==================== alu_op_driver
==> alu_op_driver/congestion.png <==
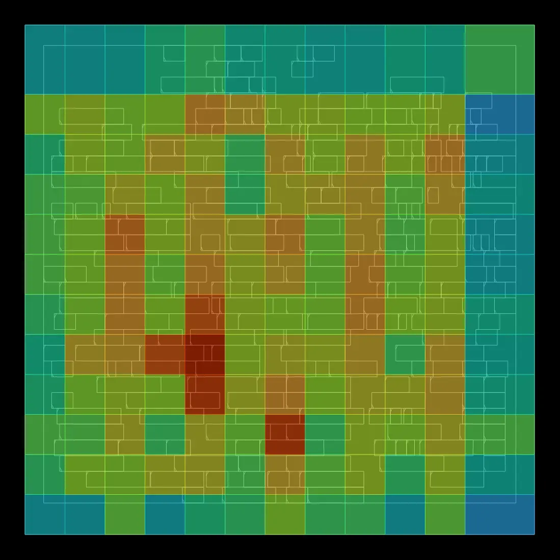
==> alu_op_driver/wires.png <==
Scale: 6 px per µm. Two of the layers only.
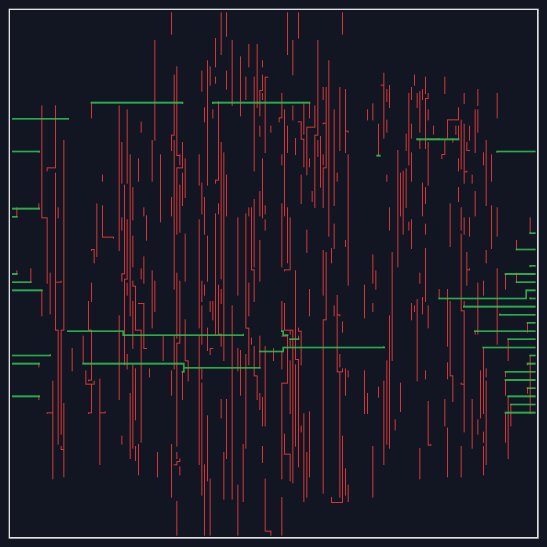
--- config.mk ---
export PLATFORM = sky130hd
export DESIGN_NAME = alu_op_driver
export DESIGN_NICKNAME = d
export VERILOG_FILES = /design/src/rtl/alu_op_driver.sv
export SDC_FILE = /design/constraint.sdc
export NUM_CORES = 1
export LEC_CHECK = 0
export CORE_MARGIN = 3
export CORE_UTILIZATION = 49
export CTS_CLUSTER_SIZE = 16
export DETAILED_ROUTE_END_ITERATION = 16
export PLACE_DENSITY = 0.72
export SKIP_CTS_REPAIR_TIMING = 1
export SLEW_MARGIN = 20
export SYNTH_ARGS = -nofsm -noshare
export SYNTH_HDL_FRONTEND = slang
export SYNTH_SLANG_ARGS = --single-unit
--- constraint.sdc ---
create_clock -name clk -period 4.1 [get_ports clk]
set_input_delay 1.23 -clock clk [delete_from_list [all_inputs] [get_ports clk]]
set_output_delay 1.23 -clock clk [all_outputs]
set_load 0.1 [all_outputs]
--- src/rtl/alu_op_driver.sv ---
// Command FIFO plus a sequencer that drives an external 4-bit ALU, then captures S/C2 into a result
// register and a chaining accumulator. Define ALU_DRV_STATS_EN to add capture/carry counters.
module alu_op_driver #(
  parameter int unsigned FIFO_DEPTH = 4,
  parameter int unsigned SETTLE_CYC = 1
) (
  input  logic       clk,
  input  logic       rst_n,
  input  logic       cmd_valid,
  output logic       cmd_ready,
  input  logic [1:0] cmd_op,
  input  logic [3:0] cmd_a,
  input  logic [3:0] cmd_b,
  input  logic       cmd_cin,
  input  logic       cmd_acc,
  output logic [3:0] alu_a,
  output logic [3:0] alu_b,
  output logic       alu_cin,
  output logic [1:0] alu_op,
  input  logic [3:0] alu_s,
  input  logic       alu_cout,
  output logic       res_valid,
  input  logic       res_ready,
  output logic [3:0] res_s,
  output logic       res_cout,
  output logic [3:0] acc,
`ifdef ALU_DRV_STATS_EN
  output logic [7:0] stat_ops,
  output logic [7:0] stat_carry,
`endif
  output logic       busy
);

  localparam int unsigned PtrW = (FIFO_DEPTH > 1) ? $clog2(FIFO_DEPTH) : 1;
  localparam int unsigned CntW = PtrW + 1;

  typedef struct packed {
    logic [1:0] op;
    logic [3:0] a;
    logic [3:0] b;
    logic       cin;
    logic       acc;
  } cmd_t;

  typedef enum logic [1:0] {StIdle, StDrive, StCapture, StResult} state_t;

  cmd_t            r_mem [FIFO_DEPTH];
  logic [PtrW-1:0] r_wptr;
  logic [PtrW-1:0] r_rptr;
  logic [CntW-1:0] r_count;

  state_t          r_state;
  logic [3:0]      r_settle;
  logic [3:0]      r_alu_a;
  logic [3:0]      r_alu_b;
  logic            r_alu_cin;
  logic [1:0]      r_alu_op;
  logic            r_res_valid;
  logic [3:0]      r_res_s;
  logic            r_res_cout;
  logic [3:0]      r_acc;
`ifdef ALU_DRV_STATS_EN
  logic [7:0]      r_stat_ops;
  logic [7:0]      r_stat_carry;
`endif

  logic            w_push;
  logic            w_pop;
  cmd_t            w_cmd;
  cmd_t            w_head;

  assign w_cmd     = '{op: cmd_op, a: cmd_a, b: cmd_b, cin: cmd_cin, acc: cmd_acc};
  assign w_head    = r_mem[r_rptr];
  assign cmd_ready = (r_count != CntW'(FIFO_DEPTH));
  assign w_push    = cmd_valid & cmd_ready;
  // Pops only from IDLE, so a pending result always blocks the next command.
  assign w_pop     = (r_state == StIdle) && (r_count != '0);

  always_ff @(posedge clk) begin
    if (w_push) begin
      r_mem[r_wptr] <= w_cmd;
    end
  end

  always_ff @(posedge clk or negedge rst_n) begin
    if (!rst_n) begin
      r_wptr  <= '0;
      r_rptr  <= '0;
      r_count <= '0;
    end else begin
      if (w_push) r_wptr <= r_wptr + PtrW'(1);
      if (w_pop)  r_rptr <= r_rptr + PtrW'(1);
      if (w_push && !w_pop) begin
        r_count <= r_count + CntW'(1);
      end else if (!w_push && w_pop) begin
        r_count <= r_count - CntW'(1);
      end
    end
  end

  always_ff @(posedge clk or negedge rst_n) begin
    if (!rst_n) begin
      r_state     <= StIdle;
      r_settle    <= '0;
      r_alu_a     <= '0;
      r_alu_b     <= '0;
      r_alu_cin   <= 1'b0;
      r_alu_op    <= '0;
      r_res_valid <= 1'b0;
      r_res_s     <= '0;
      r_res_cout  <= 1'b0;
      r_acc       <= '0;
`ifdef ALU_DRV_STATS_EN
      r_stat_ops   <= '0;
      r_stat_carry <= '0;
`endif
    end else begin
      unique case (r_state)
        StIdle: begin
          if (w_pop) begin
            r_alu_a   <= w_head.acc ? r_acc : w_head.a;
            r_alu_b   <= w_head.b;
            r_alu_cin <= w_head.cin;
            r_alu_op  <= w_head.op;
            r_settle  <= '0;
            r_state   <= StDrive;
          end
        end
        StDrive: begin
          // Counter starts at zero, so pop-to-valid latency is SETTLE_CYC+2.
          if (r_settle == 4'(SETTLE_CYC)) begin
            r_state <= StCapture;
          end else begin
            r_settle <= r_settle + 4'd1;
          end
        end
        StCapture: begin
          r_res_s     <= alu_s;
          r_res_cout  <= alu_cout;
          r_acc       <= alu_s;
          r_res_valid <= 1'b1;
          r_state     <= StResult;
`ifdef ALU_DRV_STATS_EN
          if (r_stat_ops != 8'hFF) r_stat_ops <= r_stat_ops + 8'd1;
          if (alu_cout && (r_stat_carry != 8'hFF)) r_stat_carry <= r_stat_carry + 8'd1;
`endif
        end
        StResult: begin
          if (res_ready) begin
            r_res_valid <= 1'b0;
            r_state     <= StIdle;
          end
        end
        default: r_state <= StIdle;
      endcase
    end
  end

  assign alu_a     = r_alu_a;
  assign alu_b     = r_alu_b;
  assign alu_cin   = r_alu_cin;
  assign alu_op    = r_alu_op;
  assign res_valid = r_res_valid;
  assign res_s     = r_res_s;
  assign res_cout  = r_res_cout;
  assign acc       = r_acc;
  assign busy      = (r_state != StIdle) || (r_count != '0);
`ifdef ALU_DRV_STATS_EN
  assign stat_ops   = r_stat_ops;
  assign stat_carry = r_stat_carry;
`endif

endmodule

==> flow_summary.ini <==
; physical design summary
[yosys]
syn_nets = 221
yosys_warnings = 0
xor_share_pct = 1.60
ys_types = 34
ys_seq_share_pct = 66.8
synth_area_um2 = 3280

[global_route]
first_global_vias = 1668
antenna_found_initial = 0

[worst_setup_path]
startpoint = acc[3]
r2r_end = r_count[2]
cp-start-kind = flip-flop
worst-path-stages = 1
cpLargestDelayFamily = buffers and inverters
r2r_setup_slack_ns = 1.94
crit_path_end = acc[3]

[detailed_routing]
drt_first_pass_iters = 4

[final_timing]
slew_violations = 0
skew_ns = 0.0101

[run_status]
outcome = completed

[flow_run]
cap_violations = 0
tool_warnings = 34

[floorplanning]
die_area_um2 = 7720
ios = 44

[cells_and_area]
largest_reg_flops = 48
fin_cells = 316

[worst_hold_path]
holdPathStages = 2

[cts]
path_clk_slew_ns = 0.07
## Picture notes: alu_op_driver/congestion.png
met3 Use GR: 5.83%
busiest layer in global routing: met2
Global Route Usage Sum: 15.2%
routed length per instance: 16.3 µm

## Picture notes: alu_op_driver/wires.png
legend:
  red:
    layer: metal 2
    wire_length: 2610 µm
  green:
    layer: metal 3
    wire_length: 271 µm
Vias: 1685
Post-Route WL: 5.16 mm

==> metrics by stage <==
stage	area, µm²	hold WS (ns)
global placement	3740	0.461
global route	3940	0.526
CTS	3940	0.486
finish	3940	0.480
floorplan	3280	0.503
detailed placement	3740	0.470
==> routing by layer <==
layer	routed length, µm	global-route usage (%)	up-vias
li1	-	-	789
met1	2210	18.1	843
met2	2610	25.3	49
met3	270	5.83	4
met4	67	5.44	0
met5	0	0	-
==> area by class of cell <==
class / instances / area share, %
clock buffer: 13 / 3.78
clock inverter: 3 / 1.14
inverter: 10 / 0.954
multi-input combinational: 90 / 24.8
sequential: 78 / 55.7
tap: 77 / 2.45
timing repair buffer: 45 / 11.2
==> worst reg2reg max path: stages, from the launching register on <==
cell     delay [ns]
dfrtp_1        0.54
nor2_1         0.09
nand2_1        0.15
and2_0         0.26
ha_1           0.22
inv_1          0.06
fa_1           0.37
xor2_1         0.15
nor2_1         0.12
xor2_1         0.14

==================== serial_parity_frame_ctrl
==> serial_parity_frame_ctrl/power_grid.png <==
Scale: 8 px per µm. Pins as bars on the die edge.
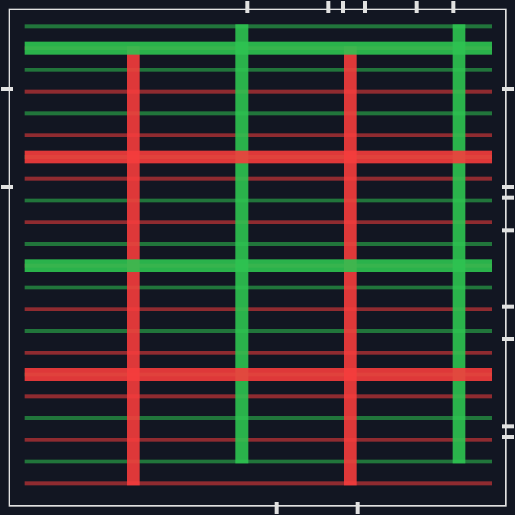
==> serial_parity_frame_ctrl/congestion.png <==
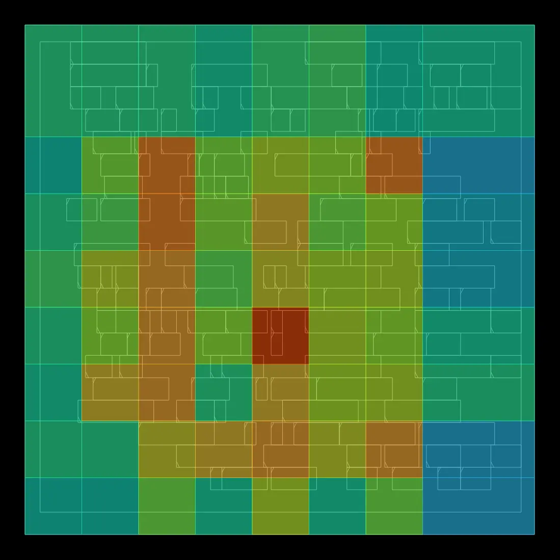
==> serial_parity_frame_ctrl/clk_routes.png <==
Scale: 10 px per µm.
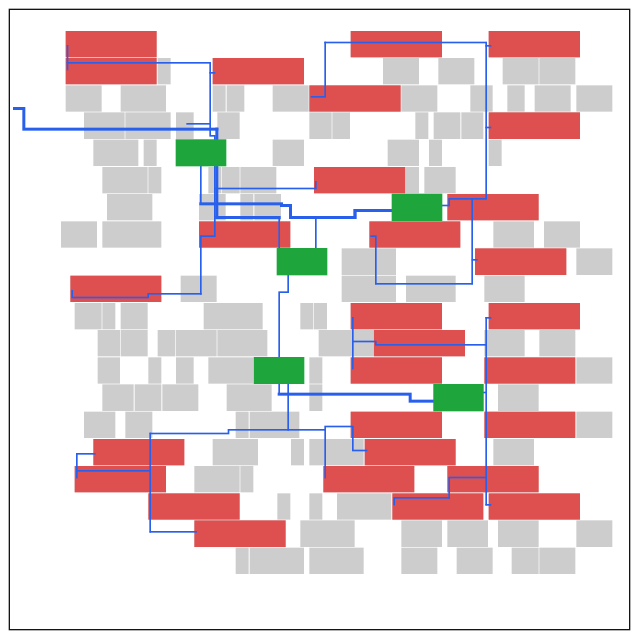
`src/rtl/serial_parity_frame_ctrl.sv`:
```
// ---------------------------------------------------------------------------
// serial_parity_frame_ctrl
//
// Receives framed serial words (start bit, WIDTH data bits LSB first, one
// parity bit, one stop bit), checks the parity and stop bits, and holds the
// assembled word with status flags for a valid/ack consumer.
//
// Parameters
//   WIDTH       data bits per frame (1..32)
//   ODD_PARITY  0 = even parity, 1 = odd parity
//
// Ports
//   clk         system clock, rising edge
//   rst_n       asynchronous active-low reset
//   x           serial data bit, sampled only when bit_en=1
//   bit_en      one-cycle strobe per serial bit period
//   ack         consumer accepts the held word (ignored while valid=0)
//   data        assembled data word
//   valid       data and flags hold a completed frame
//   parity_err  received parity bit disagreed with the data
//   frame_err   stop bit was sampled as 0
//   overrun     a frame completed while the previous one was still pending
//   busy        receiver is inside a frame (not IDLE)
// ---------------------------------------------------------------------------
module serial_parity_frame_ctrl #(
    parameter int WIDTH      = 8,
    parameter bit ODD_PARITY = 1'b0
) (
    input  logic             clk,
    input  logic             rst_n,
    input  logic             x,
    input  logic             bit_en,
    input  logic             ack,
    output logic [WIDTH-1:0] data,
    output logic             valid,
    output logic             parity_err,
    output logic             frame_err,
    output logic             overrun,
    output logic             busy
);

    localparam int CW = $clog2(WIDTH + 1);

    typedef enum logic [1:0] {
        S_IDLE   = 2'd0,
        S_DATA   = 2'd1,
        S_PARITY = 2'd2,
        S_STOP   = 2'd3
    } state_t;

    state_t           r_state;
    logic [CW-1:0]    r_cnt;
    logic             r_par;       // running parity of data bits, 1 = odd
    logic             r_pe_pend;   // parity result waiting for the stop bit
    logic [WIDTH-1:0] r_shift;
    logic [WIDTH-1:0] r_data;
    logic             r_valid;
    logic             r_pe;
    logic             r_fe;
    logic             r_ovr;
    logic             r_busy;

    logic w_shift_en;
    logic w_last_bit;
    logic w_complete;

    assign w_shift_en = bit_en && (r_state == S_DATA);
    assign w_last_bit = (r_cnt == CW'(WIDTH - 1));
    assign w_complete = bit_en && (r_state == S_STOP);

    // Each data bit lands at its own position, selected by the bit counter,
    // so no shifting of earlier bits is required.
    genvar gi;
    generate
        for (gi = 0; gi < WIDTH; gi++) begin : g_shift
            always_ff @(posedge clk or negedge rst_n) begin
                if (!rst_n) begin
                    r_shift[gi] <= 1'b0;
                end else if (w_shift_en && (r_cnt == CW'(gi))) begin
                    r_shift[gi] <= x;
                end
            end
        end
    endgenerate

    always_ff @(posedge clk or negedge rst_n) begin
        if (!rst_n) begin
            r_state   <= S_IDLE;
            r_cnt     <= '0;
            r_par     <= 1'b0;
            r_pe_pend <= 1'b0;
            r_data    <= '0;
            r_valid   <= 1'b0;
            r_pe      <= 1'b0;
            r_fe      <= 1'b0;
            r_ovr     <= 1'b0;
            r_busy    <= 1'b0;
        end else begin
            // Frame sequencing, advanced only on bit strobes.
            if (bit_en) begin
                case (r_state)
                    S_IDLE: begin
                        if (!x) begin
                            r_state <= S_DATA;
                            r_cnt   <= '0;
                            r_par   <= 1'b0;
                            r_busy  <= 1'b1;
                        end
                    end
                    S_DATA: begin
                        r_par <= r_par ^ x;
                        r_cnt <= r_cnt + CW'(1);
                        if (w_last_bit) begin
                            r_state <= S_PARITY;
                        end
                    end
                    S_PARITY: begin
                        r_pe_pend <= r_par ^ x ^ ODD_PARITY;
                        r_state   <= S_STOP;
                    end
                    S_STOP: begin
                        r_state <= S_IDLE;
                        r_busy  <= 1'b0;
                    end
                    default: begin
                        r_state <= S_IDLE;
                        r_busy  <= 1'b0;
                    end
                endcase
            end

            // Output holding register and handshake. A completion that meets
            // an unacknowledged word drops the new frame and flags overrun;
            // an ack on the same edge frees the slot for the new frame.
            if (w_complete) begin
                if (!r_valid || ack) begin
                    r_data  <= r_shift;
                    r_pe    <= r_pe_pend;
                    r_fe    <= ~x;
                    r_valid <= 1'b1;
                    r_ovr   <= 1'b0;
                end else begin
                    r_ovr <= 1'b1;
                end
            end else if (r_valid && ack) begin
                r_valid <= 1'b0;
                r_pe    <= 1'b0;
                r_fe    <= 1'b0;
                r_ovr   <= 1'b0;
            end
        end
    end

    assign data       = r_data;
    assign valid      = r_valid;
    assign parity_err = r_pe;
    assign frame_err  = r_fe;
    assign overrun    = r_ovr;
    assign busy       = r_busy;

endmodule
```
`config.mk`:
```
export PLATFORM = sky130hd
export DESIGN_NAME = serial_parity_frame_ctrl
export DESIGN_NICKNAME = d
export VERILOG_FILES = /design/src/rtl/serial_parity_frame_ctrl.sv
export SDC_FILE = /design/constraint.sdc
export NUM_CORES = 1
export LEC_CHECK = 0
export CAP_MARGIN = 20
export CELL_PAD_IN_SITES_DETAIL_PLACEMENT = 0
export CELL_PAD_IN_SITES_GLOBAL_PLACEMENT = 2
export CORE_MARGIN = 1.5
export CORE_UTILIZATION = 42
export CTS_BUF_LIST = sky130_fd_sc_hd__clkbuf_8
export DETAILED_ROUTE_END_ITERATION = 8
export PLACE_DENSITY_LB_ADDON = 0.08
export SETUP_SLACK_MARGIN = 0.3
export SLEW_MARGIN = 30
export SYNTH_ARGS = -nofsm -noshare
export SYNTH_HDL_FRONTEND = slang
export SYNTH_SLANG_ARGS = --single-unit
```
`constraint.sdc`:
```
create_clock -name clk -period 4.9 [get_ports clk]
set_clock_uncertainty 0.15 [all_clocks]
set_input_delay 0.735 -clock clk [delete_from_list [all_inputs] [get_ports clk]]
set_output_delay 0.735 -clock clk [all_outputs]
set_load 0.01 [all_outputs]
```
==> flow_summary.ini <==
; physical design summary
[run_status]
outcome = completed

[yosys]
yosysChipArea_um2 = 1460
ys_seq_share_pct = 49.8
yosys_cells = 115
ff_type = dfrtp_1

[detailed_routing]
wl_met3_um = 95
top_layer_used = met4
route.met2.wl_mm = 1.07
drc_errors = 0

[worst_setup_path]
cp_slowest_cell = clkdlybuf4s50_1
critical_path_class = input pin to flip-flop
cp-end-kind = flip-flop
r2r_setup_slack_ns = 2.85
path_cells = clkdlybuf4s50_1 -> nand2_1 -> nor2b_1 -> mux2_2
worst-path-stages = 4

[final_timing]
min_period_ns = 2.65
min_period_over_period_pct = 54.1

[placed_design]
routabilityCongestion = 0.731
numPortBuffers = 17

[cells_and_area]
syn2layout_area_growth_pct = 20.7
n_antenna_cell = 0

[worst_hold_path]
holdPathEnd = data[6]

[cts]
path_clk_slew_ns = 0.06
post_cts_buffers = 0
hold_buffers = 0
cts_root_buf = clkbuf_8

[floorplanning]
ios = 18
Notes on serial_parity_frame_ctrl/power_grid.png above:
legend:
  green:
    net: VDD
  red:
    net: VSS
met5 straps: 4
signal pins: 18
met4 straps: 4
Core ar.: 3340 µm²
die y size: 61.9 µm

Notes on serial_parity_frame_ctrl/congestion.png above:
final core occ: 52.7%
routed length per instance: 13.0 µm
busiest layer in global routing: met2
met1 usage: 19.3%

Notes on serial_parity_frame_ctrl/clk_routes.png above:
legend:
  red:
    item: flip-flops
    count: 29
  green:
    item: clock drivers
    count: 5
  blue:
    item: clock wires
    length: 362 µm
routed clock nets: 6
clk latency late pin: 0.27 ns
Power Clock: 0.212 mW
clock network fraction of total power: 20.7%

[synth_stat cells, types with 2 or more instances]
library cell / number / area [µm²]
a21o_1: 3 / 22.5
a21oi_1: 3 / 15.0
a22o_1: 2 / 17.5
buf_6: 2 / 22.5
dfrtp_1: 29 / 726
ha_1: 9 / 113
inv_1: 5 / 18.8
mux2_2: 8 / 90.1
mux2_4: 8 / 120
mux2i_1: 3 / 30.0
nand2_1: 15 / 56.3
nand3b_1: 4 / 30.0
nor2_1: 2 / 7.51
nor2b_1: 2 / 12.5
[layout make-up]
| cell class | count | area [µm²] |
|---|---|---|
| repair buffers | 18 | 178 |
| flip-flops and latches | 29 | 726 |
| well taps | 46 | 57.6 |
| fillers | 303 | 1580 |
| inverters | 5 | 18.8 |
| clock buffers | 7 | 96.3 |
| multi-input cells | 77 | 677 |
| clock inverters | 1 | 5.00 |
[through the flow]
step                setup WS (ns)  hold slack [ns]  instance area, µm²  total power [mW]
finish                       2.25            0.354                1760              1.03
global route                 2.12            0.376                1760              1.11
CTS                          2.24            0.360                1760              1.04
detailed placement           1.95            0.345                1660             0.824
global placement             2.03            0.339                1660             0.812
floorplan                    3.07            0.289                1460             0.682

==================== fetch_pc_gen_flat
==> fetch_pc_gen_flat/cell_density.png <==
Scale: 3 px per µm. 9 x 9 tiles, from white (low) to dark blue (high), 0 to 100% covered.
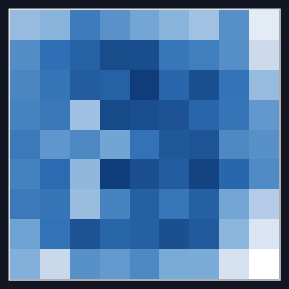
==> fetch_pc_gen_flat/congestion.png <==
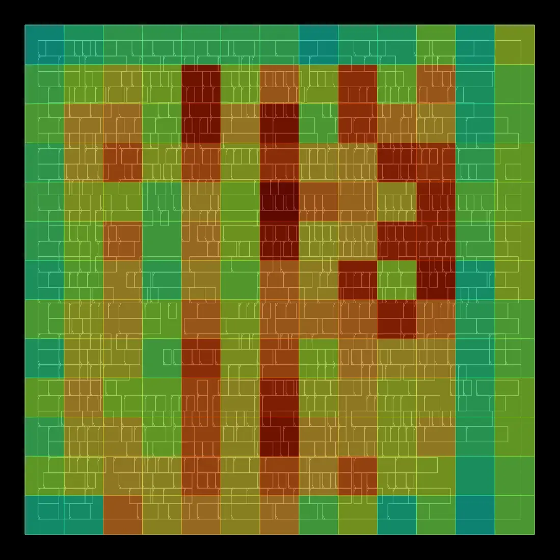
==> fetch_pc_gen_flat/power_grid.png <==
Scale: 6 px per µm. Pins as bars on the die edge.
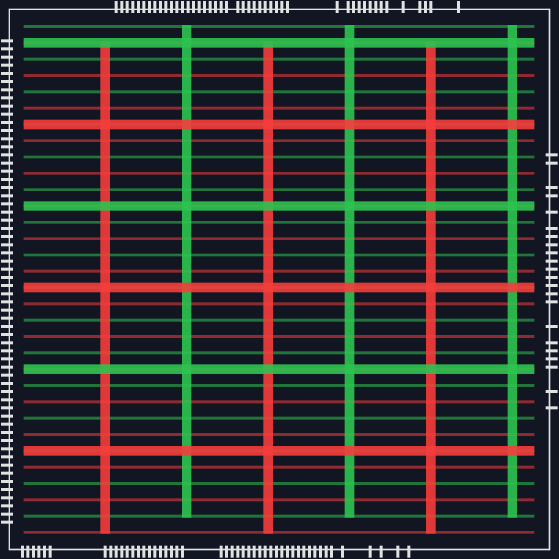
**config.mk**
```make
export PLATFORM = sky130hd
export DESIGN_NAME = fetch_pc_gen_flat
export DESIGN_NICKNAME = d
export VERILOG_FILES = /design/src/rtl/fetch_pkg.sv /design/src/rtl/fetch_pc_gen_if.sv /design/src/rtl/redirect_arb.sv /design/src/rtl/fetch_pc_gen.sv /design/src/flat_wrapper.sv
export SDC_FILE = /design/constraint.sdc
export NUM_CORES = 1
export LEC_CHECK = 0
export ABC_AREA = 1
export CAP_MARGIN = 20
export CORE_MARGIN = 2
export CORE_UTILIZATION = 43
export CTS_CLUSTER_SIZE = 28
export DETAILED_ROUTE_END_ITERATION = 16
export PLACE_DENSITY = 0.9
export SYNTH_ARGS = -nofsm -noshare
export SYNTH_HDL_FRONTEND = slang
export SYNTH_HIERARCHICAL = 1
export SYNTH_SLANG_ARGS = --single-unit
```
**constraint.sdc**
```tcl
create_clock -name clk -period 3.3 [get_ports clk]
set_input_delay 0.66 -clock clk [delete_from_list [all_inputs] [get_ports clk]]
set_output_delay 0.66 -clock clk [all_outputs]
set_load 0.1 [all_outputs]
```
**src/rtl/fetch_pkg.sv**
```systemverilog
`default_nettype none
// ============================================================================
// Module      : fetch_pkg
// Description : Shared definitions for the fetch-PC generator: redirect
//               source indices, epoch type, and geometry helper functions.
// Revision    : 1.0 - initial release
// ============================================================================
package fetch_pkg;

    // Redirect source indices; lower index wins arbitration.
    localparam int REDIR_COMMIT = 0;
    localparam int REDIR_EXEC   = 1;
    localparam int REDIR_PRED   = 2;

    localparam int EPOCH_W_DFLT = 3;
    typedef logic [EPOCH_W_DFLT-1:0] epoch_t;

    // Bytes covered by one fetch group.
    function automatic int group_bytes(input int core_width, input int insn_bytes);
        return core_width * insn_bytes;
    endfunction

    // Width of the slot-offset field inside a group (0 for single-slot groups).
    function automatic int off_width(input int core_width);
        return (core_width > 1) ? $clog2(core_width) : 0;
    endfunction

    // Width of a redirect source index, never narrower than one bit.
    function automatic int src_width(input int num_redir);
        return (num_redir > 1) ? $clog2(num_redir) : 1;
    endfunction

endpackage
`default_nettype wire

```
**src/rtl/fetch_pc_gen_if.sv**
```systemverilog
`default_nettype none
// ============================================================================
// Module      : fetch_pc_gen_if
// Description : Redirect inputs and fetch-group handshake between the PC
//               generator and the fetch stage.
//               master : the PC generator (drives fetch_*, redir_src)
//               slave  : fetch stage / redirect sources
// Revision    : 1.0 - initial release
// ============================================================================
interface fetch_pc_gen_if
    import fetch_pkg::*;
#(
    parameter int CORE_WIDTH = 2,
    parameter int XLEN       = 32,
    parameter int NUM_REDIR  = 3,
    parameter int EPOCH_W    = 3
);
    localparam int SRC_W = src_width(NUM_REDIR);

    logic [NUM_REDIR-1:0]      redir_valid;
    logic [NUM_REDIR*XLEN-1:0] redir_addr;
    logic                      fetch_ready;
    logic                      fetch_valid;
    logic [XLEN-1:0]           fetch_pc;
    logic [CORE_WIDTH-1:0]     fetch_mask;
    logic [EPOCH_W-1:0]        fetch_epoch;
    logic [XLEN-1:0]           fetch_npc;
    logic [SRC_W-1:0]          redir_src;

    modport master (
        input  redir_valid, redir_addr, fetch_ready,
        output fetch_valid, fetch_pc, fetch_mask, fetch_epoch, fetch_npc, redir_src
    );

    modport slave (
        output redir_valid, redir_addr, fetch_ready,
        input  fetch_valid, fetch_pc, fetch_mask, fetch_epoch, fetch_npc, redir_src
    );

endinterface
`default_nettype wire

```
**src/rtl/redirect_arb.sv**
```systemverilog
`default_nettype none
// ============================================================================
// Module      : redirect_arb
// Description : Fixed-priority redirect arbiter. Lowest-index valid source
//               wins; its target has the sub-instruction bits cleared.
// Ports       : i_valid  - per-source request
//               i_addr   - packed targets, source i at [i*XLEN +: XLEN]
//               o_any    - at least one request present
//               o_idx    - winning source index
//               o_target - sanitised winning target
// Revision    : 1.0 - initial release
// ============================================================================
module redirect_arb
    import fetch_pkg::*;
#(
    parameter int NUM_REDIR  = 3,
    parameter int XLEN       = 32,
    parameter int INSN_BYTES = 4,
    parameter int SRC_W      = src_width(NUM_REDIR)
) (
    input  wire logic [NUM_REDIR-1:0]      i_valid,
    input  wire logic [NUM_REDIR*XLEN-1:0] i_addr,
    output logic                           o_any,
    output logic [SRC_W-1:0]               o_idx,
    output logic [XLEN-1:0]                o_target
);
    localparam logic [XLEN-1:0] c_ALIGN_MASK = ~XLEN'(INSN_BYTES - 1);

    logic [XLEN-1:0] w_raw;

    // Scan from highest to lowest index so the lowest set index is written last.
    always_comb begin
        o_any = 1'b0;
        o_idx = '0;
        w_raw = '0;
        for (int i = NUM_REDIR - 1; i >= 0; i--) begin
            if (i_valid[i]) begin
                o_any = 1'b1;
                o_idx = SRC_W'(i);
                w_raw = i_addr[i*XLEN +: XLEN];
            end
        end
    end

    assign o_target = w_raw & c_ALIGN_MASK;

endmodule
`default_nettype wire

```
**src/rtl/fetch_pc_gen.sv**
```systemverilog
`default_nettype none
// ============================================================================
// Module      : fetch_pc_gen
// Description : Fetch-PC generator. Presents one fetch group per cycle with
//               a per-slot mask and redirect epoch; handles prioritised
//               redirects, group-aligned sequential advance, and provides a
//               combinational lookahead of the next PC.
// Ports       : clk      - clock, rising edge
//               reset_n  - synchronous active-low reset
//               bus      - fetch_pc_gen_if.master (redirect inputs, fetch
//                          handshake, fetch_pc/mask/epoch/npc, redir_src)
// Revision    : 1.0 - initial release
// ============================================================================
module fetch_pc_gen
    import fetch_pkg::*;
#(
    parameter int              CORE_WIDTH   = 2,
    parameter int              INSN_BYTES   = 4,
    parameter int              XLEN         = 32,
    parameter int              NUM_REDIR    = 3,
    parameter int              EPOCH_W      = 3,
    parameter logic [XLEN-1:0] RESET_VECTOR = '0
) (
    input  wire logic         clk,
    input  wire logic         reset_n,
    fetch_pc_gen_if.master    bus
);
    localparam int              c_GB      = group_bytes(CORE_WIDTH, INSN_BYTES);
    localparam int              c_LOG_IB  = $clog2(INSN_BYTES);
    localparam int              c_SRC_W   = src_width(NUM_REDIR);
    localparam logic [XLEN-1:0] c_GB_MASK = ~XLEN'(c_GB - 1);

    logic [XLEN-1:0]    r_pc;
    logic [EPOCH_W-1:0] r_epoch;
    logic               r_valid;

    logic               w_any;
    logic [c_SRC_W-1:0] w_idx;
    logic [XLEN-1:0]    w_target;
    logic [XLEN-1:0]    w_seq_pc;
    logic [XLEN-1:0]    w_npc;

    redirect_arb #(
        .NUM_REDIR  (NUM_REDIR),
        .XLEN       (XLEN),
        .INSN_BYTES (INSN_BYTES),
        .SRC_W      (c_SRC_W)
    ) u_arb (
        .i_valid  (bus.redir_valid),
        .i_addr   (bus.redir_addr),
        .o_any    (w_any),
        .o_idx    (w_idx),
        .o_target (w_target)
    );

    // Sequential successor starts at the next group boundary, which also
    // realigns a group entered via an unaligned redirect. Wraps mod 2^XLEN.
    assign w_seq_pc = (r_pc & c_GB_MASK) + XLEN'(c_GB);

    always_comb begin
        w_npc = r_pc;
        if (!reset_n) begin
            w_npc = RESET_VECTOR;
        end else if (w_any) begin
            w_npc = w_target;
        end else if (r_valid && bus.fetch_ready) begin
            w_npc = w_seq_pc;
        end
    end

    always_ff @(posedge clk) begin
        if (!reset_n) begin
            r_pc    <= RESET_VECTOR;
            r_epoch <= '0;
            r_valid <= 1'b0;
        end else begin
            r_pc    <= w_npc;
            r_valid <= 1'b1;
            if (w_any) begin
                r_epoch <= r_epoch + 1'b1;
            end
        end
    end

    // Slots below the entry offset of an unaligned group are not real.
    generate
        if (CORE_WIDTH > 1) begin : g_mask_multi
            localparam int c_OFF_W = off_width(CORE_WIDTH);
            logic [c_OFF_W-1:0] w_off;
            assign w_off = c_OFF_W'(r_pc >> c_LOG_IB);
            for (genvar i = 0; i < CORE_WIDTH; i++) begin : g_slot
                assign bus.fetch_mask[i] = (w_off <= c_OFF_W'(i));
            end
        end else begin : g_mask_single
            assign bus.fetch_mask = 1'b1;
        end
    endgenerate

    assign bus.fetch_valid = r_valid;
    assign bus.fetch_pc    = r_pc;
    assign bus.fetch_epoch = r_epoch;
    assign bus.fetch_npc   = w_npc;
    assign bus.redir_src   = w_idx;

endmodule
`default_nettype wire
```
**src/flat_wrapper.sv**
```systemverilog
// flat-port wrapper written by rule: the top's interface ports become plain ports
module fetch_pc_gen_flat import fetch_pkg::*;
#(
    parameter int              CORE_WIDTH   = 2,
    parameter int              INSN_BYTES   = 4,
    parameter int              XLEN         = 32,
    parameter int              NUM_REDIR    = 3,
    parameter int              EPOCH_W      = 3,
    parameter logic [XLEN-1:0] RESET_VECTOR = '0
)
  (clk, reset_n, bus_redir_valid, bus_redir_addr, bus_fetch_ready, bus_fetch_valid, bus_fetch_pc, bus_fetch_mask, bus_fetch_epoch, bus_fetch_npc, bus_redir_src);
  fetch_pc_gen_if #(.CORE_WIDTH(CORE_WIDTH), .XLEN(XLEN), .NUM_REDIR(NUM_REDIR), .EPOCH_W(EPOCH_W)) bus_i ();
  input  wire logic clk;
  input  wire logic reset_n;
  input wire logic [$bits(bus_i.redir_valid)-1:0] bus_redir_valid;
  input wire logic [$bits(bus_i.redir_addr)-1:0] bus_redir_addr;
  input wire logic [$bits(bus_i.fetch_ready)-1:0] bus_fetch_ready;
  output wire logic [$bits(bus_i.fetch_valid)-1:0] bus_fetch_valid;
  output wire logic [$bits(bus_i.fetch_pc)-1:0] bus_fetch_pc;
  output wire logic [$bits(bus_i.fetch_mask)-1:0] bus_fetch_mask;
  output wire logic [$bits(bus_i.fetch_epoch)-1:0] bus_fetch_epoch;
  output wire logic [$bits(bus_i.fetch_npc)-1:0] bus_fetch_npc;
  output wire logic [$bits(bus_i.redir_src)-1:0] bus_redir_src;
  assign bus_i.redir_valid = bus_redir_valid;
  assign bus_i.redir_addr = bus_redir_addr;
  assign bus_i.fetch_ready = bus_fetch_ready;
  assign bus_fetch_valid = bus_i.fetch_valid;
  assign bus_fetch_pc = bus_i.fetch_pc;
  assign bus_fetch_mask = bus_i.fetch_mask;
  assign bus_fetch_epoch = bus_i.fetch_epoch;
  assign bus_fetch_npc = bus_i.fetch_npc;
  assign bus_redir_src = bus_i.redir_src;
  fetch_pc_gen #(.CORE_WIDTH(CORE_WIDTH), .INSN_BYTES(INSN_BYTES), .XLEN(XLEN), .NUM_REDIR(NUM_REDIR), .EPOCH_W(EPOCH_W), .RESET_VECTOR(RESET_VECTOR)) u_core (.clk(clk), .reset_n(reset_n), .bus(bus_i));
endmodule
```
==> flow_summary.ini <==
; physical design summary
[cts]
clkLatencyLatePin_ns = 0.29
cts_inserted_buffers = 5
cts_tree = done
hold_buffers = 0
cts_root_buf = clkbuf_8
clk_path_buf_depth = 2

[placed_design]
routabilityCongestion = 0.885

[cells_and_area]
buf_share_pct = 39.3
stdcell_area_um2 = 5290

[final_timing]
setup_viol = 0
finalSetupTns_ns = 0
hold_violations = 0

[global_route]
grt_max_degree = 60
first_global_vias = 3830
antenna_found_initial = 0

[yosys]
synth_async_sr_flop_share_pct = 0
common_cells = nand3_1, nand2_1, inv_1, nor2_1, dfxtp_1
yosysTopAreaCell = dfxtp_1
fa_ha_area_share_pct = 0.791

[run_status]
outcome = completed

[flow_run]
tool_warnings = 33

[worst_setup_path]
required_ns = 2.64
r2r_setup_slack_ns = 1.64
About fetch_pc_gen_flat/cell_density.png:
tiles over 75% full: 33%
mean over tiles: 64%
fullest tile: 95%
densest ninth of the die: center
nearly empty tiles: 1.2%
emptiest ninth of the die: lower right

About fetch_pc_gen_flat/congestion.png:
GR met2 Demand/Resource: 46.3%
busiest layer in global routing: met2
routed length per instance: 13.6 µm
Global Route Usage Sum: 25.8%
met1 usage: 32.3%

About fetch_pc_gen_flat/power_grid.png:
legend:
  green:
    net: VDD
  red:
    net: VSS
met5 straps: 6
met4 straps: 6

-- registers in the layout (all words and copies together), names as in the netlist --
register and count:
u_core/bus.fetch_epoch 3, u_core/bus.fetch_pc 32, u_core/bus.fetch_valid 1
-- worst max-delay path, stage by stage --
cell             delay (ns)
clkdlybuf4s50_1        0.47
nand2_1                0.13
nor2_1                 0.22
nand3_1                0.18
nor2_1                 0.25
nand3b_1               0.12
nand3_1                0.11
nand2_1                0.07
inv_1                  0.10
buf_12                 0.18
-- kinds of logic (layout without fill, tap and decap cells) --
kind of cell,after synthesis,after routing
xor gates and xnor gates,4,4
AOI/OAI and AO/OA,39,39
DFF,36,36
adders and majority gates,2,2
and+or+nand+nor,349,349
buffers and inverters,113,272
other,2,3
-- routing by layer --
metal / vias up / GRT usage [%] / wire (µm)
met4: 0 / 8.08 / 259
met3: 24 / 2.85 / 756
met1: 1834 / 32.3 / 4530
met2: 191 / 46.3 / 5380
li1: 2043 / - / -
met5: - / 0 / 0
-- where the power goes --
group	leakage (nW)	switching, mW	internal (mW)
logic	2.13	0.712	0.346
registers	0.300	0.0432	0.470
clock network	0.0479	0.170	0.147
total	2.48	0.925	0.963

==================== sys_ctrl_rx
<file path="src/rtl/sys_pkg.sv">
`default_nettype none
// ============================================================================
//  Module      : sys_pkg
//  Description : Constants shared by the system controller, register file and
//                UART blocks: bus widths, command bytes, controller states.
//  Revision    : 1.0 - initial release
// ============================================================================
package sys_pkg;

  // Register-file bus widths
  localparam int ADDR_W = 4;
  localparam int DATA_W = 8;

  // Default frame command bytes
  localparam logic [DATA_W-1:0] CMD_WR_DEFAULT = 8'hAA;
  localparam logic [DATA_W-1:0] CMD_RD_DEFAULT = 8'hBB;

  // Receive-controller state encoding
  localparam int STATE_W = 3;
  typedef logic [STATE_W-1:0] state_t;

  localparam state_t ST_IDLE    = 3'd0;
  localparam state_t ST_WR_ADDR = 3'd1;
  localparam state_t ST_WR_DATA = 3'd2;
  localparam state_t ST_RD_ADDR = 3'd3;
  localparam state_t ST_RD_WAIT = 3'd4;
  localparam state_t ST_TX_SEND = 3'd5;

endpackage
`default_nettype wire

</file>
<file path="src/rtl/sys_ctrl_rx.sv">
`default_nettype none
// ============================================================================
//  Module      : sys_ctrl_rx
//  Description : Parses UART write (CMD_WR, addr, data) and read (CMD_RD,
//                addr) frames, drives the register-file access port and
//                forwards read data to the UART transmitter.
//  Revision    : 1.0 - initial release
// ============================================================================
module sys_ctrl_rx
  import sys_pkg::*;
#(
  parameter logic [DATA_W-1:0] CMD_WR     = CMD_WR_DEFAULT,
  parameter logic [DATA_W-1:0] CMD_RD     = CMD_RD_DEFAULT,
  // Cycles allowed in RD_WAIT; must lie in 2..7 to fit the 3-bit counter
  parameter int                RD_TIMEOUT = 4
) (
  input  logic              clk,
  input  logic              RST,
  input  logic [DATA_W-1:0] RX_P_DATA,
  input  logic              RX_D_VLD,
  output logic              WrEN,
  output logic              RdEN,
  output logic [ADDR_W-1:0] Address,
  output logic [DATA_W-1:0] WrData,
  input  logic [DATA_W-1:0] RdData,
  input  logic              RdData_VLD,
  output logic [DATA_W-1:0] TX_P_DATA,
  output logic              TX_D_VLD,
  input  logic              TX_BUSY,
  output logic              CMD_ERR,
  output logic              OVR_ERR
);

  localparam logic [2:0] TIMEOUT_CNT = 3'(RD_TIMEOUT);

  state_t            state_q, state_d;
  logic [2:0]        cnt_q, cnt_d;

  logic              wr_en_q, wr_en_d;
  logic              rd_en_q, rd_en_d;
  logic [ADDR_W-1:0] address_q, address_d;
  logic [DATA_W-1:0] wr_data_q, wr_data_d;
  logic [DATA_W-1:0] tx_p_data_q, tx_p_data_d;
  logic              tx_d_vld_q, tx_d_vld_d;
  logic              cmd_err_q, cmd_err_d;
  logic              ovr_err_q, ovr_err_d;

  logic              rd_timeout;
  logic              is_known_cmd;

  // Read data has priority: a timeout only counts when no data arrives that cycle
  assign rd_timeout   = (state_q == ST_RD_WAIT) && !RdData_VLD && (cnt_q == TIMEOUT_CNT);
  assign is_known_cmd = (RX_P_DATA == CMD_WR) || (RX_P_DATA == CMD_RD);

  // State and timeout-counter registers
  always_ff @(posedge clk or posedge RST) begin
    if (RST) begin
      state_q <= ST_IDLE;
      cnt_q   <= 3'd0;
    end else begin
      state_q <= state_d;
      cnt_q   <= cnt_d;
    end
  end

  // Next-state and timeout-counter logic
  always_comb begin
    state_d = state_q;
    cnt_d   = cnt_q;
    case (state_q)
      ST_IDLE: begin
        if (RX_D_VLD) begin
          if (RX_P_DATA == CMD_WR) begin
            state_d = ST_WR_ADDR;
          end else if (RX_P_DATA == CMD_RD) begin
            state_d = ST_RD_ADDR;
          end
        end
      end
      ST_WR_ADDR: begin
        if (RX_D_VLD) state_d = ST_WR_DATA;
      end
      ST_WR_DATA: begin
        if (RX_D_VLD) state_d = ST_IDLE;
      end
      ST_RD_ADDR: begin
        if (RX_D_VLD) begin
          state_d = ST_RD_WAIT;
          cnt_d   = 3'd0;
        end
      end
      ST_RD_WAIT: begin
        if (RdData_VLD) begin
          state_d = ST_TX_SEND;
        end else if (rd_timeout) begin
          state_d = ST_IDLE;
        end else begin
          cnt_d = cnt_q + 3'd1;
        end
      end
      ST_TX_SEND: begin
        if (tx_d_vld_q && !TX_BUSY) state_d = ST_IDLE;
      end
      default: state_d = ST_IDLE;
    endcase
  end

  // Next values of the registered outputs; strobes default low, data holds
  always_comb begin
    wr_en_d     = 1'b0;
    rd_en_d     = 1'b0;
    cmd_err_d   = 1'b0;
    ovr_err_d   = 1'b0;
    tx_d_vld_d  = 1'b0;
    address_d   = address_q;
    wr_data_d   = wr_data_q;
    tx_p_data_d = tx_p_data_q;
    case (state_q)
      ST_IDLE: begin
        cmd_err_d = RX_D_VLD && !is_known_cmd;
      end
      ST_WR_ADDR: begin
        if (RX_D_VLD) address_d = RX_P_DATA[ADDR_W-1:0];
      end
      ST_WR_DATA: begin
        if (RX_D_VLD) begin
          wr_data_d = RX_P_DATA;
          wr_en_d   = 1'b1;
        end
      end
      ST_RD_ADDR: begin
        if (RX_D_VLD) begin
          address_d = RX_P_DATA[ADDR_W-1:0];
          rd_en_d   = 1'b1;
        end
      end
      ST_RD_WAIT: begin
        // A dropped byte and a timeout in the same cycle share one pulse
        ovr_err_d = RX_D_VLD || rd_timeout;
        if (RdData_VLD) begin
          tx_p_data_d = RdData;
          tx_d_vld_d  = 1'b1;
        end
      end
      ST_TX_SEND: begin
        ovr_err_d  = RX_D_VLD;
        // Request stays up until the transmitter is seen not busy
        tx_d_vld_d = TX_BUSY;
      end
      default: ;
    endcase
  end

  // Output registers
  always_ff @(posedge clk or posedge RST) begin
    if (RST) begin
      wr_en_q     <= 1'b0;
      rd_en_q     <= 1'b0;
      address_q   <= '0;
      wr_data_q   <= '0;
      tx_p_data_q <= '0;
      tx_d_vld_q  <= 1'b0;
      cmd_err_q   <= 1'b0;
      ovr_err_q   <= 1'b0;
    end else begin
      wr_en_q     <= wr_en_d;
      rd_en_q     <= rd_en_d;
      address_q   <= address_d;
      wr_data_q   <= wr_data_d;
      tx_p_data_q <= tx_p_data_d;
      tx_d_vld_q  <= tx_d_vld_d;
      cmd_err_q   <= cmd_err_d;
      ovr_err_q   <= ovr_err_d;
    end
  end

  assign WrEN      = wr_en_q;
  assign RdEN      = rd_en_q;
  assign Address   = address_q;
  assign WrData    = wr_data_q;
  assign TX_P_DATA = tx_p_data_q;
  assign TX_D_VLD  = tx_d_vld_q;
  assign CMD_ERR   = cmd_err_q;
  assign OVR_ERR   = ovr_err_q;

endmodule
`default_nettype wire

</file>
<file path="config.mk">
export PLATFORM = sky130hd
export DESIGN_NAME = sys_ctrl_rx
export DESIGN_NICKNAME = d
export VERILOG_FILES = /design/src/rtl/sys_pkg.sv /design/src/rtl/sys_ctrl_rx.sv
export SDC_FILE = /design/constraint.sdc
export NUM_CORES = 1
export LEC_CHECK = 0
export CAP_MARGIN = 20
export CORE_ASPECT_RATIO = 0.7
export CORE_MARGIN = 2
export CORE_UTILIZATION = 44
export CTS_CLUSTER_SIZE = 14
export DETAILED_ROUTE_END_ITERATION = 12
export GPL_TIMING_DRIVEN = 0
export PLACE_DENSITY = 0.78
export REMOVE_ABC_BUFFERS = 1
export SLEW_MARGIN = 10
export SYNTH_ARGS = -nofsm -noshare
export SYNTH_HDL_FRONTEND = slang
export SYNTH_SLANG_ARGS = --single-unit
export TNS_END_PERCENT = 1
</file>
<file path="constraint.sdc">
create_clock -name clk -period 1.7 [get_ports clk]
set_input_delay 0.51 -clock clk [delete_from_list [all_inputs] [get_ports clk]]
set_output_delay 0.51 -clock clk [all_outputs]
set_load 0.05 [all_outputs]
</file>
==> flow_summary.ini <==
; physical design summary
[final_timing]
fin_ws_ns = -0.00898
slew_violations = 0
fmax_ghz = 0.585
setup_viol = 1
min_period_over_period_pct = 101

[run_status]
violations = negative setup slack
outcome = finished, violations left

[global_route]
overflow = 0

[cells_and_area]
fill_cells = 212

[yosys]
netlist_logic_family_top = multiplexers
synth-simple-area-share_pct = 11.3
ff_type = dfrtp_1

[floorplanning]
fp.dieH_um = 49.8

[cts]
post_cts_buffers = 0

[detailed_routing]
drt_iter0_drc = 33
[cells in the mapped netlist (2+ instances only)]
cell type	count	share of area [%]
nor2_1	6	1.7
ha_1	2	1.9
nand3_1	2	0.76
nand3b_1	2	1.1
nand2_1	3	0.86
inv_2	2	0.57
inv_1	4	1.1
nand2b_1	3	1.4
xor2_1	2	1.3
mux2_2	23	20
dfrtp_1	31	59
nor3_1	3	1.1
[stage by stage]
stage	area, µm²	TNS [ns]	utilization (%)	power (mW)
after floorplan	1300	0	-	2.76
after global placement	1800	-15.16	63.7	3.43
after detailed placement	1830	-10.18	64.7	3.49
after CTS	1910	-0.221	67.5	3.95
after global routing	1970	-0.0408	69.6	4.23
final	1970	-0.00898	69.6	4.00
[cell type report]
class                   instances  area (µm²)  area share (%)
flip-flops and latches         31         776            39.5
multi-input cells              60         554            28.2
repair buffers                 48         468            23.8
clock buffers                   8         100            5.09
well taps                      36        45.0            2.29
inverters                       6        22.5            1.15
[per-layer routing]
metal / vias to the layer above / track usage [%] / share of wire, %
met1: 447 / 20.3 / 45
met3: 4 / 6.95 / 11
met2: 44 / 25.8 / 43
li1: 454 / - / -
met4: 0 / 10.8 / 1.4
met5: - / 0 / 0
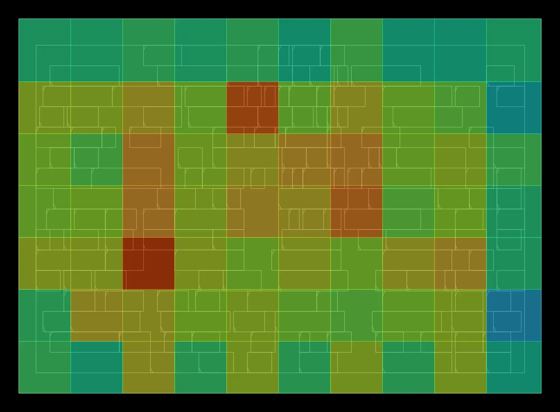
(sys_ctrl_rx/congestion.png)
Global Route Usage Sum: 17.0%
final core occ: 69.6%
routed length per instance: 13.6 µm
met1 usage: 20.3%
busiest layer in global routing: met2

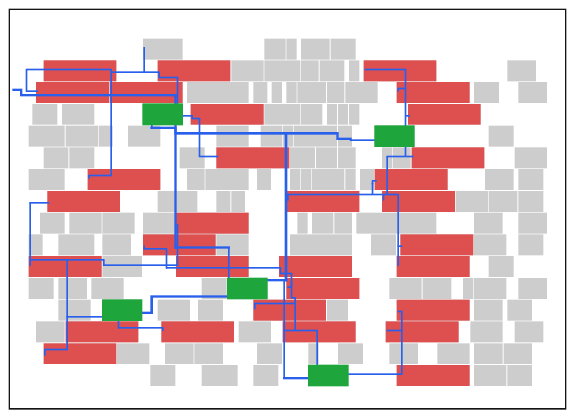
(sys_ctrl_rx/clk_routes.png)
Scale: 8 px per µm.
legend:
  blue:
    item: clock wires
    length: 389 µm
  red:
    item: flip-flops
    count: 31
  green:
    item: clock drivers
    count: 5
flops lie: spread over the die
routed clock nets: 6
clock network fraction of total power: 15.5%
clk latency late pin: 0.28 ns
Layout Skew: 0.00336 ns
Power Clock: 0.619 mW

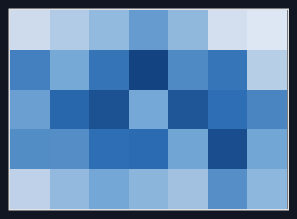
(sys_ctrl_rx/cell_density.png)
Scale: 4 px per µm. 7 x 5 tiles, from white (low) to dark blue (high), 0 to 100% covered.
tiles over 75% full: 17%
mean over tiles: 56%
emptiest ninth of the die: upper right
Initial Util: 46.6%
Core ar.: 2820 µm²


==================== uart_tx_parity_flat
==> uart_tx_parity_flat/clk_routes.png <==
Scale: 6 px per µm.
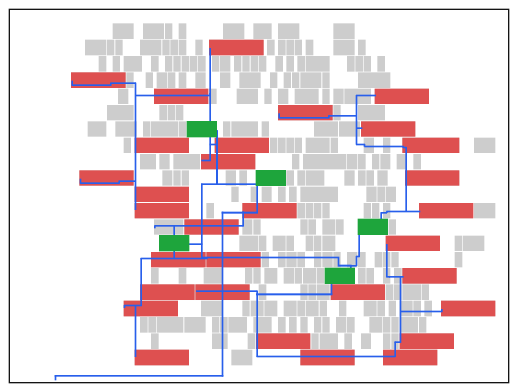
==> uart_tx_parity_flat/congestion.png <==
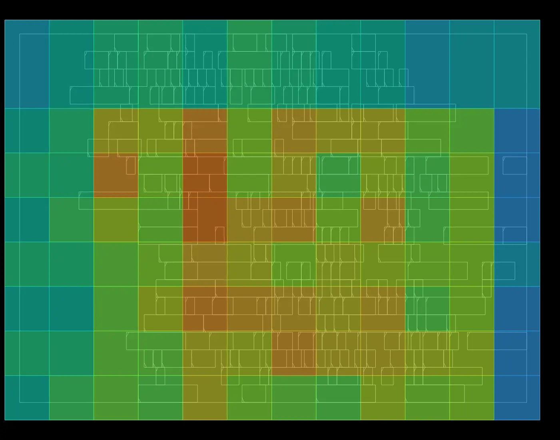
`src/rtl/uart_tx_parity_pkg.sv`:
```
// Shared UART definitions: transmit FSM encoding, frame constants and parity helper.
// Imported by both the transmit and receive sides of the UART.
package uart_pkg;

  typedef enum logic [2:0] {IDLE, START, DATA, PARITY, STOP} uart_tx_state_t;

  localparam int DATA_BITS = 8;

  // Parity bit that makes the count of ones even (odd = 0) or odd (odd = 1)
  function automatic logic calcParity(input logic [DATA_BITS-1:0] data, input logic odd);
    return (^data) ^ odd;
  endfunction

endpackage

```
`src/rtl/uart_tx_parity_if.sv`:
```
// Transmit request/status bundle between the UART top level and the transmitter.
interface uart_tx_parity_if;
  logic [7:0] tx_data;
  logic       tx_start;
  logic       tx_busy;
  logic       tx_done;
  logic       tx;

  modport master (output tx_data, tx_start, input tx_busy, tx_done, tx);
  modport slave  (input tx_data, tx_start, output tx_busy, tx_done, tx);
endinterface

```
`src/rtl/uart_tx_parity_baud_tick.sv`:
```
// Bit-period counter: counts 0..CLKS_PER_BIT-1 and flags the last cycle of each bit.
// Shared by the transmitter and receiver.
module uart_baud_tick #(
  parameter int CLKS_PER_BIT = 5208
) (
  input  logic clk,
  input  logic reset,
  input  logic clear,
  output logic tick
);
  localparam int CW = (CLKS_PER_BIT > 2) ? $clog2(CLKS_PER_BIT) : 1;
  localparam logic [CW-1:0] LAST = CW'(CLKS_PER_BIT - 1);

  logic [CW-1:0] count_r;

  // Bit-period counter; wraps by itself so back-to-back bits need no explicit clear
  always_ff @(posedge clk or posedge reset) begin
    if (reset) begin
      count_r <= '0;
    end else if (clear) begin
      count_r <= '0;
    end else if (count_r == LAST) begin
      count_r <= '0;
    end else begin
      count_r <= count_r + CW'(1);
    end
  end

  assign tick = (count_r == LAST) && !clear;
endmodule

```
`src/rtl/uart_tx_parity.sv`:
```
// UART transmitter: start bit, 8 data bits LSB first, optional parity bit, one stop bit,
// with a busy/done handshake and a registered, glitch-free serial output.
module uart_tx_parity
  import uart_pkg::*;
#(
  parameter int CLKS_PER_BIT = 5208,
  parameter int PARITY_EN    = 1,
  parameter int PARITY_ODD   = 0
) (
  input  logic               clk,
  input  logic               reset,
  uart_tx_parity_if.slave    bus
);
  localparam logic [2:0] LAST_BIT = 3'(DATA_BITS - 1);

  uart_tx_state_t       state_r, nextState_s;
  logic [DATA_BITS-1:0] shift_r, nextShift_s;
  logic [2:0]           bitIdx_r, nextBitIdx_s;
  logic                 parity_r, nextParity_s;
  logic                 tx_r, nextTx_s;
  logic                 busy_r, nextBusy_s;
  logic                 done_r, nextDone_s;
  logic                 tick_s;
  logic                 accept_s;

  uart_baud_tick #(.CLKS_PER_BIT(CLKS_PER_BIT)) u_baud (
    .clk   (clk),
    .reset (reset),
    .clear (state_r == IDLE),
    .tick  (tick_s)
  );

  // A request is taken when idle, or on the final stop-bit cycle so frames can abut
  assign accept_s = bus.tx_start && ((state_r == IDLE) || ((state_r == STOP) && tick_s));

  // State, datapath and output registers
  always_ff @(posedge clk or posedge reset) begin
    if (reset) begin
      state_r  <= IDLE;
      shift_r  <= '0;
      bitIdx_r <= 3'd0;
      parity_r <= 1'b0;
      tx_r     <= 1'b1;
      busy_r   <= 1'b0;
      done_r   <= 1'b0;
    end else begin
      state_r  <= nextState_s;
      shift_r  <= nextShift_s;
      bitIdx_r <= nextBitIdx_s;
      parity_r <= nextParity_s;
      tx_r     <= nextTx_s;
      busy_r   <= nextBusy_s;
      done_r   <= nextDone_s;
    end
  end

  // Next-state and next-output logic
  always_comb begin
    nextState_s  = state_r;
    nextShift_s  = shift_r;
    nextBitIdx_s = bitIdx_r;
    nextParity_s = parity_r;
    nextTx_s     = tx_r;
    nextBusy_s   = busy_r;
    nextDone_s   = 1'b0;

    case (state_r)
      IDLE: begin
        nextTx_s   = 1'b1;
        nextBusy_s = 1'b0;
      end
      START: begin
        if (tick_s) begin
          nextState_s = DATA;
          nextTx_s    = shift_r[0];
        end else begin
          nextState_s = START;
        end
      end
      DATA: begin
        if (!tick_s) begin
          nextState_s = DATA;
        end else if (bitIdx_r == LAST_BIT) begin
          nextBitIdx_s = 3'd0;
          if (PARITY_EN != 0) begin
            nextState_s = PARITY;
            nextTx_s    = parity_r;
          end else begin
            nextState_s = STOP;
            nextTx_s    = 1'b1;
          end
        end else begin
          nextBitIdx_s = bitIdx_r + 3'd1;
          nextShift_s  = {1'b0, shift_r[DATA_BITS-1:1]};
          nextTx_s     = shift_r[1];
        end
      end
      PARITY: begin
        if (tick_s) begin
          nextState_s = STOP;
          nextTx_s    = 1'b1;
        end else begin
          nextState_s = PARITY;
        end
      end
      STOP: begin
        if (tick_s) begin
          nextState_s = IDLE;
          nextTx_s    = 1'b1;
          nextBusy_s  = 1'b0;
          nextDone_s  = 1'b1;
        end else begin
          nextState_s = STOP;
        end
      end
      default: begin
        nextState_s = IDLE;
        nextTx_s    = 1'b1;
        nextBusy_s  = 1'b0;
      end
    endcase

    if (accept_s) begin
      nextState_s  = START;
      nextShift_s  = bus.tx_data;
      nextParity_s = calcParity(bus.tx_data, 1'(PARITY_ODD));
      nextBitIdx_s = 3'd0;
      nextTx_s     = 1'b0;
      nextBusy_s   = 1'b1;
    end else begin
      nextParity_s = nextParity_s;
    end
  end

  assign bus.tx      = tx_r;
  assign bus.tx_busy = busy_r;
  assign bus.tx_done = done_r;
endmodule

```
`src/flat_wrapper.sv`:
```
// flat-port wrapper written by rule: the top's interface ports become plain ports
module uart_tx_parity_flat import uart_pkg::*;
#(
  parameter int CLKS_PER_BIT = 5208,
  parameter int PARITY_EN    = 1,
  parameter int PARITY_ODD   = 0
)
  (clk, reset, bus_tx_data, bus_tx_start, bus_tx_busy, bus_tx_done, bus_tx);
  uart_tx_parity_if bus_i ();
  input  logic clk;
  input  logic reset;
  input wire logic [$bits(bus_i.tx_data)-1:0] bus_tx_data;
  input wire logic [$bits(bus_i.tx_start)-1:0] bus_tx_start;
  output wire logic [$bits(bus_i.tx_busy)-1:0] bus_tx_busy;
  output wire logic [$bits(bus_i.tx_done)-1:0] bus_tx_done;
  output wire logic [$bits(bus_i.tx)-1:0] bus_tx;
  assign bus_i.tx_data = bus_tx_data;
  assign bus_i.tx_start = bus_tx_start;
  assign bus_tx_busy = bus_i.tx_busy;
  assign bus_tx_done = bus_i.tx_done;
  assign bus_tx = bus_i.tx;
  uart_tx_parity #(.CLKS_PER_BIT(CLKS_PER_BIT), .PARITY_EN(PARITY_EN), .PARITY_ODD(PARITY_ODD)) u_core (.clk(clk), .reset(reset), .bus(bus_i));
endmodule
```
`config.mk`:
```
export PLATFORM = sky130hd
export DESIGN_NAME = uart_tx_parity_flat
export DESIGN_NICKNAME = d
export VERILOG_FILES = /design/src/rtl/uart_tx_parity_pkg.sv /design/src/rtl/uart_tx_parity_if.sv /design/src/rtl/uart_tx_parity_baud_tick.sv /design/src/rtl/uart_tx_parity.sv /design/src/flat_wrapper.sv
export SDC_FILE = /design/constraint.sdc
export NUM_CORES = 1
export LEC_CHECK = 0
export ABC_AREA = 1
export CAP_MARGIN = 20
export CORE_AREA = 2 2 81 60
export DETAILED_ROUTE_END_ITERATION = 10
export DIE_AREA = 0 0 83 62
export GPL_TIMING_DRIVEN = 0
export PLACE_DENSITY = 0.72
export SLEW_MARGIN = 30
export SYNTH_ARGS = -nofsm -noshare
export SYNTH_HDL_FRONTEND = slang
export SYNTH_HIERARCHICAL = 1
export SYNTH_SLANG_ARGS = --single-unit
```
`constraint.sdc`:
```
create_clock -name clk -period 3.1 [get_ports clk]
set_input_delay 0.62 -clock clk [delete_from_list [all_inputs] [get_ports clk]]
set_output_delay 0.62 -clock clk [all_outputs]
set_load 0.03 [all_outputs]
```
==> flow_summary.ini <==
; physical design summary
[worst_hold_path]
hp-start = u_core/u_baud/count_r[0]
min_path_type = flip-flop to flip-flop

[cts]
clock-sinks = 31
clk_path_buf_depth = 2
ctsResizeCount = 0
hold_buffers = 0

[detailed_routing]
vias = 1503
final_antenna_net_count = 0

[worst_setup_path]
crit_path_max_incr_delay_ns = 0.46
path_cells = nor2_2 -> nand2_1 -> inv_1 -> clkbuf_1 -> nor2_1 -> o21ai_2 -> inv_2 -> nand2_4 -> buf_8 -> nand3_2 -> nand3_1
critPathArrivalTime_ns = 2.38

[yosys]
yosysChipArea_um2 = 1890

[run_status]
outcome = completed

[final_timing]
hold_violations = 0
hold-worst-slack_ns = 0.483

[floorplanning]
die_w_um = 83

[cells_and_area]
final_nets = 283
layout_top_cell = nand2_1

[global_route]
met1_usage_pct = 21.1

[placed_design]
place_hpwl_mm = 2.67
About uart_tx_parity_flat/clk_routes.png:
legend:
  blue:
    item: clock wires
    length: 432 µm
  green:
    item: clock drivers
    count: 5
  red:
    item: flip-flops
    count: 31
routed clock nets: 6
Power Clock: 0.315 mW
Layout Skew: 0.00870 ns
clock network fraction of total power: 40.6%

About uart_tx_parity_flat/congestion.png:
Global Route Usage Sum: 14.4%
GR met2 Demand/Resource: 20.3%
busiest layer in global routing: met1
met3 Use GR: 3.70%
routed length per instance: 10.5 µm

-- logic make-up (layout without fill, tap and decap cells) --
group / count (synthesis) / count (layout) / share of synthesized area [%]
xor gates and xnor gates: 8 / 8 / 3.70
buffers and inverters: 41 / 61 / 9.13
adders and majority gates: 3 / 3 / 1.98
DFF: 31 / 31 / 41.1
AOI/OAI and AO/OA: 14 / 14 / 6.02
and+or+nand+nor: 152 / 152 / 38.1
-- layout make-up --
type,instances,area (µm²)
well taps,57,71.3
plain buffers,3,30.0
repair buffers,13,130
fillers,446,2310
inverters,38,143
clock buffers,6,82.6
flip-flops and latches,31,777
multi-input cells,177,942
clock inverters,1,5.00
-- metrics by stage --
stage / utilization [%] / setup WS (ns)
global placement: 46.6 / 0.964
detailed placement: 46.6 / 0.948
finish: 48.5 / 0.934
CTS: 48.5 / 0.933
global route: 48.5 / 0.744
floorplan: - / 1.20
-- cell usage after synthesis, types with 2 or more instances --
cell and instances:
a21oi_1 3, dfrtp_1 30, ha_1 3, inv_1 34, inv_2 4, nand2_1 77
nand2_2 4, nand2_4 2, nand3_1 18, nand3_2 6, nand4_1 3, nor2_1 31
nor2_2 6, o211ai_2 4, o21ai_0 2, o21ai_2 3, xnor2_1 3, xor2_1 5

==================== fetch_pc_ctrl
==> fetch_pc_ctrl/layer_met4.png <==
Scale: 2 px per µm.
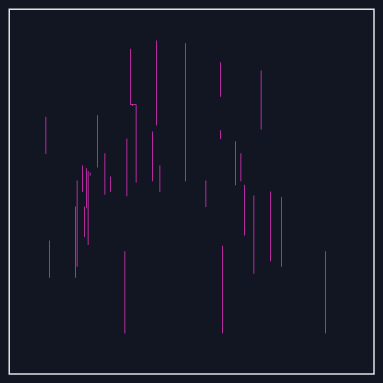
==> fetch_pc_ctrl/clk_routes.png <==
Scale: 3 px per µm.
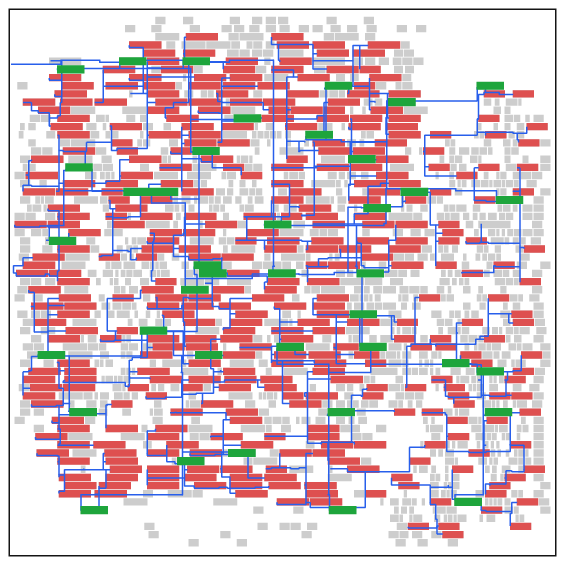
### src/rtl/fetch_pkg.sv
// Shared types and constants for the fetch-stage next-PC controller.
package fetch_pkg;

    // Address width the prediction entry is built for; the top-level
    // DATA_WIDTH parameter is expected to match it.
    localparam int XLEN = 32;

    // Major opcodes of the control-flow instructions the front-end tracks.
    localparam logic [6:0] OPC_BRANCH = 7'b1100011;
    localparam logic [6:0] OPC_JAL    = 7'b1101111;
    localparam logic [6:0] OPC_JALR   = 7'b1100111;

    // One in-flight prediction: what fetch assumed, and where to go if the
    // instruction turns out not-taken.
    typedef struct packed {
        logic            taken;
        logic [XLEN-1:0] target;
        logic [XLEN-1:0] fallthru;
    } pred_entry_t;

endpackage : fetch_pkg

### src/rtl/fetch_pred_fifo.sv
// In-order FIFO of predictions for control-flow instructions between fetch
// and execute. Full/empty come from comparing wrap-extended pointers.
module pred_fifo
    import fetch_pkg::*;
#(
    parameter int FIFO_DEPTH = 4
) (
    input  logic        clk,
    input  logic        i_rst,
    input  logic        i_push,
    input  logic        i_pop,
    input  logic        i_flush,
    input  pred_entry_t i_din,
    output pred_entry_t o_head,
    output logic        o_full,
    output logic        o_empty
);

    localparam int AW = $clog2(FIFO_DEPTH);

    logic [AW:0]  r_wr_ptr;
    logic [AW:0]  r_rd_ptr;
    pred_entry_t  r_mem [FIFO_DEPTH];

    // Pointer update: reset or flush empties the queue; push/pop advance independently.
    always_ff @(posedge clk) begin
        // NOTE: sequential state uses non-blocking assignments so every flop
        // samples pre-edge values regardless of block ordering.
        if (i_rst || i_flush) begin
            r_wr_ptr <= '0;
            r_rd_ptr <= '0;
        end else begin
            if (i_push) r_wr_ptr <= r_wr_ptr + 1'b1;
            if (i_pop)  r_rd_ptr <= r_rd_ptr + 1'b1;
        end
    end

    // Entry storage write port.
    always_ff @(posedge clk) begin
        // NOTE: storage is deliberately not reset; the pointers alone decide
        // which entries are valid, so stale contents are never observed.
        if (i_push) r_mem[r_wr_ptr[AW-1:0]] <= i_din;
    end

    assign o_head  = r_mem[r_rd_ptr[AW-1:0]];
    assign o_empty = (r_wr_ptr == r_rd_ptr);
    assign o_full  = (r_wr_ptr[AW] != r_rd_ptr[AW]) &&
                     (r_wr_ptr[AW-1:0] == r_rd_ptr[AW-1:0]);

endmodule : pred_fifo

### src/rtl/fetch_pc_ctrl.sv
// Fetch-stage next-PC controller: owns PC_f, tracks predictions of in-flight
// control-flow instructions, checks them at execute and redirects on mispredict.
module fetch_pc_ctrl
    import fetch_pkg::*;
#(
    parameter int                    DATA_WIDTH = XLEN,
    parameter logic [DATA_WIDTH-1:0] RESET_PC   = '0,
    parameter int                    FIFO_DEPTH = 4,
    parameter int                    CNT_WIDTH  = 32
) (
    input  logic                  clk,
    input  logic                  rst,
    input  logic                  stall_f,
    input  logic                  ctrl_f,
    input  logic                  predict_taken_f,
    input  logic [DATA_WIDTH-1:0] branch_target_f,
    input  logic                  resolve_valid_e,
    input  logic                  actual_taken_e,
    input  logic [DATA_WIDTH-1:0] actual_target_e,
    output logic [DATA_WIDTH-1:0] PC_f,
    output logic                  flush_fd,
    output logic [CNT_WIDTH-1:0]  branch_cnt,
    output logic [CNT_WIDTH-1:0]  mispredict_cnt,
    output logic                  overflow_err,
    output logic                  underflow_err
);

    logic [DATA_WIDTH-1:0] r_pc;
    logic                  r_flush;
    logic [CNT_WIDTH-1:0]  r_branch_cnt;
    logic [CNT_WIDTH-1:0]  r_mispredict_cnt;
    logic                  r_overflow_err;
    logic                  r_underflow_err;

    pred_entry_t           w_head;
    pred_entry_t           w_new_entry;
    logic                  w_full;
    logic                  w_empty;
    logic                  w_resolve;
    logic                  w_mispredict;
    logic [DATA_WIDTH-1:0] w_recovery;
    logic [DATA_WIDTH-1:0] w_pc_plus4;
    logic                  w_push_req;
    logic                  w_push;
    logic                  w_overflow;
    logic                  w_underflow;
    logic [DATA_WIDTH-1:0] w_next_pc;

    assign w_pc_plus4 = r_pc + DATA_WIDTH'(4);

    // A resolve only counts when there is a prediction to check it against.
    assign w_resolve    = resolve_valid_e && !w_empty;
    assign w_underflow  = resolve_valid_e && w_empty;
    assign w_mispredict = w_resolve &&
                          ((actual_taken_e != w_head.taken) ||
                           (actual_taken_e && (actual_target_e != w_head.target)));
    assign w_recovery   = actual_taken_e ? actual_target_e : w_head.fallthru;

    // The instruction in F is younger than a mispredicting one, so it is
    // squashed rather than tracked. A full queue still accepts a push when
    // the head leaves in the same cycle.
    assign w_push_req = ctrl_f && !stall_f && !w_mispredict;
    assign w_push     = w_push_req && (!w_full || w_resolve);
    assign w_overflow = w_push_req && w_full && !w_resolve;

    assign w_new_entry = '{taken:    predict_taken_f,
                           target:   branch_target_f,
                           fallthru: w_pc_plus4};

    pred_fifo #(
        .FIFO_DEPTH (FIFO_DEPTH)
    ) u_pred_fifo (
        .clk     (clk),
        .i_rst   (rst),
        .i_push  (w_push),
        .i_pop   (w_resolve),
        .i_flush (w_mispredict),
        .i_din   (w_new_entry),
        .o_head  (w_head),
        .o_full  (w_full),
        .o_empty (w_empty)
    );

    // Next-PC select: redirect beats stall, stall beats prediction.
    always_comb begin
        // NOTE: the default assignment up front keeps every path driven, so
        // no latch is inferred when a branch of the if-chain is edited later.
        w_next_pc = w_pc_plus4;
        if (w_mispredict)         w_next_pc = w_recovery;
        else if (stall_f)         w_next_pc = r_pc;
        else if (predict_taken_f) w_next_pc = branch_target_f;
    end

    // PC register and the registered one-cycle flush pulse.
    always_ff @(posedge clk) begin
        if (rst) begin
            r_pc    <= RESET_PC;
            r_flush <= 1'b0;
        end else begin
            r_pc    <= w_next_pc;
            r_flush <= w_mispredict;
        end
    end

    // Performance counters; both wrap naturally at their width.
    always_ff @(posedge clk) begin
        if (rst) begin
            r_branch_cnt     <= '0;
            r_mispredict_cnt <= '0;
        end else begin
            if (w_resolve)    r_branch_cnt     <= r_branch_cnt + 1'b1;
            if (w_mispredict) r_mispredict_cnt <= r_mispredict_cnt + 1'b1;
        end
    end

    // Sticky protocol-error flags, cleared only by reset.
    always_ff @(posedge clk) begin
        if (rst) begin
            r_overflow_err  <= 1'b0;
            r_underflow_err <= 1'b0;
        end else begin
            if (w_overflow)  r_overflow_err  <= 1'b1;
            if (w_underflow) r_underflow_err <= 1'b1;
        end
    end

    assign PC_f           = r_pc;
    assign flush_fd       = r_flush;
    assign branch_cnt     = r_branch_cnt;
    assign mispredict_cnt = r_mispredict_cnt;
    assign overflow_err   = r_overflow_err;
    assign underflow_err  = r_underflow_err;

endmodule : fetch_pc_ctrl

### config.mk
export PLATFORM = sky130hd
export DESIGN_NAME = fetch_pc_ctrl
export DESIGN_NICKNAME = d
export VERILOG_FILES = /design/src/rtl/fetch_pkg.sv /design/src/rtl/fetch_pred_fifo.sv /design/src/rtl/fetch_pc_ctrl.sv
export SDC_FILE = /design/constraint.sdc
export NUM_CORES = 1
export LEC_CHECK = 0
export CORE_MARGIN = 1
export CORE_UTILIZATION = 50
export CTS_BUF_LIST = sky130_fd_sc_hd__clkbuf_8 sky130_fd_sc_hd__clkbuf_16
export DETAILED_ROUTE_END_ITERATION = 7
export PLACE_DENSITY = 0.72
export REMOVE_ABC_BUFFERS = 1
export SLEW_MARGIN = 20
export SYNTH_ARGS = -nofsm -noshare
export SYNTH_HDL_FRONTEND = slang
export SYNTH_SLANG_ARGS = --single-unit
### constraint.sdc
create_clock -name clk -period 10.1 [get_ports clk]
set_input_delay 1.515 -clock clk [delete_from_list [all_inputs] [get_ports clk]]
set_output_delay 1.515 -clock clk [all_outputs]
set_load 0.01 [all_outputs]
==> flow_summary.ini <==
; physical design summary
[detailed_routing]
avgViaCountPerCell = 6.19
drc_errors = 0
top_layer_used = met4

[final_timing]
skew_ns = 0.0214
slew_headroom_pct = 20.8
min_period_over_period_pct = 58.9
slew_violations = 0

[cts]
path_clk_slew_ns = 0.05
hold_buffers = 0
cts_tree = done
cts_root_buf = clkbuf_16
post_cts_buffers = 0

[power_and_ir_drop]
irDropWorstVdd_v = 0.000138
leakage_nw = 6.13

[placed_design]
place_hpwl_mm = 24.8
pre_cts_ws_ns = 3.83

[worst_setup_path]
cpLargestDelayFamily = simple AND/OR/NAND/NOR gates
crit_path_end = u_pred_fifo.r_mem[1][41]
required_ns = 10.24

[yosys]
fa_ha_area_share_pct = 0.620
synth_async_sr_flop_share_pct = 0

[cells_and_area]
drive_above_1_share_pct = 11.9
largest_reg_flops = 260
seq_share_pct = 51.3
syn2layout_area_growth_pct = 20.2
comb_share_pct = 29.9

[floorplanning]
well_tap_count = 402

[run_status]
outcome = completed

[global_route]
grt_pass1_wl_mm = 62.4

[worst_hold_path]
holdPathEnd = underflow_err
About fetch_pc_ctrl/layer_met4.png:
nets with wire on the layer: 22
share of all routed wire: 2.1%
longest straight run: 68.7 µm
Vias: 10956
Post-Route WL: 40.6 mm

About fetch_pc_ctrl/clk_routes.png:
legend:
  green:
    item: clock drivers
    count: 39
  red:
    item: flip-flops
    count: 367
  blue:
    item: clock wires
    length: 4280 µm
routed clock nets: 40

cells in the mapped netlist, types with 4 or more instances:
library cell / number
and4_1: 12
buf_4: 8
dfxtp_1: 107
clkbuf_1: 44
buf_1: 5
nor3_1: 24
nand3_1: 45
or3_1: 18
and3_1: 13
mux4_2: 59
edfxtp_1: 260
xor2_1: 39
o21a_1: 7
mux2_2: 5
nand4_1: 35
o31ai_1: 27
o21ai_0: 29
inv_1: 15
nor2_1: 63
nor2b_1: 18
o41ai_1: 4
a311oi_1: 9
or4_1: 25
buf_2: 16
a21oi_1: 49
nor4_1: 12
xnor2_1: 61
a221oi_1: 6
a2111oi_0: 17
ha_1: 8
a211oi_1: 16
mux2i_1: 34
nand2_1: 48
power groups by stage:
| stage | clock network [mW] | logic (mW) | registers [mW] |
|---|---|---|---|
| floorplan | 0 | 0.257 | 1.80 |
| detailed placement | 0 | 0.479 | 1.80 |
| global placement | 0 | 0.471 | 1.79 |
| finish | 1.39 | 0.482 | 1.77 |
| global route | 1.47 | 0.515 | 1.78 |
| CTS | 1.41 | 0.483 | 1.77 |

==================== bram_mat_seq
==> bram_mat_seq/layer_met4.png <==
Scale: 3 px per µm.
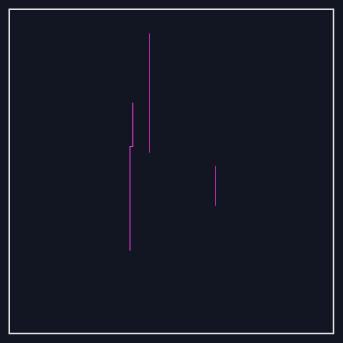
==> bram_mat_seq/congestion.png <==
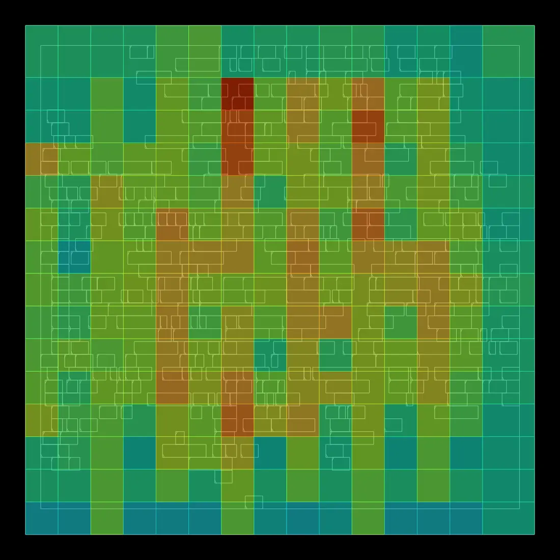
`src/rtl/bram_mat_seq.sv`:
```
// Port arbiter and stream sequencer for a single-port matrix BRAM: host writes in IDLE,
// row- or column-major read stream with a 2-entry skid FIFO and full backpressure.
module bram_mat_seq #(
    parameter int unsigned ROWS      = 4,
    parameter int unsigned COLS      = 4,
    parameter int unsigned WORD_SIZE = 16,
    localparam int unsigned ADDR_WIDTH = $clog2(ROWS * COLS),
    localparam int unsigned ROW_W      = (ROWS > 1) ? $clog2(ROWS) : 1,
    localparam int unsigned COL_W      = (COLS > 1) ? $clog2(COLS) : 1
) (
    input  logic                  clk,
    input  logic                  rst,
    input  logic                  start,
    input  logic                  transpose,
    input  logic                  abort,
    input  logic                  wr_valid,
    output logic                  wr_ready,
    input  logic [ADDR_WIDTH-1:0] wr_addr,
    input  logic [WORD_SIZE-1:0]  wr_data,
    output logic                  bram_we,
    output logic [ADDR_WIDTH-1:0] bram_addr,
    output logic [WORD_SIZE-1:0]  bram_di,
    input  logic [WORD_SIZE-1:0]  bram_dout,
    output logic                  out_valid,
    input  logic                  out_ready,
    output logic [WORD_SIZE-1:0]  out_data,
    output logic [ROW_W-1:0]      out_row,
    output logic [COL_W-1:0]      out_col,
    output logic                  out_last,
    output logic                  busy,
    output logic                  done
);

    localparam int unsigned NUM_WORDS = ROWS * COLS;
    localparam int unsigned CNT_W     = ADDR_WIDTH + 1;

    typedef enum logic [1:0] {StIdle, StStream, StDone} state_t;

    state_t                 r_state;
    state_t                 w_state_nxt;
    logic                   r_transpose;
    logic [ROW_W-1:0]       r_row;
    logic [COL_W-1:0]       r_col;
    logic [CNT_W-1:0]       r_issued;

    // Read in flight: its data appears on bram_dout this cycle.
    logic                   r_inflight;
    logic [ROW_W-1:0]       r_inf_row;
    logic [COL_W-1:0]       r_inf_col;
    logic                   r_inf_last;

    logic [WORD_SIZE-1:0]   r_fifo_data [2];
    logic [ROW_W-1:0]       r_fifo_row  [2];
    logic [COL_W-1:0]       r_fifo_col  [2];
    logic                   r_fifo_last [2];
    logic                   r_wptr;
    logic                   r_rptr;
    logic [1:0]             r_count;

    logic                   w_stream;
    logic                   w_start_acc;
    logic                   w_empty;
    logic                   w_issue;
    logic                   w_xfer;
    logic                   w_push;
    logic                   w_pop;
    logic [1:0]             w_count_nxt;
    logic [ROW_W-1:0]       w_row_nxt;
    logic [COL_W-1:0]       w_col_nxt;
    logic [ADDR_WIDTH-1:0]  w_issue_addr;
    logic [WORD_SIZE-1:0]   w_head_data;
    logic [ROW_W-1:0]       w_head_row;
    logic [COL_W-1:0]       w_head_col;
    logic                   w_head_last;
    logic                   w_out_valid;

    assign w_stream    = (r_state == StStream);
    assign w_start_acc = (r_state == StIdle) && start && !wr_valid;
    assign w_empty     = (r_count == 2'd0);

    // Skid occupancy plus in-flight read never exceeds two.
    assign w_issue = w_stream && !abort && (r_issued < CNT_W'(NUM_WORDS)) &&
                     ((3'(r_count) + 3'(r_inflight)) < 3'd2);

    assign w_issue_addr = ADDR_WIDTH'(r_row) * ADDR_WIDTH'(COLS) + ADDR_WIDTH'(r_col);

    always_comb begin
        w_row_nxt = r_row;
        w_col_nxt = r_col;
        if (r_transpose) begin
            if (r_row == ROW_W'(ROWS - 1)) begin
                w_row_nxt = '0;
                w_col_nxt = (r_col == COL_W'(COLS - 1)) ? '0 : r_col + 1'b1;
            end else begin
                w_row_nxt = r_row + 1'b1;
            end
        end else begin
            if (r_col == COL_W'(COLS - 1)) begin
                w_col_nxt = '0;
                w_row_nxt = (r_row == ROW_W'(ROWS - 1)) ? '0 : r_row + 1'b1;
            end else begin
                w_col_nxt = r_col + 1'b1;
            end
        end
    end

    // An empty FIFO is bypassed so returning data is presented in its arrival cycle.
    always_comb begin
        if (w_empty) begin
            w_head_data = bram_dout;
            w_head_row  = r_inf_row;
            w_head_col  = r_inf_col;
            w_head_last = r_inf_last;
        end else begin
            w_head_data = r_fifo_data[r_rptr];
            w_head_row  = r_fifo_row[r_rptr];
            w_head_col  = r_fifo_col[r_rptr];
            w_head_last = r_fifo_last[r_rptr];
        end
    end

    assign w_out_valid = w_stream && !abort && (!w_empty || r_inflight);
    assign w_xfer      = w_out_valid && out_ready;
    assign w_push      = w_stream && r_inflight && !(w_empty && w_xfer);
    assign w_pop       = !w_empty && w_xfer;

    always_comb begin
        w_count_nxt = r_count;
        case ({w_push, w_pop})
            2'b10:   w_count_nxt = r_count + 2'd1;
            2'b01:   w_count_nxt = r_count - 2'd1;
            default: w_count_nxt = r_count;
        endcase
    end

    always_comb begin
        w_state_nxt = r_state;
        case (r_state)
            StIdle:   if (w_start_acc) w_state_nxt = StStream;
            StStream: begin
                if (abort) begin
                    w_state_nxt = StIdle;
                end else if (w_xfer && w_head_last) begin
                    w_state_nxt = StDone;
                end
            end
            StDone:   w_state_nxt = StIdle;
            default:  w_state_nxt = StIdle;
        endcase
    end

    always_comb begin
        wr_ready  = (r_state == StIdle) && wr_valid;
        bram_we   = wr_ready;
        bram_di   = wr_ready ? wr_data : '0;
        bram_addr = '0;
        if (wr_ready) begin
            bram_addr = wr_addr;
        end else if (w_issue) begin
            bram_addr = w_issue_addr;
        end
        out_valid = w_out_valid;
        out_data  = w_out_valid ? w_head_data : '0;
        out_row   = w_out_valid ? w_head_row : '0;
        out_col   = w_out_valid ? w_head_col : '0;
        out_last  = w_out_valid && w_head_last;
        busy      = (r_state != StIdle);
        done      = (r_state == StDone);
    end

    always_ff @(posedge clk or posedge rst) begin
        if (rst) begin
            r_state <= StIdle;
        end else begin
            r_state <= w_state_nxt;
        end
    end

    always_ff @(posedge clk or posedge rst) begin
        if (rst) begin
            r_transpose <= 1'b0;
            r_row       <= '0;
            r_col       <= '0;
            r_issued    <= '0;
            r_inflight  <= 1'b0;
            r_inf_row   <= '0;
            r_inf_col   <= '0;
            r_inf_last  <= 1'b0;
            r_wptr      <= 1'b0;
            r_rptr      <= 1'b0;
            r_count     <= 2'd0;
            for (int i = 0; i < 2; i++) begin
                r_fifo_data[i] <= '0;
                r_fifo_row[i]  <= '0;
                r_fifo_col[i]  <= '0;
                r_fifo_last[i] <= 1'b0;
            end
        end else if (w_start_acc) begin
            r_transpose <= transpose;
            r_row       <= '0;
            r_col       <= '0;
            r_issued    <= '0;
            r_inflight  <= 1'b0;
            r_wptr      <= 1'b0;
            r_rptr      <= 1'b0;
            r_count     <= 2'd0;
        end else if (w_stream && abort) begin
            r_inflight <= 1'b0;
            r_wptr     <= 1'b0;
            r_rptr     <= 1'b0;
            r_count    <= 2'd0;
        end else if (w_stream) begin
            r_inflight <= w_issue;
            if (w_issue) begin
                r_inf_row  <= r_row;
                r_inf_col  <= r_col;
                r_inf_last <= (r_issued == CNT_W'(NUM_WORDS - 1));
                r_row      <= w_row_nxt;
                r_col      <= w_col_nxt;
                r_issued   <= r_issued + 1'b1;
            end
            if (w_push) begin
                r_fifo_data[r_wptr] <= bram_dout;
                r_fifo_row[r_wptr]  <= r_inf_row;
                r_fifo_col[r_wptr]  <= r_inf_col;
                r_fifo_last[r_wptr] <= r_inf_last;
                r_wptr              <= ~r_wptr;
            end
            if (w_pop) begin
                r_rptr <= ~r_rptr;
            end
            r_count <= w_count_nxt;
        end
    end

endmodule

```
`config.mk`:
```
export PLATFORM = sky130hd
export DESIGN_NAME = bram_mat_seq
export DESIGN_NICKNAME = d
export VERILOG_FILES = /design/src/rtl/bram_mat_seq.sv
export SDC_FILE = /design/constraint.sdc
export NUM_CORES = 1
export LEC_CHECK = 0
export CAP_MARGIN = 40
export CORE_MARGIN = 3
export CORE_UTILIZATION = 32
export DETAILED_ROUTE_END_ITERATION = 10
export HOLD_SLACK_MARGIN = 0.15
export SLEW_MARGIN = 10
export SYNTH_ARGS = -nofsm -noshare
export SYNTH_HDL_FRONTEND = slang
export SYNTH_SLANG_ARGS = --single-unit
```
`constraint.sdc`:
```
create_clock -name clk -period 3.45 [get_ports clk]
set_clock_uncertainty 0.15 [all_clocks]
set_input_delay 0.5175 -clock clk [delete_from_list [all_inputs] [get_ports clk]]
set_output_delay 0.5175 -clock clk [all_outputs]
set_load 0.005 [all_outputs]
```
==> flow_summary.ini <==
; physical design summary
[run_status]
outcome = completed

[cells_and_area]
stdcell_area_um2 = 4600
top_regs = r_fifo_data x32, r_issued x5
final_nets = 431

[placed_design]
routabilityCongestion = 0.775

[global_route]
busiest_layer = met2
antenna_found_initial = 0

[final_timing]
setup_viol = 0
slew_headroom_pct = 66.4
hold_violations = 0
fin_ws_ns = 0.263

[power_and_ir_drop]
leakage_nw = 1.99
sw_frac_of_total_pct = 30.4
power.switching_mw = 0.844

[detailed_routing]
avgViaCountPerCell = 4.80
wl_met1_mm = 3.31

[worst_setup_path]
cp-end-kind = primary output
startpoint = abort
required_ns = 2.78
r2r_setup_slack_ns = 0.98

[cts]
cts_root_buf = clkbuf_8
clk_path_buf_depth = 2

[yosys]
syn_nets = 340
ff_type = dfrtp_1
ys_types = 35

[floorplanning]
die_area_um2 = 11600
## Picture notes: bram_mat_seq/layer_met4.png
longest straight run: 39.4 µm
wire length on this layer: 102 µm
share of all routed wire: 1.4%
nets with wire on the layer: 2
Vias: 2499
Post-Route WL: 7.31 mm

## Picture notes: bram_mat_seq/congestion.png
Global Route Usage Sum: 13.2%
final core occ: 46.5%
routed length per instance: 14.0 µm

==> synthesized netlist by cell type, types with 3 or more instances <==
cell,instances
nor2b_1,3
a22o_1,5
or3_1,3
clkbuf_1,13
nand3_1,4
dfrtp_1,64
buf_2,4
mux2i_1,21
a21oi_1,4
mux2_2,48
nor2_1,29
o21ai_0,6
and2_1,17
a211oi_1,21
ha_1,4
nand2_1,9
xor2_1,4
inv_1,9
or2_2,3
==> cells by family (layout without fill, tap and decap cells) <==
logic type / Yosys count / in the layout / share of synthesized area (%)
buf+inv: 28 / 123 / 3.45
compound gates: 44 / 44 / 10.2
flops: 64 / 64 / 48.5
xor+xnor: 5 / 5 / 1.33
fa+ha+maj: 4 / 4 / 1.52
mux: 69 / 69 / 22.7
simple gates: 79 / 79 / 12.3
==> area by class of cell <==
cell class	count	area [µm²]	area share, %
multi-input cells	201	1610	34.9
inverters	9	33.8	0.734
repair buffers	99	976	21.2
clock inverters	3	65.1	1.41
clock buffers	12	155	3.37
flip-flops and latches	64	1600	34.8
well taps	133	166	3.61
==> timing repair <==
action | 4_1_cts | 5_1_grt
hold buffers | 0 | 0
endpoints found under the setup margin | 0 | 3
resized | 0 | 2

==================== veda_dp_mem_flat
==> veda_dp_mem_flat/layer_met4.png <==
Scale: 1 px per µm.
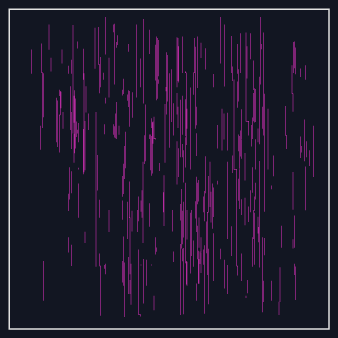
==> veda_dp_mem_flat/clk_routes.png <==
Scale: 2 px per µm.
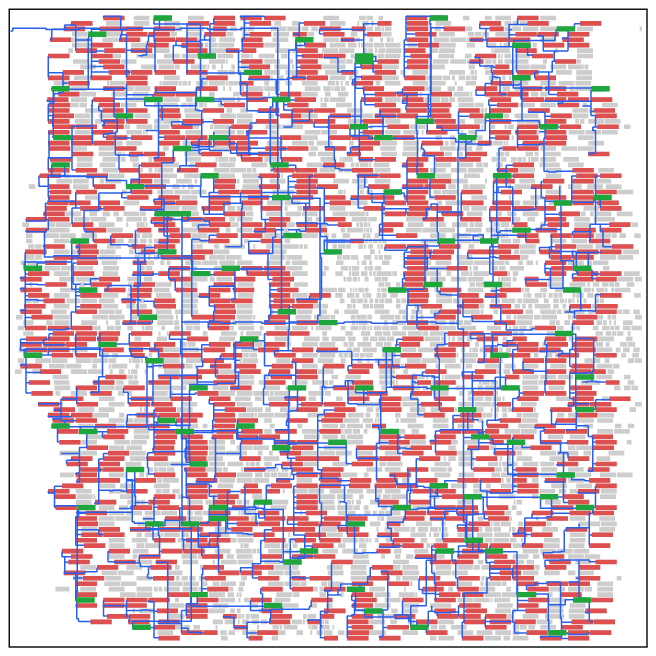
**src/rtl/veda_dp_mem_if.sv**
```systemverilog
// Bus bundle for veda_dp_mem: masked write port, two read ports, clear request and status.
// The master drives requests; the memory (slave) returns read data, valid flags and status.
interface veda_dp_mem_if #(
   parameter int width  = 32,
   parameter int addr_w = 5
);
   logic                  clear_req;
   logic                  wr_en;
   logic [addr_w-1:0]     wr_addr;
   logic [width-1:0]      wr_data;
   logic [width/8-1:0]    wr_mask;
   logic                  rd_en_a;
   logic [addr_w-1:0]     rd_addr_a;
   logic [width-1:0]      rd_data_a;
   logic                  rd_valid_a;
   logic                  rd_en_b;
   logic [addr_w-1:0]     rd_addr_b;
   logic [width-1:0]      rd_data_b;
   logic                  rd_valid_b;
   logic                  busy;
   logic                  addr_err;

   modport master (
      output clear_req, wr_en, wr_addr, wr_data, wr_mask,
      output rd_en_a, rd_addr_a, rd_en_b, rd_addr_b,
      input  rd_data_a, rd_valid_a, rd_data_b, rd_valid_b, busy, addr_err
   );

   modport slave (
      input  clear_req, wr_en, wr_addr, wr_data, wr_mask,
      input  rd_en_a, rd_addr_a, rd_en_b, rd_addr_b,
      output rd_data_a, rd_valid_a, rd_data_b, rd_valid_b, busy, addr_err
   );
endinterface

```
**src/rtl/veda_dp_mem.sv**
```systemverilog
// Data memory with one byte-masked write port, two registered read ports with
// write-first forwarding, range checking and a word-by-word hardware clear sequencer.
module veda_dp_mem #(
   parameter int width  = 32,
   parameter int depth  = 32,
   parameter int addr_w = 5
) (
   input  logic           clk,
   input  logic           reset,
   veda_dp_mem_if.slave   bus
);
   localparam int                nbytes   = width / 8;
   localparam logic [addr_w:0]   depth_x  = (addr_w + 1)'(depth);
   localparam logic [addr_w-1:0] last_ptr = addr_w'(depth - 1);

   typedef enum logic [0:0] {
      IDLE  = 1'b0,
      CLEAR = 1'b1
   } state_t;

   state_t              state_r;
   state_t              state_s;
   logic [addr_w-1:0]   ptr_r;
   logic [addr_w-1:0]   ptr_s;
   logic [width-1:0]    mem_r [depth];

   logic [width-1:0]    rd_data_a_r;
   logic [width-1:0]    rd_data_b_r;
   logic                rd_valid_a_r;
   logic                rd_valid_b_r;
   logic                addr_err_r;
   logic [width-1:0]    rd_data_a_s;
   logic [width-1:0]    rd_data_b_s;
   logic                rd_valid_a_s;
   logic                rd_valid_b_s;
   logic                addr_err_s;

   logic                accept_s;
   logic                wr_ok_s;
   logic                a_ok_s;
   logic                b_ok_s;
   logic [width-1:0]    wr_word_s;
   logic [width-1:0]    rd_word_a_s;
   logic [width-1:0]    rd_word_b_s;

   function automatic logic [width-1:0] merge_bytes(
      input logic [width-1:0]  old_word,
      input logic [width-1:0]  new_word,
      input logic [nbytes-1:0] mask
   );
      logic [width-1:0] res;
      for (int i = 0; i < nbytes; i++) begin
         res[8*i +: 8] = mask[i] ? new_word[8*i +: 8] : old_word[8*i +: 8];
      end
      return res;
   endfunction

   // Compare in addr_w+1 bits so depth == 2**addr_w needs no special case.
   function automatic logic in_range(input logic [addr_w-1:0] addr);
      return ({1'b0, addr} < depth_x);
   endfunction

   // Request qualification, merged write word and forwarded read words.
   always_comb begin
      accept_s    = (state_r == IDLE) && !bus.clear_req;
      wr_ok_s     = bus.wr_en && in_range(bus.wr_addr);
      a_ok_s      = in_range(bus.rd_addr_a);
      b_ok_s      = in_range(bus.rd_addr_b);
      wr_word_s   = merge_bytes(mem_r[bus.wr_addr], bus.wr_data, bus.wr_mask);
      rd_word_a_s = (wr_ok_s && (bus.wr_addr == bus.rd_addr_a)) ? wr_word_s : mem_r[bus.rd_addr_a];
      rd_word_b_s = (wr_ok_s && (bus.wr_addr == bus.rd_addr_b)) ? wr_word_s : mem_r[bus.rd_addr_b];
   end

   // Next-state logic for the IDLE/CLEAR sequencer and its word pointer.
   always_comb begin
      state_s = state_r;
      ptr_s   = ptr_r;
      case (state_r)
         IDLE: begin
            if (bus.clear_req) begin
               state_s = CLEAR;
               ptr_s   = '0;
            end else begin
               state_s = IDLE;
               ptr_s   = ptr_r;
            end
         end
         CLEAR: begin
            if (ptr_r == last_ptr) begin
               state_s = IDLE;
               ptr_s   = '0;
            end else begin
               state_s = CLEAR;
               ptr_s   = ptr_r + 1'b1;
            end
         end
         default: begin
            state_s = CLEAR;
            ptr_s   = '0;
         end
      endcase
   end

   // Next values of the read ports and the range-error pulse.
   always_comb begin
      rd_data_a_s  = rd_data_a_r;
      rd_data_b_s  = rd_data_b_r;
      rd_valid_a_s = 1'b0;
      rd_valid_b_s = 1'b0;
      if (accept_s && bus.rd_en_a) begin
         rd_valid_a_s = 1'b1;
         rd_data_a_s  = a_ok_s ? rd_word_a_s : '0;
      end else begin
         rd_valid_a_s = 1'b0;
      end
      if (accept_s && bus.rd_en_b) begin
         rd_valid_b_s = 1'b1;
         rd_data_b_s  = b_ok_s ? rd_word_b_s : '0;
      end else begin
         rd_valid_b_s = 1'b0;
      end
      addr_err_s = accept_s && ((bus.wr_en && !in_range(bus.wr_addr)) ||
                                (bus.rd_en_a && !a_ok_s) ||
                                (bus.rd_en_b && !b_ok_s));
   end

   // Sequencer state and registered outputs; reset restarts the clear from word 0.
   always_ff @(posedge clk) begin
      if (reset) begin
         state_r      <= CLEAR;
         ptr_r        <= '0;
         rd_data_a_r  <= '0;
         rd_data_b_r  <= '0;
         rd_valid_a_r <= 1'b0;
         rd_valid_b_r <= 1'b0;
         addr_err_r   <= 1'b0;
      end else begin
         state_r      <= state_s;
         ptr_r        <= ptr_s;
         rd_data_a_r  <= rd_data_a_s;
         rd_data_b_r  <= rd_data_b_s;
         rd_valid_a_r <= rd_valid_a_s;
         rd_valid_b_r <= rd_valid_b_s;
         addr_err_r   <= addr_err_s;
      end
   end

   // Storage array: zeroed one word per cycle while clearing, masked writes otherwise.
   always_ff @(posedge clk) begin
      if (!reset) begin
         if (state_r == CLEAR) begin
            mem_r[ptr_r] <= '0;
         end else if (accept_s && wr_ok_s) begin
            mem_r[bus.wr_addr] <= wr_word_s;
         end
      end
   end

   assign bus.rd_data_a  = rd_data_a_r;
   assign bus.rd_data_b  = rd_data_b_r;
   assign bus.rd_valid_a = rd_valid_a_r;
   assign bus.rd_valid_b = rd_valid_b_r;
   assign bus.addr_err   = addr_err_r;
   assign bus.busy       = (state_r == CLEAR);
endmodule
```
**src/flat_wrapper.sv**
```systemverilog
// flat-port wrapper written by rule: the top's interface ports become plain ports
module veda_dp_mem_flat 
#(
   parameter int width  = 32,
   parameter int depth  = 32,
   parameter int addr_w = 5
)
  (clk, reset, bus_clear_req, bus_wr_en, bus_wr_addr, bus_wr_data, bus_wr_mask, bus_rd_en_a, bus_rd_addr_a, bus_rd_en_b, bus_rd_addr_b, bus_rd_data_a, bus_rd_valid_a, bus_rd_data_b, bus_rd_valid_b, bus_busy, bus_addr_err);
  veda_dp_mem_if #(.width(width), .addr_w(addr_w)) bus_i ();
  input  logic clk;
  input  logic reset;
  input wire logic [$bits(bus_i.clear_req)-1:0] bus_clear_req;
  input wire logic [$bits(bus_i.wr_en)-1:0] bus_wr_en;
  input wire logic [$bits(bus_i.wr_addr)-1:0] bus_wr_addr;
  input wire logic [$bits(bus_i.wr_data)-1:0] bus_wr_data;
  input wire logic [$bits(bus_i.wr_mask)-1:0] bus_wr_mask;
  input wire logic [$bits(bus_i.rd_en_a)-1:0] bus_rd_en_a;
  input wire logic [$bits(bus_i.rd_addr_a)-1:0] bus_rd_addr_a;
  input wire logic [$bits(bus_i.rd_en_b)-1:0] bus_rd_en_b;
  input wire logic [$bits(bus_i.rd_addr_b)-1:0] bus_rd_addr_b;
  output wire logic [$bits(bus_i.rd_data_a)-1:0] bus_rd_data_a;
  output wire logic [$bits(bus_i.rd_valid_a)-1:0] bus_rd_valid_a;
  output wire logic [$bits(bus_i.rd_data_b)-1:0] bus_rd_data_b;
  output wire logic [$bits(bus_i.rd_valid_b)-1:0] bus_rd_valid_b;
  output wire logic [$bits(bus_i.busy)-1:0] bus_busy;
  output wire logic [$bits(bus_i.addr_err)-1:0] bus_addr_err;
  assign bus_i.clear_req = bus_clear_req;
  assign bus_i.wr_en = bus_wr_en;
  assign bus_i.wr_addr = bus_wr_addr;
  assign bus_i.wr_data = bus_wr_data;
  assign bus_i.wr_mask = bus_wr_mask;
  assign bus_i.rd_en_a = bus_rd_en_a;
  assign bus_i.rd_addr_a = bus_rd_addr_a;
  assign bus_i.rd_en_b = bus_rd_en_b;
  assign bus_i.rd_addr_b = bus_rd_addr_b;
  assign bus_rd_data_a = bus_i.rd_data_a;
  assign bus_rd_valid_a = bus_i.rd_valid_a;
  assign bus_rd_data_b = bus_i.rd_data_b;
  assign bus_rd_valid_b = bus_i.rd_valid_b;
  assign bus_busy = bus_i.busy;
  assign bus_addr_err = bus_i.addr_err;
  veda_dp_mem #(.width(width), .depth(depth), .addr_w(addr_w)) u_core (.clk(clk), .reset(reset), .bus(bus_i));
endmodule
```
**config.mk**
```make
export PLATFORM = sky130hd
export DESIGN_NAME = veda_dp_mem_flat
export DESIGN_NICKNAME = d
export VERILOG_FILES = /design/src/rtl/veda_dp_mem_if.sv /design/src/rtl/veda_dp_mem.sv /design/src/flat_wrapper.sv
export SDC_FILE = /design/constraint.sdc
export NUM_CORES = 2
export LEC_CHECK = 0
export ABC_AREA = 0
export CAP_MARGIN = 20
export CORE_MARGIN = 2
export CORE_UTILIZATION = 60
export CTS_CLUSTER_SIZE = 40
export DETAILED_ROUTE_END_ITERATION = 10
export PLACE_DENSITY_LB_ADDON = 0.2
export SYNTH_ARGS = -nofsm -noshare
export SYNTH_HDL_FRONTEND = slang
export SYNTH_SLANG_ARGS = --single-unit
```
**constraint.sdc**
```tcl
create_clock -name clk -period 6.4 [get_ports clk]
set_clock_uncertainty 0.2 [all_clocks]
set_input_delay 0.96 -clock clk [delete_from_list [all_inputs] [get_ports clk]]
set_output_delay 0.96 -clock clk [all_outputs]
set_load 0.01 [all_outputs]
```
==> flow_summary.ini <==
; physical design summary
[placed_design]
place_area_um2 = 62400

[detailed_routing]
avgViaCountPerCell = 8.39

[final_timing]
min_period_ns = 4.65
min_period_over_period_pct = 72.7
fin_ws_ns = 1.75

[cells_and_area]
layout_top_cell = edfxtp_1
layout_top_cells = edfxtp_1, mux4_2, mux2_2

[yosys]
yosysChipArea_um2 = 59200
ys_ff = 1096
area_leaders = edfxtp_1, mux4_2, mux2_2, dfxtp_1, clkbuf_1

[cts]
hold_buffers = 0
path_clk_slew_ns = 0.06

[flow_run]
tool_warnings = 27
cap_violations = 0

[worst_setup_path]
reg2reg_depth = 7

[worst_hold_path]
hp-start = u_core.bus.rd_data_a[10]

[run_status]
outcome = completed
Notes on veda_dp_mem_flat/layer_met4.png above:
share of all routed wire: 4.8%
nets with wire on the layer: 146
main direction: vertical
longest straight run: 154 µm
Vias: 38671
Post-Route WL: 197 mm

Notes on veda_dp_mem_flat/clk_routes.png above:
legend:
  blue:
    item: clock wires
    length: 13200 µm
  green:
    item: clock drivers
    count: 112
  red:
    item: flip-flops
    count: 1096
flops lie: spread over the die
routed clock nets: 113

==> power by group <==
group	switching [mW]	internal [mW]	total (mW)
Sequential	0.0278	7.76	7.79
Clock	2.89	4.00	6.89
Combinational	0.783	0.571	1.35
Total	3.70	12.3	16.0
==> final cells by class <==
class	instances	area [µm²]	area share (%)
flip-flops and latches	1096	32200	48.6
multi-input cells	1724	25800	39.0
clock buffers	146	3080	4.65
repair buffers	251	2660	4.02
well taps	1287	1610	2.43
clock inverters	65	738	1.11
inverters	40	151	0.228
diodes	2	5.00	0.00755
==> kinds of logic after synthesis <==
family	after synthesis	share of synthesized area, %
compound gates	303	4.62
xor+xnor	8	0.118
fa+ha+maj	2	0.0423
buf+inv	350	2.52
flops	1096	54.4
mux	995	34.4
other cells	1	0.00633
simple gates	415	3.92
==> worst max-delay path: cells and delay by family <==
family                 cells  cell delay, ns
and+or+nand+nor            2            1.18
buffers and inverters      3            2.14
AOI/OAI and AO/OA          1            0.54
==> flip-flops by register name, summed over array words and instances, names as in the netlist <==
register / count
u_core.bus.rd_data_a: 32
u_core.bus.busy: 1
u_core.ptr_r: 5
u_core.bus.rd_data_b: 32
u_core.mem_r: 1024
u_core.bus.rd_valid_b: 1
u_core.bus.rd_valid_a: 1

==================== dec_rkey_buf_flat
[config.mk]
export PLATFORM = sky130hd
export DESIGN_NAME = dec_rkey_buf_flat
export DESIGN_NICKNAME = d
export VERILOG_FILES = /design/src/rtl/dec_rkey_buf_if.sv /design/src/rtl/dec_rkey_buf.sv /design/src/flat_wrapper.sv
export SDC_FILE = /design/constraint.sdc
export NUM_CORES = 2
export LEC_CHECK = 0
export ABC_AREA = 1
export CORE_AREA = 2 2 438 440
export CTS_CLUSTER_DIAMETER = 80
export DETAILED_ROUTE_END_ITERATION = 16
export DIE_AREA = 0 0 440 442
export SLEW_MARGIN = 30
export SYNTH_ARGS = -nofsm -noshare
export SYNTH_HDL_FRONTEND = slang
export SYNTH_SLANG_ARGS = --single-unit
[constraint.sdc]
create_clock -name clk -period 13.8 [get_ports clk]
set_input_delay 2.76 -clock clk [delete_from_list [all_inputs] [get_ports clk]]
set_output_delay 2.76 -clock clk [all_outputs]
set_load 0.05 [all_outputs]
[src/rtl/dec_rkey_buf_if.sv]
// Round-key load and decryption-schedule read bundle between key expansion,
// the schedule buffer and the decryption datapath.
interface dec_rkey_buf_if;
  logic         start;
  logic         in_valid;
  logic         in_ready;
  logic [3:0]   in_round;
  logic [127:0] in_key;
  logic         rd_en;
  logic [3:0]   rd_round;
  logic [127:0] rd_key;
  logic         rd_valid;
  logic         keys_ready;
  logic         err;

  modport master (
    output start, in_valid, in_round, in_key, rd_en, rd_round,
    input  in_ready, rd_key, rd_valid, keys_ready, err
  );

  modport slave (
    input  start, in_valid, in_round, in_key, rd_en, rd_round,
    output in_ready, rd_key, rd_valid, keys_ready, err
  );
endinterface

[src/rtl/dec_rkey_buf.sv]
// Buffers encryption round keys and serves them as the equivalent-inverse-cipher
// decryption schedule; zero load latency, registered 1-cycle read port.
module dec_rkey_buf #(
  parameter int NR = 10
) (
  input logic           clk,
  input logic           rst_n,
  dec_rkey_buf_if.slave bus
);

  localparam logic [1:0] ST_IDLE = 2'd0;
  localparam logic [1:0] ST_LOAD = 2'd1;
  localparam logic [1:0] ST_DONE = 2'd2;
  localparam logic [3:0] NR_L    = 4'(NR);

  function automatic logic [7:0] xt(input logic [7:0] b);
    return {b[6:0], 1'b0} ^ (b[7] ? 8'h1b : 8'h00);
  endfunction

  // InvMixColumns on one column; byte 0 is the most significant byte.
  function automatic logic [31:0] inv_mix_col(input logic [31:0] w);
    logic [7:0] b [4];
    logic [7:0] m9 [4];
    logic [7:0] m11 [4];
    logic [7:0] m13 [4];
    logic [7:0] m14 [4];
    logic [7:0] x2, x4, x8;
    for (int i = 0; i < 4; i++) begin
      b[i]   = w[31-8*i -: 8];
      x2     = xt(b[i]);
      x4     = xt(x2);
      x8     = xt(x4);
      m9[i]  = x8 ^ b[i];
      m11[i] = x8 ^ x2 ^ b[i];
      m13[i] = x8 ^ x4 ^ b[i];
      m14[i] = x8 ^ x4 ^ x2;
    end
    return {m14[0] ^ m11[1] ^ m13[2] ^ m9[3],
            m9[0]  ^ m14[1] ^ m11[2] ^ m13[3],
            m13[0] ^ m9[1]  ^ m14[2] ^ m11[3],
            m11[0] ^ m13[1] ^ m9[2]  ^ m14[3]};
  endfunction

  function automatic logic [127:0] key_eic(input logic [127:0] k);
    return {inv_mix_col(k[127:96]), inv_mix_col(k[95:64]),
            inv_mix_col(k[63:32]),  inv_mix_col(k[31:0])};
  endfunction

  logic [1:0]   state_q, state_d;
  logic [3:0]   exp_r_q, exp_r_d;
  logic         err_q, err_d;
  logic [127:0] rd_key_q, rd_key_d;
  logic         rd_valid_q, rd_valid_d;
  logic [127:0] mem_q [0:NR];

  logic         xfer, wr_en, rd_ok;
  logic [3:0]   wr_slot;
  logic [127:0] wr_dat;

  always_comb begin
    xfer    = bus.in_valid && (state_q == ST_LOAD) && !bus.start;
    wr_en   = xfer && (bus.in_round == exp_r_q) && (bus.in_round <= NR_L);
    wr_slot = NR_L - bus.in_round;
    wr_dat  = ((bus.in_round == 4'd0) || (bus.in_round == NR_L)) ? bus.in_key
                                                                  : key_eic(bus.in_key);
    rd_ok   = bus.rd_en && (state_q == ST_DONE) && (bus.rd_round <= NR_L);

    state_d    = state_q;
    exp_r_d    = exp_r_q;
    err_d      = err_q;
    rd_valid_d = rd_ok;
    rd_key_d   = rd_ok ? mem_q[bus.rd_round] : rd_key_q;

    // start overrides any transfer presented in the same cycle
    if (bus.start) begin
      state_d = ST_LOAD;
      exp_r_d = 4'd0;
      err_d   = 1'b0;
    end else if (wr_en) begin
      exp_r_d = exp_r_q + 4'd1;
      if (bus.in_round == NR_L) state_d = ST_DONE;
    end else if (xfer) begin
      err_d   = 1'b1;
      state_d = ST_IDLE;
    end
  end

  always_ff @(posedge clk or negedge rst_n) begin
    if (!rst_n) begin
      state_q    <= ST_IDLE;
      exp_r_q    <= 4'd0;
      err_q      <= 1'b0;
      rd_key_q   <= '0;
      rd_valid_q <= 1'b0;
    end else begin
      state_q    <= state_d;
      exp_r_q    <= exp_r_d;
      err_q      <= err_d;
      rd_key_q   <= rd_key_d;
      rd_valid_q <= rd_valid_d;
    end
  end

  // Slot contents are only observable once a full in-order load has completed.
  always_ff @(posedge clk) begin
    if (wr_en) mem_q[wr_slot] <= wr_dat;
  end

  assign bus.in_ready   = (state_q == ST_LOAD);
  assign bus.keys_ready = (state_q == ST_DONE);
  assign bus.err        = err_q;
  assign bus.rd_key     = rd_key_q;
  assign bus.rd_valid   = rd_valid_q;

endmodule

[src/flat_wrapper.sv]
// flat-port wrapper written by rule: the top's interface ports become plain ports
module dec_rkey_buf_flat 
#(
  parameter int NR = 10
)
  (clk, rst_n, bus_start, bus_in_valid, bus_in_round, bus_in_key, bus_rd_en, bus_rd_round, bus_in_ready, bus_rd_key, bus_rd_valid, bus_keys_ready, bus_err);
  dec_rkey_buf_if bus_i ();
  input logic clk;
  input logic rst_n;
  input wire logic [$bits(bus_i.start)-1:0] bus_start;
  input wire logic [$bits(bus_i.in_valid)-1:0] bus_in_valid;
  input wire logic [$bits(bus_i.in_round)-1:0] bus_in_round;
  input wire logic [$bits(bus_i.in_key)-1:0] bus_in_key;
  input wire logic [$bits(bus_i.rd_en)-1:0] bus_rd_en;
  input wire logic [$bits(bus_i.rd_round)-1:0] bus_rd_round;
  output wire logic [$bits(bus_i.in_ready)-1:0] bus_in_ready;
  output wire logic [$bits(bus_i.rd_key)-1:0] bus_rd_key;
  output wire logic [$bits(bus_i.rd_valid)-1:0] bus_rd_valid;
  output wire logic [$bits(bus_i.keys_ready)-1:0] bus_keys_ready;
  output wire logic [$bits(bus_i.err)-1:0] bus_err;
  assign bus_i.start = bus_start;
  assign bus_i.in_valid = bus_in_valid;
  assign bus_i.in_round = bus_in_round;
  assign bus_i.in_key = bus_in_key;
  assign bus_i.rd_en = bus_rd_en;
  assign bus_i.rd_round = bus_rd_round;
  assign bus_in_ready = bus_i.in_ready;
  assign bus_rd_key = bus_i.rd_key;
  assign bus_rd_valid = bus_i.rd_valid;
  assign bus_keys_ready = bus_i.keys_ready;
  assign bus_err = bus_i.err;
  dec_rkey_buf #(.NR(NR)) u_core (.clk(clk), .rst_n(rst_n), .bus(bus_i));
endmodule
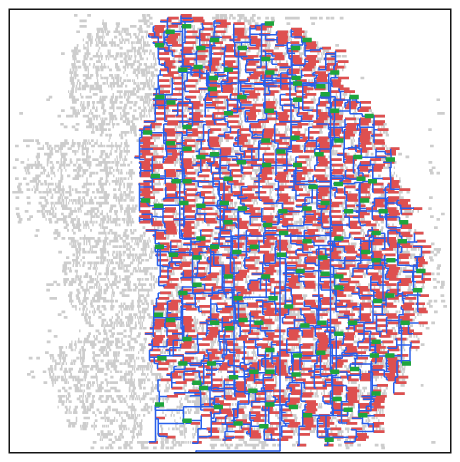
(dec_rkey_buf_flat/clk_routes.png)
Scale: 1 px per µm.
legend:
  red:
    item: flip-flops
    count: 1544
  green:
    item: clock drivers
    count: 145
  blue:
    item: clock wires
    length: 16700 µm
routed clock nets: 146
clk latency late pin: 0.80 ns
Layout Skew: 0.0222 ns

==> flow_summary.ini <==
; physical design summary
[run_status]
outcome = completed

[flow_run]
tool_warnings = 67

[placed_design]
place_area_um2 = 80100

[floorplanning]
die_area_um2 = 194000
fp.dieH_um = 442

[global_route]
overflow = 0

[cts]
cts_root_buf = clkbuf_16
clk_path_buf_depth = 3

[final_timing]
setup_viol = 0
fmax_ghz = 0.152

[cells_and_area]
fin_util_pct = 44.9
seq_share_pct = 53.6
n_antenna_cell = 17
buf_share_pct = 4.30
stdcell_area_um2 = 85200

[yosys]
avgSynthCellArea_um2 = 9.94
yosysTopAreaCell = edfxtp_1
yosysTopAreaCellShare_pct = 56.0
synth_area_um2 = 75500

[worst_setup_path]
path_max_fanout = 50
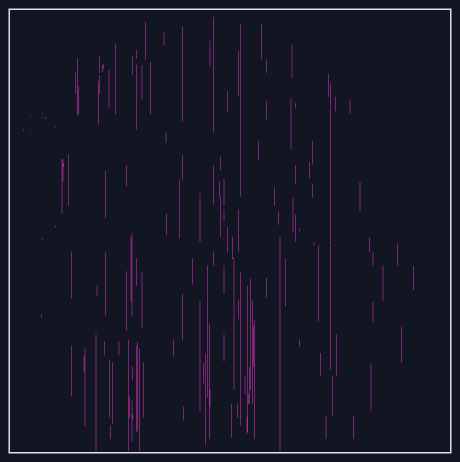
(dec_rkey_buf_flat/layer_met4.png)
Scale: 1 px per µm.
main direction: vertical
nets with wire on the layer: 100
longest straight run: 286 µm

==> worst max-delay path, delay by kind of cell <==
kind,cells,cell delay [ns]
AND/OR/NAND/NOR,6,1.75
buffers and inverters,6,2.35
==> per-layer routing <==
layer	track usage [%]	share of wire, %	vias to the layer above
met2	37.4	45	2170
li1	-	-	26192
met4	6.78	2.5	18
met3	3.31	7.7	322
met5	0	0.049	-
met1	35.1	44	27671
==> registers in the layout, summed over array words and instances, names as in the netlist <==
register and cells:
u_core.mem_q 1408, u_core.bus.rd_key 128, u_core.exp_r_q 4, u_core.state_q 2
u_core.bus.err 1, u_core.bus.rd_valid 1
==> worst paths after layout <==
kind                                         end  slack (ns)               from
setup reg to reg             u_core.mem_q[8][18]        9.58  u_core.exp_r_q[0]
setup / recovery             u_core.mem_q[8][18]        7.22    bus_in_round[3]
max in group asynchronous  u_core.bus.rd_key[72]        9.74              rst_n
hold / removal                    u_core.bus.err        0.49     u_core.bus.err
hold reg to reg                   u_core.bus.err        0.49     u_core.bus.err
min in group asynchronous   u_core.bus.rd_key[1]        1.94              rst_n
==> power breakdown <==
group	internal (mW)	total, mW	switching [mW]
combinational	0.568	2.29	1.73
sequential	5.57	5.59	0.0250
clock	2.30	4.08	1.77

==================== mul_share_arbiter_flat
## config.mk

```make
export PLATFORM = sky130hd
export DESIGN_NAME = mul_share_arbiter_flat
export DESIGN_NICKNAME = d
export VERILOG_FILES = /design/src/rtl/hir_share_pkg.sv /design/src/rtl/mul_share_arbiter_if.sv /design/src/rtl/mul_share_arbiter_rr_arbiter.sv /design/src/rtl/mul_share_arbiter.sv /design/src/flat_wrapper.sv
export SDC_FILE = /design/constraint.sdc
export NUM_CORES = 1
export LEC_CHECK = 0
export CELL_PAD_IN_SITES_DETAIL_PLACEMENT = 1
export CELL_PAD_IN_SITES_GLOBAL_PLACEMENT = 1
export CORE_ASPECT_RATIO = 1.1
export CORE_UTILIZATION = 43
export DETAILED_ROUTE_END_ITERATION = 8
export PLACE_DENSITY_LB_ADDON = 0.2
export SLEW_MARGIN = 20
export SYNTH_ARGS = -nofsm -noshare
export SYNTH_HDL_FRONTEND = slang
export SYNTH_HIERARCHICAL = 1
export SYNTH_SLANG_ARGS = --single-unit
export TNS_END_PERCENT = 30
```

## constraint.sdc

```tcl
create_clock -name clk -period 11.4 [get_ports clk]
set_input_delay 2.28 -clock clk [delete_from_list [all_inputs] [get_ports clk]]
set_output_delay 2.28 -clock clk [all_outputs]
set_load 0.1 [all_outputs]
```

## src/rtl/hir_share_pkg.sv

```systemverilog
// hir_share_pkg: shared types and helpers for shared-resource controllers
package hir_share_pkg;
    typedef logic [31:0] stat_t;
    localparam stat_t STAT_MAX = 32'hFFFF_FFFF;
    function automatic int tag_w(input int n);
        return (n > 1) ? $clog2(n) : 1;
    endfunction
endpackage

```

## src/rtl/mul_share_arbiter_if.sv

```systemverilog
// mul_share_arbiter_if: requester-side bus of the shared multiplier
interface mul_share_arbiter_if #(
    parameter int NUM_REQ = 4,
    parameter int WIDTH   = 32
);
    logic [NUM_REQ-1:0]       req_valid;
    logic [NUM_REQ*WIDTH-1:0] req_a;
    logic [NUM_REQ*WIDTH-1:0] req_b;
    logic [NUM_REQ-1:0]       req_grant;
    logic [NUM_REQ-1:0]       resp_valid;
    logic [WIDTH-1:0]         resp_data;
    logic                     busy;
    modport master(output req_valid, req_a, req_b, input req_grant, resp_valid, resp_data, busy);
    modport slave(input req_valid, req_a, req_b, output req_grant, resp_valid, resp_data, busy);
endinterface

```

## src/rtl/mul_share_arbiter_rr_arbiter.sv

```systemverilog
// rr_arbiter: combinational round-robin pick, first request at or above ptr (wrapping)
module rr_arbiter
    import hir_share_pkg::*;
#(
    parameter int N  = 4,
    parameter int PW = tag_w(N)
) (
    input  logic [N-1:0]  req,
    input  logic [PW-1:0] ptr,
    output logic [N-1:0]  gnt
);
    logic [N-1:0] one;
    assign one = {{(N-1){1'b0}}, 1'b1};
    // Walk from farthest to nearest so the closest request to ptr wins.
    always_comb begin
        gnt = '0;
        for (int k = N - 1; k >= 0; k--) begin
            if (|(req & (one << ((32'(ptr) + k) % N)))) gnt = one << ((32'(ptr) + k) % N);
        end
    end
endmodule

```

## src/rtl/mul_share_arbiter.sv

```systemverilog
// mul_share_arbiter: one pipelined multiplier shared by NUM_REQ requesters, round-robin issue.
// Optional MUL_SHARE_ARBITER_STATS_EN adds saturating grant/stall counters.
module mul_share_arbiter
    import hir_share_pkg::*;
#(
    parameter int NUM_REQ     = 4,
    parameter int WIDTH       = 32,
    parameter int MUL_LATENCY = 3
) (
    input  logic clk,
    input  logic rst,
    mul_share_arbiter_if.slave bus
`ifdef MUL_SHARE_ARBITER_STATS_EN
    ,
    output stat_t stat_issued,
    output stat_t stat_stalls
`endif
);
    localparam int PTR_W = tag_w(NUM_REQ);
    logic [PTR_W-1:0]       ptr, ptr_nxt;
    logic [NUM_REQ-1:0]     gnt, issue;
    logic [WIDTH-1:0]       a_sel, b_sel, prod;
    logic [MUL_LATENCY-1:0] stg_v;
    logic [NUM_REQ-1:0]     stg_tag [MUL_LATENCY];
    logic [WIDTH-1:0]       stg_p   [MUL_LATENCY];

    rr_arbiter #(.N(NUM_REQ), .PW(PTR_W)) u_arb (.req(bus.req_valid), .ptr(ptr), .gnt(gnt));

    assign issue = rst ? '0 : gnt;
    always_comb begin
        a_sel   = '0;
        b_sel   = '0;
        ptr_nxt = ptr;
        for (int i = 0; i < NUM_REQ; i++) begin
            if (issue[i]) begin
                a_sel   = bus.req_a[i*WIDTH +: WIDTH];
                b_sel   = bus.req_b[i*WIDTH +: WIDTH];
                ptr_nxt = (i == NUM_REQ - 1) ? '0 : PTR_W'(i + 1);
            end
        end
    end
    assign prod = a_sel * b_sel;

    // Tag and valid shift with the product so bubbles and owners stay aligned.
    always_ff @(posedge clk) begin
        if (rst) begin
            ptr   <= '0;
            stg_v <= '0;
            for (int k = 0; k < MUL_LATENCY; k++) begin
                stg_tag[k] <= '0;
                stg_p[k]   <= '0;
            end
        end else begin
            ptr        <= ptr_nxt;
            stg_v[0]   <= |issue;
            stg_tag[0] <= issue;
            stg_p[0]   <= prod;
            for (int k = 1; k < MUL_LATENCY; k++) begin
                stg_v[k]   <= stg_v[k-1];
                stg_tag[k] <= stg_tag[k-1];
                stg_p[k]   <= stg_p[k-1];
            end
        end
    end

    assign bus.req_grant  = issue;
    assign bus.resp_valid = stg_v[MUL_LATENCY-1] ? stg_tag[MUL_LATENCY-1] : '0;
    assign bus.resp_data  = stg_v[MUL_LATENCY-1] ? stg_p[MUL_LATENCY-1] : '0;
    assign bus.busy       = |stg_v;

`ifdef MUL_SHARE_ARBITER_STATS_EN
    always_ff @(posedge clk) begin
        if (rst) begin
            stat_issued <= '0;
            stat_stalls <= '0;
        end else begin
            if (|issue && stat_issued != STAT_MAX) stat_issued <= stat_issued + 1'b1;
            if (|(bus.req_valid & ~issue) && stat_stalls != STAT_MAX) stat_stalls <= stat_stalls + 1'b1;
        end
    end
`endif
endmodule

```

## src/flat_wrapper.sv

```systemverilog
// flat-port wrapper written by rule: the top's interface ports become plain ports
module mul_share_arbiter_flat import hir_share_pkg::*;
#(
    parameter int NUM_REQ     = 4,
    parameter int WIDTH       = 32,
    parameter int MUL_LATENCY = 3
)
  (clk, rst, bus_req_valid, bus_req_a, bus_req_b, bus_req_grant, bus_resp_valid, bus_resp_data, bus_busy);
  mul_share_arbiter_if #(.NUM_REQ(NUM_REQ), .WIDTH(WIDTH)) bus_i ();
  input  logic clk;
  input  logic rst;
  input wire logic [$bits(bus_i.req_valid)-1:0] bus_req_valid;
  input wire logic [$bits(bus_i.req_a)-1:0] bus_req_a;
  input wire logic [$bits(bus_i.req_b)-1:0] bus_req_b;
  output wire logic [$bits(bus_i.req_grant)-1:0] bus_req_grant;
  output wire logic [$bits(bus_i.resp_valid)-1:0] bus_resp_valid;
  output wire logic [$bits(bus_i.resp_data)-1:0] bus_resp_data;
  output wire logic [$bits(bus_i.busy)-1:0] bus_busy;
  assign bus_i.req_valid = bus_req_valid;
  assign bus_i.req_a = bus_req_a;
  assign bus_i.req_b = bus_req_b;
  assign bus_req_grant = bus_i.req_grant;
  assign bus_resp_valid = bus_i.resp_valid;
  assign bus_resp_data = bus_i.resp_data;
  assign bus_busy = bus_i.busy;
  mul_share_arbiter #(.NUM_REQ(NUM_REQ), .WIDTH(WIDTH), .MUL_LATENCY(MUL_LATENCY)) u_core (.clk(clk), .rst(rst), .bus(bus_i));
endmodule
```

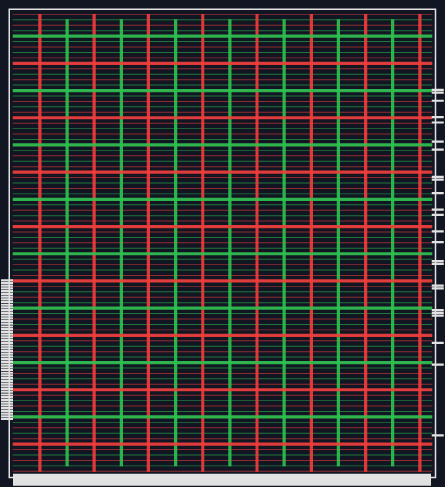
(mul_share_arbiter_flat/power_grid.png)
Scale: 2 px per µm. Pins as bars on the die edge.
legend:
  green:
    net: VDD
  red:
    net: VSS
met4 straps: 15
signal pins: 303
met1 rails: 85
rows: 84
met5 straps: 16
maximum vdd drop: 0.000160 V
Core ar.: 47900 µm²
Die X-Extent: 212 µm
die y size: 233 µm

==> flow_summary.ini <==
; physical design summary
[yosys]
yosysTopAreaCell = fa_1
synth_area_um2 = 20900

[global_route]
gr-usage-all-layers_pct = 35.9
overflow = 0
grt_pass1_wl_mm = 129

[worst_setup_path]
r2r_setup_slack_ns = 2.23
timing.critical_path.mode_cell = fa_1
path_buffers = 6

[cells_and_area]
fill_cells = 5596

[final_timing]
min_period_over_period_pct = 97.1
hold-worst-slack_ns = 0.424
fin_ws_ns = 0.328
min_period_ns = 11.07

[run_status]
outcome = completed

[cts]
post_cts_buffers = 0
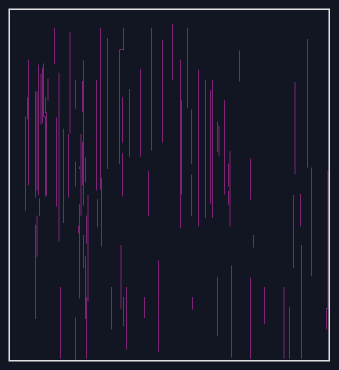
(mul_share_arbiter_flat/layer_met4.png)
Scale: 1.5 px per µm.
share of all routed wire: 5.0%
longest straight run: 112 µm

-- per-layer routing --
metal | up-vias | track usage, % | routed length (µm)
met5 | - | 0 | 0
li1 | 8030 | - | -
met1 | 9485 | 41.1 | 33100
met4 | 0 | 17.6 | 4310
met3 | 191 | 4.02 | 3360
met2 | 532 | 65.9 | 44800
-- layout make-up --
cell class | instances | area (µm²) | area share, %
diodes | 3 | 7.51 | 0.0285
clock buffers | 23 | 468 | 1.77
well taps | 645 | 807 | 3.06
inverters | 368 | 1380 | 5.24
flip-flops and latches | 113 | 2260 | 8.58
clock inverters | 6 | 60.1 | 0.228
multi-input cells | 1761 | 16700 | 63.4
repair buffers | 477 | 4650 | 17.6
-- cells by family (layout without fill, tap and decap cells) --
| kind of cell | Yosys count | count (layout) | share of synthesized area, % |
|---|---|---|---|
| flip-flops | 113 | 113 | 10.8 |
| AND-OR/OR-AND | 259 | 259 | 9.28 |
| XOR/XNOR | 74 | 74 | 3.46 |
| AND/OR/NAND/NOR | 897 | 897 | 20.5 |
| adder cells (fa/ha/maj) | 531 | 531 | 46.4 |
| other | 0 | 3 | 0 |
| buffers and inverters | 514 | 874 | 9.57 |

==================== kbd_event_ctrl
==> kbd_event_ctrl/power_grid.png <==
Scale: 6 px per µm. Pins as bars on the die edge.
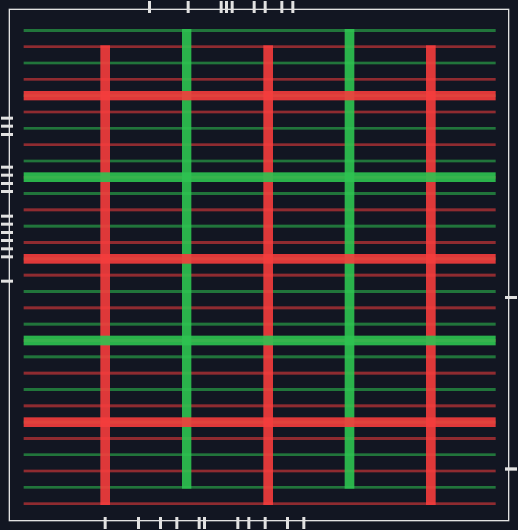
==> kbd_event_ctrl/cell_density.png <==
Scale: 3 px per µm. 8 x 8 tiles, from white (low) to dark blue (high), 0 to 100% covered.
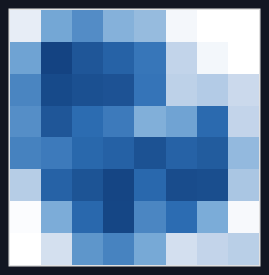
## src/rtl/kbd_pkg.sv

```systemverilog
// rtl/kbd_pkg.sv - shared FSM state type and PS/2 scan-code constants for kbd_event_ctrl
package kbd_pkg;

    typedef enum logic [1:0] {
        ST_IDLE = 2'd0,
        ST_POP  = 2'd1,
        ST_EMIT = 2'd2
    } state_e;

    localparam logic [7:0] SC_EXT  = 8'hE0;
    localparam logic [7:0] SC_BRK  = 8'hF0;
    localparam logic [7:0] SC_ERR0 = 8'h00;
    localparam logic [7:0] SC_ERR1 = 8'hFF;
    localparam logic [7:0] SC_BAT  = 8'hAA;
    localparam logic [7:0] SC_ACK  = 8'hFA;
    localparam logic [7:0] SC_ECHO = 8'hEE;
    localparam logic [7:0] SC_RSND = 8'hFE;

    // Keyboard housekeeping replies that never describe a key.
    function automatic logic is_discard(input logic [7:0] b);
        return (b == SC_ERR0) || (b == SC_ERR1) || (b == SC_BAT) ||
               (b == SC_ACK)  || (b == SC_ECHO) || (b == SC_RSND);
    endfunction

endpackage

```

## src/rtl/kbd_event_ctrl.sv

```systemverilog
// rtl/kbd_event_ctrl.sv - PS/2 scan-code byte decoder producing make/break key events
module kbd_event_ctrl
    import kbd_pkg::*;
#(
    parameter int unsigned TIMEOUT_CYCLES  = 1000000,
    parameter bit          SUPPRESS_REPEAT = 1'b1
) (
    input  logic       clk_i,
    input  logic       rst_i,
    input  logic [7:0] ps2_data_i,
    input  logic       ps2_ready_i,
    input  logic       ps2_overflow_i,
    output logic       ps2_nextdata_n_o,
    output logic       evt_valid_o,
    input  logic       evt_ready_i,
    output logic [7:0] evt_code_o,
    output logic       evt_ext_o,
    output logic       evt_brk_o,
    output logic       held_o,
    output logic [7:0] key_cnt_o,
    output logic       ovf_sticky_o,
    input  logic       ovf_clr_i
);

    localparam int TMR_W = $clog2(TIMEOUT_CYCLES + 1);
    localparam logic [TMR_W-1:0] TMR_LAST = TMR_W'(TIMEOUT_CYCLES - 1);

    state_e           state_q;
    logic [7:0]       byte_q;
    logic             ext_pend_q;
    logic             brk_pend_q;
    logic [TMR_W-1:0] tmr_q;
    logic [7:0]       held_code_q;
    logic             held_ext_q;
    logic             ovf_prev_q;

    logic ovf_rise;
    logic held_match;
    logic is_repeat;

    assign ovf_rise   = ps2_overflow_i & ~ovf_prev_q;
    assign held_match = held_o & (byte_q == held_code_q) & (ext_pend_q == held_ext_q);
    assign is_repeat  = ~brk_pend_q & held_match;

    always_ff @(posedge clk_i or posedge rst_i) begin
        if (rst_i) begin
            state_q          <= ST_IDLE;
            byte_q           <= '0;
            ext_pend_q       <= 1'b0;
            brk_pend_q       <= 1'b0;
            tmr_q            <= '0;
            held_code_q      <= '0;
            held_ext_q       <= 1'b0;
            ovf_prev_q       <= 1'b0;
            ps2_nextdata_n_o <= 1'b1;
            evt_valid_o      <= 1'b0;
            evt_code_o       <= '0;
            evt_ext_o        <= 1'b0;
            evt_brk_o        <= 1'b0;
            held_o           <= 1'b0;
            key_cnt_o        <= '0;
            ovf_sticky_o     <= 1'b0;
        end else begin
            ovf_prev_q       <= ps2_overflow_i;
            ps2_nextdata_n_o <= 1'b1;
            case (state_q)
                ST_IDLE: begin
                    if (ps2_ready_i) begin
                        byte_q           <= ps2_data_i;
                        tmr_q            <= '0;
                        ps2_nextdata_n_o <= 1'b0;
                        state_q          <= ST_POP;
                    end else if (ext_pend_q | brk_pend_q) begin
                        // A prefix whose key byte never arrives is dropped.
                        if (tmr_q == TMR_LAST) begin
                            ext_pend_q <= 1'b0;
                            brk_pend_q <= 1'b0;
                            tmr_q      <= '0;
                        end else begin
                            tmr_q <= tmr_q + TMR_W'(1);
                        end
                    end
                end
                ST_POP: begin
                    state_q <= ST_IDLE;
                    if (byte_q == SC_EXT) begin
                        ext_pend_q <= 1'b1;
                    end else if (byte_q == SC_BRK) begin
                        brk_pend_q <= 1'b1;
                    end else begin
                        ext_pend_q <= 1'b0;
                        brk_pend_q <= 1'b0;
                        if (!is_discard(byte_q)) begin
                            if (brk_pend_q) begin
                                if (held_match) held_o <= 1'b0;
                            end else if (!is_repeat) begin
                                key_cnt_o   <= key_cnt_o + 8'd1;
                                held_code_q <= byte_q;
                                held_ext_q  <= ext_pend_q;
                                held_o      <= 1'b1;
                            end
                            if (!(is_repeat && SUPPRESS_REPEAT)) begin
                                evt_valid_o <= 1'b1;
                                evt_code_o  <= byte_q;
                                evt_ext_o   <= ext_pend_q;
                                evt_brk_o   <= brk_pend_q;
                                state_q     <= ST_EMIT;
                            end
                        end
                    end
                end
                ST_EMIT: begin
                    if (evt_ready_i) begin
                        evt_valid_o <= 1'b0;
                        evt_code_o  <= '0;
                        evt_ext_o   <= 1'b0;
                        evt_brk_o   <= 1'b0;
                        state_q     <= ST_IDLE;
                    end
                end
                default: state_q <= ST_IDLE;
            endcase
            // Lost bytes make any half-received prefix meaningless.
            if (ovf_rise) begin
                ovf_sticky_o <= 1'b1;
                ext_pend_q   <= 1'b0;
                brk_pend_q   <= 1'b0;
                tmr_q        <= '0;
            end else if (ovf_clr_i) begin
                ovf_sticky_o <= 1'b0;
            end
        end
    end

endmodule

```

## config.mk

```make
export PLATFORM = sky130hd
export DESIGN_NAME = kbd_event_ctrl
export DESIGN_NICKNAME = d
export VERILOG_FILES = /design/src/rtl/kbd_pkg.sv /design/src/rtl/kbd_event_ctrl.sv
export SDC_FILE = /design/constraint.sdc
export NUM_CORES = 1
export LEC_CHECK = 0
export CAP_MARGIN = 20
export CORE_AREA = 2 2 81 83
export CTS_CLUSTER_DIAMETER = 60
export DETAILED_ROUTE_END_ITERATION = 7
export DIE_AREA = 0 0 83 85
export GPL_ROUTABILITY_DRIVEN = 0
export PLACE_DENSITY = 0.83
export SLEW_MARGIN = 20
export SYNTH_ARGS = -nofsm -noshare
export SYNTH_HDL_FRONTEND = slang
export SYNTH_SLANG_ARGS = --single-unit
```

## constraint.sdc

```tcl
create_clock -name clk_i -period 2.3 [get_ports clk_i]
set_input_delay 0.23 -clock clk_i [delete_from_list [all_inputs] [get_ports clk_i]]
set_output_delay 0.23 -clock clk_i [all_outputs]
set_load 0.02 [all_outputs]
```

==> flow_summary.ini <==
; physical design summary
[final_timing]
hold_violations = 0

[global_route]
grt_max_degree = 65
overflow = 0
antenna_found_initial = 0
first_global_vias = 2393

[cells_and_area]
drive_above_1_share_pct = 20.8
fin_cells = 423
largest-register = tmr_q
final_nets = 357

[run_status]
outcome = completed

[cts]
cts_tree = done
clkLatencyLatePin_ns = 0.35
clock-sinks = 64
clk_path_buf_depth = 2

[yosys]
yosysChipArea_um2 = 3200
yosysMostFrequentCell = dfrtp_1
ys_ff = 64
syn_nets = 303

[worst_setup_path]
critPathArrivalTime_ns = 2.35
required_ns = 2.54
cp-start-kind = flip-flop

[floorplanning]
die_area_um2 = 7060
ios = 36

[worst_hold_path]
min_path_type = input pin to asynchronous set/reset pin

[power_and_ir_drop]
comb_power_mw = 1.78
p_int_mw = 2.74

[placed_design]
pre_cts_ws_ns = 0.0145

[detailed_routing]
drc_errors = 0
Notes on kbd_event_ctrl/power_grid.png above:
legend:
  red:
    net: VSS
  green:
    net: VDD
met4 straps: 5
signal pins: 36
met5 straps: 5
maximum vdd drop: 0.000765 V
Core ar.: 6200 µm²

Notes on kbd_event_ctrl/cell_density.png above:
emptiest ninth of the die: upper right
mean over tiles: 54%
nearly empty tiles: 7.8%
fullest tile: 92%
tiles over 75% full: 36%

cell usage in the layout (no fill, tap or decap), types with 4 or more instances in the layout:
cell,instances
buf_4,15
inv_1,9
a22o_1,9
nor4_1,5
or3_1,6
o21ai_0,13
nor2_2,5
or4_1,4
a21oi_1,12
nand2_1,22
nand4_1,6
clkbuf_8,9
and3_1,6
mux2_2,10
nor2_1,10
xor2_1,11
mux2_4,8
nand3_1,14
xnor2_1,10
nor3_1,8
dfrtp_1,63
clkdlybuf4s50_1,35
layer usage:
layer  GRT usage, %  wire [µm]  up-vias
met4           5.81        128        0
met2           34.6       3400       51
li1               -          -     1166
met5              0          0        -
met1           25.6       2960     1194
met3           6.61        317       11
final cells by class:
type,instances,area [µm²]
fill,476,2300
sequential,64,1600
multi-input combinational,204,1500
timing repair buffer,52,503
clock buffer,10,128
tap,77,96.3
clock inverter,6,37.5
inverter,10,37.5
kinds of logic after synthesis:
family | share of synthesized area (%)
AND-OR/OR-AND | 13.1
XOR/XNOR | 5.74
adder cells (fa/ha/maj) | 0.781
buffers and inverters | 3.32
flip-flops | 50.0
multiplexers | 7.27
AND/OR/NAND/NOR | 19.7

==================== uart_rx_oversampled_flat
==> uart_rx_oversampled_flat/power_grid.png <==
Scale: 6 px per µm. Pins as bars on the die edge.
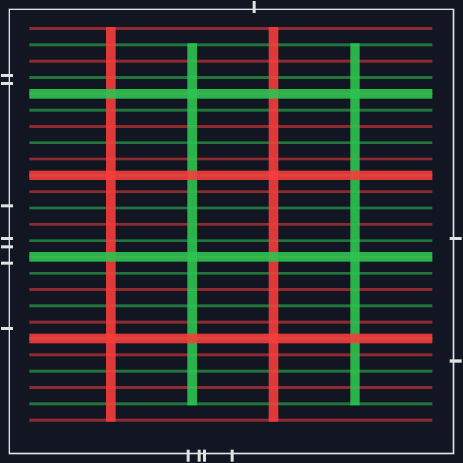
==> uart_rx_oversampled_flat/cell_density.png <==
Scale: 4 px per µm. 7 x 7 tiles, from white (low) to dark blue (high), 0 to 100% covered.
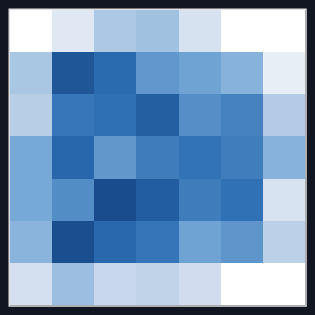
==> uart_rx_oversampled_flat/congestion.png <==
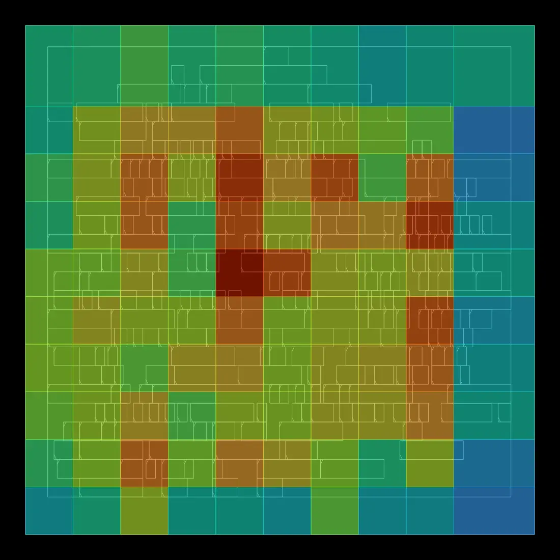
--- src/rtl/uart_rx_oversampled_if.sv ---
// Serial receive link: line input plus the received-byte strobe and status.
// master drives the line; slave is the receiver.
interface uart_rx_oversampled_if;
    logic       rx;
    logic       rx_rdy;
    logic [7:0] rx_bus;
    logic       frame_err;
    logic       busy;

    modport master (
        output rx,
        input  rx_rdy,
        input  rx_bus,
        input  frame_err,
        input  busy
    );

    modport slave (
        input  rx,
        output rx_rdy,
        output rx_bus,
        output frame_err,
        output busy
    );
endinterface

--- src/rtl/uart_rx_oversampled.sv ---
// 8N1 UART receiver, 16x oversampled, mid-bit sampling.
// Emits a one-clk rx_rdy per good frame and frame_err per bad stop bit.
module uart_rx_oversampled #(
    parameter int DIVISOR    = 163,
    parameter int OVERSAMPLE = 16
) (
    input  logic                 clk,
    input  logic                 reset_n,
    uart_rx_oversampled_if.slave bus
);
    typedef enum logic [2:0] {
        IDLE,
        START,
        DATA,
        STOP,
        WAIT_HIGH
    } state_t;

    localparam logic [15:0] DIV_MAX = 16'(DIVISOR - 1);
    localparam logic [3:0]  HALF_T  = 4'(OVERSAMPLE / 2 - 1);
    localparam logic [3:0]  FULL_T  = 4'(OVERSAMPLE - 1);

    state_t      state;
    state_t      state_nxt;
    logic        rx_m;
    logic        rx_s;
    logic [15:0] div;
    logic [3:0]  tcnt;
    logic [2:0]  bit_idx;
    logic [7:0]  shreg;
    logic [7:0]  rx_bus_q;
    logic        rx_rdy_q;
    logic        frame_err_q;

    logic tick;
    logic half;
    logic full;
    logic start_ok;
    logic sample;
    logic rdy_nxt;
    logic ferr_nxt;

    assign tick = (state != IDLE) && (div == DIV_MAX);
    assign half = tick && (tcnt == HALF_T);
    assign full = tick && (tcnt == FULL_T);

    // Two-flop synchronizer; idle-high so reset does not fake a start bit.
    always_ff @(posedge clk or negedge reset_n) begin
        if (!reset_n) begin
            rx_m <= 1'b1;
            rx_s <= 1'b1;
        end else begin
            rx_m <= bus.rx;
            rx_s <= rx_m;
        end
    end

    // FSM state register.
    always_ff @(posedge clk or negedge reset_n) begin
        if (!reset_n) begin
            state <= IDLE;
        end else begin
            state <= state_nxt;
        end
    end

    // FSM next-state logic.
    always_comb begin
        state_nxt = state;
        unique case (state)
            IDLE: begin
                if (!rx_s) state_nxt = START;
            end
            START: begin
                if (half) state_nxt = rx_s ? IDLE : DATA;
            end
            DATA: begin
                if (full && (bit_idx == 3'd7)) state_nxt = STOP;
            end
            STOP: begin
                if (full) state_nxt = rx_s ? IDLE : WAIT_HIGH;
            end
            WAIT_HIGH: begin
                if (rx_s) state_nxt = IDLE;
            end
            default: state_nxt = IDLE;
        endcase
    end

    // FSM output decode: strobes consumed by the datapath register.
    always_comb begin
        start_ok = (state == START) && half && !rx_s;
        sample   = (state == DATA) && full;
        rdy_nxt  = (state == STOP) && full && rx_s;
        ferr_nxt = (state == STOP) && full && !rx_s;
    end

    // Tick divider, tick counter, shifter and registered result pulses.
    always_ff @(posedge clk or negedge reset_n) begin
        if (!reset_n) begin
            div         <= '0;
            tcnt        <= '0;
            bit_idx     <= '0;
            shreg       <= '0;
            rx_bus_q    <= '0;
            rx_rdy_q    <= 1'b0;
            frame_err_q <= 1'b0;
        end else begin
            rx_rdy_q    <= rdy_nxt;
            frame_err_q <= ferr_nxt;
            if (state == IDLE) begin
                div  <= '0;
                tcnt <= '0;
            end else begin
                div <= tick ? '0 : div + 16'd1;
                if (start_ok) begin
                    tcnt <= '0;
                end else if (tick) begin
                    tcnt <= tcnt + 4'd1;
                end
            end
            if (start_ok) begin
                bit_idx <= '0;
            end else if (sample) begin
                bit_idx <= bit_idx + 3'd1;
                shreg   <= {rx_s, shreg[7:1]};
            end
            if (rdy_nxt) begin
                rx_bus_q <= shreg;
            end
        end
    end

    assign bus.rx_rdy    = rx_rdy_q;
    assign bus.frame_err = frame_err_q;
    assign bus.rx_bus    = rx_bus_q;
    assign bus.busy      = (state != IDLE) || rx_rdy_q;
endmodule

--- src/flat_wrapper.sv ---
// flat-port wrapper written by rule: the top's interface ports become plain ports
module uart_rx_oversampled_flat 
#(
    parameter int DIVISOR    = 163,
    parameter int OVERSAMPLE = 16
)
  (clk, reset_n, bus_rx, bus_rx_rdy, bus_rx_bus, bus_frame_err, bus_busy);
  uart_rx_oversampled_if bus_i ();
  input  logic clk;
  input  logic reset_n;
  input wire logic [$bits(bus_i.rx)-1:0] bus_rx;
  output wire logic [$bits(bus_i.rx_rdy)-1:0] bus_rx_rdy;
  output wire logic [$bits(bus_i.rx_bus)-1:0] bus_rx_bus;
  output wire logic [$bits(bus_i.frame_err)-1:0] bus_frame_err;
  output wire logic [$bits(bus_i.busy)-1:0] bus_busy;
  assign bus_i.rx = bus_rx;
  assign bus_rx_rdy = bus_i.rx_rdy;
  assign bus_rx_bus = bus_i.rx_bus;
  assign bus_frame_err = bus_i.frame_err;
  assign bus_busy = bus_i.busy;
  uart_rx_oversampled #(.DIVISOR(DIVISOR), .OVERSAMPLE(OVERSAMPLE)) u_core (.clk(clk), .reset_n(reset_n), .bus(bus_i));
endmodule
--- config.mk ---
export PLATFORM = sky130hd
export DESIGN_NAME = uart_rx_oversampled_flat
export DESIGN_NICKNAME = d
export VERILOG_FILES = /design/src/rtl/uart_rx_oversampled_if.sv /design/src/rtl/uart_rx_oversampled.sv /design/src/flat_wrapper.sv
export SDC_FILE = /design/constraint.sdc
export NUM_CORES = 1
export LEC_CHECK = 0
export ABC_AREA = 1
export CAP_MARGIN = 25
export CORE_MARGIN = 3
export CORE_UTILIZATION = 50
export CTS_BUF_LIST = sky130_fd_sc_hd__clkbuf_16
export CTS_CLUSTER_DIAMETER = 150
export DETAILED_ROUTE_END_ITERATION = 16
export GPL_TIMING_DRIVEN = 0
export PLACE_DENSITY = 0.77
export SYNTH_ARGS = -nofsm -noshare
export SYNTH_HDL_FRONTEND = slang
export SYNTH_SLANG_ARGS = --single-unit
--- constraint.sdc ---
create_clock -name clk -period 4.4 [get_ports clk]
set_clock_uncertainty 0.05 [all_clocks]
set_input_delay 1.1 -clock clk [delete_from_list [all_inputs] [get_ports clk]]
set_output_delay 1.1 -clock clk [all_outputs]
set_load 0.02 [all_outputs]
==> flow_summary.ini <==
; physical design summary
[run_status]
outcome = completed

[detailed_routing]
route.met2.wl_mm = 1.93
final_antenna_net_count = 0
avgViaCountPerCell = 5.02
wl_met1_mm = 1.90

[cells_and_area]
seq_share_pct = 43.6
logic_area_um2 = 968
drive_above_1_share_pct = 17.3

[global_route]
grt_max_degree = 36

[final_timing]
rsz0062_at_grt = false

[worst_setup_path]
path_max_fanout = 9

[yosys]
avgSynthCellArea_um2 = 8.98
synth_area_um2 = 2300
ff_type = dfrtp_1
synth_async_sr_flop_share_pct = 100

[power_and_ir_drop]
irDropWorstVdd_v = 0.000170
power.switching_mw = 0.163

[cts]
cts_root_buf = clkbuf_16

[placed_design]
routabilityCongestion = 0.824

[worst_hold_path]
holdPathStages = 0
About uart_rx_oversampled_flat/power_grid.png:
legend:
  red:
    net: VSS
  green:
    net: VDD
met4 straps: 4
rows: 24
signal pins: 14
met5 straps: 4
met1 rails: 25

About uart_rx_oversampled_flat/cell_density.png:
densest ninth of the die: center
nearly empty tiles: 10%
tiles over 75% full: 16%
final core occ: 60.4%
Core ar.: 4380 µm²

About uart_rx_oversampled_flat/congestion.png:
Global Route Usage Sum: 17.5%
busiest layer in global routing: met2
met3 Use GR: 4.38%
routed length per instance: 12.2 µm
GR met2 Demand/Resource: 28.0%

==> worst max-delay path: stages (launching register included) <==
cell and delay (ns):
dfrtp_1 0.45, nor2_2 0.21, nand2_4 0.13, or2_2 0.31, clkdlybuf4s50_1 0.54
==> through the flow <==
step	std cells	util (%)	hold WS [ns]	cell area, µm²
finish	330	60.4	0.310	2650
floorplan	256	-	0.295	2300
global route	330	60.4	0.312	2650
detailed placement	322	57.2	0.301	2510
CTS	330	60.4	0.310	2650
global placement	321	56.9	0.297	2490
==> flip-flops by register name, indices dropped and copies added, names as in the netlist, 3 cells and up <==
register	cells
u_core.tcnt	4
u_core.bit_idx	3
u_core.div	16
u_core.bus.rx_bus	8
u_core.state	3
u_core.shreg	8
==> worst paths after layout <==
kind / startpoint / to / slack [ns]
setup / recovery: u_core.state[2] / bus_busy / 1.31
hold / removal: u_core.rx_m / u_core.rx_s / 0.31
setup reg to reg: u_core.div[0] / u_core.tcnt[0] / 2.66
hold reg to reg: u_core.rx_m / u_core.rx_s / 0.31
max in group asynchronous: reset_n / u_core.rx_m / 3.11
min in group asynchronous: reset_n / u_core.div[5] / 0.65

==================== irq_seq
==> irq_seq/power_grid.png <==
Scale: 6 px per µm. Pins as bars on the die edge.
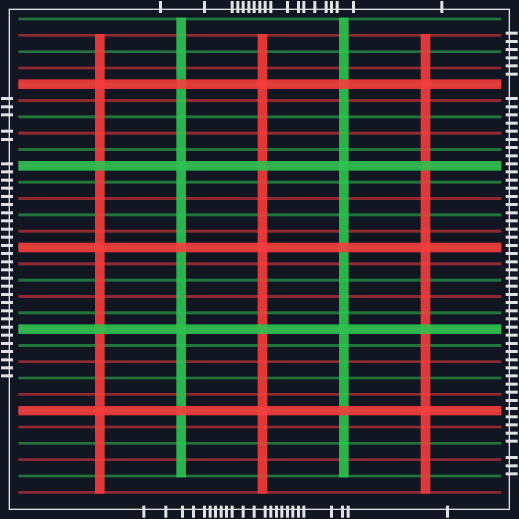
<file path="src/rtl/irq_seq.sv">
// irq_seq: interrupt entry/exit sequencer.
// Watches a level IRQ line through a synchronizer. At an instruction boundary
// in IDLE it either starts the exception-return restore or runs the fixed
// entry sequence. The entry sequence is flush, then PSR backup with the LR write,
// then the PC load to the IRQ vector. All outputs are decoded from the state
// register only.
//
// Advance semantics: `en` is the single pipeline-advance qualifier. A state
// and its strobes are presented every cycle. The downstream blocks consume
// them on a rising edge with en=1. The sequencer moves to the next state on
// that same edge. With en=0 the strobes are re-presented unchanged, and no
// register except the IRQ synchronizer changes.
module irq_seq #(
    parameter int unsigned SYNC_STAGES = 2,
    parameter logic [31:0] IRQ_VECTOR  = 32'h0000_0018,
    parameter logic [31:0] LR_OFFSET   = 32'd4,
    parameter int unsigned CNT_W       = 16
) (
    input  logic             clk,
    input  logic             rst_n,
    input  logic             en,
    input  logic             i_irq,
    input  logic             i_irq_mask,
    input  logic             i_int_mode,
    input  logic             i_insn_boundary,
    input  logic [31:0]      i_pc_next,
    input  logic             i_eret,
    output logic             o_stall,
    output logic             o_flush,
    output logic             o_spsr_bak,
    output logic             o_spsr_res,
    output logic             o_lr_wr,
    output logic [31:0]      o_lr_data,
    output logic             o_pc_load,
    output logic [31:0]      o_pc_target,
    output logic             o_busy,
    output logic [CNT_W-1:0] o_irq_cnt
);

    // State encoding
    localparam logic [2:0] ST_IDLE   = 3'd0;
    localparam logic [2:0] ST_TAKE   = 3'd1;
    localparam logic [2:0] ST_SAVE   = 3'd2;
    localparam logic [2:0] ST_JUMP   = 3'd3;
    localparam logic [2:0] ST_RETURN = 3'd4;

    logic [SYNC_STAGES-1:0] sync_q;
    logic [SYNC_STAGES-1:0] sync_d;
    logic                   irq_s;

    logic [2:0]             state_q;
    logic [2:0]             state_d;
    logic [31:0]            ret_pc_q;
    logic [31:0]            ret_pc_d;
    logic [CNT_W-1:0]       irq_cnt_q;
    logic [CNT_W-1:0]       irq_cnt_d;

    logic                   eret_at_boundary;
    logic                   irq_qualified;

    // Synchronizer shift: new sample enters at bit 0, irq_s is the oldest stage
    always_comb begin
        sync_d = {sync_q[SYNC_STAGES-2:0], i_irq};
    end

    // Synchronizer flops run every cycle, independent of en
    always_ff @(posedge clk or negedge rst_n) begin
        if (!rst_n) begin
            sync_q <= '0;
        end else begin
            sync_q <= sync_d;
        end
    end

    assign irq_s = sync_q[SYNC_STAGES-1];

    // Exception return wins over a pending IRQ at the same boundary
    assign eret_at_boundary = i_insn_boundary & i_eret;
    assign irq_qualified    = i_insn_boundary & irq_s & ~i_irq_mask & ~i_int_mode;

    // Next-state, return-PC capture and taken-interrupt count
    always_comb begin
        state_d   = state_q;
        ret_pc_d  = ret_pc_q;
        irq_cnt_d = irq_cnt_q;
        if (en) begin
            case (state_q)
                ST_IDLE: begin
                    if (eret_at_boundary) begin
                        state_d = ST_RETURN;
                    end else if (irq_qualified) begin
                        state_d  = ST_TAKE;
                        ret_pc_d = i_pc_next;
                    end
                end
                ST_TAKE: begin
                    state_d = ST_SAVE;
                end
                ST_SAVE: begin
                    state_d = ST_JUMP;
                end
                ST_JUMP: begin
                    // The PC load commits on this edge, so the entry is counted here
                    state_d   = ST_IDLE;
                    irq_cnt_d = irq_cnt_q + CNT_W'(1);
                end
                ST_RETURN: begin
                    state_d = ST_IDLE;
                end
                default: begin
                    state_d = ST_IDLE;
                end
            endcase
        end
    end

    // Sequencer registers; async reset drops any partial sequence at once
    always_ff @(posedge clk or negedge rst_n) begin
        if (!rst_n) begin
            state_q   <= ST_IDLE;
            ret_pc_q  <= '0;
            irq_cnt_q <= '0;
        end else begin
            state_q   <= state_d;
            ret_pc_q  <= ret_pc_d;
            irq_cnt_q <= irq_cnt_d;
        end
    end

    // Moore output decode: strobes depend on the state register only
    always_comb begin
        o_stall    = 1'b0;
        o_flush    = 1'b0;
        o_spsr_bak = 1'b0;
        o_spsr_res = 1'b0;
        o_lr_wr    = 1'b0;
        o_pc_load  = 1'b0;
        case (state_q)
            ST_TAKE: begin
                o_stall = 1'b1;
                o_flush = 1'b1;
            end
            ST_SAVE: begin
                o_stall    = 1'b1;
                o_spsr_bak = 1'b1;
                o_lr_wr    = 1'b1;
            end
            ST_JUMP: begin
                o_stall   = 1'b1;
                o_pc_load = 1'b1;
            end
            ST_RETURN: begin
                o_stall    = 1'b1;
                o_spsr_res = 1'b1;
            end
            default: begin
                o_stall = 1'b0;
            end
        endcase
    end

    // Data outputs are valid in every state; only the strobes qualify them
    assign o_lr_data   = ret_pc_q + LR_OFFSET;
    assign o_pc_target = IRQ_VECTOR;
    assign o_busy      = (state_q != ST_IDLE);
    assign o_irq_cnt   = irq_cnt_q;

endmodule
</file>
<file path="config.mk">
export PLATFORM = sky130hd
export DESIGN_NAME = irq_seq
export DESIGN_NICKNAME = d
export VERILOG_FILES = /design/src/rtl/irq_seq.sv
export SDC_FILE = /design/constraint.sdc
export NUM_CORES = 1
export LEC_CHECK = 0
export ABC_CLOCK_PERIOD_IN_PS = 3550
export CORE_UTILIZATION = 46
export DETAILED_ROUTE_END_ITERATION = 7
export GPL_TIMING_DRIVEN = 0
export HOLD_SLACK_MARGIN = 0.08
export PLACE_DENSITY = 0.86
export SETUP_SLACK_MARGIN = 0.1
export SLEW_MARGIN = 20
export SYNTH_ARGS = -nofsm -noshare
export SYNTH_HDL_FRONTEND = slang
export SYNTH_SLANG_ARGS = --single-unit
</file>
<file path="constraint.sdc">
create_clock -name clk -period 3.55 [get_ports clk]
set_input_delay 0.355 -clock clk [delete_from_list [all_inputs] [get_ports clk]]
set_output_delay 0.355 -clock clk [all_outputs]
set_load 0.02 [all_outputs]
</file>
==> flow_summary.ini <==
; physical design summary
[worst_setup_path]
required_ns = 3.19
r2r_end = o_irq_cnt[13]
crit_path_max_incr_delay_ns = 0.63

[cells_and_area]
final_nets = 444
layout_top_cells = clkdlybuf4s50_1, dfrtp_1, buf_4

[final_timing]
skew_ns = 0.00612
fmax_ghz = 0.326
tightest_slew_ns = 0.670
hold_violations = 0

[yosys]
avgSynthCellArea_um2 = 11.1
yosysTopAreaCellShare_pct = 43.8
ys_ff = 53
synthMuxAreaShare_pct = 12.0

[placed_design]
place_area_um2 = 4160

[cts]
ctsResizeCount = 0
clock-sinks = 53

[power_and_ir_drop]
leakage_nw = 2.01
power_density_nw_per_um2 = 529

[detailed_routing]
drt_first_pass_iters = 4
routed_wl_mm = 5.93

[run_status]
outcome = completed
Notes on irq_seq/power_grid.png above:
legend:
  red:
    net: VSS
  green:
    net: VDD
met5 straps: 5
rows: 29
met1 rails: 30
met4 straps: 5

[flip-flops by register name, indices dropped and copies added (netlist names)]
| register | flops |
|---|---|
| state_q | 3 |
| sync_q | 2 |
| o_irq_cnt | 16 |
| ret_pc_q | 32 |
[power by group]
group / total, mW / leakage, nW / switching [mW] / internal (mW)
Clock: 0.421 / 0.0574 / 0.192 / 0.229
Sequential: 0.893 / 0.709 / 0.163 / 0.730
Combinational: 0.950 / 1.25 / 0.443 / 0.507
[layer usage]
| layer | global-route usage [%] | wire [µm] |
|---|---|---|
| met1 | 22.1 | 2430 |
| met2 | 30.3 | 2870 |
| met3 | 5.17 | 586 |
| met4 | 5.64 | 44 |
| met5 | 0 | 0 |
[area by class of cell]
type                    instances  share of cell area (%)
inverters                       5                   0.438
clock inverters                 2                   0.876
flip-flops and latches         53                    31.0
well taps                      77                    2.25
multi-input cells             203                    34.6
repair buffers                 93                    21.7
clock buffers                   6                    1.93
plain buffers                  41                    7.27
[worst register-to-register path, stage by stage, from the launching register on]
cell and delay (ns):
dfrtp_1 0.45, nand4b_4 0.24, nor4_1 0.63, nand4_1 0.19, xnor2_1 0.15

==================== set_match_seq_flat
==> set_match_seq_flat/congestion.png <==
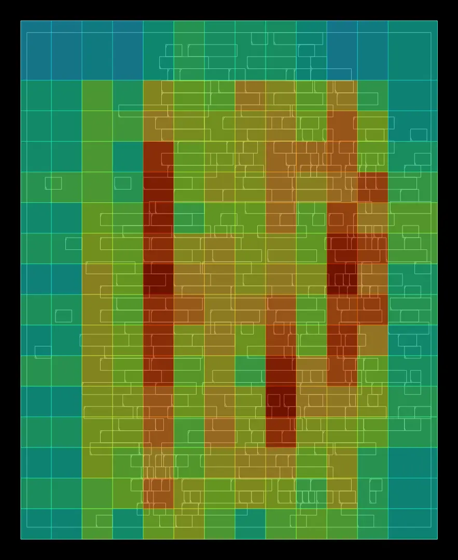
==> set_match_seq_flat/clk_routes.png <==
Scale: 4 px per µm.
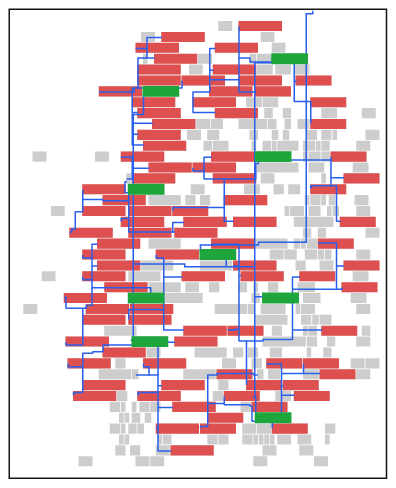
===== src/rtl/set_match_seq_if.sv =====
// Bus interface for set_match_seq: table write port, query handshake and
// result handshake. The wr_hi range bound exists only when the
// SET_MATCH_RANGE_EN macro is defined.
interface set_match_seq_if #(
    parameter int W     = 8,
    parameter int DEPTH = 8,
    parameter int IW    = $clog2(DEPTH)
);
    logic          wr_en;
    logic [IW-1:0] wr_idx;
    logic [W-1:0]  wr_data;
`ifdef SET_MATCH_RANGE_EN
    logic [W-1:0]  wr_hi;
`endif
    logic          inv_all;
    logic          wr_err;
    logic          q_valid;
    logic          q_ready;
    logic [W-1:0]  q_key;
    logic          r_valid;
    logic          r_ready;
    logic          r_hit;
    logic [IW-1:0] r_idx;
    logic          busy;

`ifdef SET_MATCH_RANGE_EN
    modport master (
        output wr_en, wr_idx, wr_data, wr_hi, inv_all, q_valid, q_key, r_ready,
        input  wr_err, q_ready, r_valid, r_hit, r_idx, busy
    );
    modport slave (
        input  wr_en, wr_idx, wr_data, wr_hi, inv_all, q_valid, q_key, r_ready,
        output wr_err, q_ready, r_valid, r_hit, r_idx, busy
    );
`else
    modport master (
        output wr_en, wr_idx, wr_data, inv_all, q_valid, q_key, r_ready,
        input  wr_err, q_ready, r_valid, r_hit, r_idx, busy
    );
    modport slave (
        input  wr_en, wr_idx, wr_data, inv_all, q_valid, q_key, r_ready,
        output wr_err, q_ready, r_valid, r_hit, r_idx, busy
    );
`endif
endinterface


===== src/rtl/set_match_seq.sv =====
// set_match_seq: sequenced set-membership engine. A table of DEPTH entries is
// scanned one entry per clock, lowest index first, through a single shared
// comparator. Returns hit flag and lowest matching index.
// Optional feature macro: SET_MATCH_RANGE_EN -- entries hold an inclusive
// [lo, hi] range instead of a single value.
module set_match_seq #(
    parameter int W     = 8,
    parameter int DEPTH = 8
) (
    input  logic            clk,
    input  logic            clr,
    set_match_seq_if.slave  bus
);
    localparam int IW = $clog2(DEPTH);

    typedef enum logic [1:0] {IDLE, SCAN, RESP} state_t;

    state_t        state, state_nx;
    logic [W-1:0]  entry_lo [DEPTH];
`ifdef SET_MATCH_RANGE_EN
    logic [W-1:0]  entry_hi [DEPTH];
`endif
    logic [DEPTH-1:0] valid;
    logic [IW-1:0] ptr;
    logic [W-1:0]  key;
    logic          r_valid_q;
    logic          r_hit_q;
    logic [IW-1:0] r_idx_q;
    logic          wr_err_q;
    logic          match_now;
    logic          last_entry;
    logic          accept;
    logic          r_done;
    logic          tbl_req;
    logic          wr_ok;
    logic          q_ready_c;
    logic          busy_c;

    assign accept     = (state == IDLE) && bus.q_valid;
    assign r_done     = r_valid_q && bus.r_ready;
    assign tbl_req    = bus.wr_en || bus.inv_all;
    assign wr_ok      = (state == IDLE) && bus.wr_en && !bus.inv_all;
    assign last_entry = (ptr == IW'(DEPTH - 1));

    // Shared comparator: does the entry under the scan pointer match the key.
    always_comb begin
        // NOTE: every signal driven here gets a default first so no latch is inferred.
        match_now = 1'b0;
`ifdef SET_MATCH_RANGE_EN
        match_now = valid[ptr] && (entry_lo[ptr] <= key) && (key <= entry_hi[ptr]);
`else
        match_now = valid[ptr] && (entry_lo[ptr] == key);
`endif
    end

    // State register; clr aborts any scan in flight.
    always_ff @(posedge clk or posedge clr) begin
        // NOTE: sequential state uses non-blocking assignments only.
        if (clr) state <= IDLE;
        else     state <= state_nx;
    end

    // Next-state logic: IDLE -> SCAN -> RESP -> IDLE.
    always_comb begin
        state_nx = state;
        case (state)
            IDLE:    if (bus.q_valid) state_nx = SCAN;
            SCAN:    if (match_now || last_entry) state_nx = RESP;
            RESP:    if (r_done) state_nx = IDLE;
            default: state_nx = IDLE;
        endcase
    end

    // State-decoded outputs.
    always_comb begin
        q_ready_c = (state == IDLE);
        busy_c    = (state != IDLE);
    end

    // Entry storage; written only in IDLE and only when not invalidating.
    always_ff @(posedge clk) begin
        // NOTE: table data has no reset; the valid bits alone define table contents.
        if (wr_ok) begin
            entry_lo[bus.wr_idx] <= bus.wr_data;
`ifdef SET_MATCH_RANGE_EN
            entry_hi[bus.wr_idx] <= bus.wr_hi;
`endif
        end
    end

    // Valid bits: inv_all wins over a same-cycle write; both ignored outside IDLE.
    always_ff @(posedge clk or posedge clr) begin
        if (clr) begin
            valid <= '0;
        end else if (state == IDLE) begin
            if (bus.inv_all)    valid <= '0;
            else if (bus.wr_en) valid[bus.wr_idx] <= 1'b1;
        end
    end

    // Dropped-write flag, one cycle after the rejected request.
    always_ff @(posedge clk or posedge clr) begin
        if (clr) wr_err_q <= 1'b0;
        else     wr_err_q <= tbl_req && (state != IDLE);
    end

    // Key capture and scan pointer.
    always_ff @(posedge clk or posedge clr) begin
        if (clr) begin
            ptr <= '0;
            key <= '0;
        end else if (accept) begin
            ptr <= '0;
            key <= bus.q_key;
        end else if (state == SCAN && !match_now && !last_entry) begin
            ptr <= ptr + 1'b1;
        end
    end

    // Scan result; held until the next scan finishes.
    always_ff @(posedge clk or posedge clr) begin
        if (clr) begin
            r_hit_q <= 1'b0;
            r_idx_q <= '0;
        end else if (state == SCAN && match_now) begin
            r_hit_q <= 1'b1;
            r_idx_q <= ptr;
        end else if (state == SCAN && last_entry) begin
            r_hit_q <= 1'b0;
            r_idx_q <= '0;
        end
    end

    // Result valid rises one cycle after entering RESP, drops after handshake.
    always_ff @(posedge clk or posedge clr) begin
        if (clr)                         r_valid_q <= 1'b0;
        else if (r_done)                 r_valid_q <= 1'b0;
        else if (state == RESP)          r_valid_q <= 1'b1;
    end

    assign bus.q_ready = q_ready_c;
    assign bus.busy    = busy_c;
    assign bus.wr_err  = wr_err_q;
    assign bus.r_valid = r_valid_q;
    assign bus.r_hit   = r_hit_q;
    assign bus.r_idx   = r_idx_q;
endmodule


===== src/flat_wrapper.sv =====
// flat-port wrapper written by rule: the top's interface ports become plain ports
module set_match_seq_flat 
#(
    parameter int W     = 8,
    parameter int DEPTH = 8
)
  (clk, clr, bus_wr_en, bus_wr_idx, bus_wr_data, bus_inv_all, bus_q_valid, bus_q_key, bus_r_ready, bus_wr_err, bus_q_ready, bus_r_valid, bus_r_hit, bus_r_idx, bus_busy);
  set_match_seq_if #(.W(W), .DEPTH(DEPTH)) bus_i ();
  input  logic clk;
  input  logic clr;
  input wire logic [$bits(bus_i.wr_en)-1:0] bus_wr_en;
  input wire logic [$bits(bus_i.wr_idx)-1:0] bus_wr_idx;
  input wire logic [$bits(bus_i.wr_data)-1:0] bus_wr_data;
  input wire logic [$bits(bus_i.inv_all)-1:0] bus_inv_all;
  input wire logic [$bits(bus_i.q_valid)-1:0] bus_q_valid;
  input wire logic [$bits(bus_i.q_key)-1:0] bus_q_key;
  input wire logic [$bits(bus_i.r_ready)-1:0] bus_r_ready;
  output wire logic [$bits(bus_i.wr_err)-1:0] bus_wr_err;
  output wire logic [$bits(bus_i.q_ready)-1:0] bus_q_ready;
  output wire logic [$bits(bus_i.r_valid)-1:0] bus_r_valid;
  output wire logic [$bits(bus_i.r_hit)-1:0] bus_r_hit;
  output wire logic [$bits(bus_i.r_idx)-1:0] bus_r_idx;
  output wire logic [$bits(bus_i.busy)-1:0] bus_busy;
  assign bus_i.wr_en = bus_wr_en;
  assign bus_i.wr_idx = bus_wr_idx;
  assign bus_i.wr_data = bus_wr_data;
  assign bus_i.inv_all = bus_inv_all;
  assign bus_i.q_valid = bus_q_valid;
  assign bus_i.q_key = bus_q_key;
  assign bus_i.r_ready = bus_r_ready;
  assign bus_wr_err = bus_i.wr_err;
  assign bus_q_ready = bus_i.q_ready;
  assign bus_r_valid = bus_i.r_valid;
  assign bus_r_hit = bus_i.r_hit;
  assign bus_r_idx = bus_i.r_idx;
  assign bus_busy = bus_i.busy;
  set_match_seq #(.W(W), .DEPTH(DEPTH)) u_core (.clk(clk), .clr(clr), .bus(bus_i));
endmodule

===== config.mk =====
export PLATFORM = sky130hd
export DESIGN_NAME = set_match_seq_flat
export DESIGN_NICKNAME = d
export VERILOG_FILES = /design/src/rtl/set_match_seq_if.sv /design/src/rtl/set_match_seq.sv /design/src/flat_wrapper.sv
export SDC_FILE = /design/constraint.sdc
export NUM_CORES = 1
export LEC_CHECK = 0
export CAP_MARGIN = 20
export CORE_ASPECT_RATIO = 1.25
export CORE_UTILIZATION = 37
export DETAILED_ROUTE_END_ITERATION = 7
export SLEW_MARGIN = 25
export SYNTH_ARGS = -nofsm -noshare
export SYNTH_HDL_FRONTEND = slang
export SYNTH_SLANG_ARGS = --single-unit

===== constraint.sdc =====
create_clock -name clk -period 3.24 [get_ports clk]
set_input_delay 0.648 -clock clk [delete_from_list [all_inputs] [get_ports clk]]
set_output_delay 0.648 -clock clk [all_outputs]
set_load 0.005 [all_outputs]

==> flow_summary.ini <==
; physical design summary
[cells_and_area]
dominant-cell-class = registers
final_nets = 313
n_antenna_cell = 0
largest_reg_flops = 64

[yosys]
yosysTopAreaCell = edfxtp_1
synth_area_um2 = 3910
xor_share_pct = 1.12
ys_types = 45

[run_status]
outcome = completed

[worst_setup_path]
cp_slowest_cell = mux4_2
critPathArrivalTime_ns = 2.99
path_max_fanout = 9

[power_and_ir_drop]
comb_power_mw = 1.25
seq-power_mw = 1.52

[final_timing]
hold-worst-slack_ns = 0.499
hold_violations = 0

[floorplanning]
ios = 33

[global_route]
grt_pass1_wl_mm = 12.6

[cts]
htree_levels = 3

[placed_design]
place_hpwl_mm = 5.23
routabilityCongestion = 0.766
About set_match_seq_flat/congestion.png:
met1 usage: 19.4%
GR met2 Demand/Resource: 27.2%
final core occ: 46.7%
Global Route Usage Sum: 15.9%

About set_match_seq_flat/clk_routes.png:
legend:
  red:
    item: flip-flops
    count: 91
  blue:
    item: clock wires
    length: 1030 µm
  green:
    item: clock drivers
    count: 9
routed clock nets: 10
Layout Skew: 0.00551 ns
Power Clock: 1.08 mW
clock network fraction of total power: 28.0%
clk latency late pin: 0.34 ns

## cell usage in the layout, fill, tap and decap left out, types with 3 or more instances in the layout
cell type / Yosys / layout
edfxtp_1: 64 / 64
clkdlybuf4s50_1: 0 / 32
dfrtp_1: 27 / 27
nand2_1: 15 / 15
mux2i_1: 14 / 14
buf_4: 3 / 14
mux4_2: 13 / 13
mux2_2: 12 / 12
nor2_1: 10 / 10
clkbuf_16: 0 / 9
nand2b_1: 8 / 8
o21a_1: 8 / 8
nor2b_1: 5 / 5
nor3_1: 4 / 4
o22ai_1: 3 / 3
xor2_1: 3 / 3
o21ai_1: 3 / 3
o41ai_1: 3 / 3
o211ai_1: 3 / 3
inv_1: 3 / 3
## routing by layer
layer	wire length (µm)	global-route usage, %	up-vias	part of all wire (%)
met3	184	2.13	14	2.4
met4	218	9.23	0	2.9
li1	-	-	1022	-
met2	3840	27.2	37	50
met1	3380	19.4	1087	44
met5	0	0	-	0
## through the flow
stage | instances | instance area (µm²) | power, mW
after global routing | 420 | 4740 | 4.08
after floorplan | 238 | 3910 | 2.46
after CTS | 420 | 4740 | 3.89
final | 420 | 4740 | 3.85
after detailed placement | 404 | 4430 | 2.80
after global placement | 404 | 4430 | 2.79

==================== multi_debouncer
### config.mk
export PLATFORM = sky130hd
export DESIGN_NAME = multi_debouncer
export DESIGN_NICKNAME = d
export VERILOG_FILES = /design/src/rtl/multi_debouncer.sv
export SDC_FILE = /design/constraint.sdc
export NUM_CORES = 1
export LEC_CHECK = 0
export CORE_MARGIN = 2
export CORE_UTILIZATION = 45
export DETAILED_ROUTE_END_ITERATION = 16
export PLACE_DENSITY = 0.67
export SYNTH_ARGS = -nofsm -noshare
export SYNTH_HDL_FRONTEND = slang
export SYNTH_SLANG_ARGS = --single-unit
### constraint.sdc
create_clock -name clk -period 2.2 [get_ports clk]
set_clock_uncertainty 0.2 [all_clocks]
set_input_delay 0.66 -clock clk [delete_from_list [all_inputs] [get_ports clk]]
set_output_delay 0.66 -clock clk [all_outputs]
set_load 0.005 [all_outputs]
### src/rtl/multi_debouncer.sv
// multi_debouncer: N-channel switch/encoder debouncer.
// Each channel passes through a two-flop synchroniser. All channels are then
// sampled on a shared divided tick. A channel's output changes only after
// STABLE_COUNT consecutive samples disagree with the current output.
// rise/fall/bounce/changed are registered one-cycle strobes. They are high in
// the same cycle that dout takes its new value.
module multi_debouncer #(
  parameter int   CHANNELS     = 2,
  parameter int   SAMPLE_DIV   = 100,
  parameter int   STABLE_COUNT = 4,
  parameter logic RESET_LEVEL  = 1'b0
) (
  input  logic                clk,
  input  logic                rst,
  input  logic                en,
  input  logic [CHANNELS-1:0] din,
  output logic [CHANNELS-1:0] dout,
  output logic [CHANNELS-1:0] rise,
  output logic [CHANNELS-1:0] fall,
  output logic [CHANNELS-1:0] bounce,
  output logic                changed
);

  localparam int DIV_W = (SAMPLE_DIV > 1) ? $clog2(SAMPLE_DIV) : 1;
  localparam int CNT_W = (STABLE_COUNT > 1) ? $clog2(STABLE_COUNT) : 1;
  localparam logic [DIV_W-1:0] DIV_LAST = DIV_W'(SAMPLE_DIV - 1);
  localparam logic [CNT_W-1:0] CNT_LAST = CNT_W'(STABLE_COUNT - 1);

  logic [CHANNELS-1:0] sync1;
  logic [CHANNELS-1:0] sync2;
  logic [DIV_W-1:0]    div;
  logic                tick;

  logic [CNT_W-1:0]    cnt      [CHANNELS];
  logic [CNT_W-1:0]    cnt_nxt  [CHANNELS];
  logic [CHANNELS-1:0] dout_nxt;
  logic [CHANNELS-1:0] rise_nxt;
  logic [CHANNELS-1:0] fall_nxt;
  logic [CHANNELS-1:0] bounce_nxt;

  // The synchroniser runs every cycle, whatever the state of en.
  always_ff @(posedge clk or posedge rst) begin
    if (rst) begin
      sync1 <= {CHANNELS{RESET_LEVEL}};
      sync2 <= {CHANNELS{RESET_LEVEL}};
    end else begin
      sync1 <= din;
      sync2 <= sync1;
    end
  end

  // The sample tick fires on the last count of the divider. en low holds it.
  assign tick = en && (div == DIV_LAST);

  // The divider counts 0..SAMPLE_DIV-1 while enabled, then wraps to 0.
  always_ff @(posedge clk or posedge rst) begin
    if (rst) begin
      div <= '0;
    end else if (en) begin
      if (div == DIV_LAST) div <= '0;
      else                 div <= div + DIV_W'(1);
    end
  end

  // Per-channel decision: agree, count toward a change, or commit the change.
  always_comb begin
    dout_nxt   = dout;
    rise_nxt   = '0;
    fall_nxt   = '0;
    bounce_nxt = '0;
    for (int i = 0; i < CHANNELS; i++) begin
      cnt_nxt[i] = cnt[i];
      if (tick) begin
        if (sync2[i] == dout[i]) begin
          // Input is back at the settled level. A partly built count was a bounce.
          cnt_nxt[i]    = '0;
          bounce_nxt[i] = (cnt[i] != '0);
        end else if (cnt[i] == CNT_LAST) begin
          dout_nxt[i] = sync2[i];
          cnt_nxt[i]  = '0;
          rise_nxt[i] = sync2[i];
          fall_nxt[i] = ~sync2[i];
        end else begin
          cnt_nxt[i] = cnt[i] + CNT_W'(1);
        end
      end
    end
  end

  // Register the counters, the levels and the strobes together, so that the
  // strobes line up with the dout transition.
  always_ff @(posedge clk or posedge rst) begin
    if (rst) begin
      for (int i = 0; i < CHANNELS; i++) cnt[i] <= '0;
      dout    <= {CHANNELS{RESET_LEVEL}};
      rise    <= '0;
      fall    <= '0;
      bounce  <= '0;
      changed <= 1'b0;
    end else begin
      for (int i = 0; i < CHANNELS; i++) cnt[i] <= cnt_nxt[i];
      dout    <= dout_nxt;
      rise    <= rise_nxt;
      fall    <= fall_nxt;
      bounce  <= bounce_nxt;
      changed <= |(rise_nxt | fall_nxt);
    end
  end

endmodule

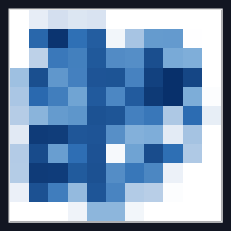
(multi_debouncer/cell_density.png)
Scale: 4 px per µm. 11 x 11 tiles, from white (low) to dark blue (high), 0 to 100% covered.
nearly empty tiles: 23%
tiles over 75% full: 26%
mean over tiles: 45%
fullest tile: 100%
emptiest ninth of the die: lower right
densest ninth of the die: center

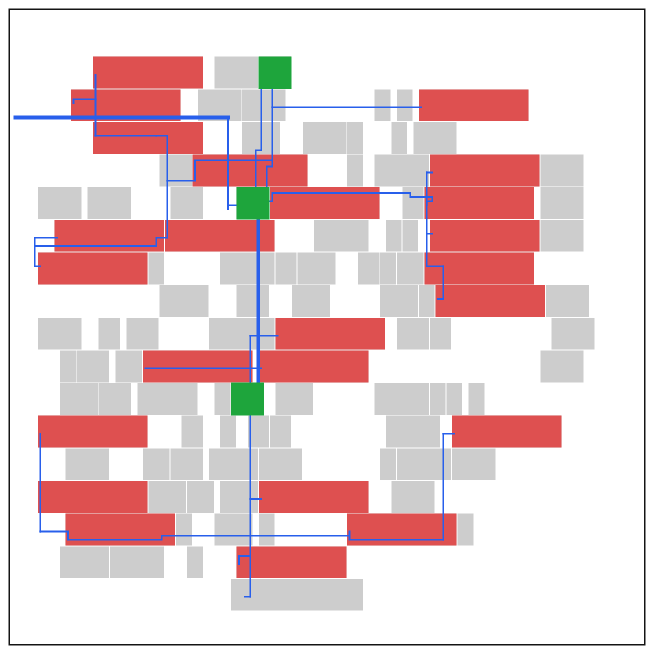
(multi_debouncer/clk_routes.png)
Scale: 12 px per µm.
legend:
  blue:
    item: clock wires
    length: 248 µm
  red:
    item: flip-flops
    count: 24
  green:
    item: clock drivers
    count: 3
flops lie: spread over the die
clk latency late pin: 0.31 ns
clock network fraction of total power: 21.9%
Power Clock: 0.314 mW

==> flow_summary.ini <==
; physical design summary
[power_and_ir_drop]
power_density_nw_per_um2 = 1100
leakage_nw = 0.597
sw_frac_of_total_pct = 33.1
power.switching_mw = 0.473

[global_route]
antenna_found_initial = 0

[cells_and_area]
clkCellAreaFrac_pct = 4.03
nNonClkBuffers = 17
layout_top_cell = dfrtp_1
layout_top_cells = dfrtp_1, clkdlybuf4s50_1, nand2_1
final-seq-area_um2 = 602

[final_timing]
setup_viol = 0
rsz0062_at_grt = false
tightest_slew_ns = 0.391

[yosys]
yosysChipArea_um2 = 1070
yosysTopAreaCellShare_pct = 56.0
yosys_cells = 89

[cts]
path_clk_slew_ns = 0.13
cts_inserted_buffers = 3
post_cts_buffers = 0

[worst_setup_path]
r2r_setup_slack_ns = 0.52

[detailed_routing]
wl_per_cell_um = 11.7
routed_wl_mm = 1.59

[floorplanning]
fp.dieH_um = 52.8

[run_status]
outcome = completed

[placed_design]
place_hpwl_mm = 1.21
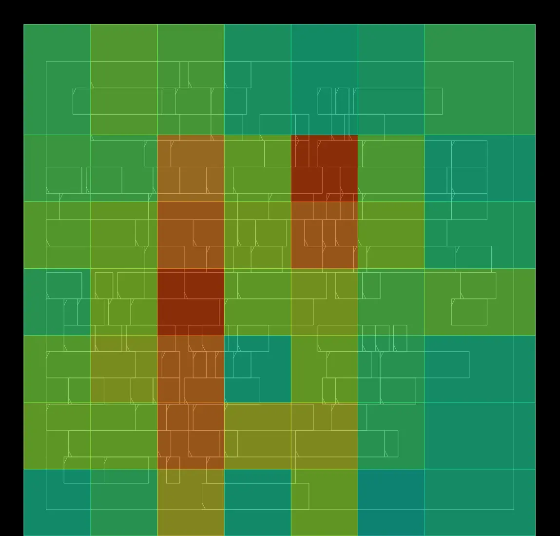
(multi_debouncer/congestion.png)
busiest layer in global routing: met2
GR met2 Demand/Resource: 22.1%
met1 usage: 20.3%
met3 Use GR: 2.57%
final core occ: 58.3%

worst min-delay path by stage:
stage / endpoint / startpoint / cells after the start / slack [ns]
2_1_floorplan: sync2[0] / sync1[0] / 0 / 0.13
3_3_place_gp: sync2[1] / sync1[1] / 0 / 0.14
3_5_place_dp: sync2[1] / sync1[1] / 0 / 0.13
4_1_cts: sync2[1] / sync1[1] / 0 / 0.17
5_1_grt: sync2[1] / sync1[1] / 0 / 0.19
6_report: sync2[1] / sync1[1] / 0 / 0.16
sequential cells by signal, indices dropped and copies added (netlist names):
name / count
bounce: 2
changed: 1
cnt: 4
div: 7
dout: 2
fall: 2
rise: 2
sync1: 2
sync2: 2
per-layer routing:
layer	wire, µm	GRT usage (%)	share of wire (%)
met3	60	2.57	3.8
met1	771	20.3	49
met2	738	22.1	47
met5	0	0	0
met4	17	6.41	1.1
cells by family after synthesis:
group / after synthesis / synth area share, %
XOR/XNOR: 6 / 4.90
multiplexers: 7 / 7.12
AND-OR/OR-AND: 5 / 3.38
buffers and inverters: 8 / 3.85
AND/OR/NAND/NOR: 33 / 17.7
adder cells (fa/ha/maj): 6 / 7.00
flip-flops: 24 / 56.0

==================== avgpool2x2_ctrl
**src/rtl/cnn_pkg.sv**
```systemverilog
// Shared constants and helpers for the FP16 CNN datapath blocks.
package cnn_pkg;

  localparam int          FP16_W    = 16;
  localparam logic [15:0] FP16_ZERO = 16'h0000;
  localparam logic [15:0] FP16_ONE  = 16'h3C00;
  localparam logic [15:0] FP16_QNAN = 16'h7E00;
  localparam logic [15:0] FP16_PINF = 16'h7C00;
  localparam logic [15:0] FP16_NINF = 16'hFC00;

  // Role of the pixel currently presented on the input stream.
  typedef enum logic [1:0] {
    PH_EVEN_ROW,  // store into the row buffer
    PH_ODD_HOLD,  // left column of a window on the odd row
    PH_ODD_FIRE   // right column of a window on the odd row: window complete
  } phase_t;

  // Width of a counter running 0..n-1 (never narrower than one bit).
  function automatic int cnt_w(input int n);
    return (n > 1) ? $clog2(n) : 1;
  endfunction

endpackage

```
**src/rtl/avg.sv**
```systemverilog
// Combinational FP16 mean of four operands: exact sum, divide by four,
// one round-to-nearest-even. NaN or (+Inf and -Inf) gives quiet NaN.
module avg import cnn_pkg::*; (
  input  logic [15:0] a,
  input  logic [15:0] b,
  input  logic [15:0] c,
  input  logic [15:0] d,
  output logic [15:0] avgout
);

  // Exact signed fixed-point value of a finite FP16 in units of 2^-24.
  function automatic logic signed [43:0] to_fix(input logic [15:0] x);
    logic [43:0] m;
    if (x[14:10] == 5'd0) m = {34'd0, x[9:0]};
    else                  m = {33'd0, 1'b1, x[9:0]} << (x[14:10] - 5'd1);
    return x[15] ? $signed(-m) : $signed(m);
  endfunction

  logic [15:0]        ops [4];
  logic signed [43:0] sum;
  logic [43:0]        mag;      // |sum|, read as |sum/4| in units of 2^-26
  logic [5:0]         p;        // leading-one position of mag
  logic [5:0]         sh;
  logic [9:0]         kept;
  logic               guard, sticky;
  logic [14:0]        enc;
  logic               nan_any, pinf_any, ninf_any, all_nzero;

  // Exact accumulate, normalise, round once, then apply special-value rules.
  // NOTE: every variable gets a default at the top so no path leaves one unassigned (no latches).
  always_comb begin
    ops[0] = a; ops[1] = b; ops[2] = c; ops[3] = d;
    nan_any = 1'b0; pinf_any = 1'b0; ninf_any = 1'b0; all_nzero = 1'b1;
    sh = 6'd0; kept = 10'd0; guard = 1'b0; sticky = 1'b0; enc = 15'd0;
    for (int k = 0; k < 4; k++) begin
      if (ops[k][14:10] == 5'h1F && ops[k][9:0] != 10'd0) nan_any = 1'b1;
      if (ops[k] == FP16_PINF) pinf_any = 1'b1;
      if (ops[k] == FP16_NINF) ninf_any = 1'b1;
      if (ops[k] != 16'h8000) all_nzero = 1'b0;
    end

    sum = to_fix(a) + to_fix(b) + to_fix(c) + to_fix(d);
    mag = sum[43] ? 44'(-sum) : 44'(sum);
    p   = 6'd0;
    for (int i = 0; i < 44; i++) if (mag[i]) p = 6'(i);

    if (p < 6'd12) begin
      // Below 2^-14: subnormal grid of 2^-24, i.e. drop two bits.
      guard  = mag[1];
      sticky = mag[0];
      enc    = {5'd0, mag[11:2]} + 15'(guard && (sticky || mag[2]));
    end else begin
      // Normal: keep 11 significant bits; carry may ripple into the exponent.
      sh     = p - 6'd10;
      kept   = 10'(mag >> sh);
      guard  = mag[sh - 6'd1];
      sticky = |(mag & ((44'd1 << (sh - 6'd1)) - 44'd1));
      enc    = {5'(p - 6'd11), kept} + 15'(guard && (sticky || kept[0]));
      if (enc > 15'h7C00) enc = 15'h7C00;
    end

    if (nan_any || (pinf_any && ninf_any)) avgout = FP16_QNAN;
    else if (pinf_any)                     avgout = FP16_PINF;
    else if (ninf_any)                     avgout = FP16_NINF;
    else if (sum == 44'sd0)                avgout = all_nzero ? 16'h8000 : FP16_ZERO;
    else                                   avgout = {sum[43], enc};
  end

endmodule

```
**src/rtl/line_buf_1r1w.sv**
```systemverilog
// One-row pixel buffer: one synchronous write port, two combinational read ports.
module line_buf_1r1w import cnn_pkg::*; #(
  parameter int DEPTH  = 24,
  parameter int DATA_W = 16,
  parameter int AW     = cnt_w(DEPTH)
) (
  input  logic              clk,
  input  logic              we,
  input  logic [AW-1:0]     waddr,
  input  logic [DATA_W-1:0] wdata,
  input  logic [AW-1:0]     raddr0,
  output logic [DATA_W-1:0] rdata0,
  input  logic [AW-1:0]     raddr1,
  output logic [DATA_W-1:0] rdata1
);

  logic [DATA_W-1:0] mem [DEPTH];

  // Write the even-row pixel into its column slot.
  // NOTE: sequential state is always updated with <= so every flop samples pre-edge values.
  // NOTE: the storage array has no reset; every slot is rewritten on the even row before
  //       it is read on the odd row, so clearing it would only cost reset fan-out.
  always_ff @(posedge clk) begin
    if (we) mem[waddr] <= wdata;
  end

  assign rdata0 = mem[raddr0];
  assign rdata1 = mem[raddr1];

endmodule

```
**src/rtl/avgpool2x2_ctrl.sv**
```systemverilog
// 2x2 stride-2 average pooling sequencer for one FP16 channel in raster order.
module avgpool2x2_ctrl import cnn_pkg::*; #(
  parameter int DATA_W = 16,
  parameter int IMG_W  = 24,
  parameter int IMG_H  = 24
) (
  input  logic              clk,
  input  logic              rst_n,
  input  logic [DATA_W-1:0] in_data,
  input  logic              in_valid,
  output logic              in_ready,
  output logic [DATA_W-1:0] out_data,
  output logic              out_valid,
  input  logic              out_ready,
  output logic              frame_done
);

  localparam int COL_W  = cnt_w(IMG_W);
  localparam int ROW_W  = cnt_w(IMG_H);
  localparam int N_OUT  = (IMG_W / 2) * (IMG_H / 2);
  localparam int OCNT_W = cnt_w(N_OUT);

  if (DATA_W != FP16_W || IMG_W < 2 || IMG_H < 2 || (IMG_W % 2) != 0 || (IMG_H % 2) != 0)
  begin : g_bad_params
    $fatal(1, "avgpool2x2_ctrl: DATA_W must be 16, IMG_W and IMG_H even and >= 2");
  end

  logic [COL_W-1:0]  col;
  logic [ROW_W-1:0]  row;
  logic [OCNT_W-1:0] ocnt;
  logic [DATA_W-1:0] hold;
  logic [DATA_W-1:0] rb_left, rb_right, avg_res;
  phase_t            phase;
  logic              in_acc, out_acc, fire, col_last, row_last;

  // A single output slot: input stalls whenever that slot cannot drain this cycle.
  assign in_ready = rst_n && (!out_valid || out_ready);
  assign in_acc   = in_valid && in_ready;
  assign out_acc  = out_valid && out_ready;
  assign col_last = (col == COL_W'(IMG_W - 1));
  assign row_last = (row == ROW_W'(IMG_H - 1));
  assign fire     = in_acc && (phase == PH_ODD_FIRE);

  // Decode the pixel's role from the parity of its coordinates.
  always_comb begin
    phase = PH_EVEN_ROW;
    if (row[0]) phase = col[0] ? PH_ODD_FIRE : PH_ODD_HOLD;
  end

  // Raster position of the next input pixel.
  always_ff @(posedge clk or negedge rst_n) begin
    if (!rst_n) begin
      col <= '0;
      row <= '0;
    end else if (in_acc) begin
      if (col_last) begin
        col <= '0;
        row <= row_last ? '0 : row + 1'b1;
      end else begin
        col <= col + 1'b1;
      end
    end
  end

  // Left pixel of the window on the odd row.
  always_ff @(posedge clk or negedge rst_n) begin
    if (!rst_n)                             hold <= '0;
    else if (in_acc && phase == PH_ODD_HOLD) hold <= in_data;
  end

  line_buf_1r1w #(.DEPTH(IMG_W), .DATA_W(DATA_W)) u_rowbuf (
    .clk    (clk),
    .we     (in_acc && phase == PH_EVEN_ROW),
    .waddr  (col),
    .wdata  (in_data),
    .raddr0 (col & ~COL_W'(1)),
    .rdata0 (rb_left),
    .raddr1 (col),
    .rdata1 (rb_right)
  );

  avg u_avg (rb_left, rb_right, hold, in_data, avg_res);

  // Output slot: a firing window loads it, otherwise acceptance empties it.
  always_ff @(posedge clk or negedge rst_n) begin
    if (!rst_n) begin
      out_valid <= 1'b0;
      out_data  <= '0;
    end else if (fire) begin
      out_valid <= 1'b1;
      out_data  <= avg_res;
    end else if (out_acc) begin
      out_valid <= 1'b0;
    end
  end

  // Count accepted outputs and pulse once the last one of the frame leaves.
  always_ff @(posedge clk or negedge rst_n) begin
    if (!rst_n) begin
      ocnt       <= '0;
      frame_done <= 1'b0;
    end else begin
      frame_done <= 1'b0;
      if (out_acc) begin
        if (ocnt == OCNT_W'(N_OUT - 1)) begin
          ocnt       <= '0;
          frame_done <= 1'b1;
        end else begin
          ocnt <= ocnt + 1'b1;
        end
      end
    end
  end

endmodule

```
**config.mk**
```make
export PLATFORM = sky130hd
export DESIGN_NAME = avgpool2x2_ctrl
export DESIGN_NICKNAME = d
export VERILOG_FILES = /design/src/rtl/cnn_pkg.sv /design/src/rtl/avg.sv /design/src/rtl/line_buf_1r1w.sv /design/src/rtl/avgpool2x2_ctrl.sv
export SDC_FILE = /design/constraint.sdc
export NUM_CORES = 2
export LEC_CHECK = 0
export CAP_MARGIN = 15
export CORE_ASPECT_RATIO = 1.1
export CORE_MARGIN = 4
export CORE_UTILIZATION = 30
export DETAILED_ROUTE_END_ITERATION = 8
export SLEW_MARGIN = 10
export SYNTH_ARGS = -nofsm -noshare
export SYNTH_HDL_FRONTEND = slang
export SYNTH_SLANG_ARGS = --single-unit
```
**constraint.sdc**
```tcl
create_clock -name clk -period 18.21 [get_ports clk]
set_input_delay 1.821 -clock clk [delete_from_list [all_inputs] [get_ports clk]]
set_output_delay 1.821 -clock clk [all_outputs]
set_load 0.02 [all_outputs]
```
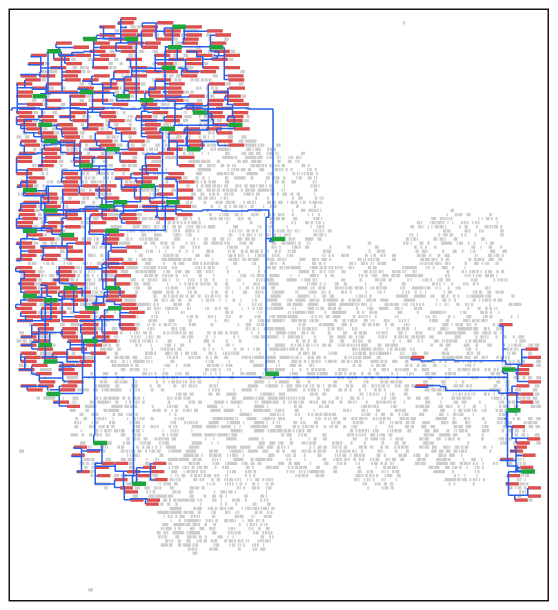
(avgpool2x2_ctrl/clk_routes.png)
Scale: 1.5 px per µm.
legend:
  green:
    item: clock drivers
    count: 45
  red:
    item: flip-flops
    count: 436
  blue:
    item: clock wires
    length: 5740 µm
routed clock nets: 46

worst min path at each step:
stage / start / to / slack, ns / cells after the start
after floorplan: ocnt[7] / ocnt[7] / 0.48 / 1
after global placement: out_data[11] / out_data[11] / 0.49 / 1
after detailed placement: out_data[14] / out_data[14] / 0.50 / 1
after CTS: out_data[14] / out_data[14] / 0.51 / 1
after global routing: out_data[14] / out_data[14] / 0.53 / 1
final: out_data[14] / out_data[14] / 0.51 / 1
registers in the layout (all words and copies together), names as in the netlist:
register      flops
row               5
hold             16
out_data         16
out_valid         1
ocnt              8
frame_done        1
u_rowbuf.mem    384
col               5
routing by layer:
layer / up-vias / track usage, % / part of all wire [%] / wire (µm)
met5: - / 0 / 0.011 / 17
met4: 2 / 10.4 / 5.8 / 9210
met3: 390 / 2.58 / 7.1 / 11200
met2: 1820 / 35.4 / 47 / 75000
met1: 18163 / 27.8 / 40 / 63200
li1: 16822 / - / - / -
==> flow_summary.ini <==
; physical design summary
[run_status]
outcome = completed

[cells_and_area]
fin_util_pct = 33.8
layout_top_cell = nand2_1

[cts]
cts_tree = done

[placed_design]
place_area_um2 = 43600
place_hpwl_mm = 122

[yosys]
netlist_logic_family_top = AND-OR/OR-AND gates
yosysTopAreaCellShare_pct = 28.5
yosysChipArea_um2 = 40500
yosysMostFrequentCell = nand2_1
synthMuxAreaShare_pct = 11.7
xor_share_pct = 6.27
yosysTopAreaCell = edfxtp_1

[detailed_routing]
drt_iter0_drc = 4311
vias = 37197
wl_per_cell_um = 25.3

[flow_run]
tool_warnings = 43

[worst_setup_path]
r2r_setup_slack_ns = 0.78
cp-start-kind = flip-flop
cpLargestDelayFamily = AND-OR/OR-AND gates
path_buffers = 7
timing.critical_path.mode_cell = buf_4
startpoint = col[2]

[final_timing]
tightest_slew_ns = 1.36

==================== serial_subtractor
File: src/rtl/serial_subtractor_pkg.sv
// Shared types and constants for the bit-serial subtractor.
package serial_subtractor_pkg;

  // Operand width used when the instantiating level does not override it.
  localparam int WIDTH_DEFAULT = 8;

  // Controller states; the encoding is fixed so debug probes can decode it.
  typedef enum logic [1:0] {
    IDLE = 2'b00,
    RUN  = 2'b01,
    DONE = 2'b10
  } state_t;

endpackage

File: src/rtl/serial_subtractor_fullsubtractor.sv
// One-bit full subtractor: x - y - bin, giving a difference bit and a borrow-out.
// Outputs come first in the port list, matching the fulladder cell.
module fullsubtractor (
  output logic diff,
  output logic bout,
  input  logic x,
  input  logic y,
  input  logic bin
);

  assign diff = x ^ y ^ bin;
  assign bout = (~x & y) | (~(x ^ y) & bin);

endmodule

File: src/rtl/serial_subtractor.sv
// Bit-serial unsigned subtractor: diff = a - b - bin, one bit per clock, LSB first.
//
// Handshake: start is accepted on any rising edge where the controller is in
// IDLE or DONE; a, b and bin are captured on that same edge. While busy is high,
// start is ignored and the captured operands are frozen. done pulses for exactly
// one cycle when diff/borrow have been refreshed; they then hold until the next
// result or reset. Asserting start while done is high chains the next operation
// with no idle cycle.
module serial_subtractor
  import serial_subtractor_pkg::*;
#(
  parameter int WIDTH = WIDTH_DEFAULT
) (
  input  logic             clk,
  input  logic             rst,
  input  logic             start,
  input  logic [WIDTH-1:0] a,
  input  logic [WIDTH-1:0] b,
  input  logic             bin,
  output logic             busy,
  output logic             done,
  output logic [WIDTH-1:0] diff,
  output logic             borrow,
  output state_t           state_dbg
);

  // Counter carries one spare bit above what indexing needs; the bit index uses
  // only the low bits, and the end-of-run compare uses the full counter.
  localparam int CW = $clog2(WIDTH) + 1;
  localparam int IW = CW - 1;
  localparam logic [CW-1:0] LAST = CW'(WIDTH - 1);

  state_t           state;
  logic [CW-1:0]    cnt;
  logic [WIDTH-1:0] a_r;
  logic [WIDTH-1:0] b_r;
  logic             br;
  logic [WIDTH-1:0] diff_acc;

  logic [IW-1:0]    idx;
  logic             abit;
  logic             bbit;
  logic             dbit;
  logic             bnext;
  logic             last;
  logic [WIDTH-1:0] diff_next;

  assign state_dbg = state;

  // Select the current bit pair and merge the new difference bit into the accumulator.
  always_comb begin
    idx       = cnt[IW-1:0];
    abit      = a_r[idx];
    bbit      = b_r[idx];
    last      = (cnt == LAST);
    diff_next = diff_acc;
    diff_next[idx] = dbit;
  end

  fullsubtractor u_fs (
    .diff (dbit),
    .bout (bnext),
    .x    (abit),
    .y    (bbit),
    .bin  (br)
  );

  // Controller: capture operands on start, step one bit per RUN edge, publish on exit.
  always_ff @(posedge clk or posedge rst) begin
    if (rst) begin
      state    <= IDLE;
      cnt      <= '0;
      a_r      <= '0;
      b_r      <= '0;
      br       <= 1'b0;
      diff_acc <= '0;
      diff     <= '0;
      borrow   <= 1'b0;
      busy     <= 1'b0;
      done     <= 1'b0;
    end else begin
      case (state)
        IDLE, DONE: begin
          done <= 1'b0;
          if (start) begin
            a_r      <= a;
            b_r      <= b;
            br       <= bin;
            cnt      <= '0;
            diff_acc <= '0;
            busy     <= 1'b1;
            state    <= RUN;
          end else begin
            state <= IDLE;
          end
        end
        RUN: begin
          diff_acc <= diff_next;
          br       <= bnext;
          if (last) begin
            cnt    <= '0;
            diff   <= diff_next;
            borrow <= bnext;
            busy   <= 1'b0;
            done   <= 1'b1;
            state  <= DONE;
          end else begin
            cnt <= cnt + 1'b1;
          end
        end
        default: begin
          busy  <= 1'b0;
          done  <= 1'b0;
          state <= IDLE;
        end
      endcase
    end
  end

endmodule

File: config.mk
export PLATFORM = sky130hd
export DESIGN_NAME = serial_subtractor
export DESIGN_NICKNAME = d
export VERILOG_FILES = /design/src/rtl/serial_subtractor_pkg.sv /design/src/rtl/serial_subtractor_fullsubtractor.sv /design/src/rtl/serial_subtractor.sv
export SDC_FILE = /design/constraint.sdc
export NUM_CORES = 1
export LEC_CHECK = 0
export CELL_PAD_IN_SITES_DETAIL_PLACEMENT = 2
export CELL_PAD_IN_SITES_GLOBAL_PLACEMENT = 2
export CORE_AREA = 2 2 86 88
export DETAILED_ROUTE_END_ITERATION = 12
export DIE_AREA = 0 0 88 90
export HOLD_SLACK_MARGIN = 0.08
export PLACE_DENSITY_LB_ADDON = 0.1
export SLEW_MARGIN = 20
export SYNTH_ARGS = -nofsm -noshare
export SYNTH_HDL_FRONTEND = slang
export SYNTH_SLANG_ARGS = --single-unit
File: constraint.sdc
create_clock -name clk -period 2.7 [get_ports clk]
set_input_delay 0.675 -clock clk [delete_from_list [all_inputs] [get_ports clk]]
set_output_delay 0.675 -clock clk [all_outputs]
set_load 0.005 [all_outputs]
==> flow_summary.ini <==
; physical design summary
[cells_and_area]
layout_top_cells = nand2_1, dfrtp_1, clkdlybuf4s50_1
fin_util_pct = 38.1

[cts]
hold_buffers = 0

[floorplanning]
ios = 33
fp.coreArea_um2 = 7020
fp.dieH_um = 90

[worst_setup_path]
r2r_setup_slack_ns = 0.09
reg2reg_depth = 5
critical_path_class = flip-flop to flip-flop

[global_route]
grt_pass1_wl_mm = 8.87

[yosys]
common_cells = nand2_1, dfrtp_1, mux2i_1, inv_1, mux2_1
ys_ff = 42

[final_timing]
min_period_over_period_pct = 96.8

[power_and_ir_drop]
sw_frac_of_total_pct = 39.1
design_power_total_mw = 3.32

[flow_run]
tool_warnings = 26

[detailed_routing]
drc_errors = 0

[worst_hold_path]
hp-start = b_r[0]

[run_status]
outcome = completed
## cell type report
cell class / count / area (µm²) / share of cell area [%]
flip-flops and latches: 42 / 1050 / 39.3
multi-input cells: 130 / 995 / 37.2
repair buffers: 40 / 384 / 14.4
well taps: 99 / 124 / 4.64
clock buffers: 7 / 86.3 / 3.23
inverters: 7 / 26.3 / 0.984
clock inverters: 1 / 5.00 / 0.187
## worst max-delay path by stage
stage	depth (start not counted)	start	endpoint
CTS	7	cnt[0]	diff[1]
global placement	5	cnt[0]	diff[4]
finish	5	cnt[0]	diff[1]
global route	5	cnt[0]	diff[1]
floorplan	8	cnt[1]	diff[1]
detailed placement	5	cnt[0]	diff[1]
## worst max-delay path: stages (launching register included)
cell and delay (ns):
dfrtp_1 0.42, mux4_1 0.56, mux2_2 0.30, fa_2 0.57, mux2_1 0.34, mux2_1 0.31
## layer usage
| layer | GRT usage [%] | share of wire (%) |
|---|---|---|
| met2 | 25.8 | 54 |
| met4 | 4.10 | 1.0 |
| met1 | 17.4 | 42 |
| met5 | 0 | 0 |
| met3 | 3.03 | 2.8 |
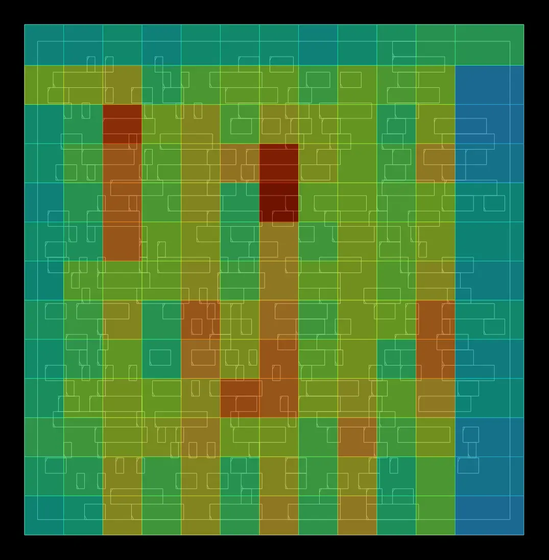
(serial_subtractor/congestion.png)
met3 Use GR: 3.03%
met1 usage: 17.4%
Global Route Usage Sum: 14.5%
routed length per instance: 15.8 µm

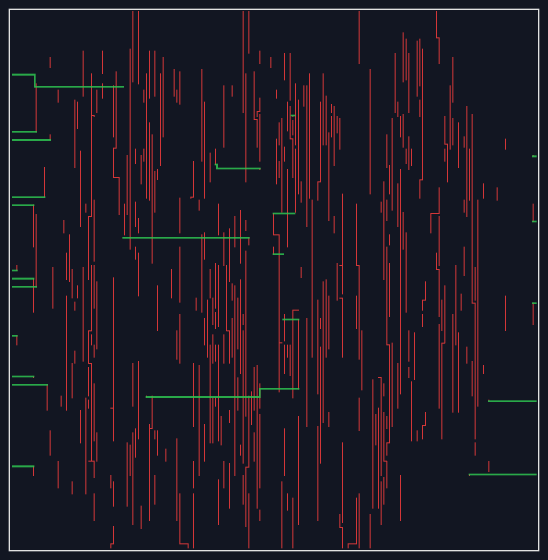
(serial_subtractor/wires.png)
Scale: 6 px per µm. Two of the layers only.
legend:
  red:
    layer: metal 2
    wire_length: 2780 µm
  green:
    layer: metal 3
    wire_length: 144 µm

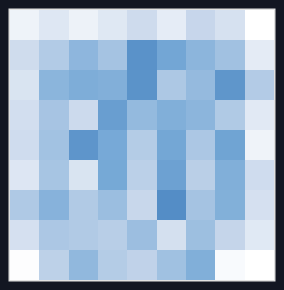
(serial_subtractor/cell_density.png)
Scale: 3 px per µm. 9 x 9 tiles, from white (low) to dark blue (high), 0 to 100% covered.
densest ninth of the die: center
nearly empty tiles: 3.7%
mean over tiles: 32%
fullest tile: 62%


==================== irq_controller
$ cat config.mk
export PLATFORM = sky130hd
export DESIGN_NAME = irq_controller
export DESIGN_NICKNAME = d
export VERILOG_FILES = /design/src/rtl/irq_controller.sv
export SDC_FILE = /design/constraint.sdc
export NUM_CORES = 1
export LEC_CHECK = 0
export CELL_PAD_IN_SITES_DETAIL_PLACEMENT = 1
export CELL_PAD_IN_SITES_GLOBAL_PLACEMENT = 2
export CORE_ASPECT_RATIO = 2
export CORE_MARGIN = 5
export CORE_UTILIZATION = 25
export CTS_BUF_LIST = sky130_fd_sc_hd__clkbuf_2 sky130_fd_sc_hd__clkbuf_4 sky130_fd_sc_hd__clkbuf_8
export DETAILED_ROUTE_END_ITERATION = 10
export PLACE_DENSITY = 0.82
export SYNTH_ARGS = -nofsm -noshare
export SYNTH_HDL_FRONTEND = slang
export SYNTH_SLANG_ARGS = --single-unit
$ cat constraint.sdc
create_clock -name CLOCK_50 -period 1.29 [get_ports CLOCK_50]
set_clock_uncertainty 0.15 [all_clocks]
set_input_delay 0.258 -clock CLOCK_50 [delete_from_list [all_inputs] [get_ports CLOCK_50]]
set_output_delay 0.258 -clock CLOCK_50 [all_outputs]
set_load 0.01 [all_outputs]
$ cat src/rtl/irq_controller.sv
// Three-line prioritised interrupt controller: synchronises and edge-detects raw lines,
// latches pending bits and hands one request at a time to the CPU (IDLE -> REQ -> SERVICE).
module irq_controller #(
    parameter logic [3:0] VEC_BASE   = 4'h4,
    parameter logic [3:0] VEC_STRIDE = 4'h1
) (
    input  logic       CLOCK_50,
    input  logic       KEY,
    input  logic [2:0] INT_IN,
    input  logic [2:0] INT_MASK,
    input  logic       IRQ_ACK,
    input  logic       IRQ_DONE,
    output logic       IRQ_REQ,
    output logic [1:0] IRQ_NUM,
    output logic [3:0] IRQ_ADDR,
    output logic [2:0] IRQ_PENDING,
    output logic       IRQ_ACTIVE
);

    typedef enum logic [1:0] {IDLE, REQ, SERVICE} state_e;

    state_e     state_q, state_d;
    logic [1:0] num_q, num_d;
    logic [2:0] sync1_q, sync2_q, prev_q;
    logic [1:0] warm_q;
    logic [2:0] pend_q, pend_d;
    logic [2:0] rise, clr, enabled;

    // Edge detection is held off until the previous-sample flop carries a real sample,
    // so a line already high when reset releases is not mistaken for a new edge.
    always_ff @(posedge CLOCK_50 or negedge KEY) begin
        if (!KEY) begin
            sync1_q <= 3'b000;
            sync2_q <= 3'b000;
            prev_q  <= 3'b000;
            warm_q  <= 2'd0;
        end else begin
            sync1_q <= INT_IN;
            sync2_q <= sync1_q;
            prev_q  <= sync2_q;
            if (warm_q != 2'd3) begin
                warm_q <= warm_q + 2'd1;
            end
        end
    end

    assign rise    = (warm_q == 2'd3) ? (sync2_q & ~prev_q) : 3'b000;
    assign pend_d  = (pend_q & ~clr) | rise;
    assign enabled = pend_q & INT_MASK;

    always_ff @(posedge CLOCK_50 or negedge KEY) begin
        if (!KEY) begin
            pend_q <= 3'b000;
        end else begin
            pend_q <= pend_d;
        end
    end

    always_ff @(posedge CLOCK_50 or negedge KEY) begin
        if (!KEY) begin
            state_q <= IDLE;
            num_q   <= 2'd0;
        end else begin
            state_q <= state_d;
            num_q   <= num_d;
        end
    end

    always_comb begin
        state_d = state_q;
        num_d   = num_q;
        clr     = 3'b000;
        case (state_q)
            IDLE: begin
                if (enabled != 3'b000) begin
                    state_d = REQ;
                    if (enabled[0]) begin
                        num_d = 2'd1;
                    end else if (enabled[1]) begin
                        num_d = 2'd2;
                    end else begin
                        num_d = 2'd3;
                    end
                end
            end
            REQ: begin
                if (IRQ_ACK) begin
                    state_d = SERVICE;
                    case (num_q)
                        2'd1:    clr = 3'b001;
                        2'd2:    clr = 3'b010;
                        2'd3:    clr = 3'b100;
                        default: clr = 3'b000;
                    endcase
                end
            end
            SERVICE: begin
                if (IRQ_DONE) begin
                    state_d = IDLE;
                    num_d   = 2'd0;
                end
            end
            default: begin
                state_d = IDLE;
                num_d   = 2'd0;
            end
        endcase
    end

    always_comb begin
        IRQ_REQ     = (state_q == REQ);
        IRQ_ACTIVE  = (state_q == SERVICE);
        IRQ_NUM     = num_q;
        IRQ_PENDING = pend_q;
        IRQ_ADDR    = 4'h0;
        if (num_q != 2'd0) begin
            IRQ_ADDR = VEC_BASE + VEC_STRIDE * {2'b00, num_q};
        end
    end

endmodule

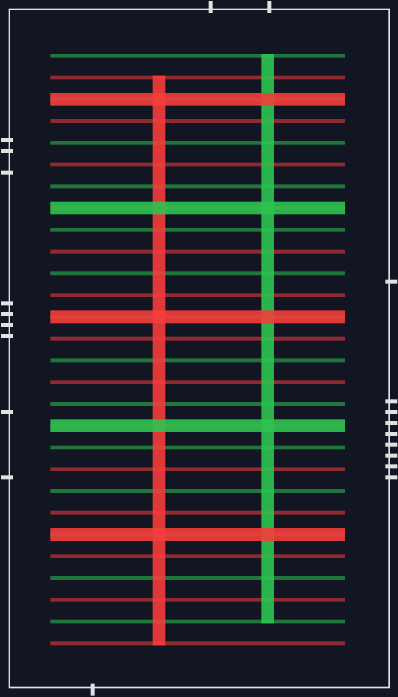
(irq_controller/power_grid.png)
Scale: 8 px per µm. Pins as bars on the die edge.
legend:
  red:
    net: VSS
  green:
    net: VDD
signal pins: 21
met4 straps: 2
met1 rails: 28
rows: 27
met5 straps: 5
Core ar.: 2700 µm²
maximum vdd drop: 0.00113 V
Die X-Extent: 47.3 µm
die y size: 84.6 µm

==> flow_summary.ini <==
; physical design summary
[final_timing]
fmax_ghz = 0.730
min_period_over_period_pct = 106
setup_viol = 6
fin_ws_ns = -0.0803

[detailed_routing]
final_antenna_net_count = 0
wl_per_cell_um = 13.9
drt_first_pass_iters = 2

[global_route]
grt_max_degree = 19
first_global_vias = 632

[yosys]
ys_types = 23
post_synth_ao_oa_area_fraction_pct = 16.4
syn_nets = 67
yosys_cells = 56

[run_status]
outcome = finished, violations left
violations = negative setup slack

[placed_design]
routabilityCongestion = 0.875
place_hpwl_mm = 1.27
numPortBuffers = 19

[worst_setup_path]
cpLargestDelayFamily = flip-flops
reg2reg_depth = 4

[cells_and_area]
fill_cells = 315
drive_above_1_share_pct = 44.0
final_nets = 103

[floorplanning]
fp-utilization_pct = 25.7

[cts]
cts_tree = done

[flow_run]
cap_violations = 0
routing by layer:
metal | vias to the layer above | part of all wire (%) | global-route usage (%)
met2 | 21 | 53 | 15.8
met1 | 282 | 36 | 10.5
met5 | - | 0 | 0
met4 | 0 | 2.6 | 5.29
li1 | 266 | - | -
met3 | 5 | 7.7 | 1.29
cell type report:
type                    count  share of cell area [%]
multi-input cells          29                    22.6
repair buffers             35                    26.7
well taps                  29                    3.28
clock buffers               4                    4.98
inverters                   5                    1.70
flip-flops and latches     18                    40.7
power breakdown:
part | leakage (nW) | internal, mW | switching, mW
logic | 0.268 | 0.625 | 0.497
clock network | 0.0288 | 0.271 | 0.169
registers | 0.200 | 0.675 | 0.0903
per-stage QoR:
step	cell area, µm²	std cells	TNS (ns)	total power, mW	util (%)
floorplan	696	56	0	1.15	-
CTS	1090	120	-0.254	2.30	40.5
global route	1110	120	-0.725	2.51	40.9
detailed placement	1000	114	-1.82	1.77	37.2
finish	1110	120	-0.228	2.33	40.9
global placement	1000	114	-1.64	1.74	37.2
repair_timing:
action                                 in CTS  in global routing
hold buffers                                0                  0
buffers inserted                            3                  0
setup endpoints to repair                  15                 14
endpoints found under the hold margin       0                  0
gates resized                              48                  8
pin swaps                                   2                  3

==================== alu_cmd_issuer
==> alu_cmd_issuer/cell_density.png <==
Scale: 3 px per µm. 8 x 8 tiles, from white (low) to dark blue (high), 0 to 100% covered.
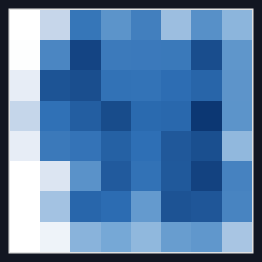
==> alu_cmd_issuer/congestion.png <==
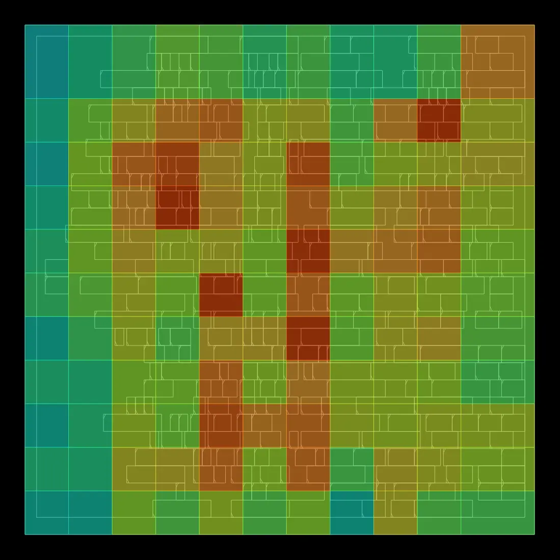
**config.mk**
```make
export PLATFORM = sky130hd
export DESIGN_NAME = alu_cmd_issuer
export DESIGN_NICKNAME = d
export VERILOG_FILES = /design/src/rtl/alu_cmd_issuer.sv
export SDC_FILE = /design/constraint.sdc
export NUM_CORES = 1
export LEC_CHECK = 0
export ABC_AREA = 0
export CORE_MARGIN = 1.5
export CORE_UTILIZATION = 53
export CTS_CLUSTER_SIZE = 25
export DETAILED_ROUTE_END_ITERATION = 8
export GPL_ROUTABILITY_DRIVEN = 0
export PLACE_DENSITY = 0.78
export SKIP_CTS_REPAIR_TIMING = 1
export SYNTH_ARGS = -nofsm -noshare
export SYNTH_HDL_FRONTEND = slang
export SYNTH_SLANG_ARGS = --single-unit
```
**constraint.sdc**
```tcl
create_clock -name clk -period 3 [get_ports clk]
set_input_delay 0.6 -clock clk [delete_from_list [all_inputs] [get_ports clk]]
set_output_delay 0.6 -clock clk [all_outputs]
set_load 0.01 [all_outputs]
```
**src/rtl/alu_cmd_issuer.sv**
```systemverilog
// Switch/button front end for the ALU: synchronizes and debounces the buttons,
// holds operands A/B and issues one valid/ready command per execute press.
// Optional auto-repeat while execute is held: define ALU_CMD_REPEAT_EN.
//
// state  | meaning
// S_IDLE | waiting for load/exec pulses, busy=0
// S_ISSUE| command presented on op_valid, waiting for op_ready, busy=1
module alu_cmd_issuer #(
   parameter int DEBOUNCE_CYCLES = 100000,
   parameter int REPEAT_CYCLES   = 5000000
) (
   input  logic       clk,
   input  logic       reset,
   input  logic [7:0] sw_data,
   input  logic [3:0] sw_op,
   input  logic       sw_sel,
   input  logic       btn_load,
   input  logic       btn_exec,
   output logic       op_valid,
   input  logic       op_ready,
   output logic [3:0] op_code,
   output logic [7:0] op_a,
   output logic [7:0] op_b,
   output logic       busy,
   output logic [7:0] exec_count
);

   localparam int DB_W = $clog2(DEBOUNCE_CYCLES);

   typedef enum logic {S_IDLE, S_ISSUE} state_t;

   state_t state, state_n;

   // index 0 = load button, index 1 = exec button
   logic [1:0]      sync1, sync2, deb, deb_d, pulse;
   logic [DB_W-1:0] db_cnt [2];

   logic load_en, issue_en, done, rep_fire;

   always_ff @(posedge clk or posedge reset) begin
      if (reset) begin
         sync1 <= '0;
         sync2 <= '0;
         deb   <= '0;
         deb_d <= '0;
         pulse <= '0;
         for (int i = 0; i < 2; i++) db_cnt[i] <= '0;
      end else begin
         sync1 <= {btn_exec, btn_load};
         sync2 <= sync1;
         deb_d <= deb;
         pulse <= deb & ~deb_d;
         for (int i = 0; i < 2; i++) begin
            if (sync2[i] == deb[i]) begin
               db_cnt[i] <= '0;
            end else if (db_cnt[i] == DB_W'(DEBOUNCE_CYCLES - 1)) begin
               deb[i]    <= ~deb[i];
               db_cnt[i] <= '0;
            end else begin
               db_cnt[i] <= db_cnt[i] + 1'b1;
            end
         end
      end
   end

`ifdef ALU_CMD_REPEAT_EN
   localparam int RP_W = $clog2(REPEAT_CYCLES + 1);

   logic [RP_W-1:0] rep_cnt;
   logic            rep_armed;

   // armed only by a handshake while exec is still held; a release disarms it
   always_ff @(posedge clk or posedge reset) begin
      if (reset) begin
         rep_cnt   <= '0;
         rep_armed <= 1'b0;
      end else if (!deb[1]) begin
         rep_cnt   <= '0;
         rep_armed <= 1'b0;
      end else if (done) begin
         rep_cnt   <= RP_W'(REPEAT_CYCLES - 1);
         rep_armed <= 1'b1;
      end else if (state == S_IDLE && rep_armed && rep_cnt != '0) begin
         rep_cnt <= rep_cnt - 1'b1;
      end
   end

   assign rep_fire = (state == S_IDLE) && rep_armed && deb[1] && (rep_cnt == '0);
`else
   logic unused_repeat;
   assign unused_repeat = ^REPEAT_CYCLES;
   assign rep_fire      = 1'b0;
`endif

   always_ff @(posedge clk or posedge reset) begin
      if (reset) state <= S_IDLE;
      else       state <= state_n;
   end

   always_comb begin
      state_n  = state;
      load_en  = 1'b0;
      issue_en = 1'b0;
      done     = 1'b0;
      case (state)
         S_IDLE: begin
            load_en = pulse[0];
            if (pulse[1] || rep_fire) begin
               issue_en = 1'b1;
               state_n  = S_ISSUE;
            end
         end
         S_ISSUE: begin
            if (op_ready) begin
               done    = 1'b1;
               state_n = S_IDLE;
            end
         end
         default: state_n = S_IDLE;
      endcase
   end

   // decoded from the state register so an async reset drops op_valid at once
   assign op_valid = (state == S_ISSUE);
   assign busy     = (state == S_ISSUE);

   always_ff @(posedge clk or posedge reset) begin
      if (reset) begin
         op_a       <= '0;
         op_b       <= '0;
         op_code    <= '0;
         exec_count <= '0;
      end else begin
         if (load_en) begin
            if (sw_sel) op_b <= sw_data;
            else        op_a <= sw_data;
         end
         if (issue_en) op_code <= sw_op;
         if (done)     exec_count <= exec_count + 8'd1;
      end
   end

endmodule

```
==> flow_summary.ini <==
; physical design summary
[run_status]
outcome = completed

[floorplanning]
die_w_um = 80.7

[yosys]
ys_types = 38
syn_nets = 290
netlist_logic_family_top = simple AND/OR/NAND/NOR gates
ys_seq_share_pct = 57.2
fa_ha_area_share_pct = 1.17

[placed_design]
pre_cts_ws_ns = 0.911

[worst_setup_path]
path_max_fanout = 16
critical_path_class = flip-flop to flip-flop
cp-end-kind = flip-flop

[detailed_routing]
drt_first_pass_iters = 6
top_layer_used = met4

[cells_and_area]
layout_top_cells = dfrtp_1, clkdlybuf4s50_1, nor2_1

[final_timing]
setup_viol = 0
tightest_slew_ns = 0.703

[worst_hold_path]
holdPathEnd = sync2[0]

[flow_run]
cap_violations = 0

[global_route]
grt_pass1_wl_mm = 9.72
Notes on alu_cmd_issuer/cell_density.png above:
mean over tiles: 59%
tiles over 75% full: 33%
fullest tile: 97%
Core ar.: 5890 µm²
Initial Util: 54.3%
final core occ: 66.9%

Notes on alu_cmd_issuer/congestion.png above:
met1 usage: 26.3%
routed length per instance: 14.6 µm

==> power groups by stage <==
stage	sequential (mW)	combinational [mW]	clock (mW)
after global routing	1.00	0.0785	0.931
after CTS	1.00	0.0708	0.886
final	1.00	0.0687	0.866
after floorplan	1.02	0.0371	0
after global placement	1.02	0.0699	0
after detailed placement	1.02	0.0700	0
==> how the worst max path moves through the flow <==
stage | start | to | slack [ns] | cells past startpoint
floorplan | reset | busy | 0.55 | 1
global placement | sw_sel | op_a[7] | 0.93 | 3
detailed placement | op_ready | exec_count[7] | 0.91 | 4
CTS | db_cnt[17] | db_cnt[24] | 0.94 | 5
global route | db_cnt[17] | db_cnt[24] | 0.83 | 5
finish | db_cnt[17] | db_cnt[24] | 0.94 | 5
==> cell type report <==
type	count	area share [%]
flip-flops and latches	73	46.4
multi-input cells	181	32.2
inverters	8	0.762
clock buffers	12	3.94
well taps	75	2.38
repair buffers	48	12.4
clock inverters	4	1.91
==> flip-flops by register name, indices dropped and copies added, names as in the netlist <==
name and count:
busy 1, db_cnt 34, deb 2, deb_d 2
exec_count 8, op_a 8, op_b 8, op_code 4
pulse 2, sync1 2, sync2 2

==================== commit_arbiter
==> commit_arbiter/power_grid.png <==
Scale: 4 px per µm. Pins as bars on the die edge.
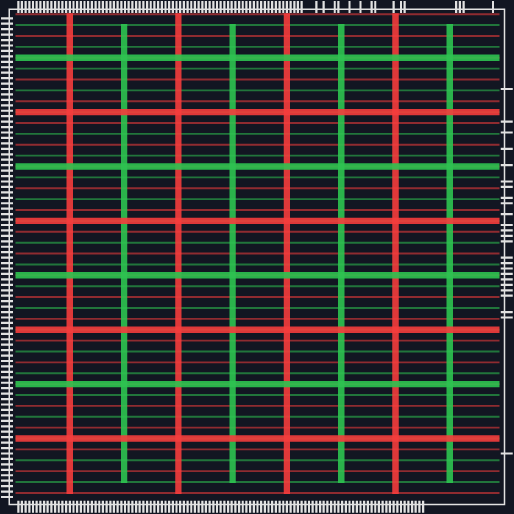
==> commit_arbiter/congestion.png <==
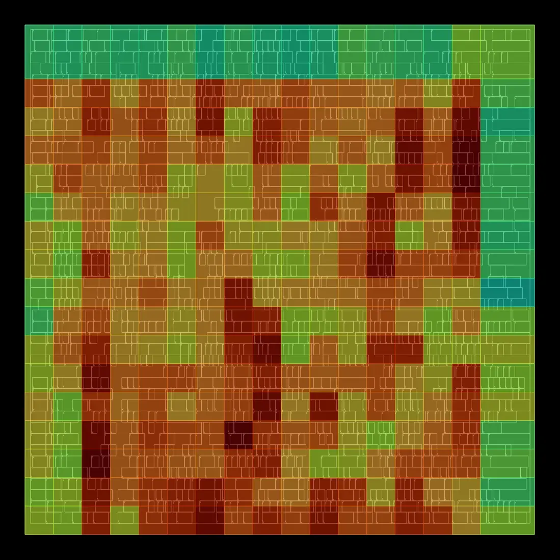
==> commit_arbiter/cell_density.png <==
Scale: 2 px per µm. 12 x 12 tiles, from white (low) to dark blue (high), 0 to 100% covered.
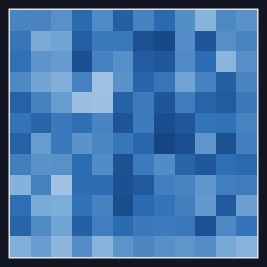
`config.mk`:
```
export PLATFORM = sky130hd
export DESIGN_NAME = commit_arbiter
export DESIGN_NICKNAME = d
export VERILOG_FILES = /design/src/rtl/commit_arbiter.sv
export SDC_FILE = /design/constraint.sdc
export NUM_CORES = 1
export LEC_CHECK = 0
export ABC_AREA = 1
export CAP_MARGIN = 20
export CORE_UTILIZATION = 46
export CTS_CLUSTER_SIZE = 25
export DETAILED_ROUTE_END_ITERATION = 12
export GPL_TIMING_DRIVEN = 0
export PLACE_DENSITY_LB_ADDON = 0.1
export SYNTH_ARGS = -nofsm -noshare
export SYNTH_HDL_FRONTEND = slang
export SYNTH_SLANG_ARGS = --single-unit
```
`constraint.sdc`:
```
create_clock -name clk -period 7.8 [get_ports clk]
set_input_delay 1.95 -clock clk [delete_from_list [all_inputs] [get_ports clk]]
set_output_delay 1.95 -clock clk [all_outputs]
set_load 0.005 [all_outputs]
```
`src/rtl/commit_arbiter.sv`:
```
// commit_arbiter: write-back stage after the execution ALUs.
// Each cycle it picks at most one ALU that holds a valid result. The pick is
// round-robin. The chosen ALU gets a one-cycle clear pulse, and its result is
// registered onto the register-file write port. An ALU that reports an error
// turns into a trap, and commit stops until the trap is acknowledged.
//
// Ports:
//   clk, rst_n        clock, asynchronous active-low reset
//   alu_valid/err     per-ALU result valid / error flag (err qualified by valid)
//   alu_res, alu_rd   flattened per-ALU result data / destination register
//   alu_clear         acknowledge: one-hot grant, or all valid ALUs on flush
//   flush             discard every pending result, reset the search pointer
//   rf_we/waddr/wdata registered register-file write port
//   trap, trap_src    error pending and the index of the faulting ALU
//   trap_ack          trap handled, resume commit
//   retire_count      committed results, wraps at 2^32

package core_config_pkg;
    localparam int XLEN       = 32;
    localparam int REG_ADDR_W = 5;
endpackage

module commit_arbiter #(
    parameter int N_ALU      = 6,
    parameter int XLEN       = core_config_pkg::XLEN,
    parameter int REG_ADDR_W = core_config_pkg::REG_ADDR_W,
    localparam int IDX_W     = (N_ALU > 1) ? $clog2(N_ALU) : 1
) (
    input  logic                        clk,
    input  logic                        rst_n,
    input  logic [N_ALU-1:0]            alu_valid,
    input  logic [N_ALU*XLEN-1:0]       alu_res,
    input  logic [N_ALU*REG_ADDR_W-1:0] alu_rd,
    input  logic [N_ALU-1:0]            alu_err,
    output logic [N_ALU-1:0]            alu_clear,
    input  logic                        flush,
    output logic                        rf_we,
    output logic [REG_ADDR_W-1:0]       rf_waddr,
    output logic [XLEN-1:0]             rf_wdata,
    output logic                        trap,
    output logic [IDX_W-1:0]            trap_src,
    input  logic                        trap_ack,
    output logic [31:0]                 retire_count
);

    typedef enum logic {S_RUN, S_TRAP} state_t;

    state_t                  state_q, state_d;
    logic [IDX_W-1:0]        ptr_q, ptr_d;
    logic [IDX_W-1:0]        trap_src_q, trap_src_d;
    logic                    rf_we_q, rf_we_d;
    logic [REG_ADDR_W-1:0]   rf_waddr_q, rf_waddr_d;
    logic [XLEN-1:0]         rf_wdata_q, rf_wdata_d;
    logic [31:0]             retire_q, retire_d;

    logic [N_ALU-1:0][XLEN-1:0]       res_arr;
    logic [N_ALU-1:0][REG_ADDR_W-1:0] rd_arr;
    logic                    grant_any;
    logic [IDX_W-1:0]        grant_idx;
    logic                    grant_en;
    logic                    grant_err;
    logic [XLEN-1:0]         grant_res;
    logic [REG_ADDR_W-1:0]   grant_rd;
    logic [IDX_W-1:0]        ptr_next;

    assign res_arr = alu_res;
    assign rd_arr  = alu_rd;

    // Round-robin search. It starts at ptr_q, moves upward and wraps to 0.
    // The first valid index it finds is the grant.
    always_comb begin
        int idx;
        grant_any = 1'b0;
        grant_idx = '0;
        idx       = 0;
        for (int k = 0; k < N_ALU; k++) begin
            idx = int'(ptr_q) + k;
            if (idx >= N_ALU) idx = idx - N_ALU;
            if (!grant_any && alu_valid[idx]) begin
                grant_any = 1'b1;
                grant_idx = IDX_W'(idx);
            end
        end
    end

    assign grant_err = alu_err[grant_idx];
    assign grant_res = res_arr[grant_idx];
    assign grant_rd  = rd_arr[grant_idx];
    assign ptr_next  = (grant_idx == IDX_W'(N_ALU - 1)) ? '0 : grant_idx + 1'b1;

    // FSM state register
    always_ff @(posedge clk or negedge rst_n) begin
        if (!rst_n) state_q <= S_RUN;
        else        state_q <= state_d;
    end

    // FSM next state: flush beats everything, including trap_ack
    always_comb begin
        state_d = state_q;
        if (flush) begin
            state_d = S_RUN;
        end else begin
            case (state_q)
                S_RUN:   if (grant_en && grant_err) state_d = S_TRAP;
                S_TRAP:  if (trap_ack)              state_d = S_RUN;
                default: state_d = S_RUN;
            endcase
        end
    end

    // FSM outputs. The clear is combinational, so it is gated by reset:
    // a grant that is pending when reset hits never acknowledges the ALU.
    always_comb begin
        alu_clear = '0;
        grant_en  = 1'b0;
        if (rst_n) begin
            if (flush) begin
                alu_clear = alu_valid;
            end else if (state_q == S_RUN && grant_any) begin
                grant_en             = 1'b1;
                alu_clear[grant_idx] = 1'b1;
            end
        end
    end

    assign trap = (state_q == S_TRAP);

    // Datapath next values. The write port holds its address and data
    // between commits. Only rf_we pulses.
    always_comb begin
        ptr_d      = ptr_q;
        trap_src_d = trap_src_q;
        rf_we_d    = 1'b0;
        rf_waddr_d = rf_waddr_q;
        rf_wdata_d = rf_wdata_q;
        retire_d   = retire_q;
        if (flush) begin
            ptr_d = '0;
        end else if (grant_en) begin
            ptr_d = ptr_next;
            if (grant_err) begin
                trap_src_d = grant_idx;
            end else begin
                // A write to x0 still counts as a retirement, but it does not write.
                rf_we_d    = |grant_rd;
                rf_waddr_d = grant_rd;
                rf_wdata_d = grant_res;
                retire_d   = retire_q + 32'd1;
            end
        end
    end

    always_ff @(posedge clk or negedge rst_n) begin
        if (!rst_n) begin
            ptr_q      <= '0;
            trap_src_q <= '0;
            rf_we_q    <= 1'b0;
            rf_waddr_q <= '0;
            rf_wdata_q <= '0;
            retire_q   <= '0;
        end else begin
            ptr_q      <= ptr_d;
            trap_src_q <= trap_src_d;
            rf_we_q    <= rf_we_d;
            rf_waddr_q <= rf_waddr_d;
            rf_wdata_q <= rf_wdata_d;
            retire_q   <= retire_d;
        end
    end

    assign rf_we        = rf_we_q;
    assign rf_waddr     = rf_waddr_q;
    assign rf_wdata     = rf_wdata_q;
    assign trap_src     = trap_src_q;
    assign retire_count = retire_q;

endmodule

```
==> flow_summary.ini <==
; physical design summary
[run_status]
outcome = completed

[cts]
cts_root_buf = clkbuf_16
hold_buffers = 0
clkLatencyLatePin_ns = 0.35
cts_inserted_buffers = 9

[placed_design]
place_hpwl_mm = 23.1
routabilityCongestion = 0.991

[worst_setup_path]
path_cells = clkdlybuf4s50_1 -> nand2_1 -> o21ai_2 -> nand3_1 -> nand2_1 -> a21oi_2 -> inv_1 -> a21oi_1 -> nand4_1 -> nand2_2 -> nand2_4 -> nand2_2 -> buf_6 -> buf_4 -> buf_2 -> nand2_1 -> o32ai_1 -> clkdlybuf4s50_1
r2r_end = rf_wdata[28]
startpoint = alu_valid[3]
reg2reg_from = ptr_q[0]
path_buffers = 6

[global_route]
grt_pass1_wl_mm = 43.2
overflow = 0
gr-usage-all-layers_pct = 37.6

[cells_and_area]
flop-count = 77
logic_gate_count = 936
syn2layout_area_growth_pct = 55.7

[yosys]
yosys_warnings = 0
area_leaders = nand2_1, dfrtp_1, nand3_1, nor2_1, inv_1
synth_async_sr_flop_share_pct = 100
syn_nets = 1391
ys_seq_share_pct = 28.4
synthMuxAreaShare_pct = 0
fa_ha_area_share_pct = 1.84
xor_share_pct = 4.00

[floorplanning]
ios = 318
die_area_um2 = 15200
## Picture notes: commit_arbiter/power_grid.png
legend:
  green:
    net: VDD
  red:
    net: VSS
signal pins: 318
met1 rails: 45
met4 straps: 8
rows: 44

## Picture notes: commit_arbiter/congestion.png
routed length per instance: 17.2 µm
busiest layer in global routing: met2

## Picture notes: commit_arbiter/cell_density.png
mean over tiles: 68%
fullest tile: 91%
tiles over 75% full: 30%
Initial Util: 46.9%
Core ar.: 14500 µm²

-- layer usage --
layer	routed length [µm]	part of all wire, %
met4	1080	3.8
met3	2130	7.4
met5	0	0
met2	14200	50
met1	11200	39
-- per-stage QoR --
| stage | area [µm²] | hold WS [ns] | utilization (%) |
|---|---|---|---|
| global route | 10600 | 0.497 | 73.0 |
| global placement | 10200 | 0.462 | 70.4 |
| CTS | 10600 | 0.481 | 73.0 |
| finish | 10600 | 0.480 | 73.0 |
| detailed placement | 10200 | 0.464 | 70.5 |
| floorplan | 6790 | 0.472 | - |
-- worst register-to-register path, cell delays in order (launching register included) --
cell      delay (ns)
dfrtp_1         0.46
inv_2           0.15
ha_1            0.41
inv_1           0.15
ha_1            0.22
nor2_1          0.11
nand2_1         0.06
inv_1           0.11
nand2_1         0.06
nand2_1         0.12
inv_1           0.07
nor2_1          0.08
nand2_1         0.05
nand3_1         0.18
inv_1           0.10
nor2_4          0.16
nand3_1         0.16
o21ai_2         0.38
clkbuf_1        0.54
nand3_1         0.15
nand3_1         0.12
nand2_1         0.10
nand2_1         0.13
nand2_1         0.06
nand2_1         0.05

==================== icache_flat
==> icache_flat/clk_routes.png <==
Scale: 2 px per µm.
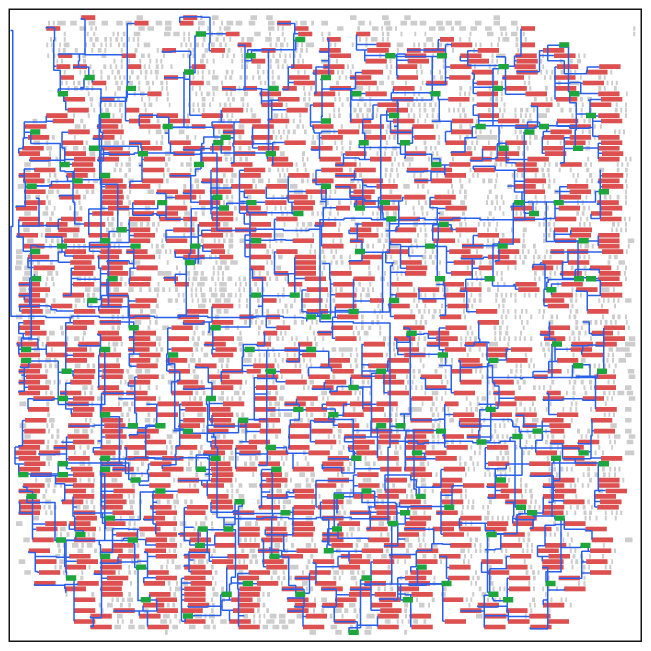
File: config.mk
export PLATFORM = sky130hd
export DESIGN_NAME = icache_flat
export DESIGN_NICKNAME = d
export VERILOG_FILES = /design/src/rtl/icache.sv /design/src/rtl/icache_if.sv /design/src/flat_wrapper.sv
export SDC_FILE = /design/constraint.sdc
export NUM_CORES = 1
export LEC_CHECK = 0
export ABC_AREA = 1
export CAP_MARGIN = 5
export CELL_PAD_IN_SITES_DETAIL_PLACEMENT = 1
export CELL_PAD_IN_SITES_GLOBAL_PLACEMENT = 2
export CORE_MARGIN = 2
export CORE_UTILIZATION = 43
export CTS_BUF_LIST = sky130_fd_sc_hd__clkbuf_2 sky130_fd_sc_hd__clkbuf_4 sky130_fd_sc_hd__clkbuf_8
export DETAILED_ROUTE_END_ITERATION = 10
export PLACE_DENSITY_LB_ADDON = 0.1
export SYNTH_ARGS = -nofsm -noshare
export SYNTH_HDL_FRONTEND = slang
export SYNTH_SLANG_ARGS = --single-unit
File: constraint.sdc
create_clock -name CLK -period 8.5 [get_ports CLK]
set_input_delay 1.275 -clock CLK [delete_from_list [all_inputs] [get_ports CLK]]
set_output_delay 1.275 -clock CLK [all_outputs]
set_load 0.01 [all_outputs]
File: src/rtl/icache.sv
// Direct-mapped, one-word-per-frame instruction cache with a COMPARE/FILL
// controller and saturating hit/miss counters.
package cpu_types_pkg;
    localparam int WORD_W = 32;
    localparam int ITAG_W = 26;
    localparam int IIDX_W = 4;
    localparam int IBLK_W = 0;
    localparam int IBYT_W = 2;

    typedef logic [WORD_W-1:0] word_t;

    // IBLK_W is zero (one word per frame), so the block-offset field is absent.
    typedef struct packed {
        logic [ITAG_W-1:0] tag;
        logic [IIDX_W-1:0] idx;
        logic [IBYT_W-1:0] bytoff;
    } icachef_t;
endpackage

// state   | meaning
// COMPARE | look up imemaddr; a miss latches the address and starts a fill
// FILL    | read the latched word from memory until iwait drops, then write it
module icache
    import cpu_types_pkg::*;
#(
    parameter int HITCNT_W = 16
) (
    input  logic                CLK,
    input  logic                RST,
    icache_if.slave             cif,
    output logic [HITCNT_W-1:0] hit_count,
    output logic [HITCNT_W-1:0] miss_count
);
    localparam int NFRAMES = 1 << IIDX_W;

    typedef enum logic {COMPARE, FILL} state_t;

    state_t            state;
    state_t            state_nxt;
    icachef_t          req;
    logic [NFRAMES-1:0] valid_q;
    logic [ITAG_W-1:0] tag_q  [NFRAMES];
    word_t             data_q [NFRAMES];
    logic [ITAG_W-1:0] miss_tag;
    logic [IIDX_W-1:0] miss_idx;
    logic              hit;
    logic              miss_take;
    logic              fill_done;
    logic [IBYT_W-1:0] unused_bytoff;

    assign req           = icachef_t'(cif.imemaddr);
    assign unused_bytoff = req.bytoff;
    assign cif.ihit      = hit;

    // Lookup, next-state and output decode; everything is forced idle while RST
    // is high so a reset in the middle of a fill cannot write a frame.
    always_comb begin
        state_nxt    = state;
        hit          = 1'b0;
        miss_take    = 1'b0;
        fill_done    = 1'b0;
        cif.imemload = '0;
        cif.iREN     = 1'b0;
        cif.iaddr    = '0;
        if (!RST) begin
            case (state)
                COMPARE: begin
                    hit = cif.imemREN && valid_q[req.idx] && (tag_q[req.idx] == req.tag);
                    if (hit) begin
                        cif.imemload = data_q[req.idx];
                    end else if (cif.imemREN) begin
                        miss_take = 1'b1;
                        state_nxt = FILL;
                    end
                end
                FILL: begin
                    cif.iREN  = 1'b1;
                    cif.iaddr = {miss_tag, miss_idx, {IBYT_W{1'b0}}};
                    if (!cif.iwait) begin
                        fill_done = 1'b1;
                        state_nxt = COMPARE;
                    end
                end
                default: state_nxt = COMPARE;
            endcase
        end
    end

    // Controller state, valid bits, miss address and counters.
    always_ff @(posedge CLK) begin
        if (RST) begin
            state      <= COMPARE;
            valid_q    <= '0;
            miss_tag   <= '0;
            miss_idx   <= '0;
            hit_count  <= '0;
            miss_count <= '0;
        end else begin
            state <= state_nxt;
            if (miss_take) begin
                miss_tag <= req.tag;
                miss_idx <= req.idx;
                if (miss_count != '1) begin
                    miss_count <= miss_count + 1'b1;
                end
            end
            if (hit && hit_count != '1) begin
                hit_count <= hit_count + 1'b1;
            end
            if (fill_done) begin
                valid_q[miss_idx] <= 1'b1;
            end
        end
    end

    // Frame tag and data need no reset; the valid bit guards them.
    always_ff @(posedge CLK) begin
        if (fill_done) begin
            tag_q[miss_idx]  <= miss_tag;
            data_q[miss_idx] <= cif.iload;
        end
    end
endmodule

File: src/rtl/icache_if.sv
// Fetch-side and memory-side signals of the instruction cache.
// The slave modport is the cache's view; the master modport is the view of the
// datapath/memory pair that drives the cache.
interface icache_if #(
    parameter int WORD_W = 32
);
    logic              imemREN;
    logic [WORD_W-1:0] imemaddr;
    logic              ihit;
    logic [WORD_W-1:0] imemload;
    logic              iREN;
    logic [WORD_W-1:0] iaddr;
    logic              iwait;
    logic [WORD_W-1:0] iload;

    modport slave (
        input  imemREN, imemaddr, iwait, iload,
        output ihit, imemload, iREN, iaddr
    );

    modport master (
        output imemREN, imemaddr, iwait, iload,
        input  ihit, imemload, iREN, iaddr
    );
endinterface

File: src/flat_wrapper.sv
// flat-port wrapper written by rule: the top's interface ports become plain ports
module icache_flat import cpu_types_pkg::*;
#(
    parameter int HITCNT_W = 16
)
  (CLK, RST, hit_count, miss_count, cif_imemREN, cif_imemaddr, cif_iwait, cif_iload, cif_ihit, cif_imemload, cif_iREN, cif_iaddr);
  icache_if cif_i ();
  input  logic CLK;
  input  logic RST;
  output logic [HITCNT_W-1:0] hit_count;
  output logic [HITCNT_W-1:0] miss_count;
  input wire logic [$bits(cif_i.imemREN)-1:0] cif_imemREN;
  input wire logic [$bits(cif_i.imemaddr)-1:0] cif_imemaddr;
  input wire logic [$bits(cif_i.iwait)-1:0] cif_iwait;
  input wire logic [$bits(cif_i.iload)-1:0] cif_iload;
  output wire logic [$bits(cif_i.ihit)-1:0] cif_ihit;
  output wire logic [$bits(cif_i.imemload)-1:0] cif_imemload;
  output wire logic [$bits(cif_i.iREN)-1:0] cif_iREN;
  output wire logic [$bits(cif_i.iaddr)-1:0] cif_iaddr;
  assign cif_i.imemREN = cif_imemREN;
  assign cif_i.imemaddr = cif_imemaddr;
  assign cif_i.iwait = cif_iwait;
  assign cif_i.iload = cif_iload;
  assign cif_ihit = cif_i.ihit;
  assign cif_imemload = cif_i.imemload;
  assign cif_iREN = cif_i.iREN;
  assign cif_iaddr = cif_i.iaddr;
  icache #(.HITCNT_W(HITCNT_W)) u_core (.CLK(CLK), .RST(RST), .cif(cif_i), .hit_count(hit_count), .miss_count(miss_count));
endmodule
==> flow_summary.ini <==
; physical design summary
[cells_and_area]
top_regs = u_core.data_q x512, u_core.tag_q x416, u_core.miss_tag x26
fin_cells = 5344

[detailed_routing]
route.met2.wl_mm = 64.8
final_antenna_net_count = 0

[final_timing]
slew_violations = 0
setup_viol = 0
min_period_over_period_pct = 87.0
finalSetupTns_ns = 0

[worst_setup_path]
reg2reg_depth = 8
cp_slowest_cell = buf_4
critPathArrivalTime_ns = 6.12

[global_route]
antenna_found_initial = 7

[cts]
ctsResizeCount = 0
htree_levels = 4
cts_root_buf = clkbuf_8

[yosys]
synth_area_um2 = 41700

[run_status]
outcome = completed

[power_and_ir_drop]
irDropWorstVdd_v = 0.000174
## Picture notes: icache_flat/clk_routes.png
legend:
  blue:
    item: clock wires
    length: 13400 µm
  green:
    item: clock drivers
    count: 172
  red:
    item: flip-flops
    count: 1007
routed clock nets: 173
flops lie: spread over the die

==> logic make-up (layout without fill, tap and decap cells) <==
logic type,count (synthesis),in the layout,synth area share (%)
and+or+nand+nor,1713,1713,16.8
DFF,1007,1007,70.7
adders and majority gates,2,2,0.0601
buffers and inverters,500,808,4.73
other,1,6,0.00900
AOI/OAI and AO/OA,531,531,7.72
xor gates and xnor gates,1,1,0.0210
==> cell usage in the layout, fill, tap and decap left out, drive strengths merged, types with 35 or more instances in the layout <==
cell type and count:
clkdlybuf4s50 156, buf 67, edfxtp 928, a21oi 268
a221oi 118, inv 265, nor2 280, o21ai 109
nand3 307, nand2 1055, dfxtp 79, clkbuf 276
clkinv 35
==> final cells by class <==
class	instances	area, µm²
Sequential cell	1007	29400
Antenna cell	4	10.0
Timing Repair Buffer	224	2130
Inverter	272	1050
Multi-Input combinational cell	2249	10300
Tap cell	1276	1600
Fill cell	10276	48400
Clock inverter	37	203
Clock buffer	275	3320
==> power by group <==
part | internal (mW) | total (mW) | switching, mW
sequential | 5.44 | 5.49 | 0.0479
clock | 2.48 | 4.43 | 1.95
combinational | 0.171 | 0.610 | 0.439
total | 8.10 | 10.5 | 2.43

==================== clk_divider_multi
==> src/rtl/clk_div_pkg.sv <==
// Shared types and helpers for the multi-channel clock divider.
package clk_div_pkg;

  typedef enum logic [1:0] {IDLE, RUN, STOPPING} ch_state_t;

  // Ratios below 2 cannot produce a high and a low phase, so they are raised to 2.
  function automatic int unsigned clamp_div(int unsigned value);
    return (value < 32'd2) ? 32'd2 : value;
  endfunction

  function automatic int unsigned high_time(int unsigned d);
    return (d + 32'd1) >> 1;
  endfunction

endpackage

==> src/rtl/clk_div_channel.sv <==
// One divider channel: FSM, period counter, shadow ratio register and registered outputs.
module clk_div_channel
  import clk_div_pkg::*;
#(
  parameter int unsigned CNT_W       = 8,
  parameter int unsigned DEFAULT_DIV = 5
) (
  input  logic             clk_in,
  input  logic             rst,
  input  logic             en,
  input  logic [CNT_W-1:0] div_in,
  input  logic             div_load,
  input  logic             sync,
  output logic             clk_out,
  output logic             tick,
  output logic [CNT_W-1:0] div_cur
);

  ch_state_t        state_q, state_d;
  logic [CNT_W-1:0] cnt_q, cnt_d;
  logic [CNT_W-1:0] div_q, div_d;
  logic [CNT_W-1:0] shadow_q, shadow_d;
  logic             pending_q, pending_d;
  logic             clk_q, clk_d;
  logic             tick_q, tick_d;

  logic [CNT_W-1:0] load_val;
  logic [CNT_W-1:0] next_div;
  logic [CNT_W-1:0] cnt_inc;
  logic [CNT_W-1:0] high_cnt;
  logic             at_boundary;

  assign load_val    = CNT_W'(clamp_div(32'(div_in)));
  assign next_div    = pending_q ? shadow_q : div_q;
  assign cnt_inc     = cnt_q + 1'b1;
  assign high_cnt    = CNT_W'(high_time(32'(div_q)));
  assign at_boundary = (cnt_q == div_q - 1'b1);

  always_comb begin
    state_d   = state_q;
    cnt_d     = cnt_q;
    div_d     = div_q;
    shadow_d  = shadow_q;
    pending_d = pending_q;
    clk_d     = clk_q;
    tick_d    = 1'b0;
    unique case (state_q)
      IDLE: begin
        cnt_d     = '0;
        clk_d     = 1'b0;
        div_d     = div_load ? load_val : next_div;
        pending_d = 1'b0;
        if (en) begin
          state_d = RUN;
          clk_d   = 1'b1;
          tick_d  = 1'b1;
        end
      end
      RUN, STOPPING: begin
        // A stopping channel whose enable came back wraps like a running one.
        if (sync || (at_boundary && (state_q == RUN || en))) begin
          cnt_d     = '0;
          clk_d     = 1'b1;
          tick_d    = 1'b1;
          div_d     = next_div;
          pending_d = 1'b0;
          if (sync) state_d = (state_q == STOPPING && !en) ? STOPPING : RUN;
          else      state_d = en ? RUN : STOPPING;
        end else if (at_boundary) begin
          state_d   = IDLE;
          cnt_d     = '0;
          clk_d     = 1'b0;
          div_d     = next_div;
          pending_d = 1'b0;
        end else begin
          cnt_d   = cnt_inc;
          clk_d   = (cnt_inc < high_cnt);
          state_d = en ? RUN : STOPPING;
        end
        // Applied after the boundary so a same-edge load waits for the next one.
        if (div_load) begin
          shadow_d  = load_val;
          pending_d = 1'b1;
        end
      end
      default: state_d = IDLE;
    endcase
  end

  always_ff @(posedge clk_in or negedge rst) begin
    if (!rst) begin
      state_q   <= IDLE;
      cnt_q     <= '0;
      div_q     <= CNT_W'(DEFAULT_DIV);
      shadow_q  <= CNT_W'(DEFAULT_DIV);
      pending_q <= 1'b0;
      clk_q     <= 1'b0;
      tick_q    <= 1'b0;
    end else begin
      state_q   <= state_d;
      cnt_q     <= cnt_d;
      div_q     <= div_d;
      shadow_q  <= shadow_d;
      pending_q <= pending_d;
      clk_q     <= clk_d;
      tick_q    <= tick_d;
    end
  end

  assign clk_out = clk_q;
  assign tick    = tick_q;
  assign div_cur = div_q;

endmodule

==> src/rtl/clk_divider_multi.sv <==
// NUM_CH independent programmable clock dividers sharing one clock and a global sync strobe.
module clk_divider_multi
  import clk_div_pkg::*;
#(
  parameter int unsigned NUM_CH      = 4,
  parameter int unsigned CNT_W       = 8,
  parameter int unsigned DEFAULT_DIV = 5
) (
  input  logic                         clk_in,
  input  logic                         rst,
  input  logic [NUM_CH-1:0]            en,
  input  logic [NUM_CH-1:0][CNT_W-1:0] div_in,
  input  logic [NUM_CH-1:0]            div_load,
  input  logic                         sync,
  output logic [NUM_CH-1:0]            clk_out,
  output logic [NUM_CH-1:0]            tick,
  output logic [NUM_CH-1:0][CNT_W-1:0] div_cur
);

  for (genvar i = 0; i < NUM_CH; i++) begin : g_ch
    clk_div_channel #(
      .CNT_W      (CNT_W),
      .DEFAULT_DIV(DEFAULT_DIV)
    ) u_ch (
      .clk_in  (clk_in),
      .rst     (rst),
      .en      (en[i]),
      .div_in  (div_in[i]),
      .div_load(div_load[i]),
      .sync    (sync),
      .clk_out (clk_out[i]),
      .tick    (tick[i]),
      .div_cur (div_cur[i])
    );
  end

endmodule

==> config.mk <==
export PLATFORM = sky130hd
export DESIGN_NAME = clk_divider_multi
export DESIGN_NICKNAME = d
export VERILOG_FILES = /design/src/rtl/clk_div_pkg.sv /design/src/rtl/clk_div_channel.sv /design/src/rtl/clk_divider_multi.sv
export SDC_FILE = /design/constraint.sdc
export NUM_CORES = 1
export LEC_CHECK = 0
export CORE_MARGIN = 2
export CORE_UTILIZATION = 35
export CTS_BUF_LIST = sky130_fd_sc_hd__clkbuf_8
export DETAILED_ROUTE_END_ITERATION = 7
export PLACE_DENSITY = 0.56
export SKIP_LAST_GASP = 1
export SLEW_MARGIN = 20
export SYNTH_ARGS = -nofsm -noshare
export SYNTH_HDL_FRONTEND = slang
export SYNTH_HIERARCHICAL = 1
export SYNTH_SLANG_ARGS = --single-unit
==> constraint.sdc <==
create_clock -name clk_in -period 2.95 [get_ports clk_in]
set_input_delay 0.4425 -clock clk_in [delete_from_list [all_inputs] [get_ports clk_in]]
set_output_delay 0.4425 -clock clk_in [all_outputs]
set_load 0.01 [all_outputs]
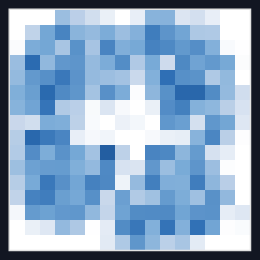
(clk_divider_multi/cell_density.png)
Scale: 1.5 px per µm. 16 x 16 tiles, from white (low) to dark blue (high), 0 to 100% covered.
mean over tiles: 37%
tiles over 75% full: 2.3%
nearly empty tiles: 14%
emptiest ninth of the die: center

==> flow_summary.ini <==
; physical design summary
[cells_and_area]
fin_cells = 1303
n_antenna_cell = 0
syn2layout_area_growth_pct = 17.1
layout_top_cell = dfrtp_1
stdcell_area_um2 = 9960

[worst_setup_path]
cp-start-kind = flip-flop

[cts]
cts_tree = done

[final_timing]
fin_ws_ns = 0.275

[run_status]
outcome = completed

[placed_design]
pre_cts_ws_ns = 0.298

[power_and_ir_drop]
power.switching_mw = 4.23
sequentialPowerShare_pct = 32.3

[yosys]
yosysMostFrequentCell = dfrtp_1
netlist_logic_family_top = AND-OR/OR-AND gates

[detailed_routing]
wl_met3_um = 610
vias = 6821
==> worst max-delay path, stage by stage (launching register included) <==
cell	delay [ns]
dfstp_2	0.64
inv_1	0.08
ha_1	0.31
o21ba_1	0.21
a221oi_1	0.29
a41oi_1	0.10
a211o_1	0.38
a211oi_4	0.40
a2bb2oi_1	0.20
==> layout make-up <==
| type | instances | area, µm² |
|---|---|---|
| fill | 2459 | 14100 |
| multi-input combinational | 702 | 5130 |
| sequential | 116 | 2920 |
| timing repair buffer | 97 | 946 |
| tap | 324 | 405 |
| clock buffer | 20 | 275 |
| clock inverter | 11 | 160 |
| inverter | 33 | 124 |
==> cells by family after synthesis <==
group                      count (synthesis)
xor gates and xnor gates                  83
muxes                                     35
adders and majority gates                 56
and+or+nand+nor                          292
buffers and inverters                     93
DFF                                      116
AOI/OAI and AO/OA                        236
==> metal layers <==
metal	vias up	track usage, %
met5	-	0
met4	0	4.67
met3	18	2.99
met2	106	25.5
met1	3284	22.9
li1	3413	-

==================== video_timing_gen
==> src/rtl/video_timing_gen.sv <==
// video_timing_gen: raster timing generator with blanking, syncs and four test patterns
module video_timing_gen #(
  parameter int H_ACTIVE = 1920,
  parameter int H_FP     = 88,
  parameter int H_SYNC   = 44,
  parameter int H_BP     = 148,
  parameter int V_ACTIVE = 1080,
  parameter int V_FP     = 4,
  parameter int V_SYNC   = 5,
  parameter int V_BP     = 36,
  parameter int SYNC_POL = 1
) (
  input  logic        clk_i,
  input  logic        rst_i,
  input  logic        cen_i,
  input  logic        en_i,
  input  logic [1:0]  pat_sel_i,
  output logic [23:0] vid_rgb_o,
  output logic [1:0]  vh_blank_o,
  output logic [2:0]  dvh_sync_o,
  output logic [11:0] hcount_o,
  output logic [10:0] vcount_o,
  output logic [7:0]  frame_o,
  output logic        busy_o
);
  localparam int H_TOTAL  = H_ACTIVE + H_FP + H_SYNC + H_BP;
  localparam int V_TOTAL  = V_ACTIVE + V_FP + V_SYNC + V_BP;
  localparam int HS_START = H_ACTIVE + H_FP;
  localparam int HS_END   = HS_START + H_SYNC;
  localparam int VS_START = V_ACTIVE + V_FP;
  localparam int VS_END   = VS_START + V_SYNC;
  localparam int BAR_W    = H_ACTIVE / 8;
  localparam logic SP     = SYNC_POL != 0;

  typedef enum logic [1:0] {IDLE, RUN, STOP} state_t;

  state_t      state_q;
  logic [11:0] h_q;
  logic [10:0] v_q;
  logic [7:0]  f_q;
  logic [1:0]  pat_q;
  logic [23:0] rgb_q;
  logic [1:0]  blank_q;
  logic [2:0]  sync_q;
  logic [11:0] hc_q;
  logic [10:0] vc_q;
  logic [7:0]  frame_q;
  logic        busy_q;

  logic        h_end, v_end, sof, hb, vb, hs, vs, idle_clr;
  logic [1:0]  pat;
  logic [2:0]  bar;
  logic [23:0] pix, rgb_d;
  logic [2:0]  sync_d;

  // Decode the pixel described by the current counter values
  always_comb begin
    h_end    = h_q == 12'(H_TOTAL - 1);
    v_end    = v_q == 11'(V_TOTAL - 1);
    sof      = h_q == '0 && v_q == '0;
    pat      = sof ? pat_sel_i : pat_q;
    hb       = h_q >= 12'(H_ACTIVE);
    vb       = v_q >= 11'(V_ACTIVE);
    hs       = h_q >= 12'(HS_START) && h_q < 12'(HS_END);
    vs       = v_q >= 11'(VS_START) && v_q < 11'(VS_END);
    bar      = '0;
    for (int i = 1; i < 8; i++) bar = h_q >= 12'(i * BAR_W) ? 3'(i) : bar;
    pix      = pat == 2'd0 ? {{8{~bar[1]}}, {8{~bar[2]}}, {8{~bar[0]}}} :
               pat == 2'd1 ? {3{h_q[10:3]}} :
               pat == 2'd2 ? {24{h_q[6] ^ v_q[6]}} : 24'hFF5A43;
    rgb_d    = (hb | vb) ? '0 : pix;
    sync_d   = {~(hb | vb), vs ? SP : ~SP, hs ? SP : ~SP};
    idle_clr = rst_i || (cen_i && state_q == IDLE);
  end

  // Run-control FSM, raster counters and registered outputs
  always_ff @(posedge clk_i) begin
    if (idle_clr) begin
      state_q <= (!rst_i && en_i) ? RUN : IDLE;
      h_q     <= '0;
      v_q     <= '0;
      f_q     <= '0;
      pat_q   <= '0;
      rgb_q   <= '0;
      blank_q <= 2'b11;
      sync_q  <= {1'b0, ~SP, ~SP};
      hc_q    <= '0;
      vc_q    <= '0;
      frame_q <= '0;
      busy_q  <= 1'b0;
    end else if (cen_i) begin
      rgb_q   <= rgb_d;
      blank_q <= {vb, hb};
      sync_q  <= sync_d;
      hc_q    <= h_q;
      vc_q    <= v_q;
      frame_q <= f_q;
      busy_q  <= 1'b1;
      pat_q   <= pat;
      h_q     <= h_end ? '0 : h_q + 12'd1;
      v_q     <= h_end ? (v_end ? '0 : v_q + 11'd1) : v_q;
      if (state_q == STOP && !en_i && h_end && v_end) begin
        state_q <= IDLE;
        f_q     <= '0;
      end else begin
        state_q <= en_i ? RUN : STOP;
        f_q     <= (h_end && v_end) ? f_q + 8'd1 : f_q;
      end
    end
  end

  assign vid_rgb_o  = rgb_q;
  assign vh_blank_o = blank_q;
  assign dvh_sync_o = sync_q;
  assign hcount_o   = hc_q;
  assign vcount_o   = vc_q;
  assign frame_o    = frame_q;
  assign busy_o     = busy_q;
endmodule
==> config.mk <==
export PLATFORM = sky130hd
export DESIGN_NAME = video_timing_gen
export DESIGN_NICKNAME = d
export VERILOG_FILES = /design/src/rtl/video_timing_gen.sv
export SDC_FILE = /design/constraint.sdc
export NUM_CORES = 1
export LEC_CHECK = 0
export CAP_MARGIN = 20
export CORE_MARGIN = 2
export CORE_UTILIZATION = 58
export CTS_CLUSTER_SIZE = 30
export DETAILED_ROUTE_END_ITERATION = 10
export GPL_ROUTABILITY_DRIVEN = 0
export PLACE_DENSITY = 0.94
export REMOVE_ABC_BUFFERS = 1
export SETUP_SLACK_MARGIN = 0.1
export SYNTH_ARGS = -nofsm -noshare
export SYNTH_HDL_FRONTEND = slang
export SYNTH_SLANG_ARGS = --single-unit
==> constraint.sdc <==
create_clock -name clk_i -period 4.9 [get_ports clk_i]
set_clock_uncertainty 0.2 [all_clocks]
set_input_delay 0.735 -clock clk_i [delete_from_list [all_inputs] [get_ports clk_i]]
set_output_delay 0.735 -clock clk_i [all_outputs]
set_load 0.02 [all_outputs]
==> flow_summary.ini <==
; physical design summary
[run_status]
outcome = completed

[placed_design]
pre_cts_ws_ns = 1.87

[detailed_routing]
vias = 3870
drt_iter0_drc = 293
drt_first_pass_iters = 5
avgViaCountPerCell = 5.94

[worst_setup_path]
required_ns = 5.02
path_max_fanout = 33
path_cells = buf_2 -> and3_1 -> and4_1 -> and2_4 -> nand2_2 -> or3_1 -> a21oi_1
reg2reg_from = h_q[8]

[cells_and_area]
drive_above_1_share_pct = 6.51
layout_top_cell = dfxtp_1
n_antenna_cell = 0

[yosys]
synth_area_um2 = 4410
ys_seq_share_pct = 44.0
xor_share_pct = 4.57
yosysMostFrequentCell = dfxtp_1

[power_and_ir_drop]
design_power_total_mw = 1.56
irDropWorstVdd_v = 0.000153

[final_timing]
min_period_over_period_pct = 54.5
hold-worst-slack_ns = 0.253

[cts]
hold_buffers = 0

[global_route]
met1_usage_pct = 34.0
busiest_layer = met2
final cells by class:
type | instances | area (µm²)
Clock buffer | 9 | 124
Clock inverter | 7 | 86.3
Fill cell | 535 | 2020
Inverter | 11 | 41.3
Multi-Input combinational cell | 360 | 2260
Sequential cell | 96 | 1940
Tap cell | 99 | 124
Timing Repair Buffer | 70 | 686
registers in the layout, summed over array words and instances, names as in the netlist:
register	flops
vid_rgb_o	24
h_q	12
hcount_o	12
v_q	11
vcount_o	11
f_q	8
frame_o	8
dvh_sync_o	3
pat_q	2
state_q	2
vh_blank_o	2
busy_o	1
power breakdown:
part / internal (mW) / switching, mW / leakage (nW) / total (mW)
Clock: 0.247 / 0.305 / 0.104 / 0.553
Sequential: 0.806 / 0.0168 / 0.784 / 0.823
Combinational: 0.0787 / 0.108 / 1.15 / 0.187
critical path, delay by kind of cell:
kind                   cells  cell delay [ns]
buffers and inverters      1             0.58
and+or+nand+nor            5             1.33
AOI/OAI and AO/OA          1             0.14
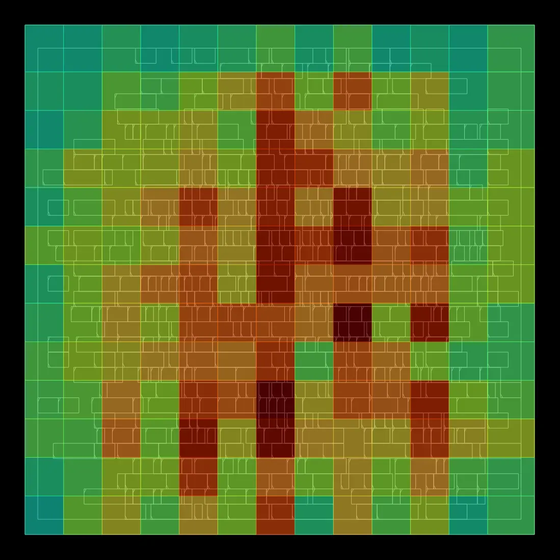
(video_timing_gen/congestion.png)
routed length per instance: 16.3 µm
GR met2 Demand/Resource: 41.3%
final core occ: 72.2%
met3 Use GR: 6.06%


==================== filter_coeff_ctrl
==> filter_coeff_ctrl/cell_density.png <==
Scale: 3 px per µm. 8 x 8 tiles, from white (low) to dark blue (high), 0 to 100% covered.
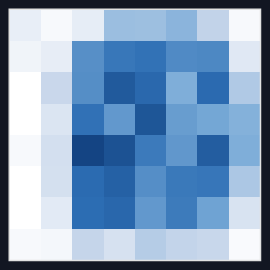
[src/rtl/filter_coeff_ctrl.sv]
// Filter coefficient controller for a state variable filter.
// Converts an octave/mantissa cutoff code into a 1.17 frequency coefficient F by
// shift-and-clamp, and a 4-bit resonance code into a 2.16 damping coefficient Q1.
// Optional feature macro: FILTER_COEFF_SLEW_EN -- when defined, F slews toward the
// computed target by at most SLEW_STEP per slew_tick; otherwise F jumps on LOAD.
module filter_coeff_ctrl #(
  parameter int unsigned F_MAX     = 72090,
  parameter int unsigned Q1_STEP   = 8192,
  parameter int unsigned SLEW_STEP = 256
) (
  input  logic               clk,
  input  logic               rst,
  input  logic               req_valid,
  output logic               req_ready,
  input  logic [7:0]         cutoff,
  input  logic [3:0]         resonance,
  input  logic               slew_tick,
  output logic signed [17:0] F,
  output logic signed [17:0] Q1,
  output logic               busy
);

  localparam int unsigned Q1_MAX  = 131071;
  localparam int unsigned F_RESET = 16;

  localparam logic [19:0] FMaxAcc = 20'(F_MAX);
  localparam logic [17:0] FMaxW   = 18'(F_MAX);
  localparam logic [17:0] FRstW   = 18'(F_RESET);
  localparam logic [17:0] Q1MaxW  = 18'(Q1_MAX);

  typedef enum logic [1:0] {
    StIdle,
    StCalc,
    StLoad
  } state_e;

  state_e      state_q;
  logic [19:0] acc_q;
  logic [3:0]  cnt_q;
  logic [3:0]  res_q;
  logic [17:0] f_target_q;
  logic [17:0] f_q;
  logic [17:0] q1_q;

  logic [17:0] f_load;
  logic [17:0] q1_load;
  logic [31:0] q1_full;
  logic        calc_done;

  // Handshake and status decode straight from the state register
  assign req_ready = (state_q == StIdle);
  assign busy      = (state_q != StIdle);

  assign F  = f_q;
  assign Q1 = q1_q;

  // LOAD-time values: clamped accumulator and damping from the captured resonance
  always_comb begin
    f_load    = (acc_q > FMaxAcc) ? FMaxW : acc_q[17:0];
    q1_full   = Q1_MAX - (32'(res_q) * Q1_STEP);
    q1_load   = q1_full[17:0];
    // Stop shifting once the octave is exhausted or the value already exceeds the ceiling
    calc_done = (cnt_q == 4'd0) || (acc_q > FMaxAcc);
  end

`ifdef FILTER_COEFF_SLEW_EN
  localparam logic [17:0] SlewW = 18'(SLEW_STEP);

  logic [17:0] f_diff;
  logic [17:0] f_step;
  logic [17:0] f_slew;

  // Next F after one slew tick: move toward the current (pre-LOAD) target
  always_comb begin
    f_diff = '0;
    f_step = '0;
    f_slew = f_q;
    if (f_target_q > f_q) begin
      f_diff = f_target_q - f_q;
      f_step = (f_diff > SlewW) ? SlewW : f_diff;
      f_slew = f_q + f_step;
    end else if (f_target_q < f_q) begin
      f_diff = f_q - f_target_q;
      f_step = (f_diff > SlewW) ? SlewW : f_diff;
      f_slew = f_q - f_step;
    end
  end
`else
  logic unused_slew_tick;
  assign unused_slew_tick = slew_tick;
`endif

  // Control FSM with all coefficient registers; reset aborts any request in flight
  always_ff @(posedge clk or posedge rst) begin
    if (rst) begin
      state_q    <= StIdle;
      acc_q      <= '0;
      cnt_q      <= '0;
      res_q      <= '0;
      f_target_q <= FRstW;
      f_q        <= FRstW;
      q1_q       <= Q1MaxW;
    end else begin
`ifdef FILTER_COEFF_SLEW_EN
      // Slewing runs in every state; f_slew was built from the old target
      if (slew_tick) begin
        f_q <= f_slew;
      end
`endif
      unique case (state_q)
        StIdle: begin
          if (req_valid) begin
            res_q   <= resonance;
            // 16 + m: implicit leading one above the 4-bit mantissa
            acc_q   <= {15'd0, 1'b1, cutoff[3:0]};
            cnt_q   <= cutoff[7:4];
            state_q <= StCalc;
          end
        end
        StCalc: begin
          if (calc_done) begin
            state_q <= StLoad;
          end else begin
            acc_q <= {acc_q[18:0], 1'b0};
            cnt_q <= cnt_q - 4'd1;
          end
        end
        StLoad: begin
          f_target_q <= f_load;
          q1_q       <= q1_load;
`ifndef FILTER_COEFF_SLEW_EN
          f_q        <= f_load;
`endif
          state_q    <= StIdle;
        end
        default: begin
          state_q <= StIdle;
        end
      endcase
    end
  end

endmodule

[config.mk]
export PLATFORM = sky130hd
export DESIGN_NAME = filter_coeff_ctrl
export DESIGN_NICKNAME = d
export VERILOG_FILES = /design/src/rtl/filter_coeff_ctrl.sv
export SDC_FILE = /design/constraint.sdc
export NUM_CORES = 1
export LEC_CHECK = 0
export CAP_MARGIN = 15
export CORE_MARGIN = 3
export CORE_UTILIZATION = 40
export DETAILED_ROUTE_END_ITERATION = 8
export PLACE_DENSITY = 0.66
export SYNTH_ARGS = -nofsm -noshare
export SYNTH_HDL_FRONTEND = slang
export SYNTH_SLANG_ARGS = --single-unit
[constraint.sdc]
create_clock -name clk -period 2.2 [get_ports clk]
set_input_delay 0.33 -clock clk [delete_from_list [all_inputs] [get_ports clk]]
set_output_delay 0.33 -clock clk [all_outputs]
set_load 0.02 [all_outputs]
==> flow_summary.ini <==
; physical design summary
[run_status]
outcome = completed

[power_and_ir_drop]
combPwrFrac_pct = 51.5
pwr-share-clk_pct = 14.1

[final_timing]
hold-worst-slack_ns = 0.382

[cts]
cts_root_buf = clkbuf_8
path_clk_slew_ns = 0.09

[global_route]
grt_pass1_wl_mm = 8.38

[worst_setup_path]
critPathArrivalTime_ns = 2.26

[floorplanning]
fp.coreArea_um2 = 5640

[detailed_routing]
wl_per_cell_um = 13.9
wl_met1_mm = 2.17
route.met2.wl_mm = 2.35

[cells_and_area]
n_antenna_cell = 0
comb_share_pct = 30.6

[yosys]
ys_types = 40
About filter_coeff_ctrl/cell_density.png:
fullest tile: 92%
densest ninth of the die: center
nearly empty tiles: 6.2%
mean over tiles: 42%

-- Yosys cell counts, types with 6 or more instances --
cell type  number  area share [%]
nand3_1         8             1.7
a22o_1          9             3.3
nor3_1          6             1.3
nor2_1         13             2.0
clkbuf_1        7             1.1
a21oi_1         7             1.5
o21ai_0        17             3.6
dfrtp_1        47              49
nand2_1        30             4.7
buf_4          16             5.0
inv_1          11             1.7
-- flip-flops by register name, summed over array words and instances, names as in the netlist --
signal,count
F,18
cnt_q,4
Q1,4
res_q,4
acc_q,20
state_q,2
-- cell usage in the layout (no fill, tap or decap), drive strengths merged, types with 5 or more instances in the layout --
cell / count
conb: 14
o21ai: 18
clkdlybuf4s50: 38
mux2: 5
clkbuf: 7
nor2: 13
o22ai: 5
a22o: 9
nand3: 8
nor3: 6
dfstp: 5
a21oi: 10
inv: 11
buf: 15
dfrtp: 47
nand2: 31
-- cell families after synthesis --
logic type | after synthesis | share of synthesized area, %
simple gates | 77 | 15.6
compound gates | 56 | 16.6
flops | 52 | 54.8
buf+inv | 37 | 8.97
mux | 7 | 3.20
other cells | 2 | 0.315
fa+ha+maj | 1 | 0.524


==> screenshots <==
Cell area per tile.
(a)
Scale: 4 px per µm. 5 x 8 tiles, from white (low) to dark blue (high), 0 to 100% covered.
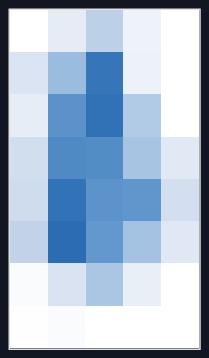
(b)
Scale: 3 px per µm. 8 x 8 tiles, from white (low) to dark blue (high), 0 to 100% covered.
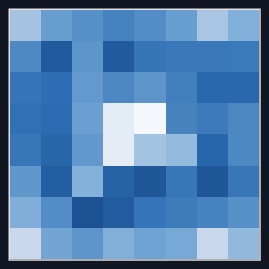
(c)
36 x 39 tiles, from white (low) to dark blue (high), 0 to 100% covered.
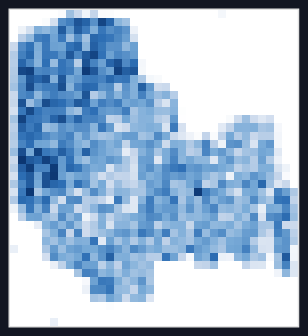
(d)
Scale: 1 px per µm. 21 x 23 tiles, from white (low) to dark blue (high), 0 to 100% covered.
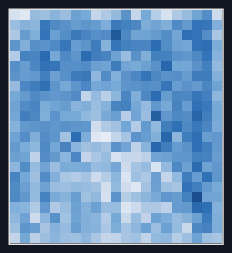
(e)
Scale: 1.5 px per µm. 18 x 18 tiles, from white (low) to dark blue (high), 0 to 100% covered.
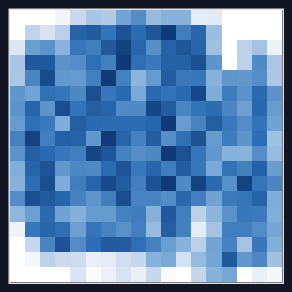
(f)
Scale: 3 px per µm. 9 x 9 tiles, from white (low) to dark blue (high), 0 to 100% covered.
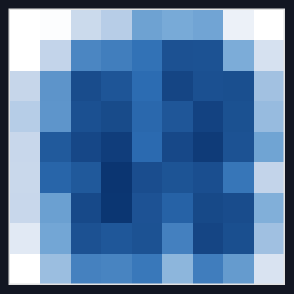
- fetch_pc_ctrl = (e)
- mul_share_arbiter_flat = (d)
- avgpool2x2_ctrl = (c)
- video_timing_gen = (f)
- irq_seq = (b)
- irq_controller = (a)
- lowest utilization: (c)
- largest die: (c)

Key to (a):
densest ninth of the die: center
mean over tiles: 27%
emptiest ninth of the die: upper right
nearly empty tiles: 23%
tiles over 75% full: 2.5%


## Gallery

Supply network.
picture 1
Scale: 10 px per µm. Pins as bars on the die edge.
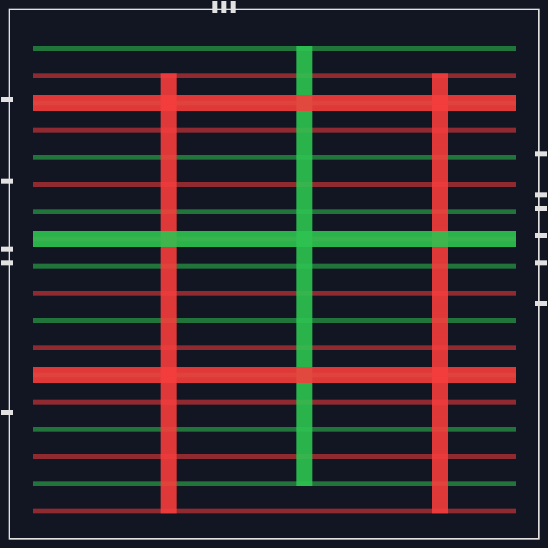
picture 2
Scale: 6 px per µm. Pins as bars on the die edge.
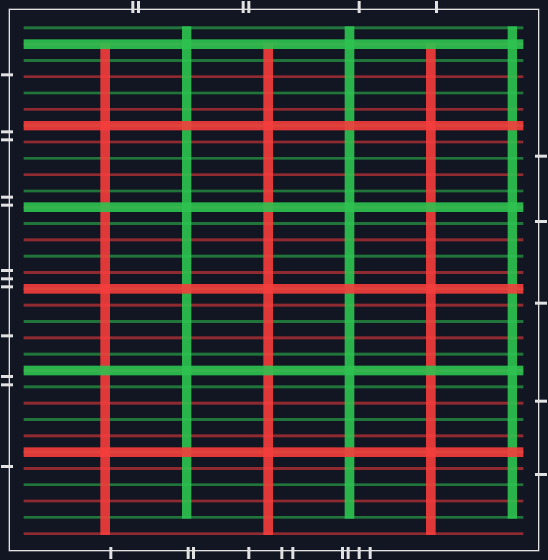
picture 3
Scale: 1.5 px per µm. Pins as bars on the die edge.
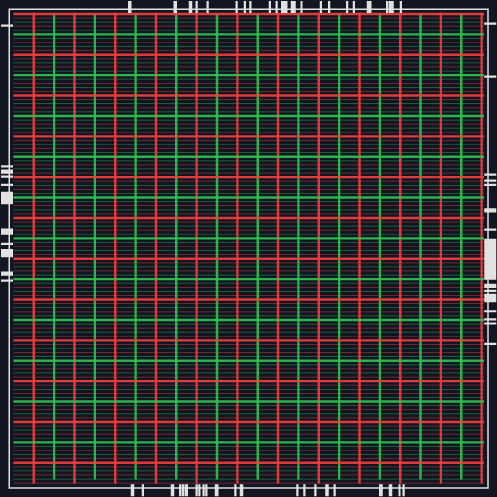
picture 4
Scale: 1 px per µm. Pins as bars on the die edge.
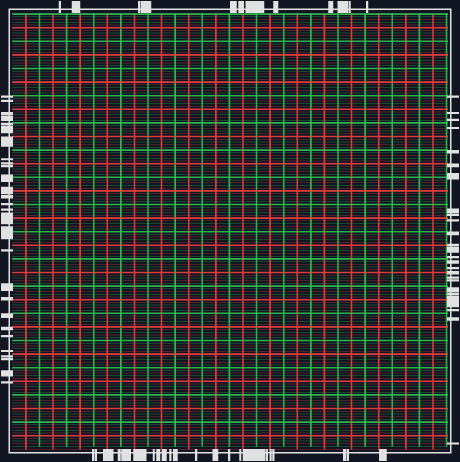
picture 5
Scale: 1.5 px per µm. Pins as bars on the die edge.
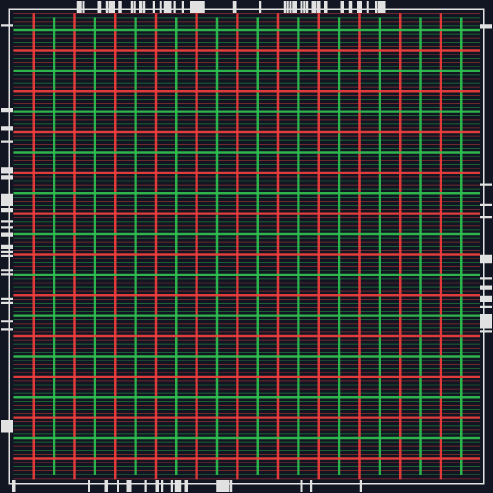
picture 6
Scale: 1 px per µm. Pins as bars on the die edge.
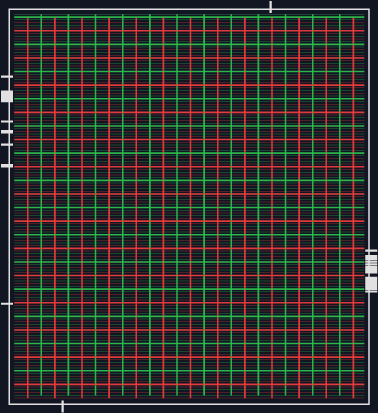
Picture 3 is veda_dp_mem_flat.
Picture 4 is dec_rkey_buf_flat.
Picture 6 is avgpool2x2_ctrl.
Picture 1 is multi_debouncer.
Picture 2 is serial_subtractor.
Picture 5 is icache_flat.
- smallest die: picture 1
- largest die: picture 4

Key to picture 2:
legend:
  green:
    net: VDD
  red:
    net: VSS
rows: 31
met1 rails: 32
met4 straps: 6
signal pins: 33

Power figures rest on the tool's default switching activity, not on a simulated workload.
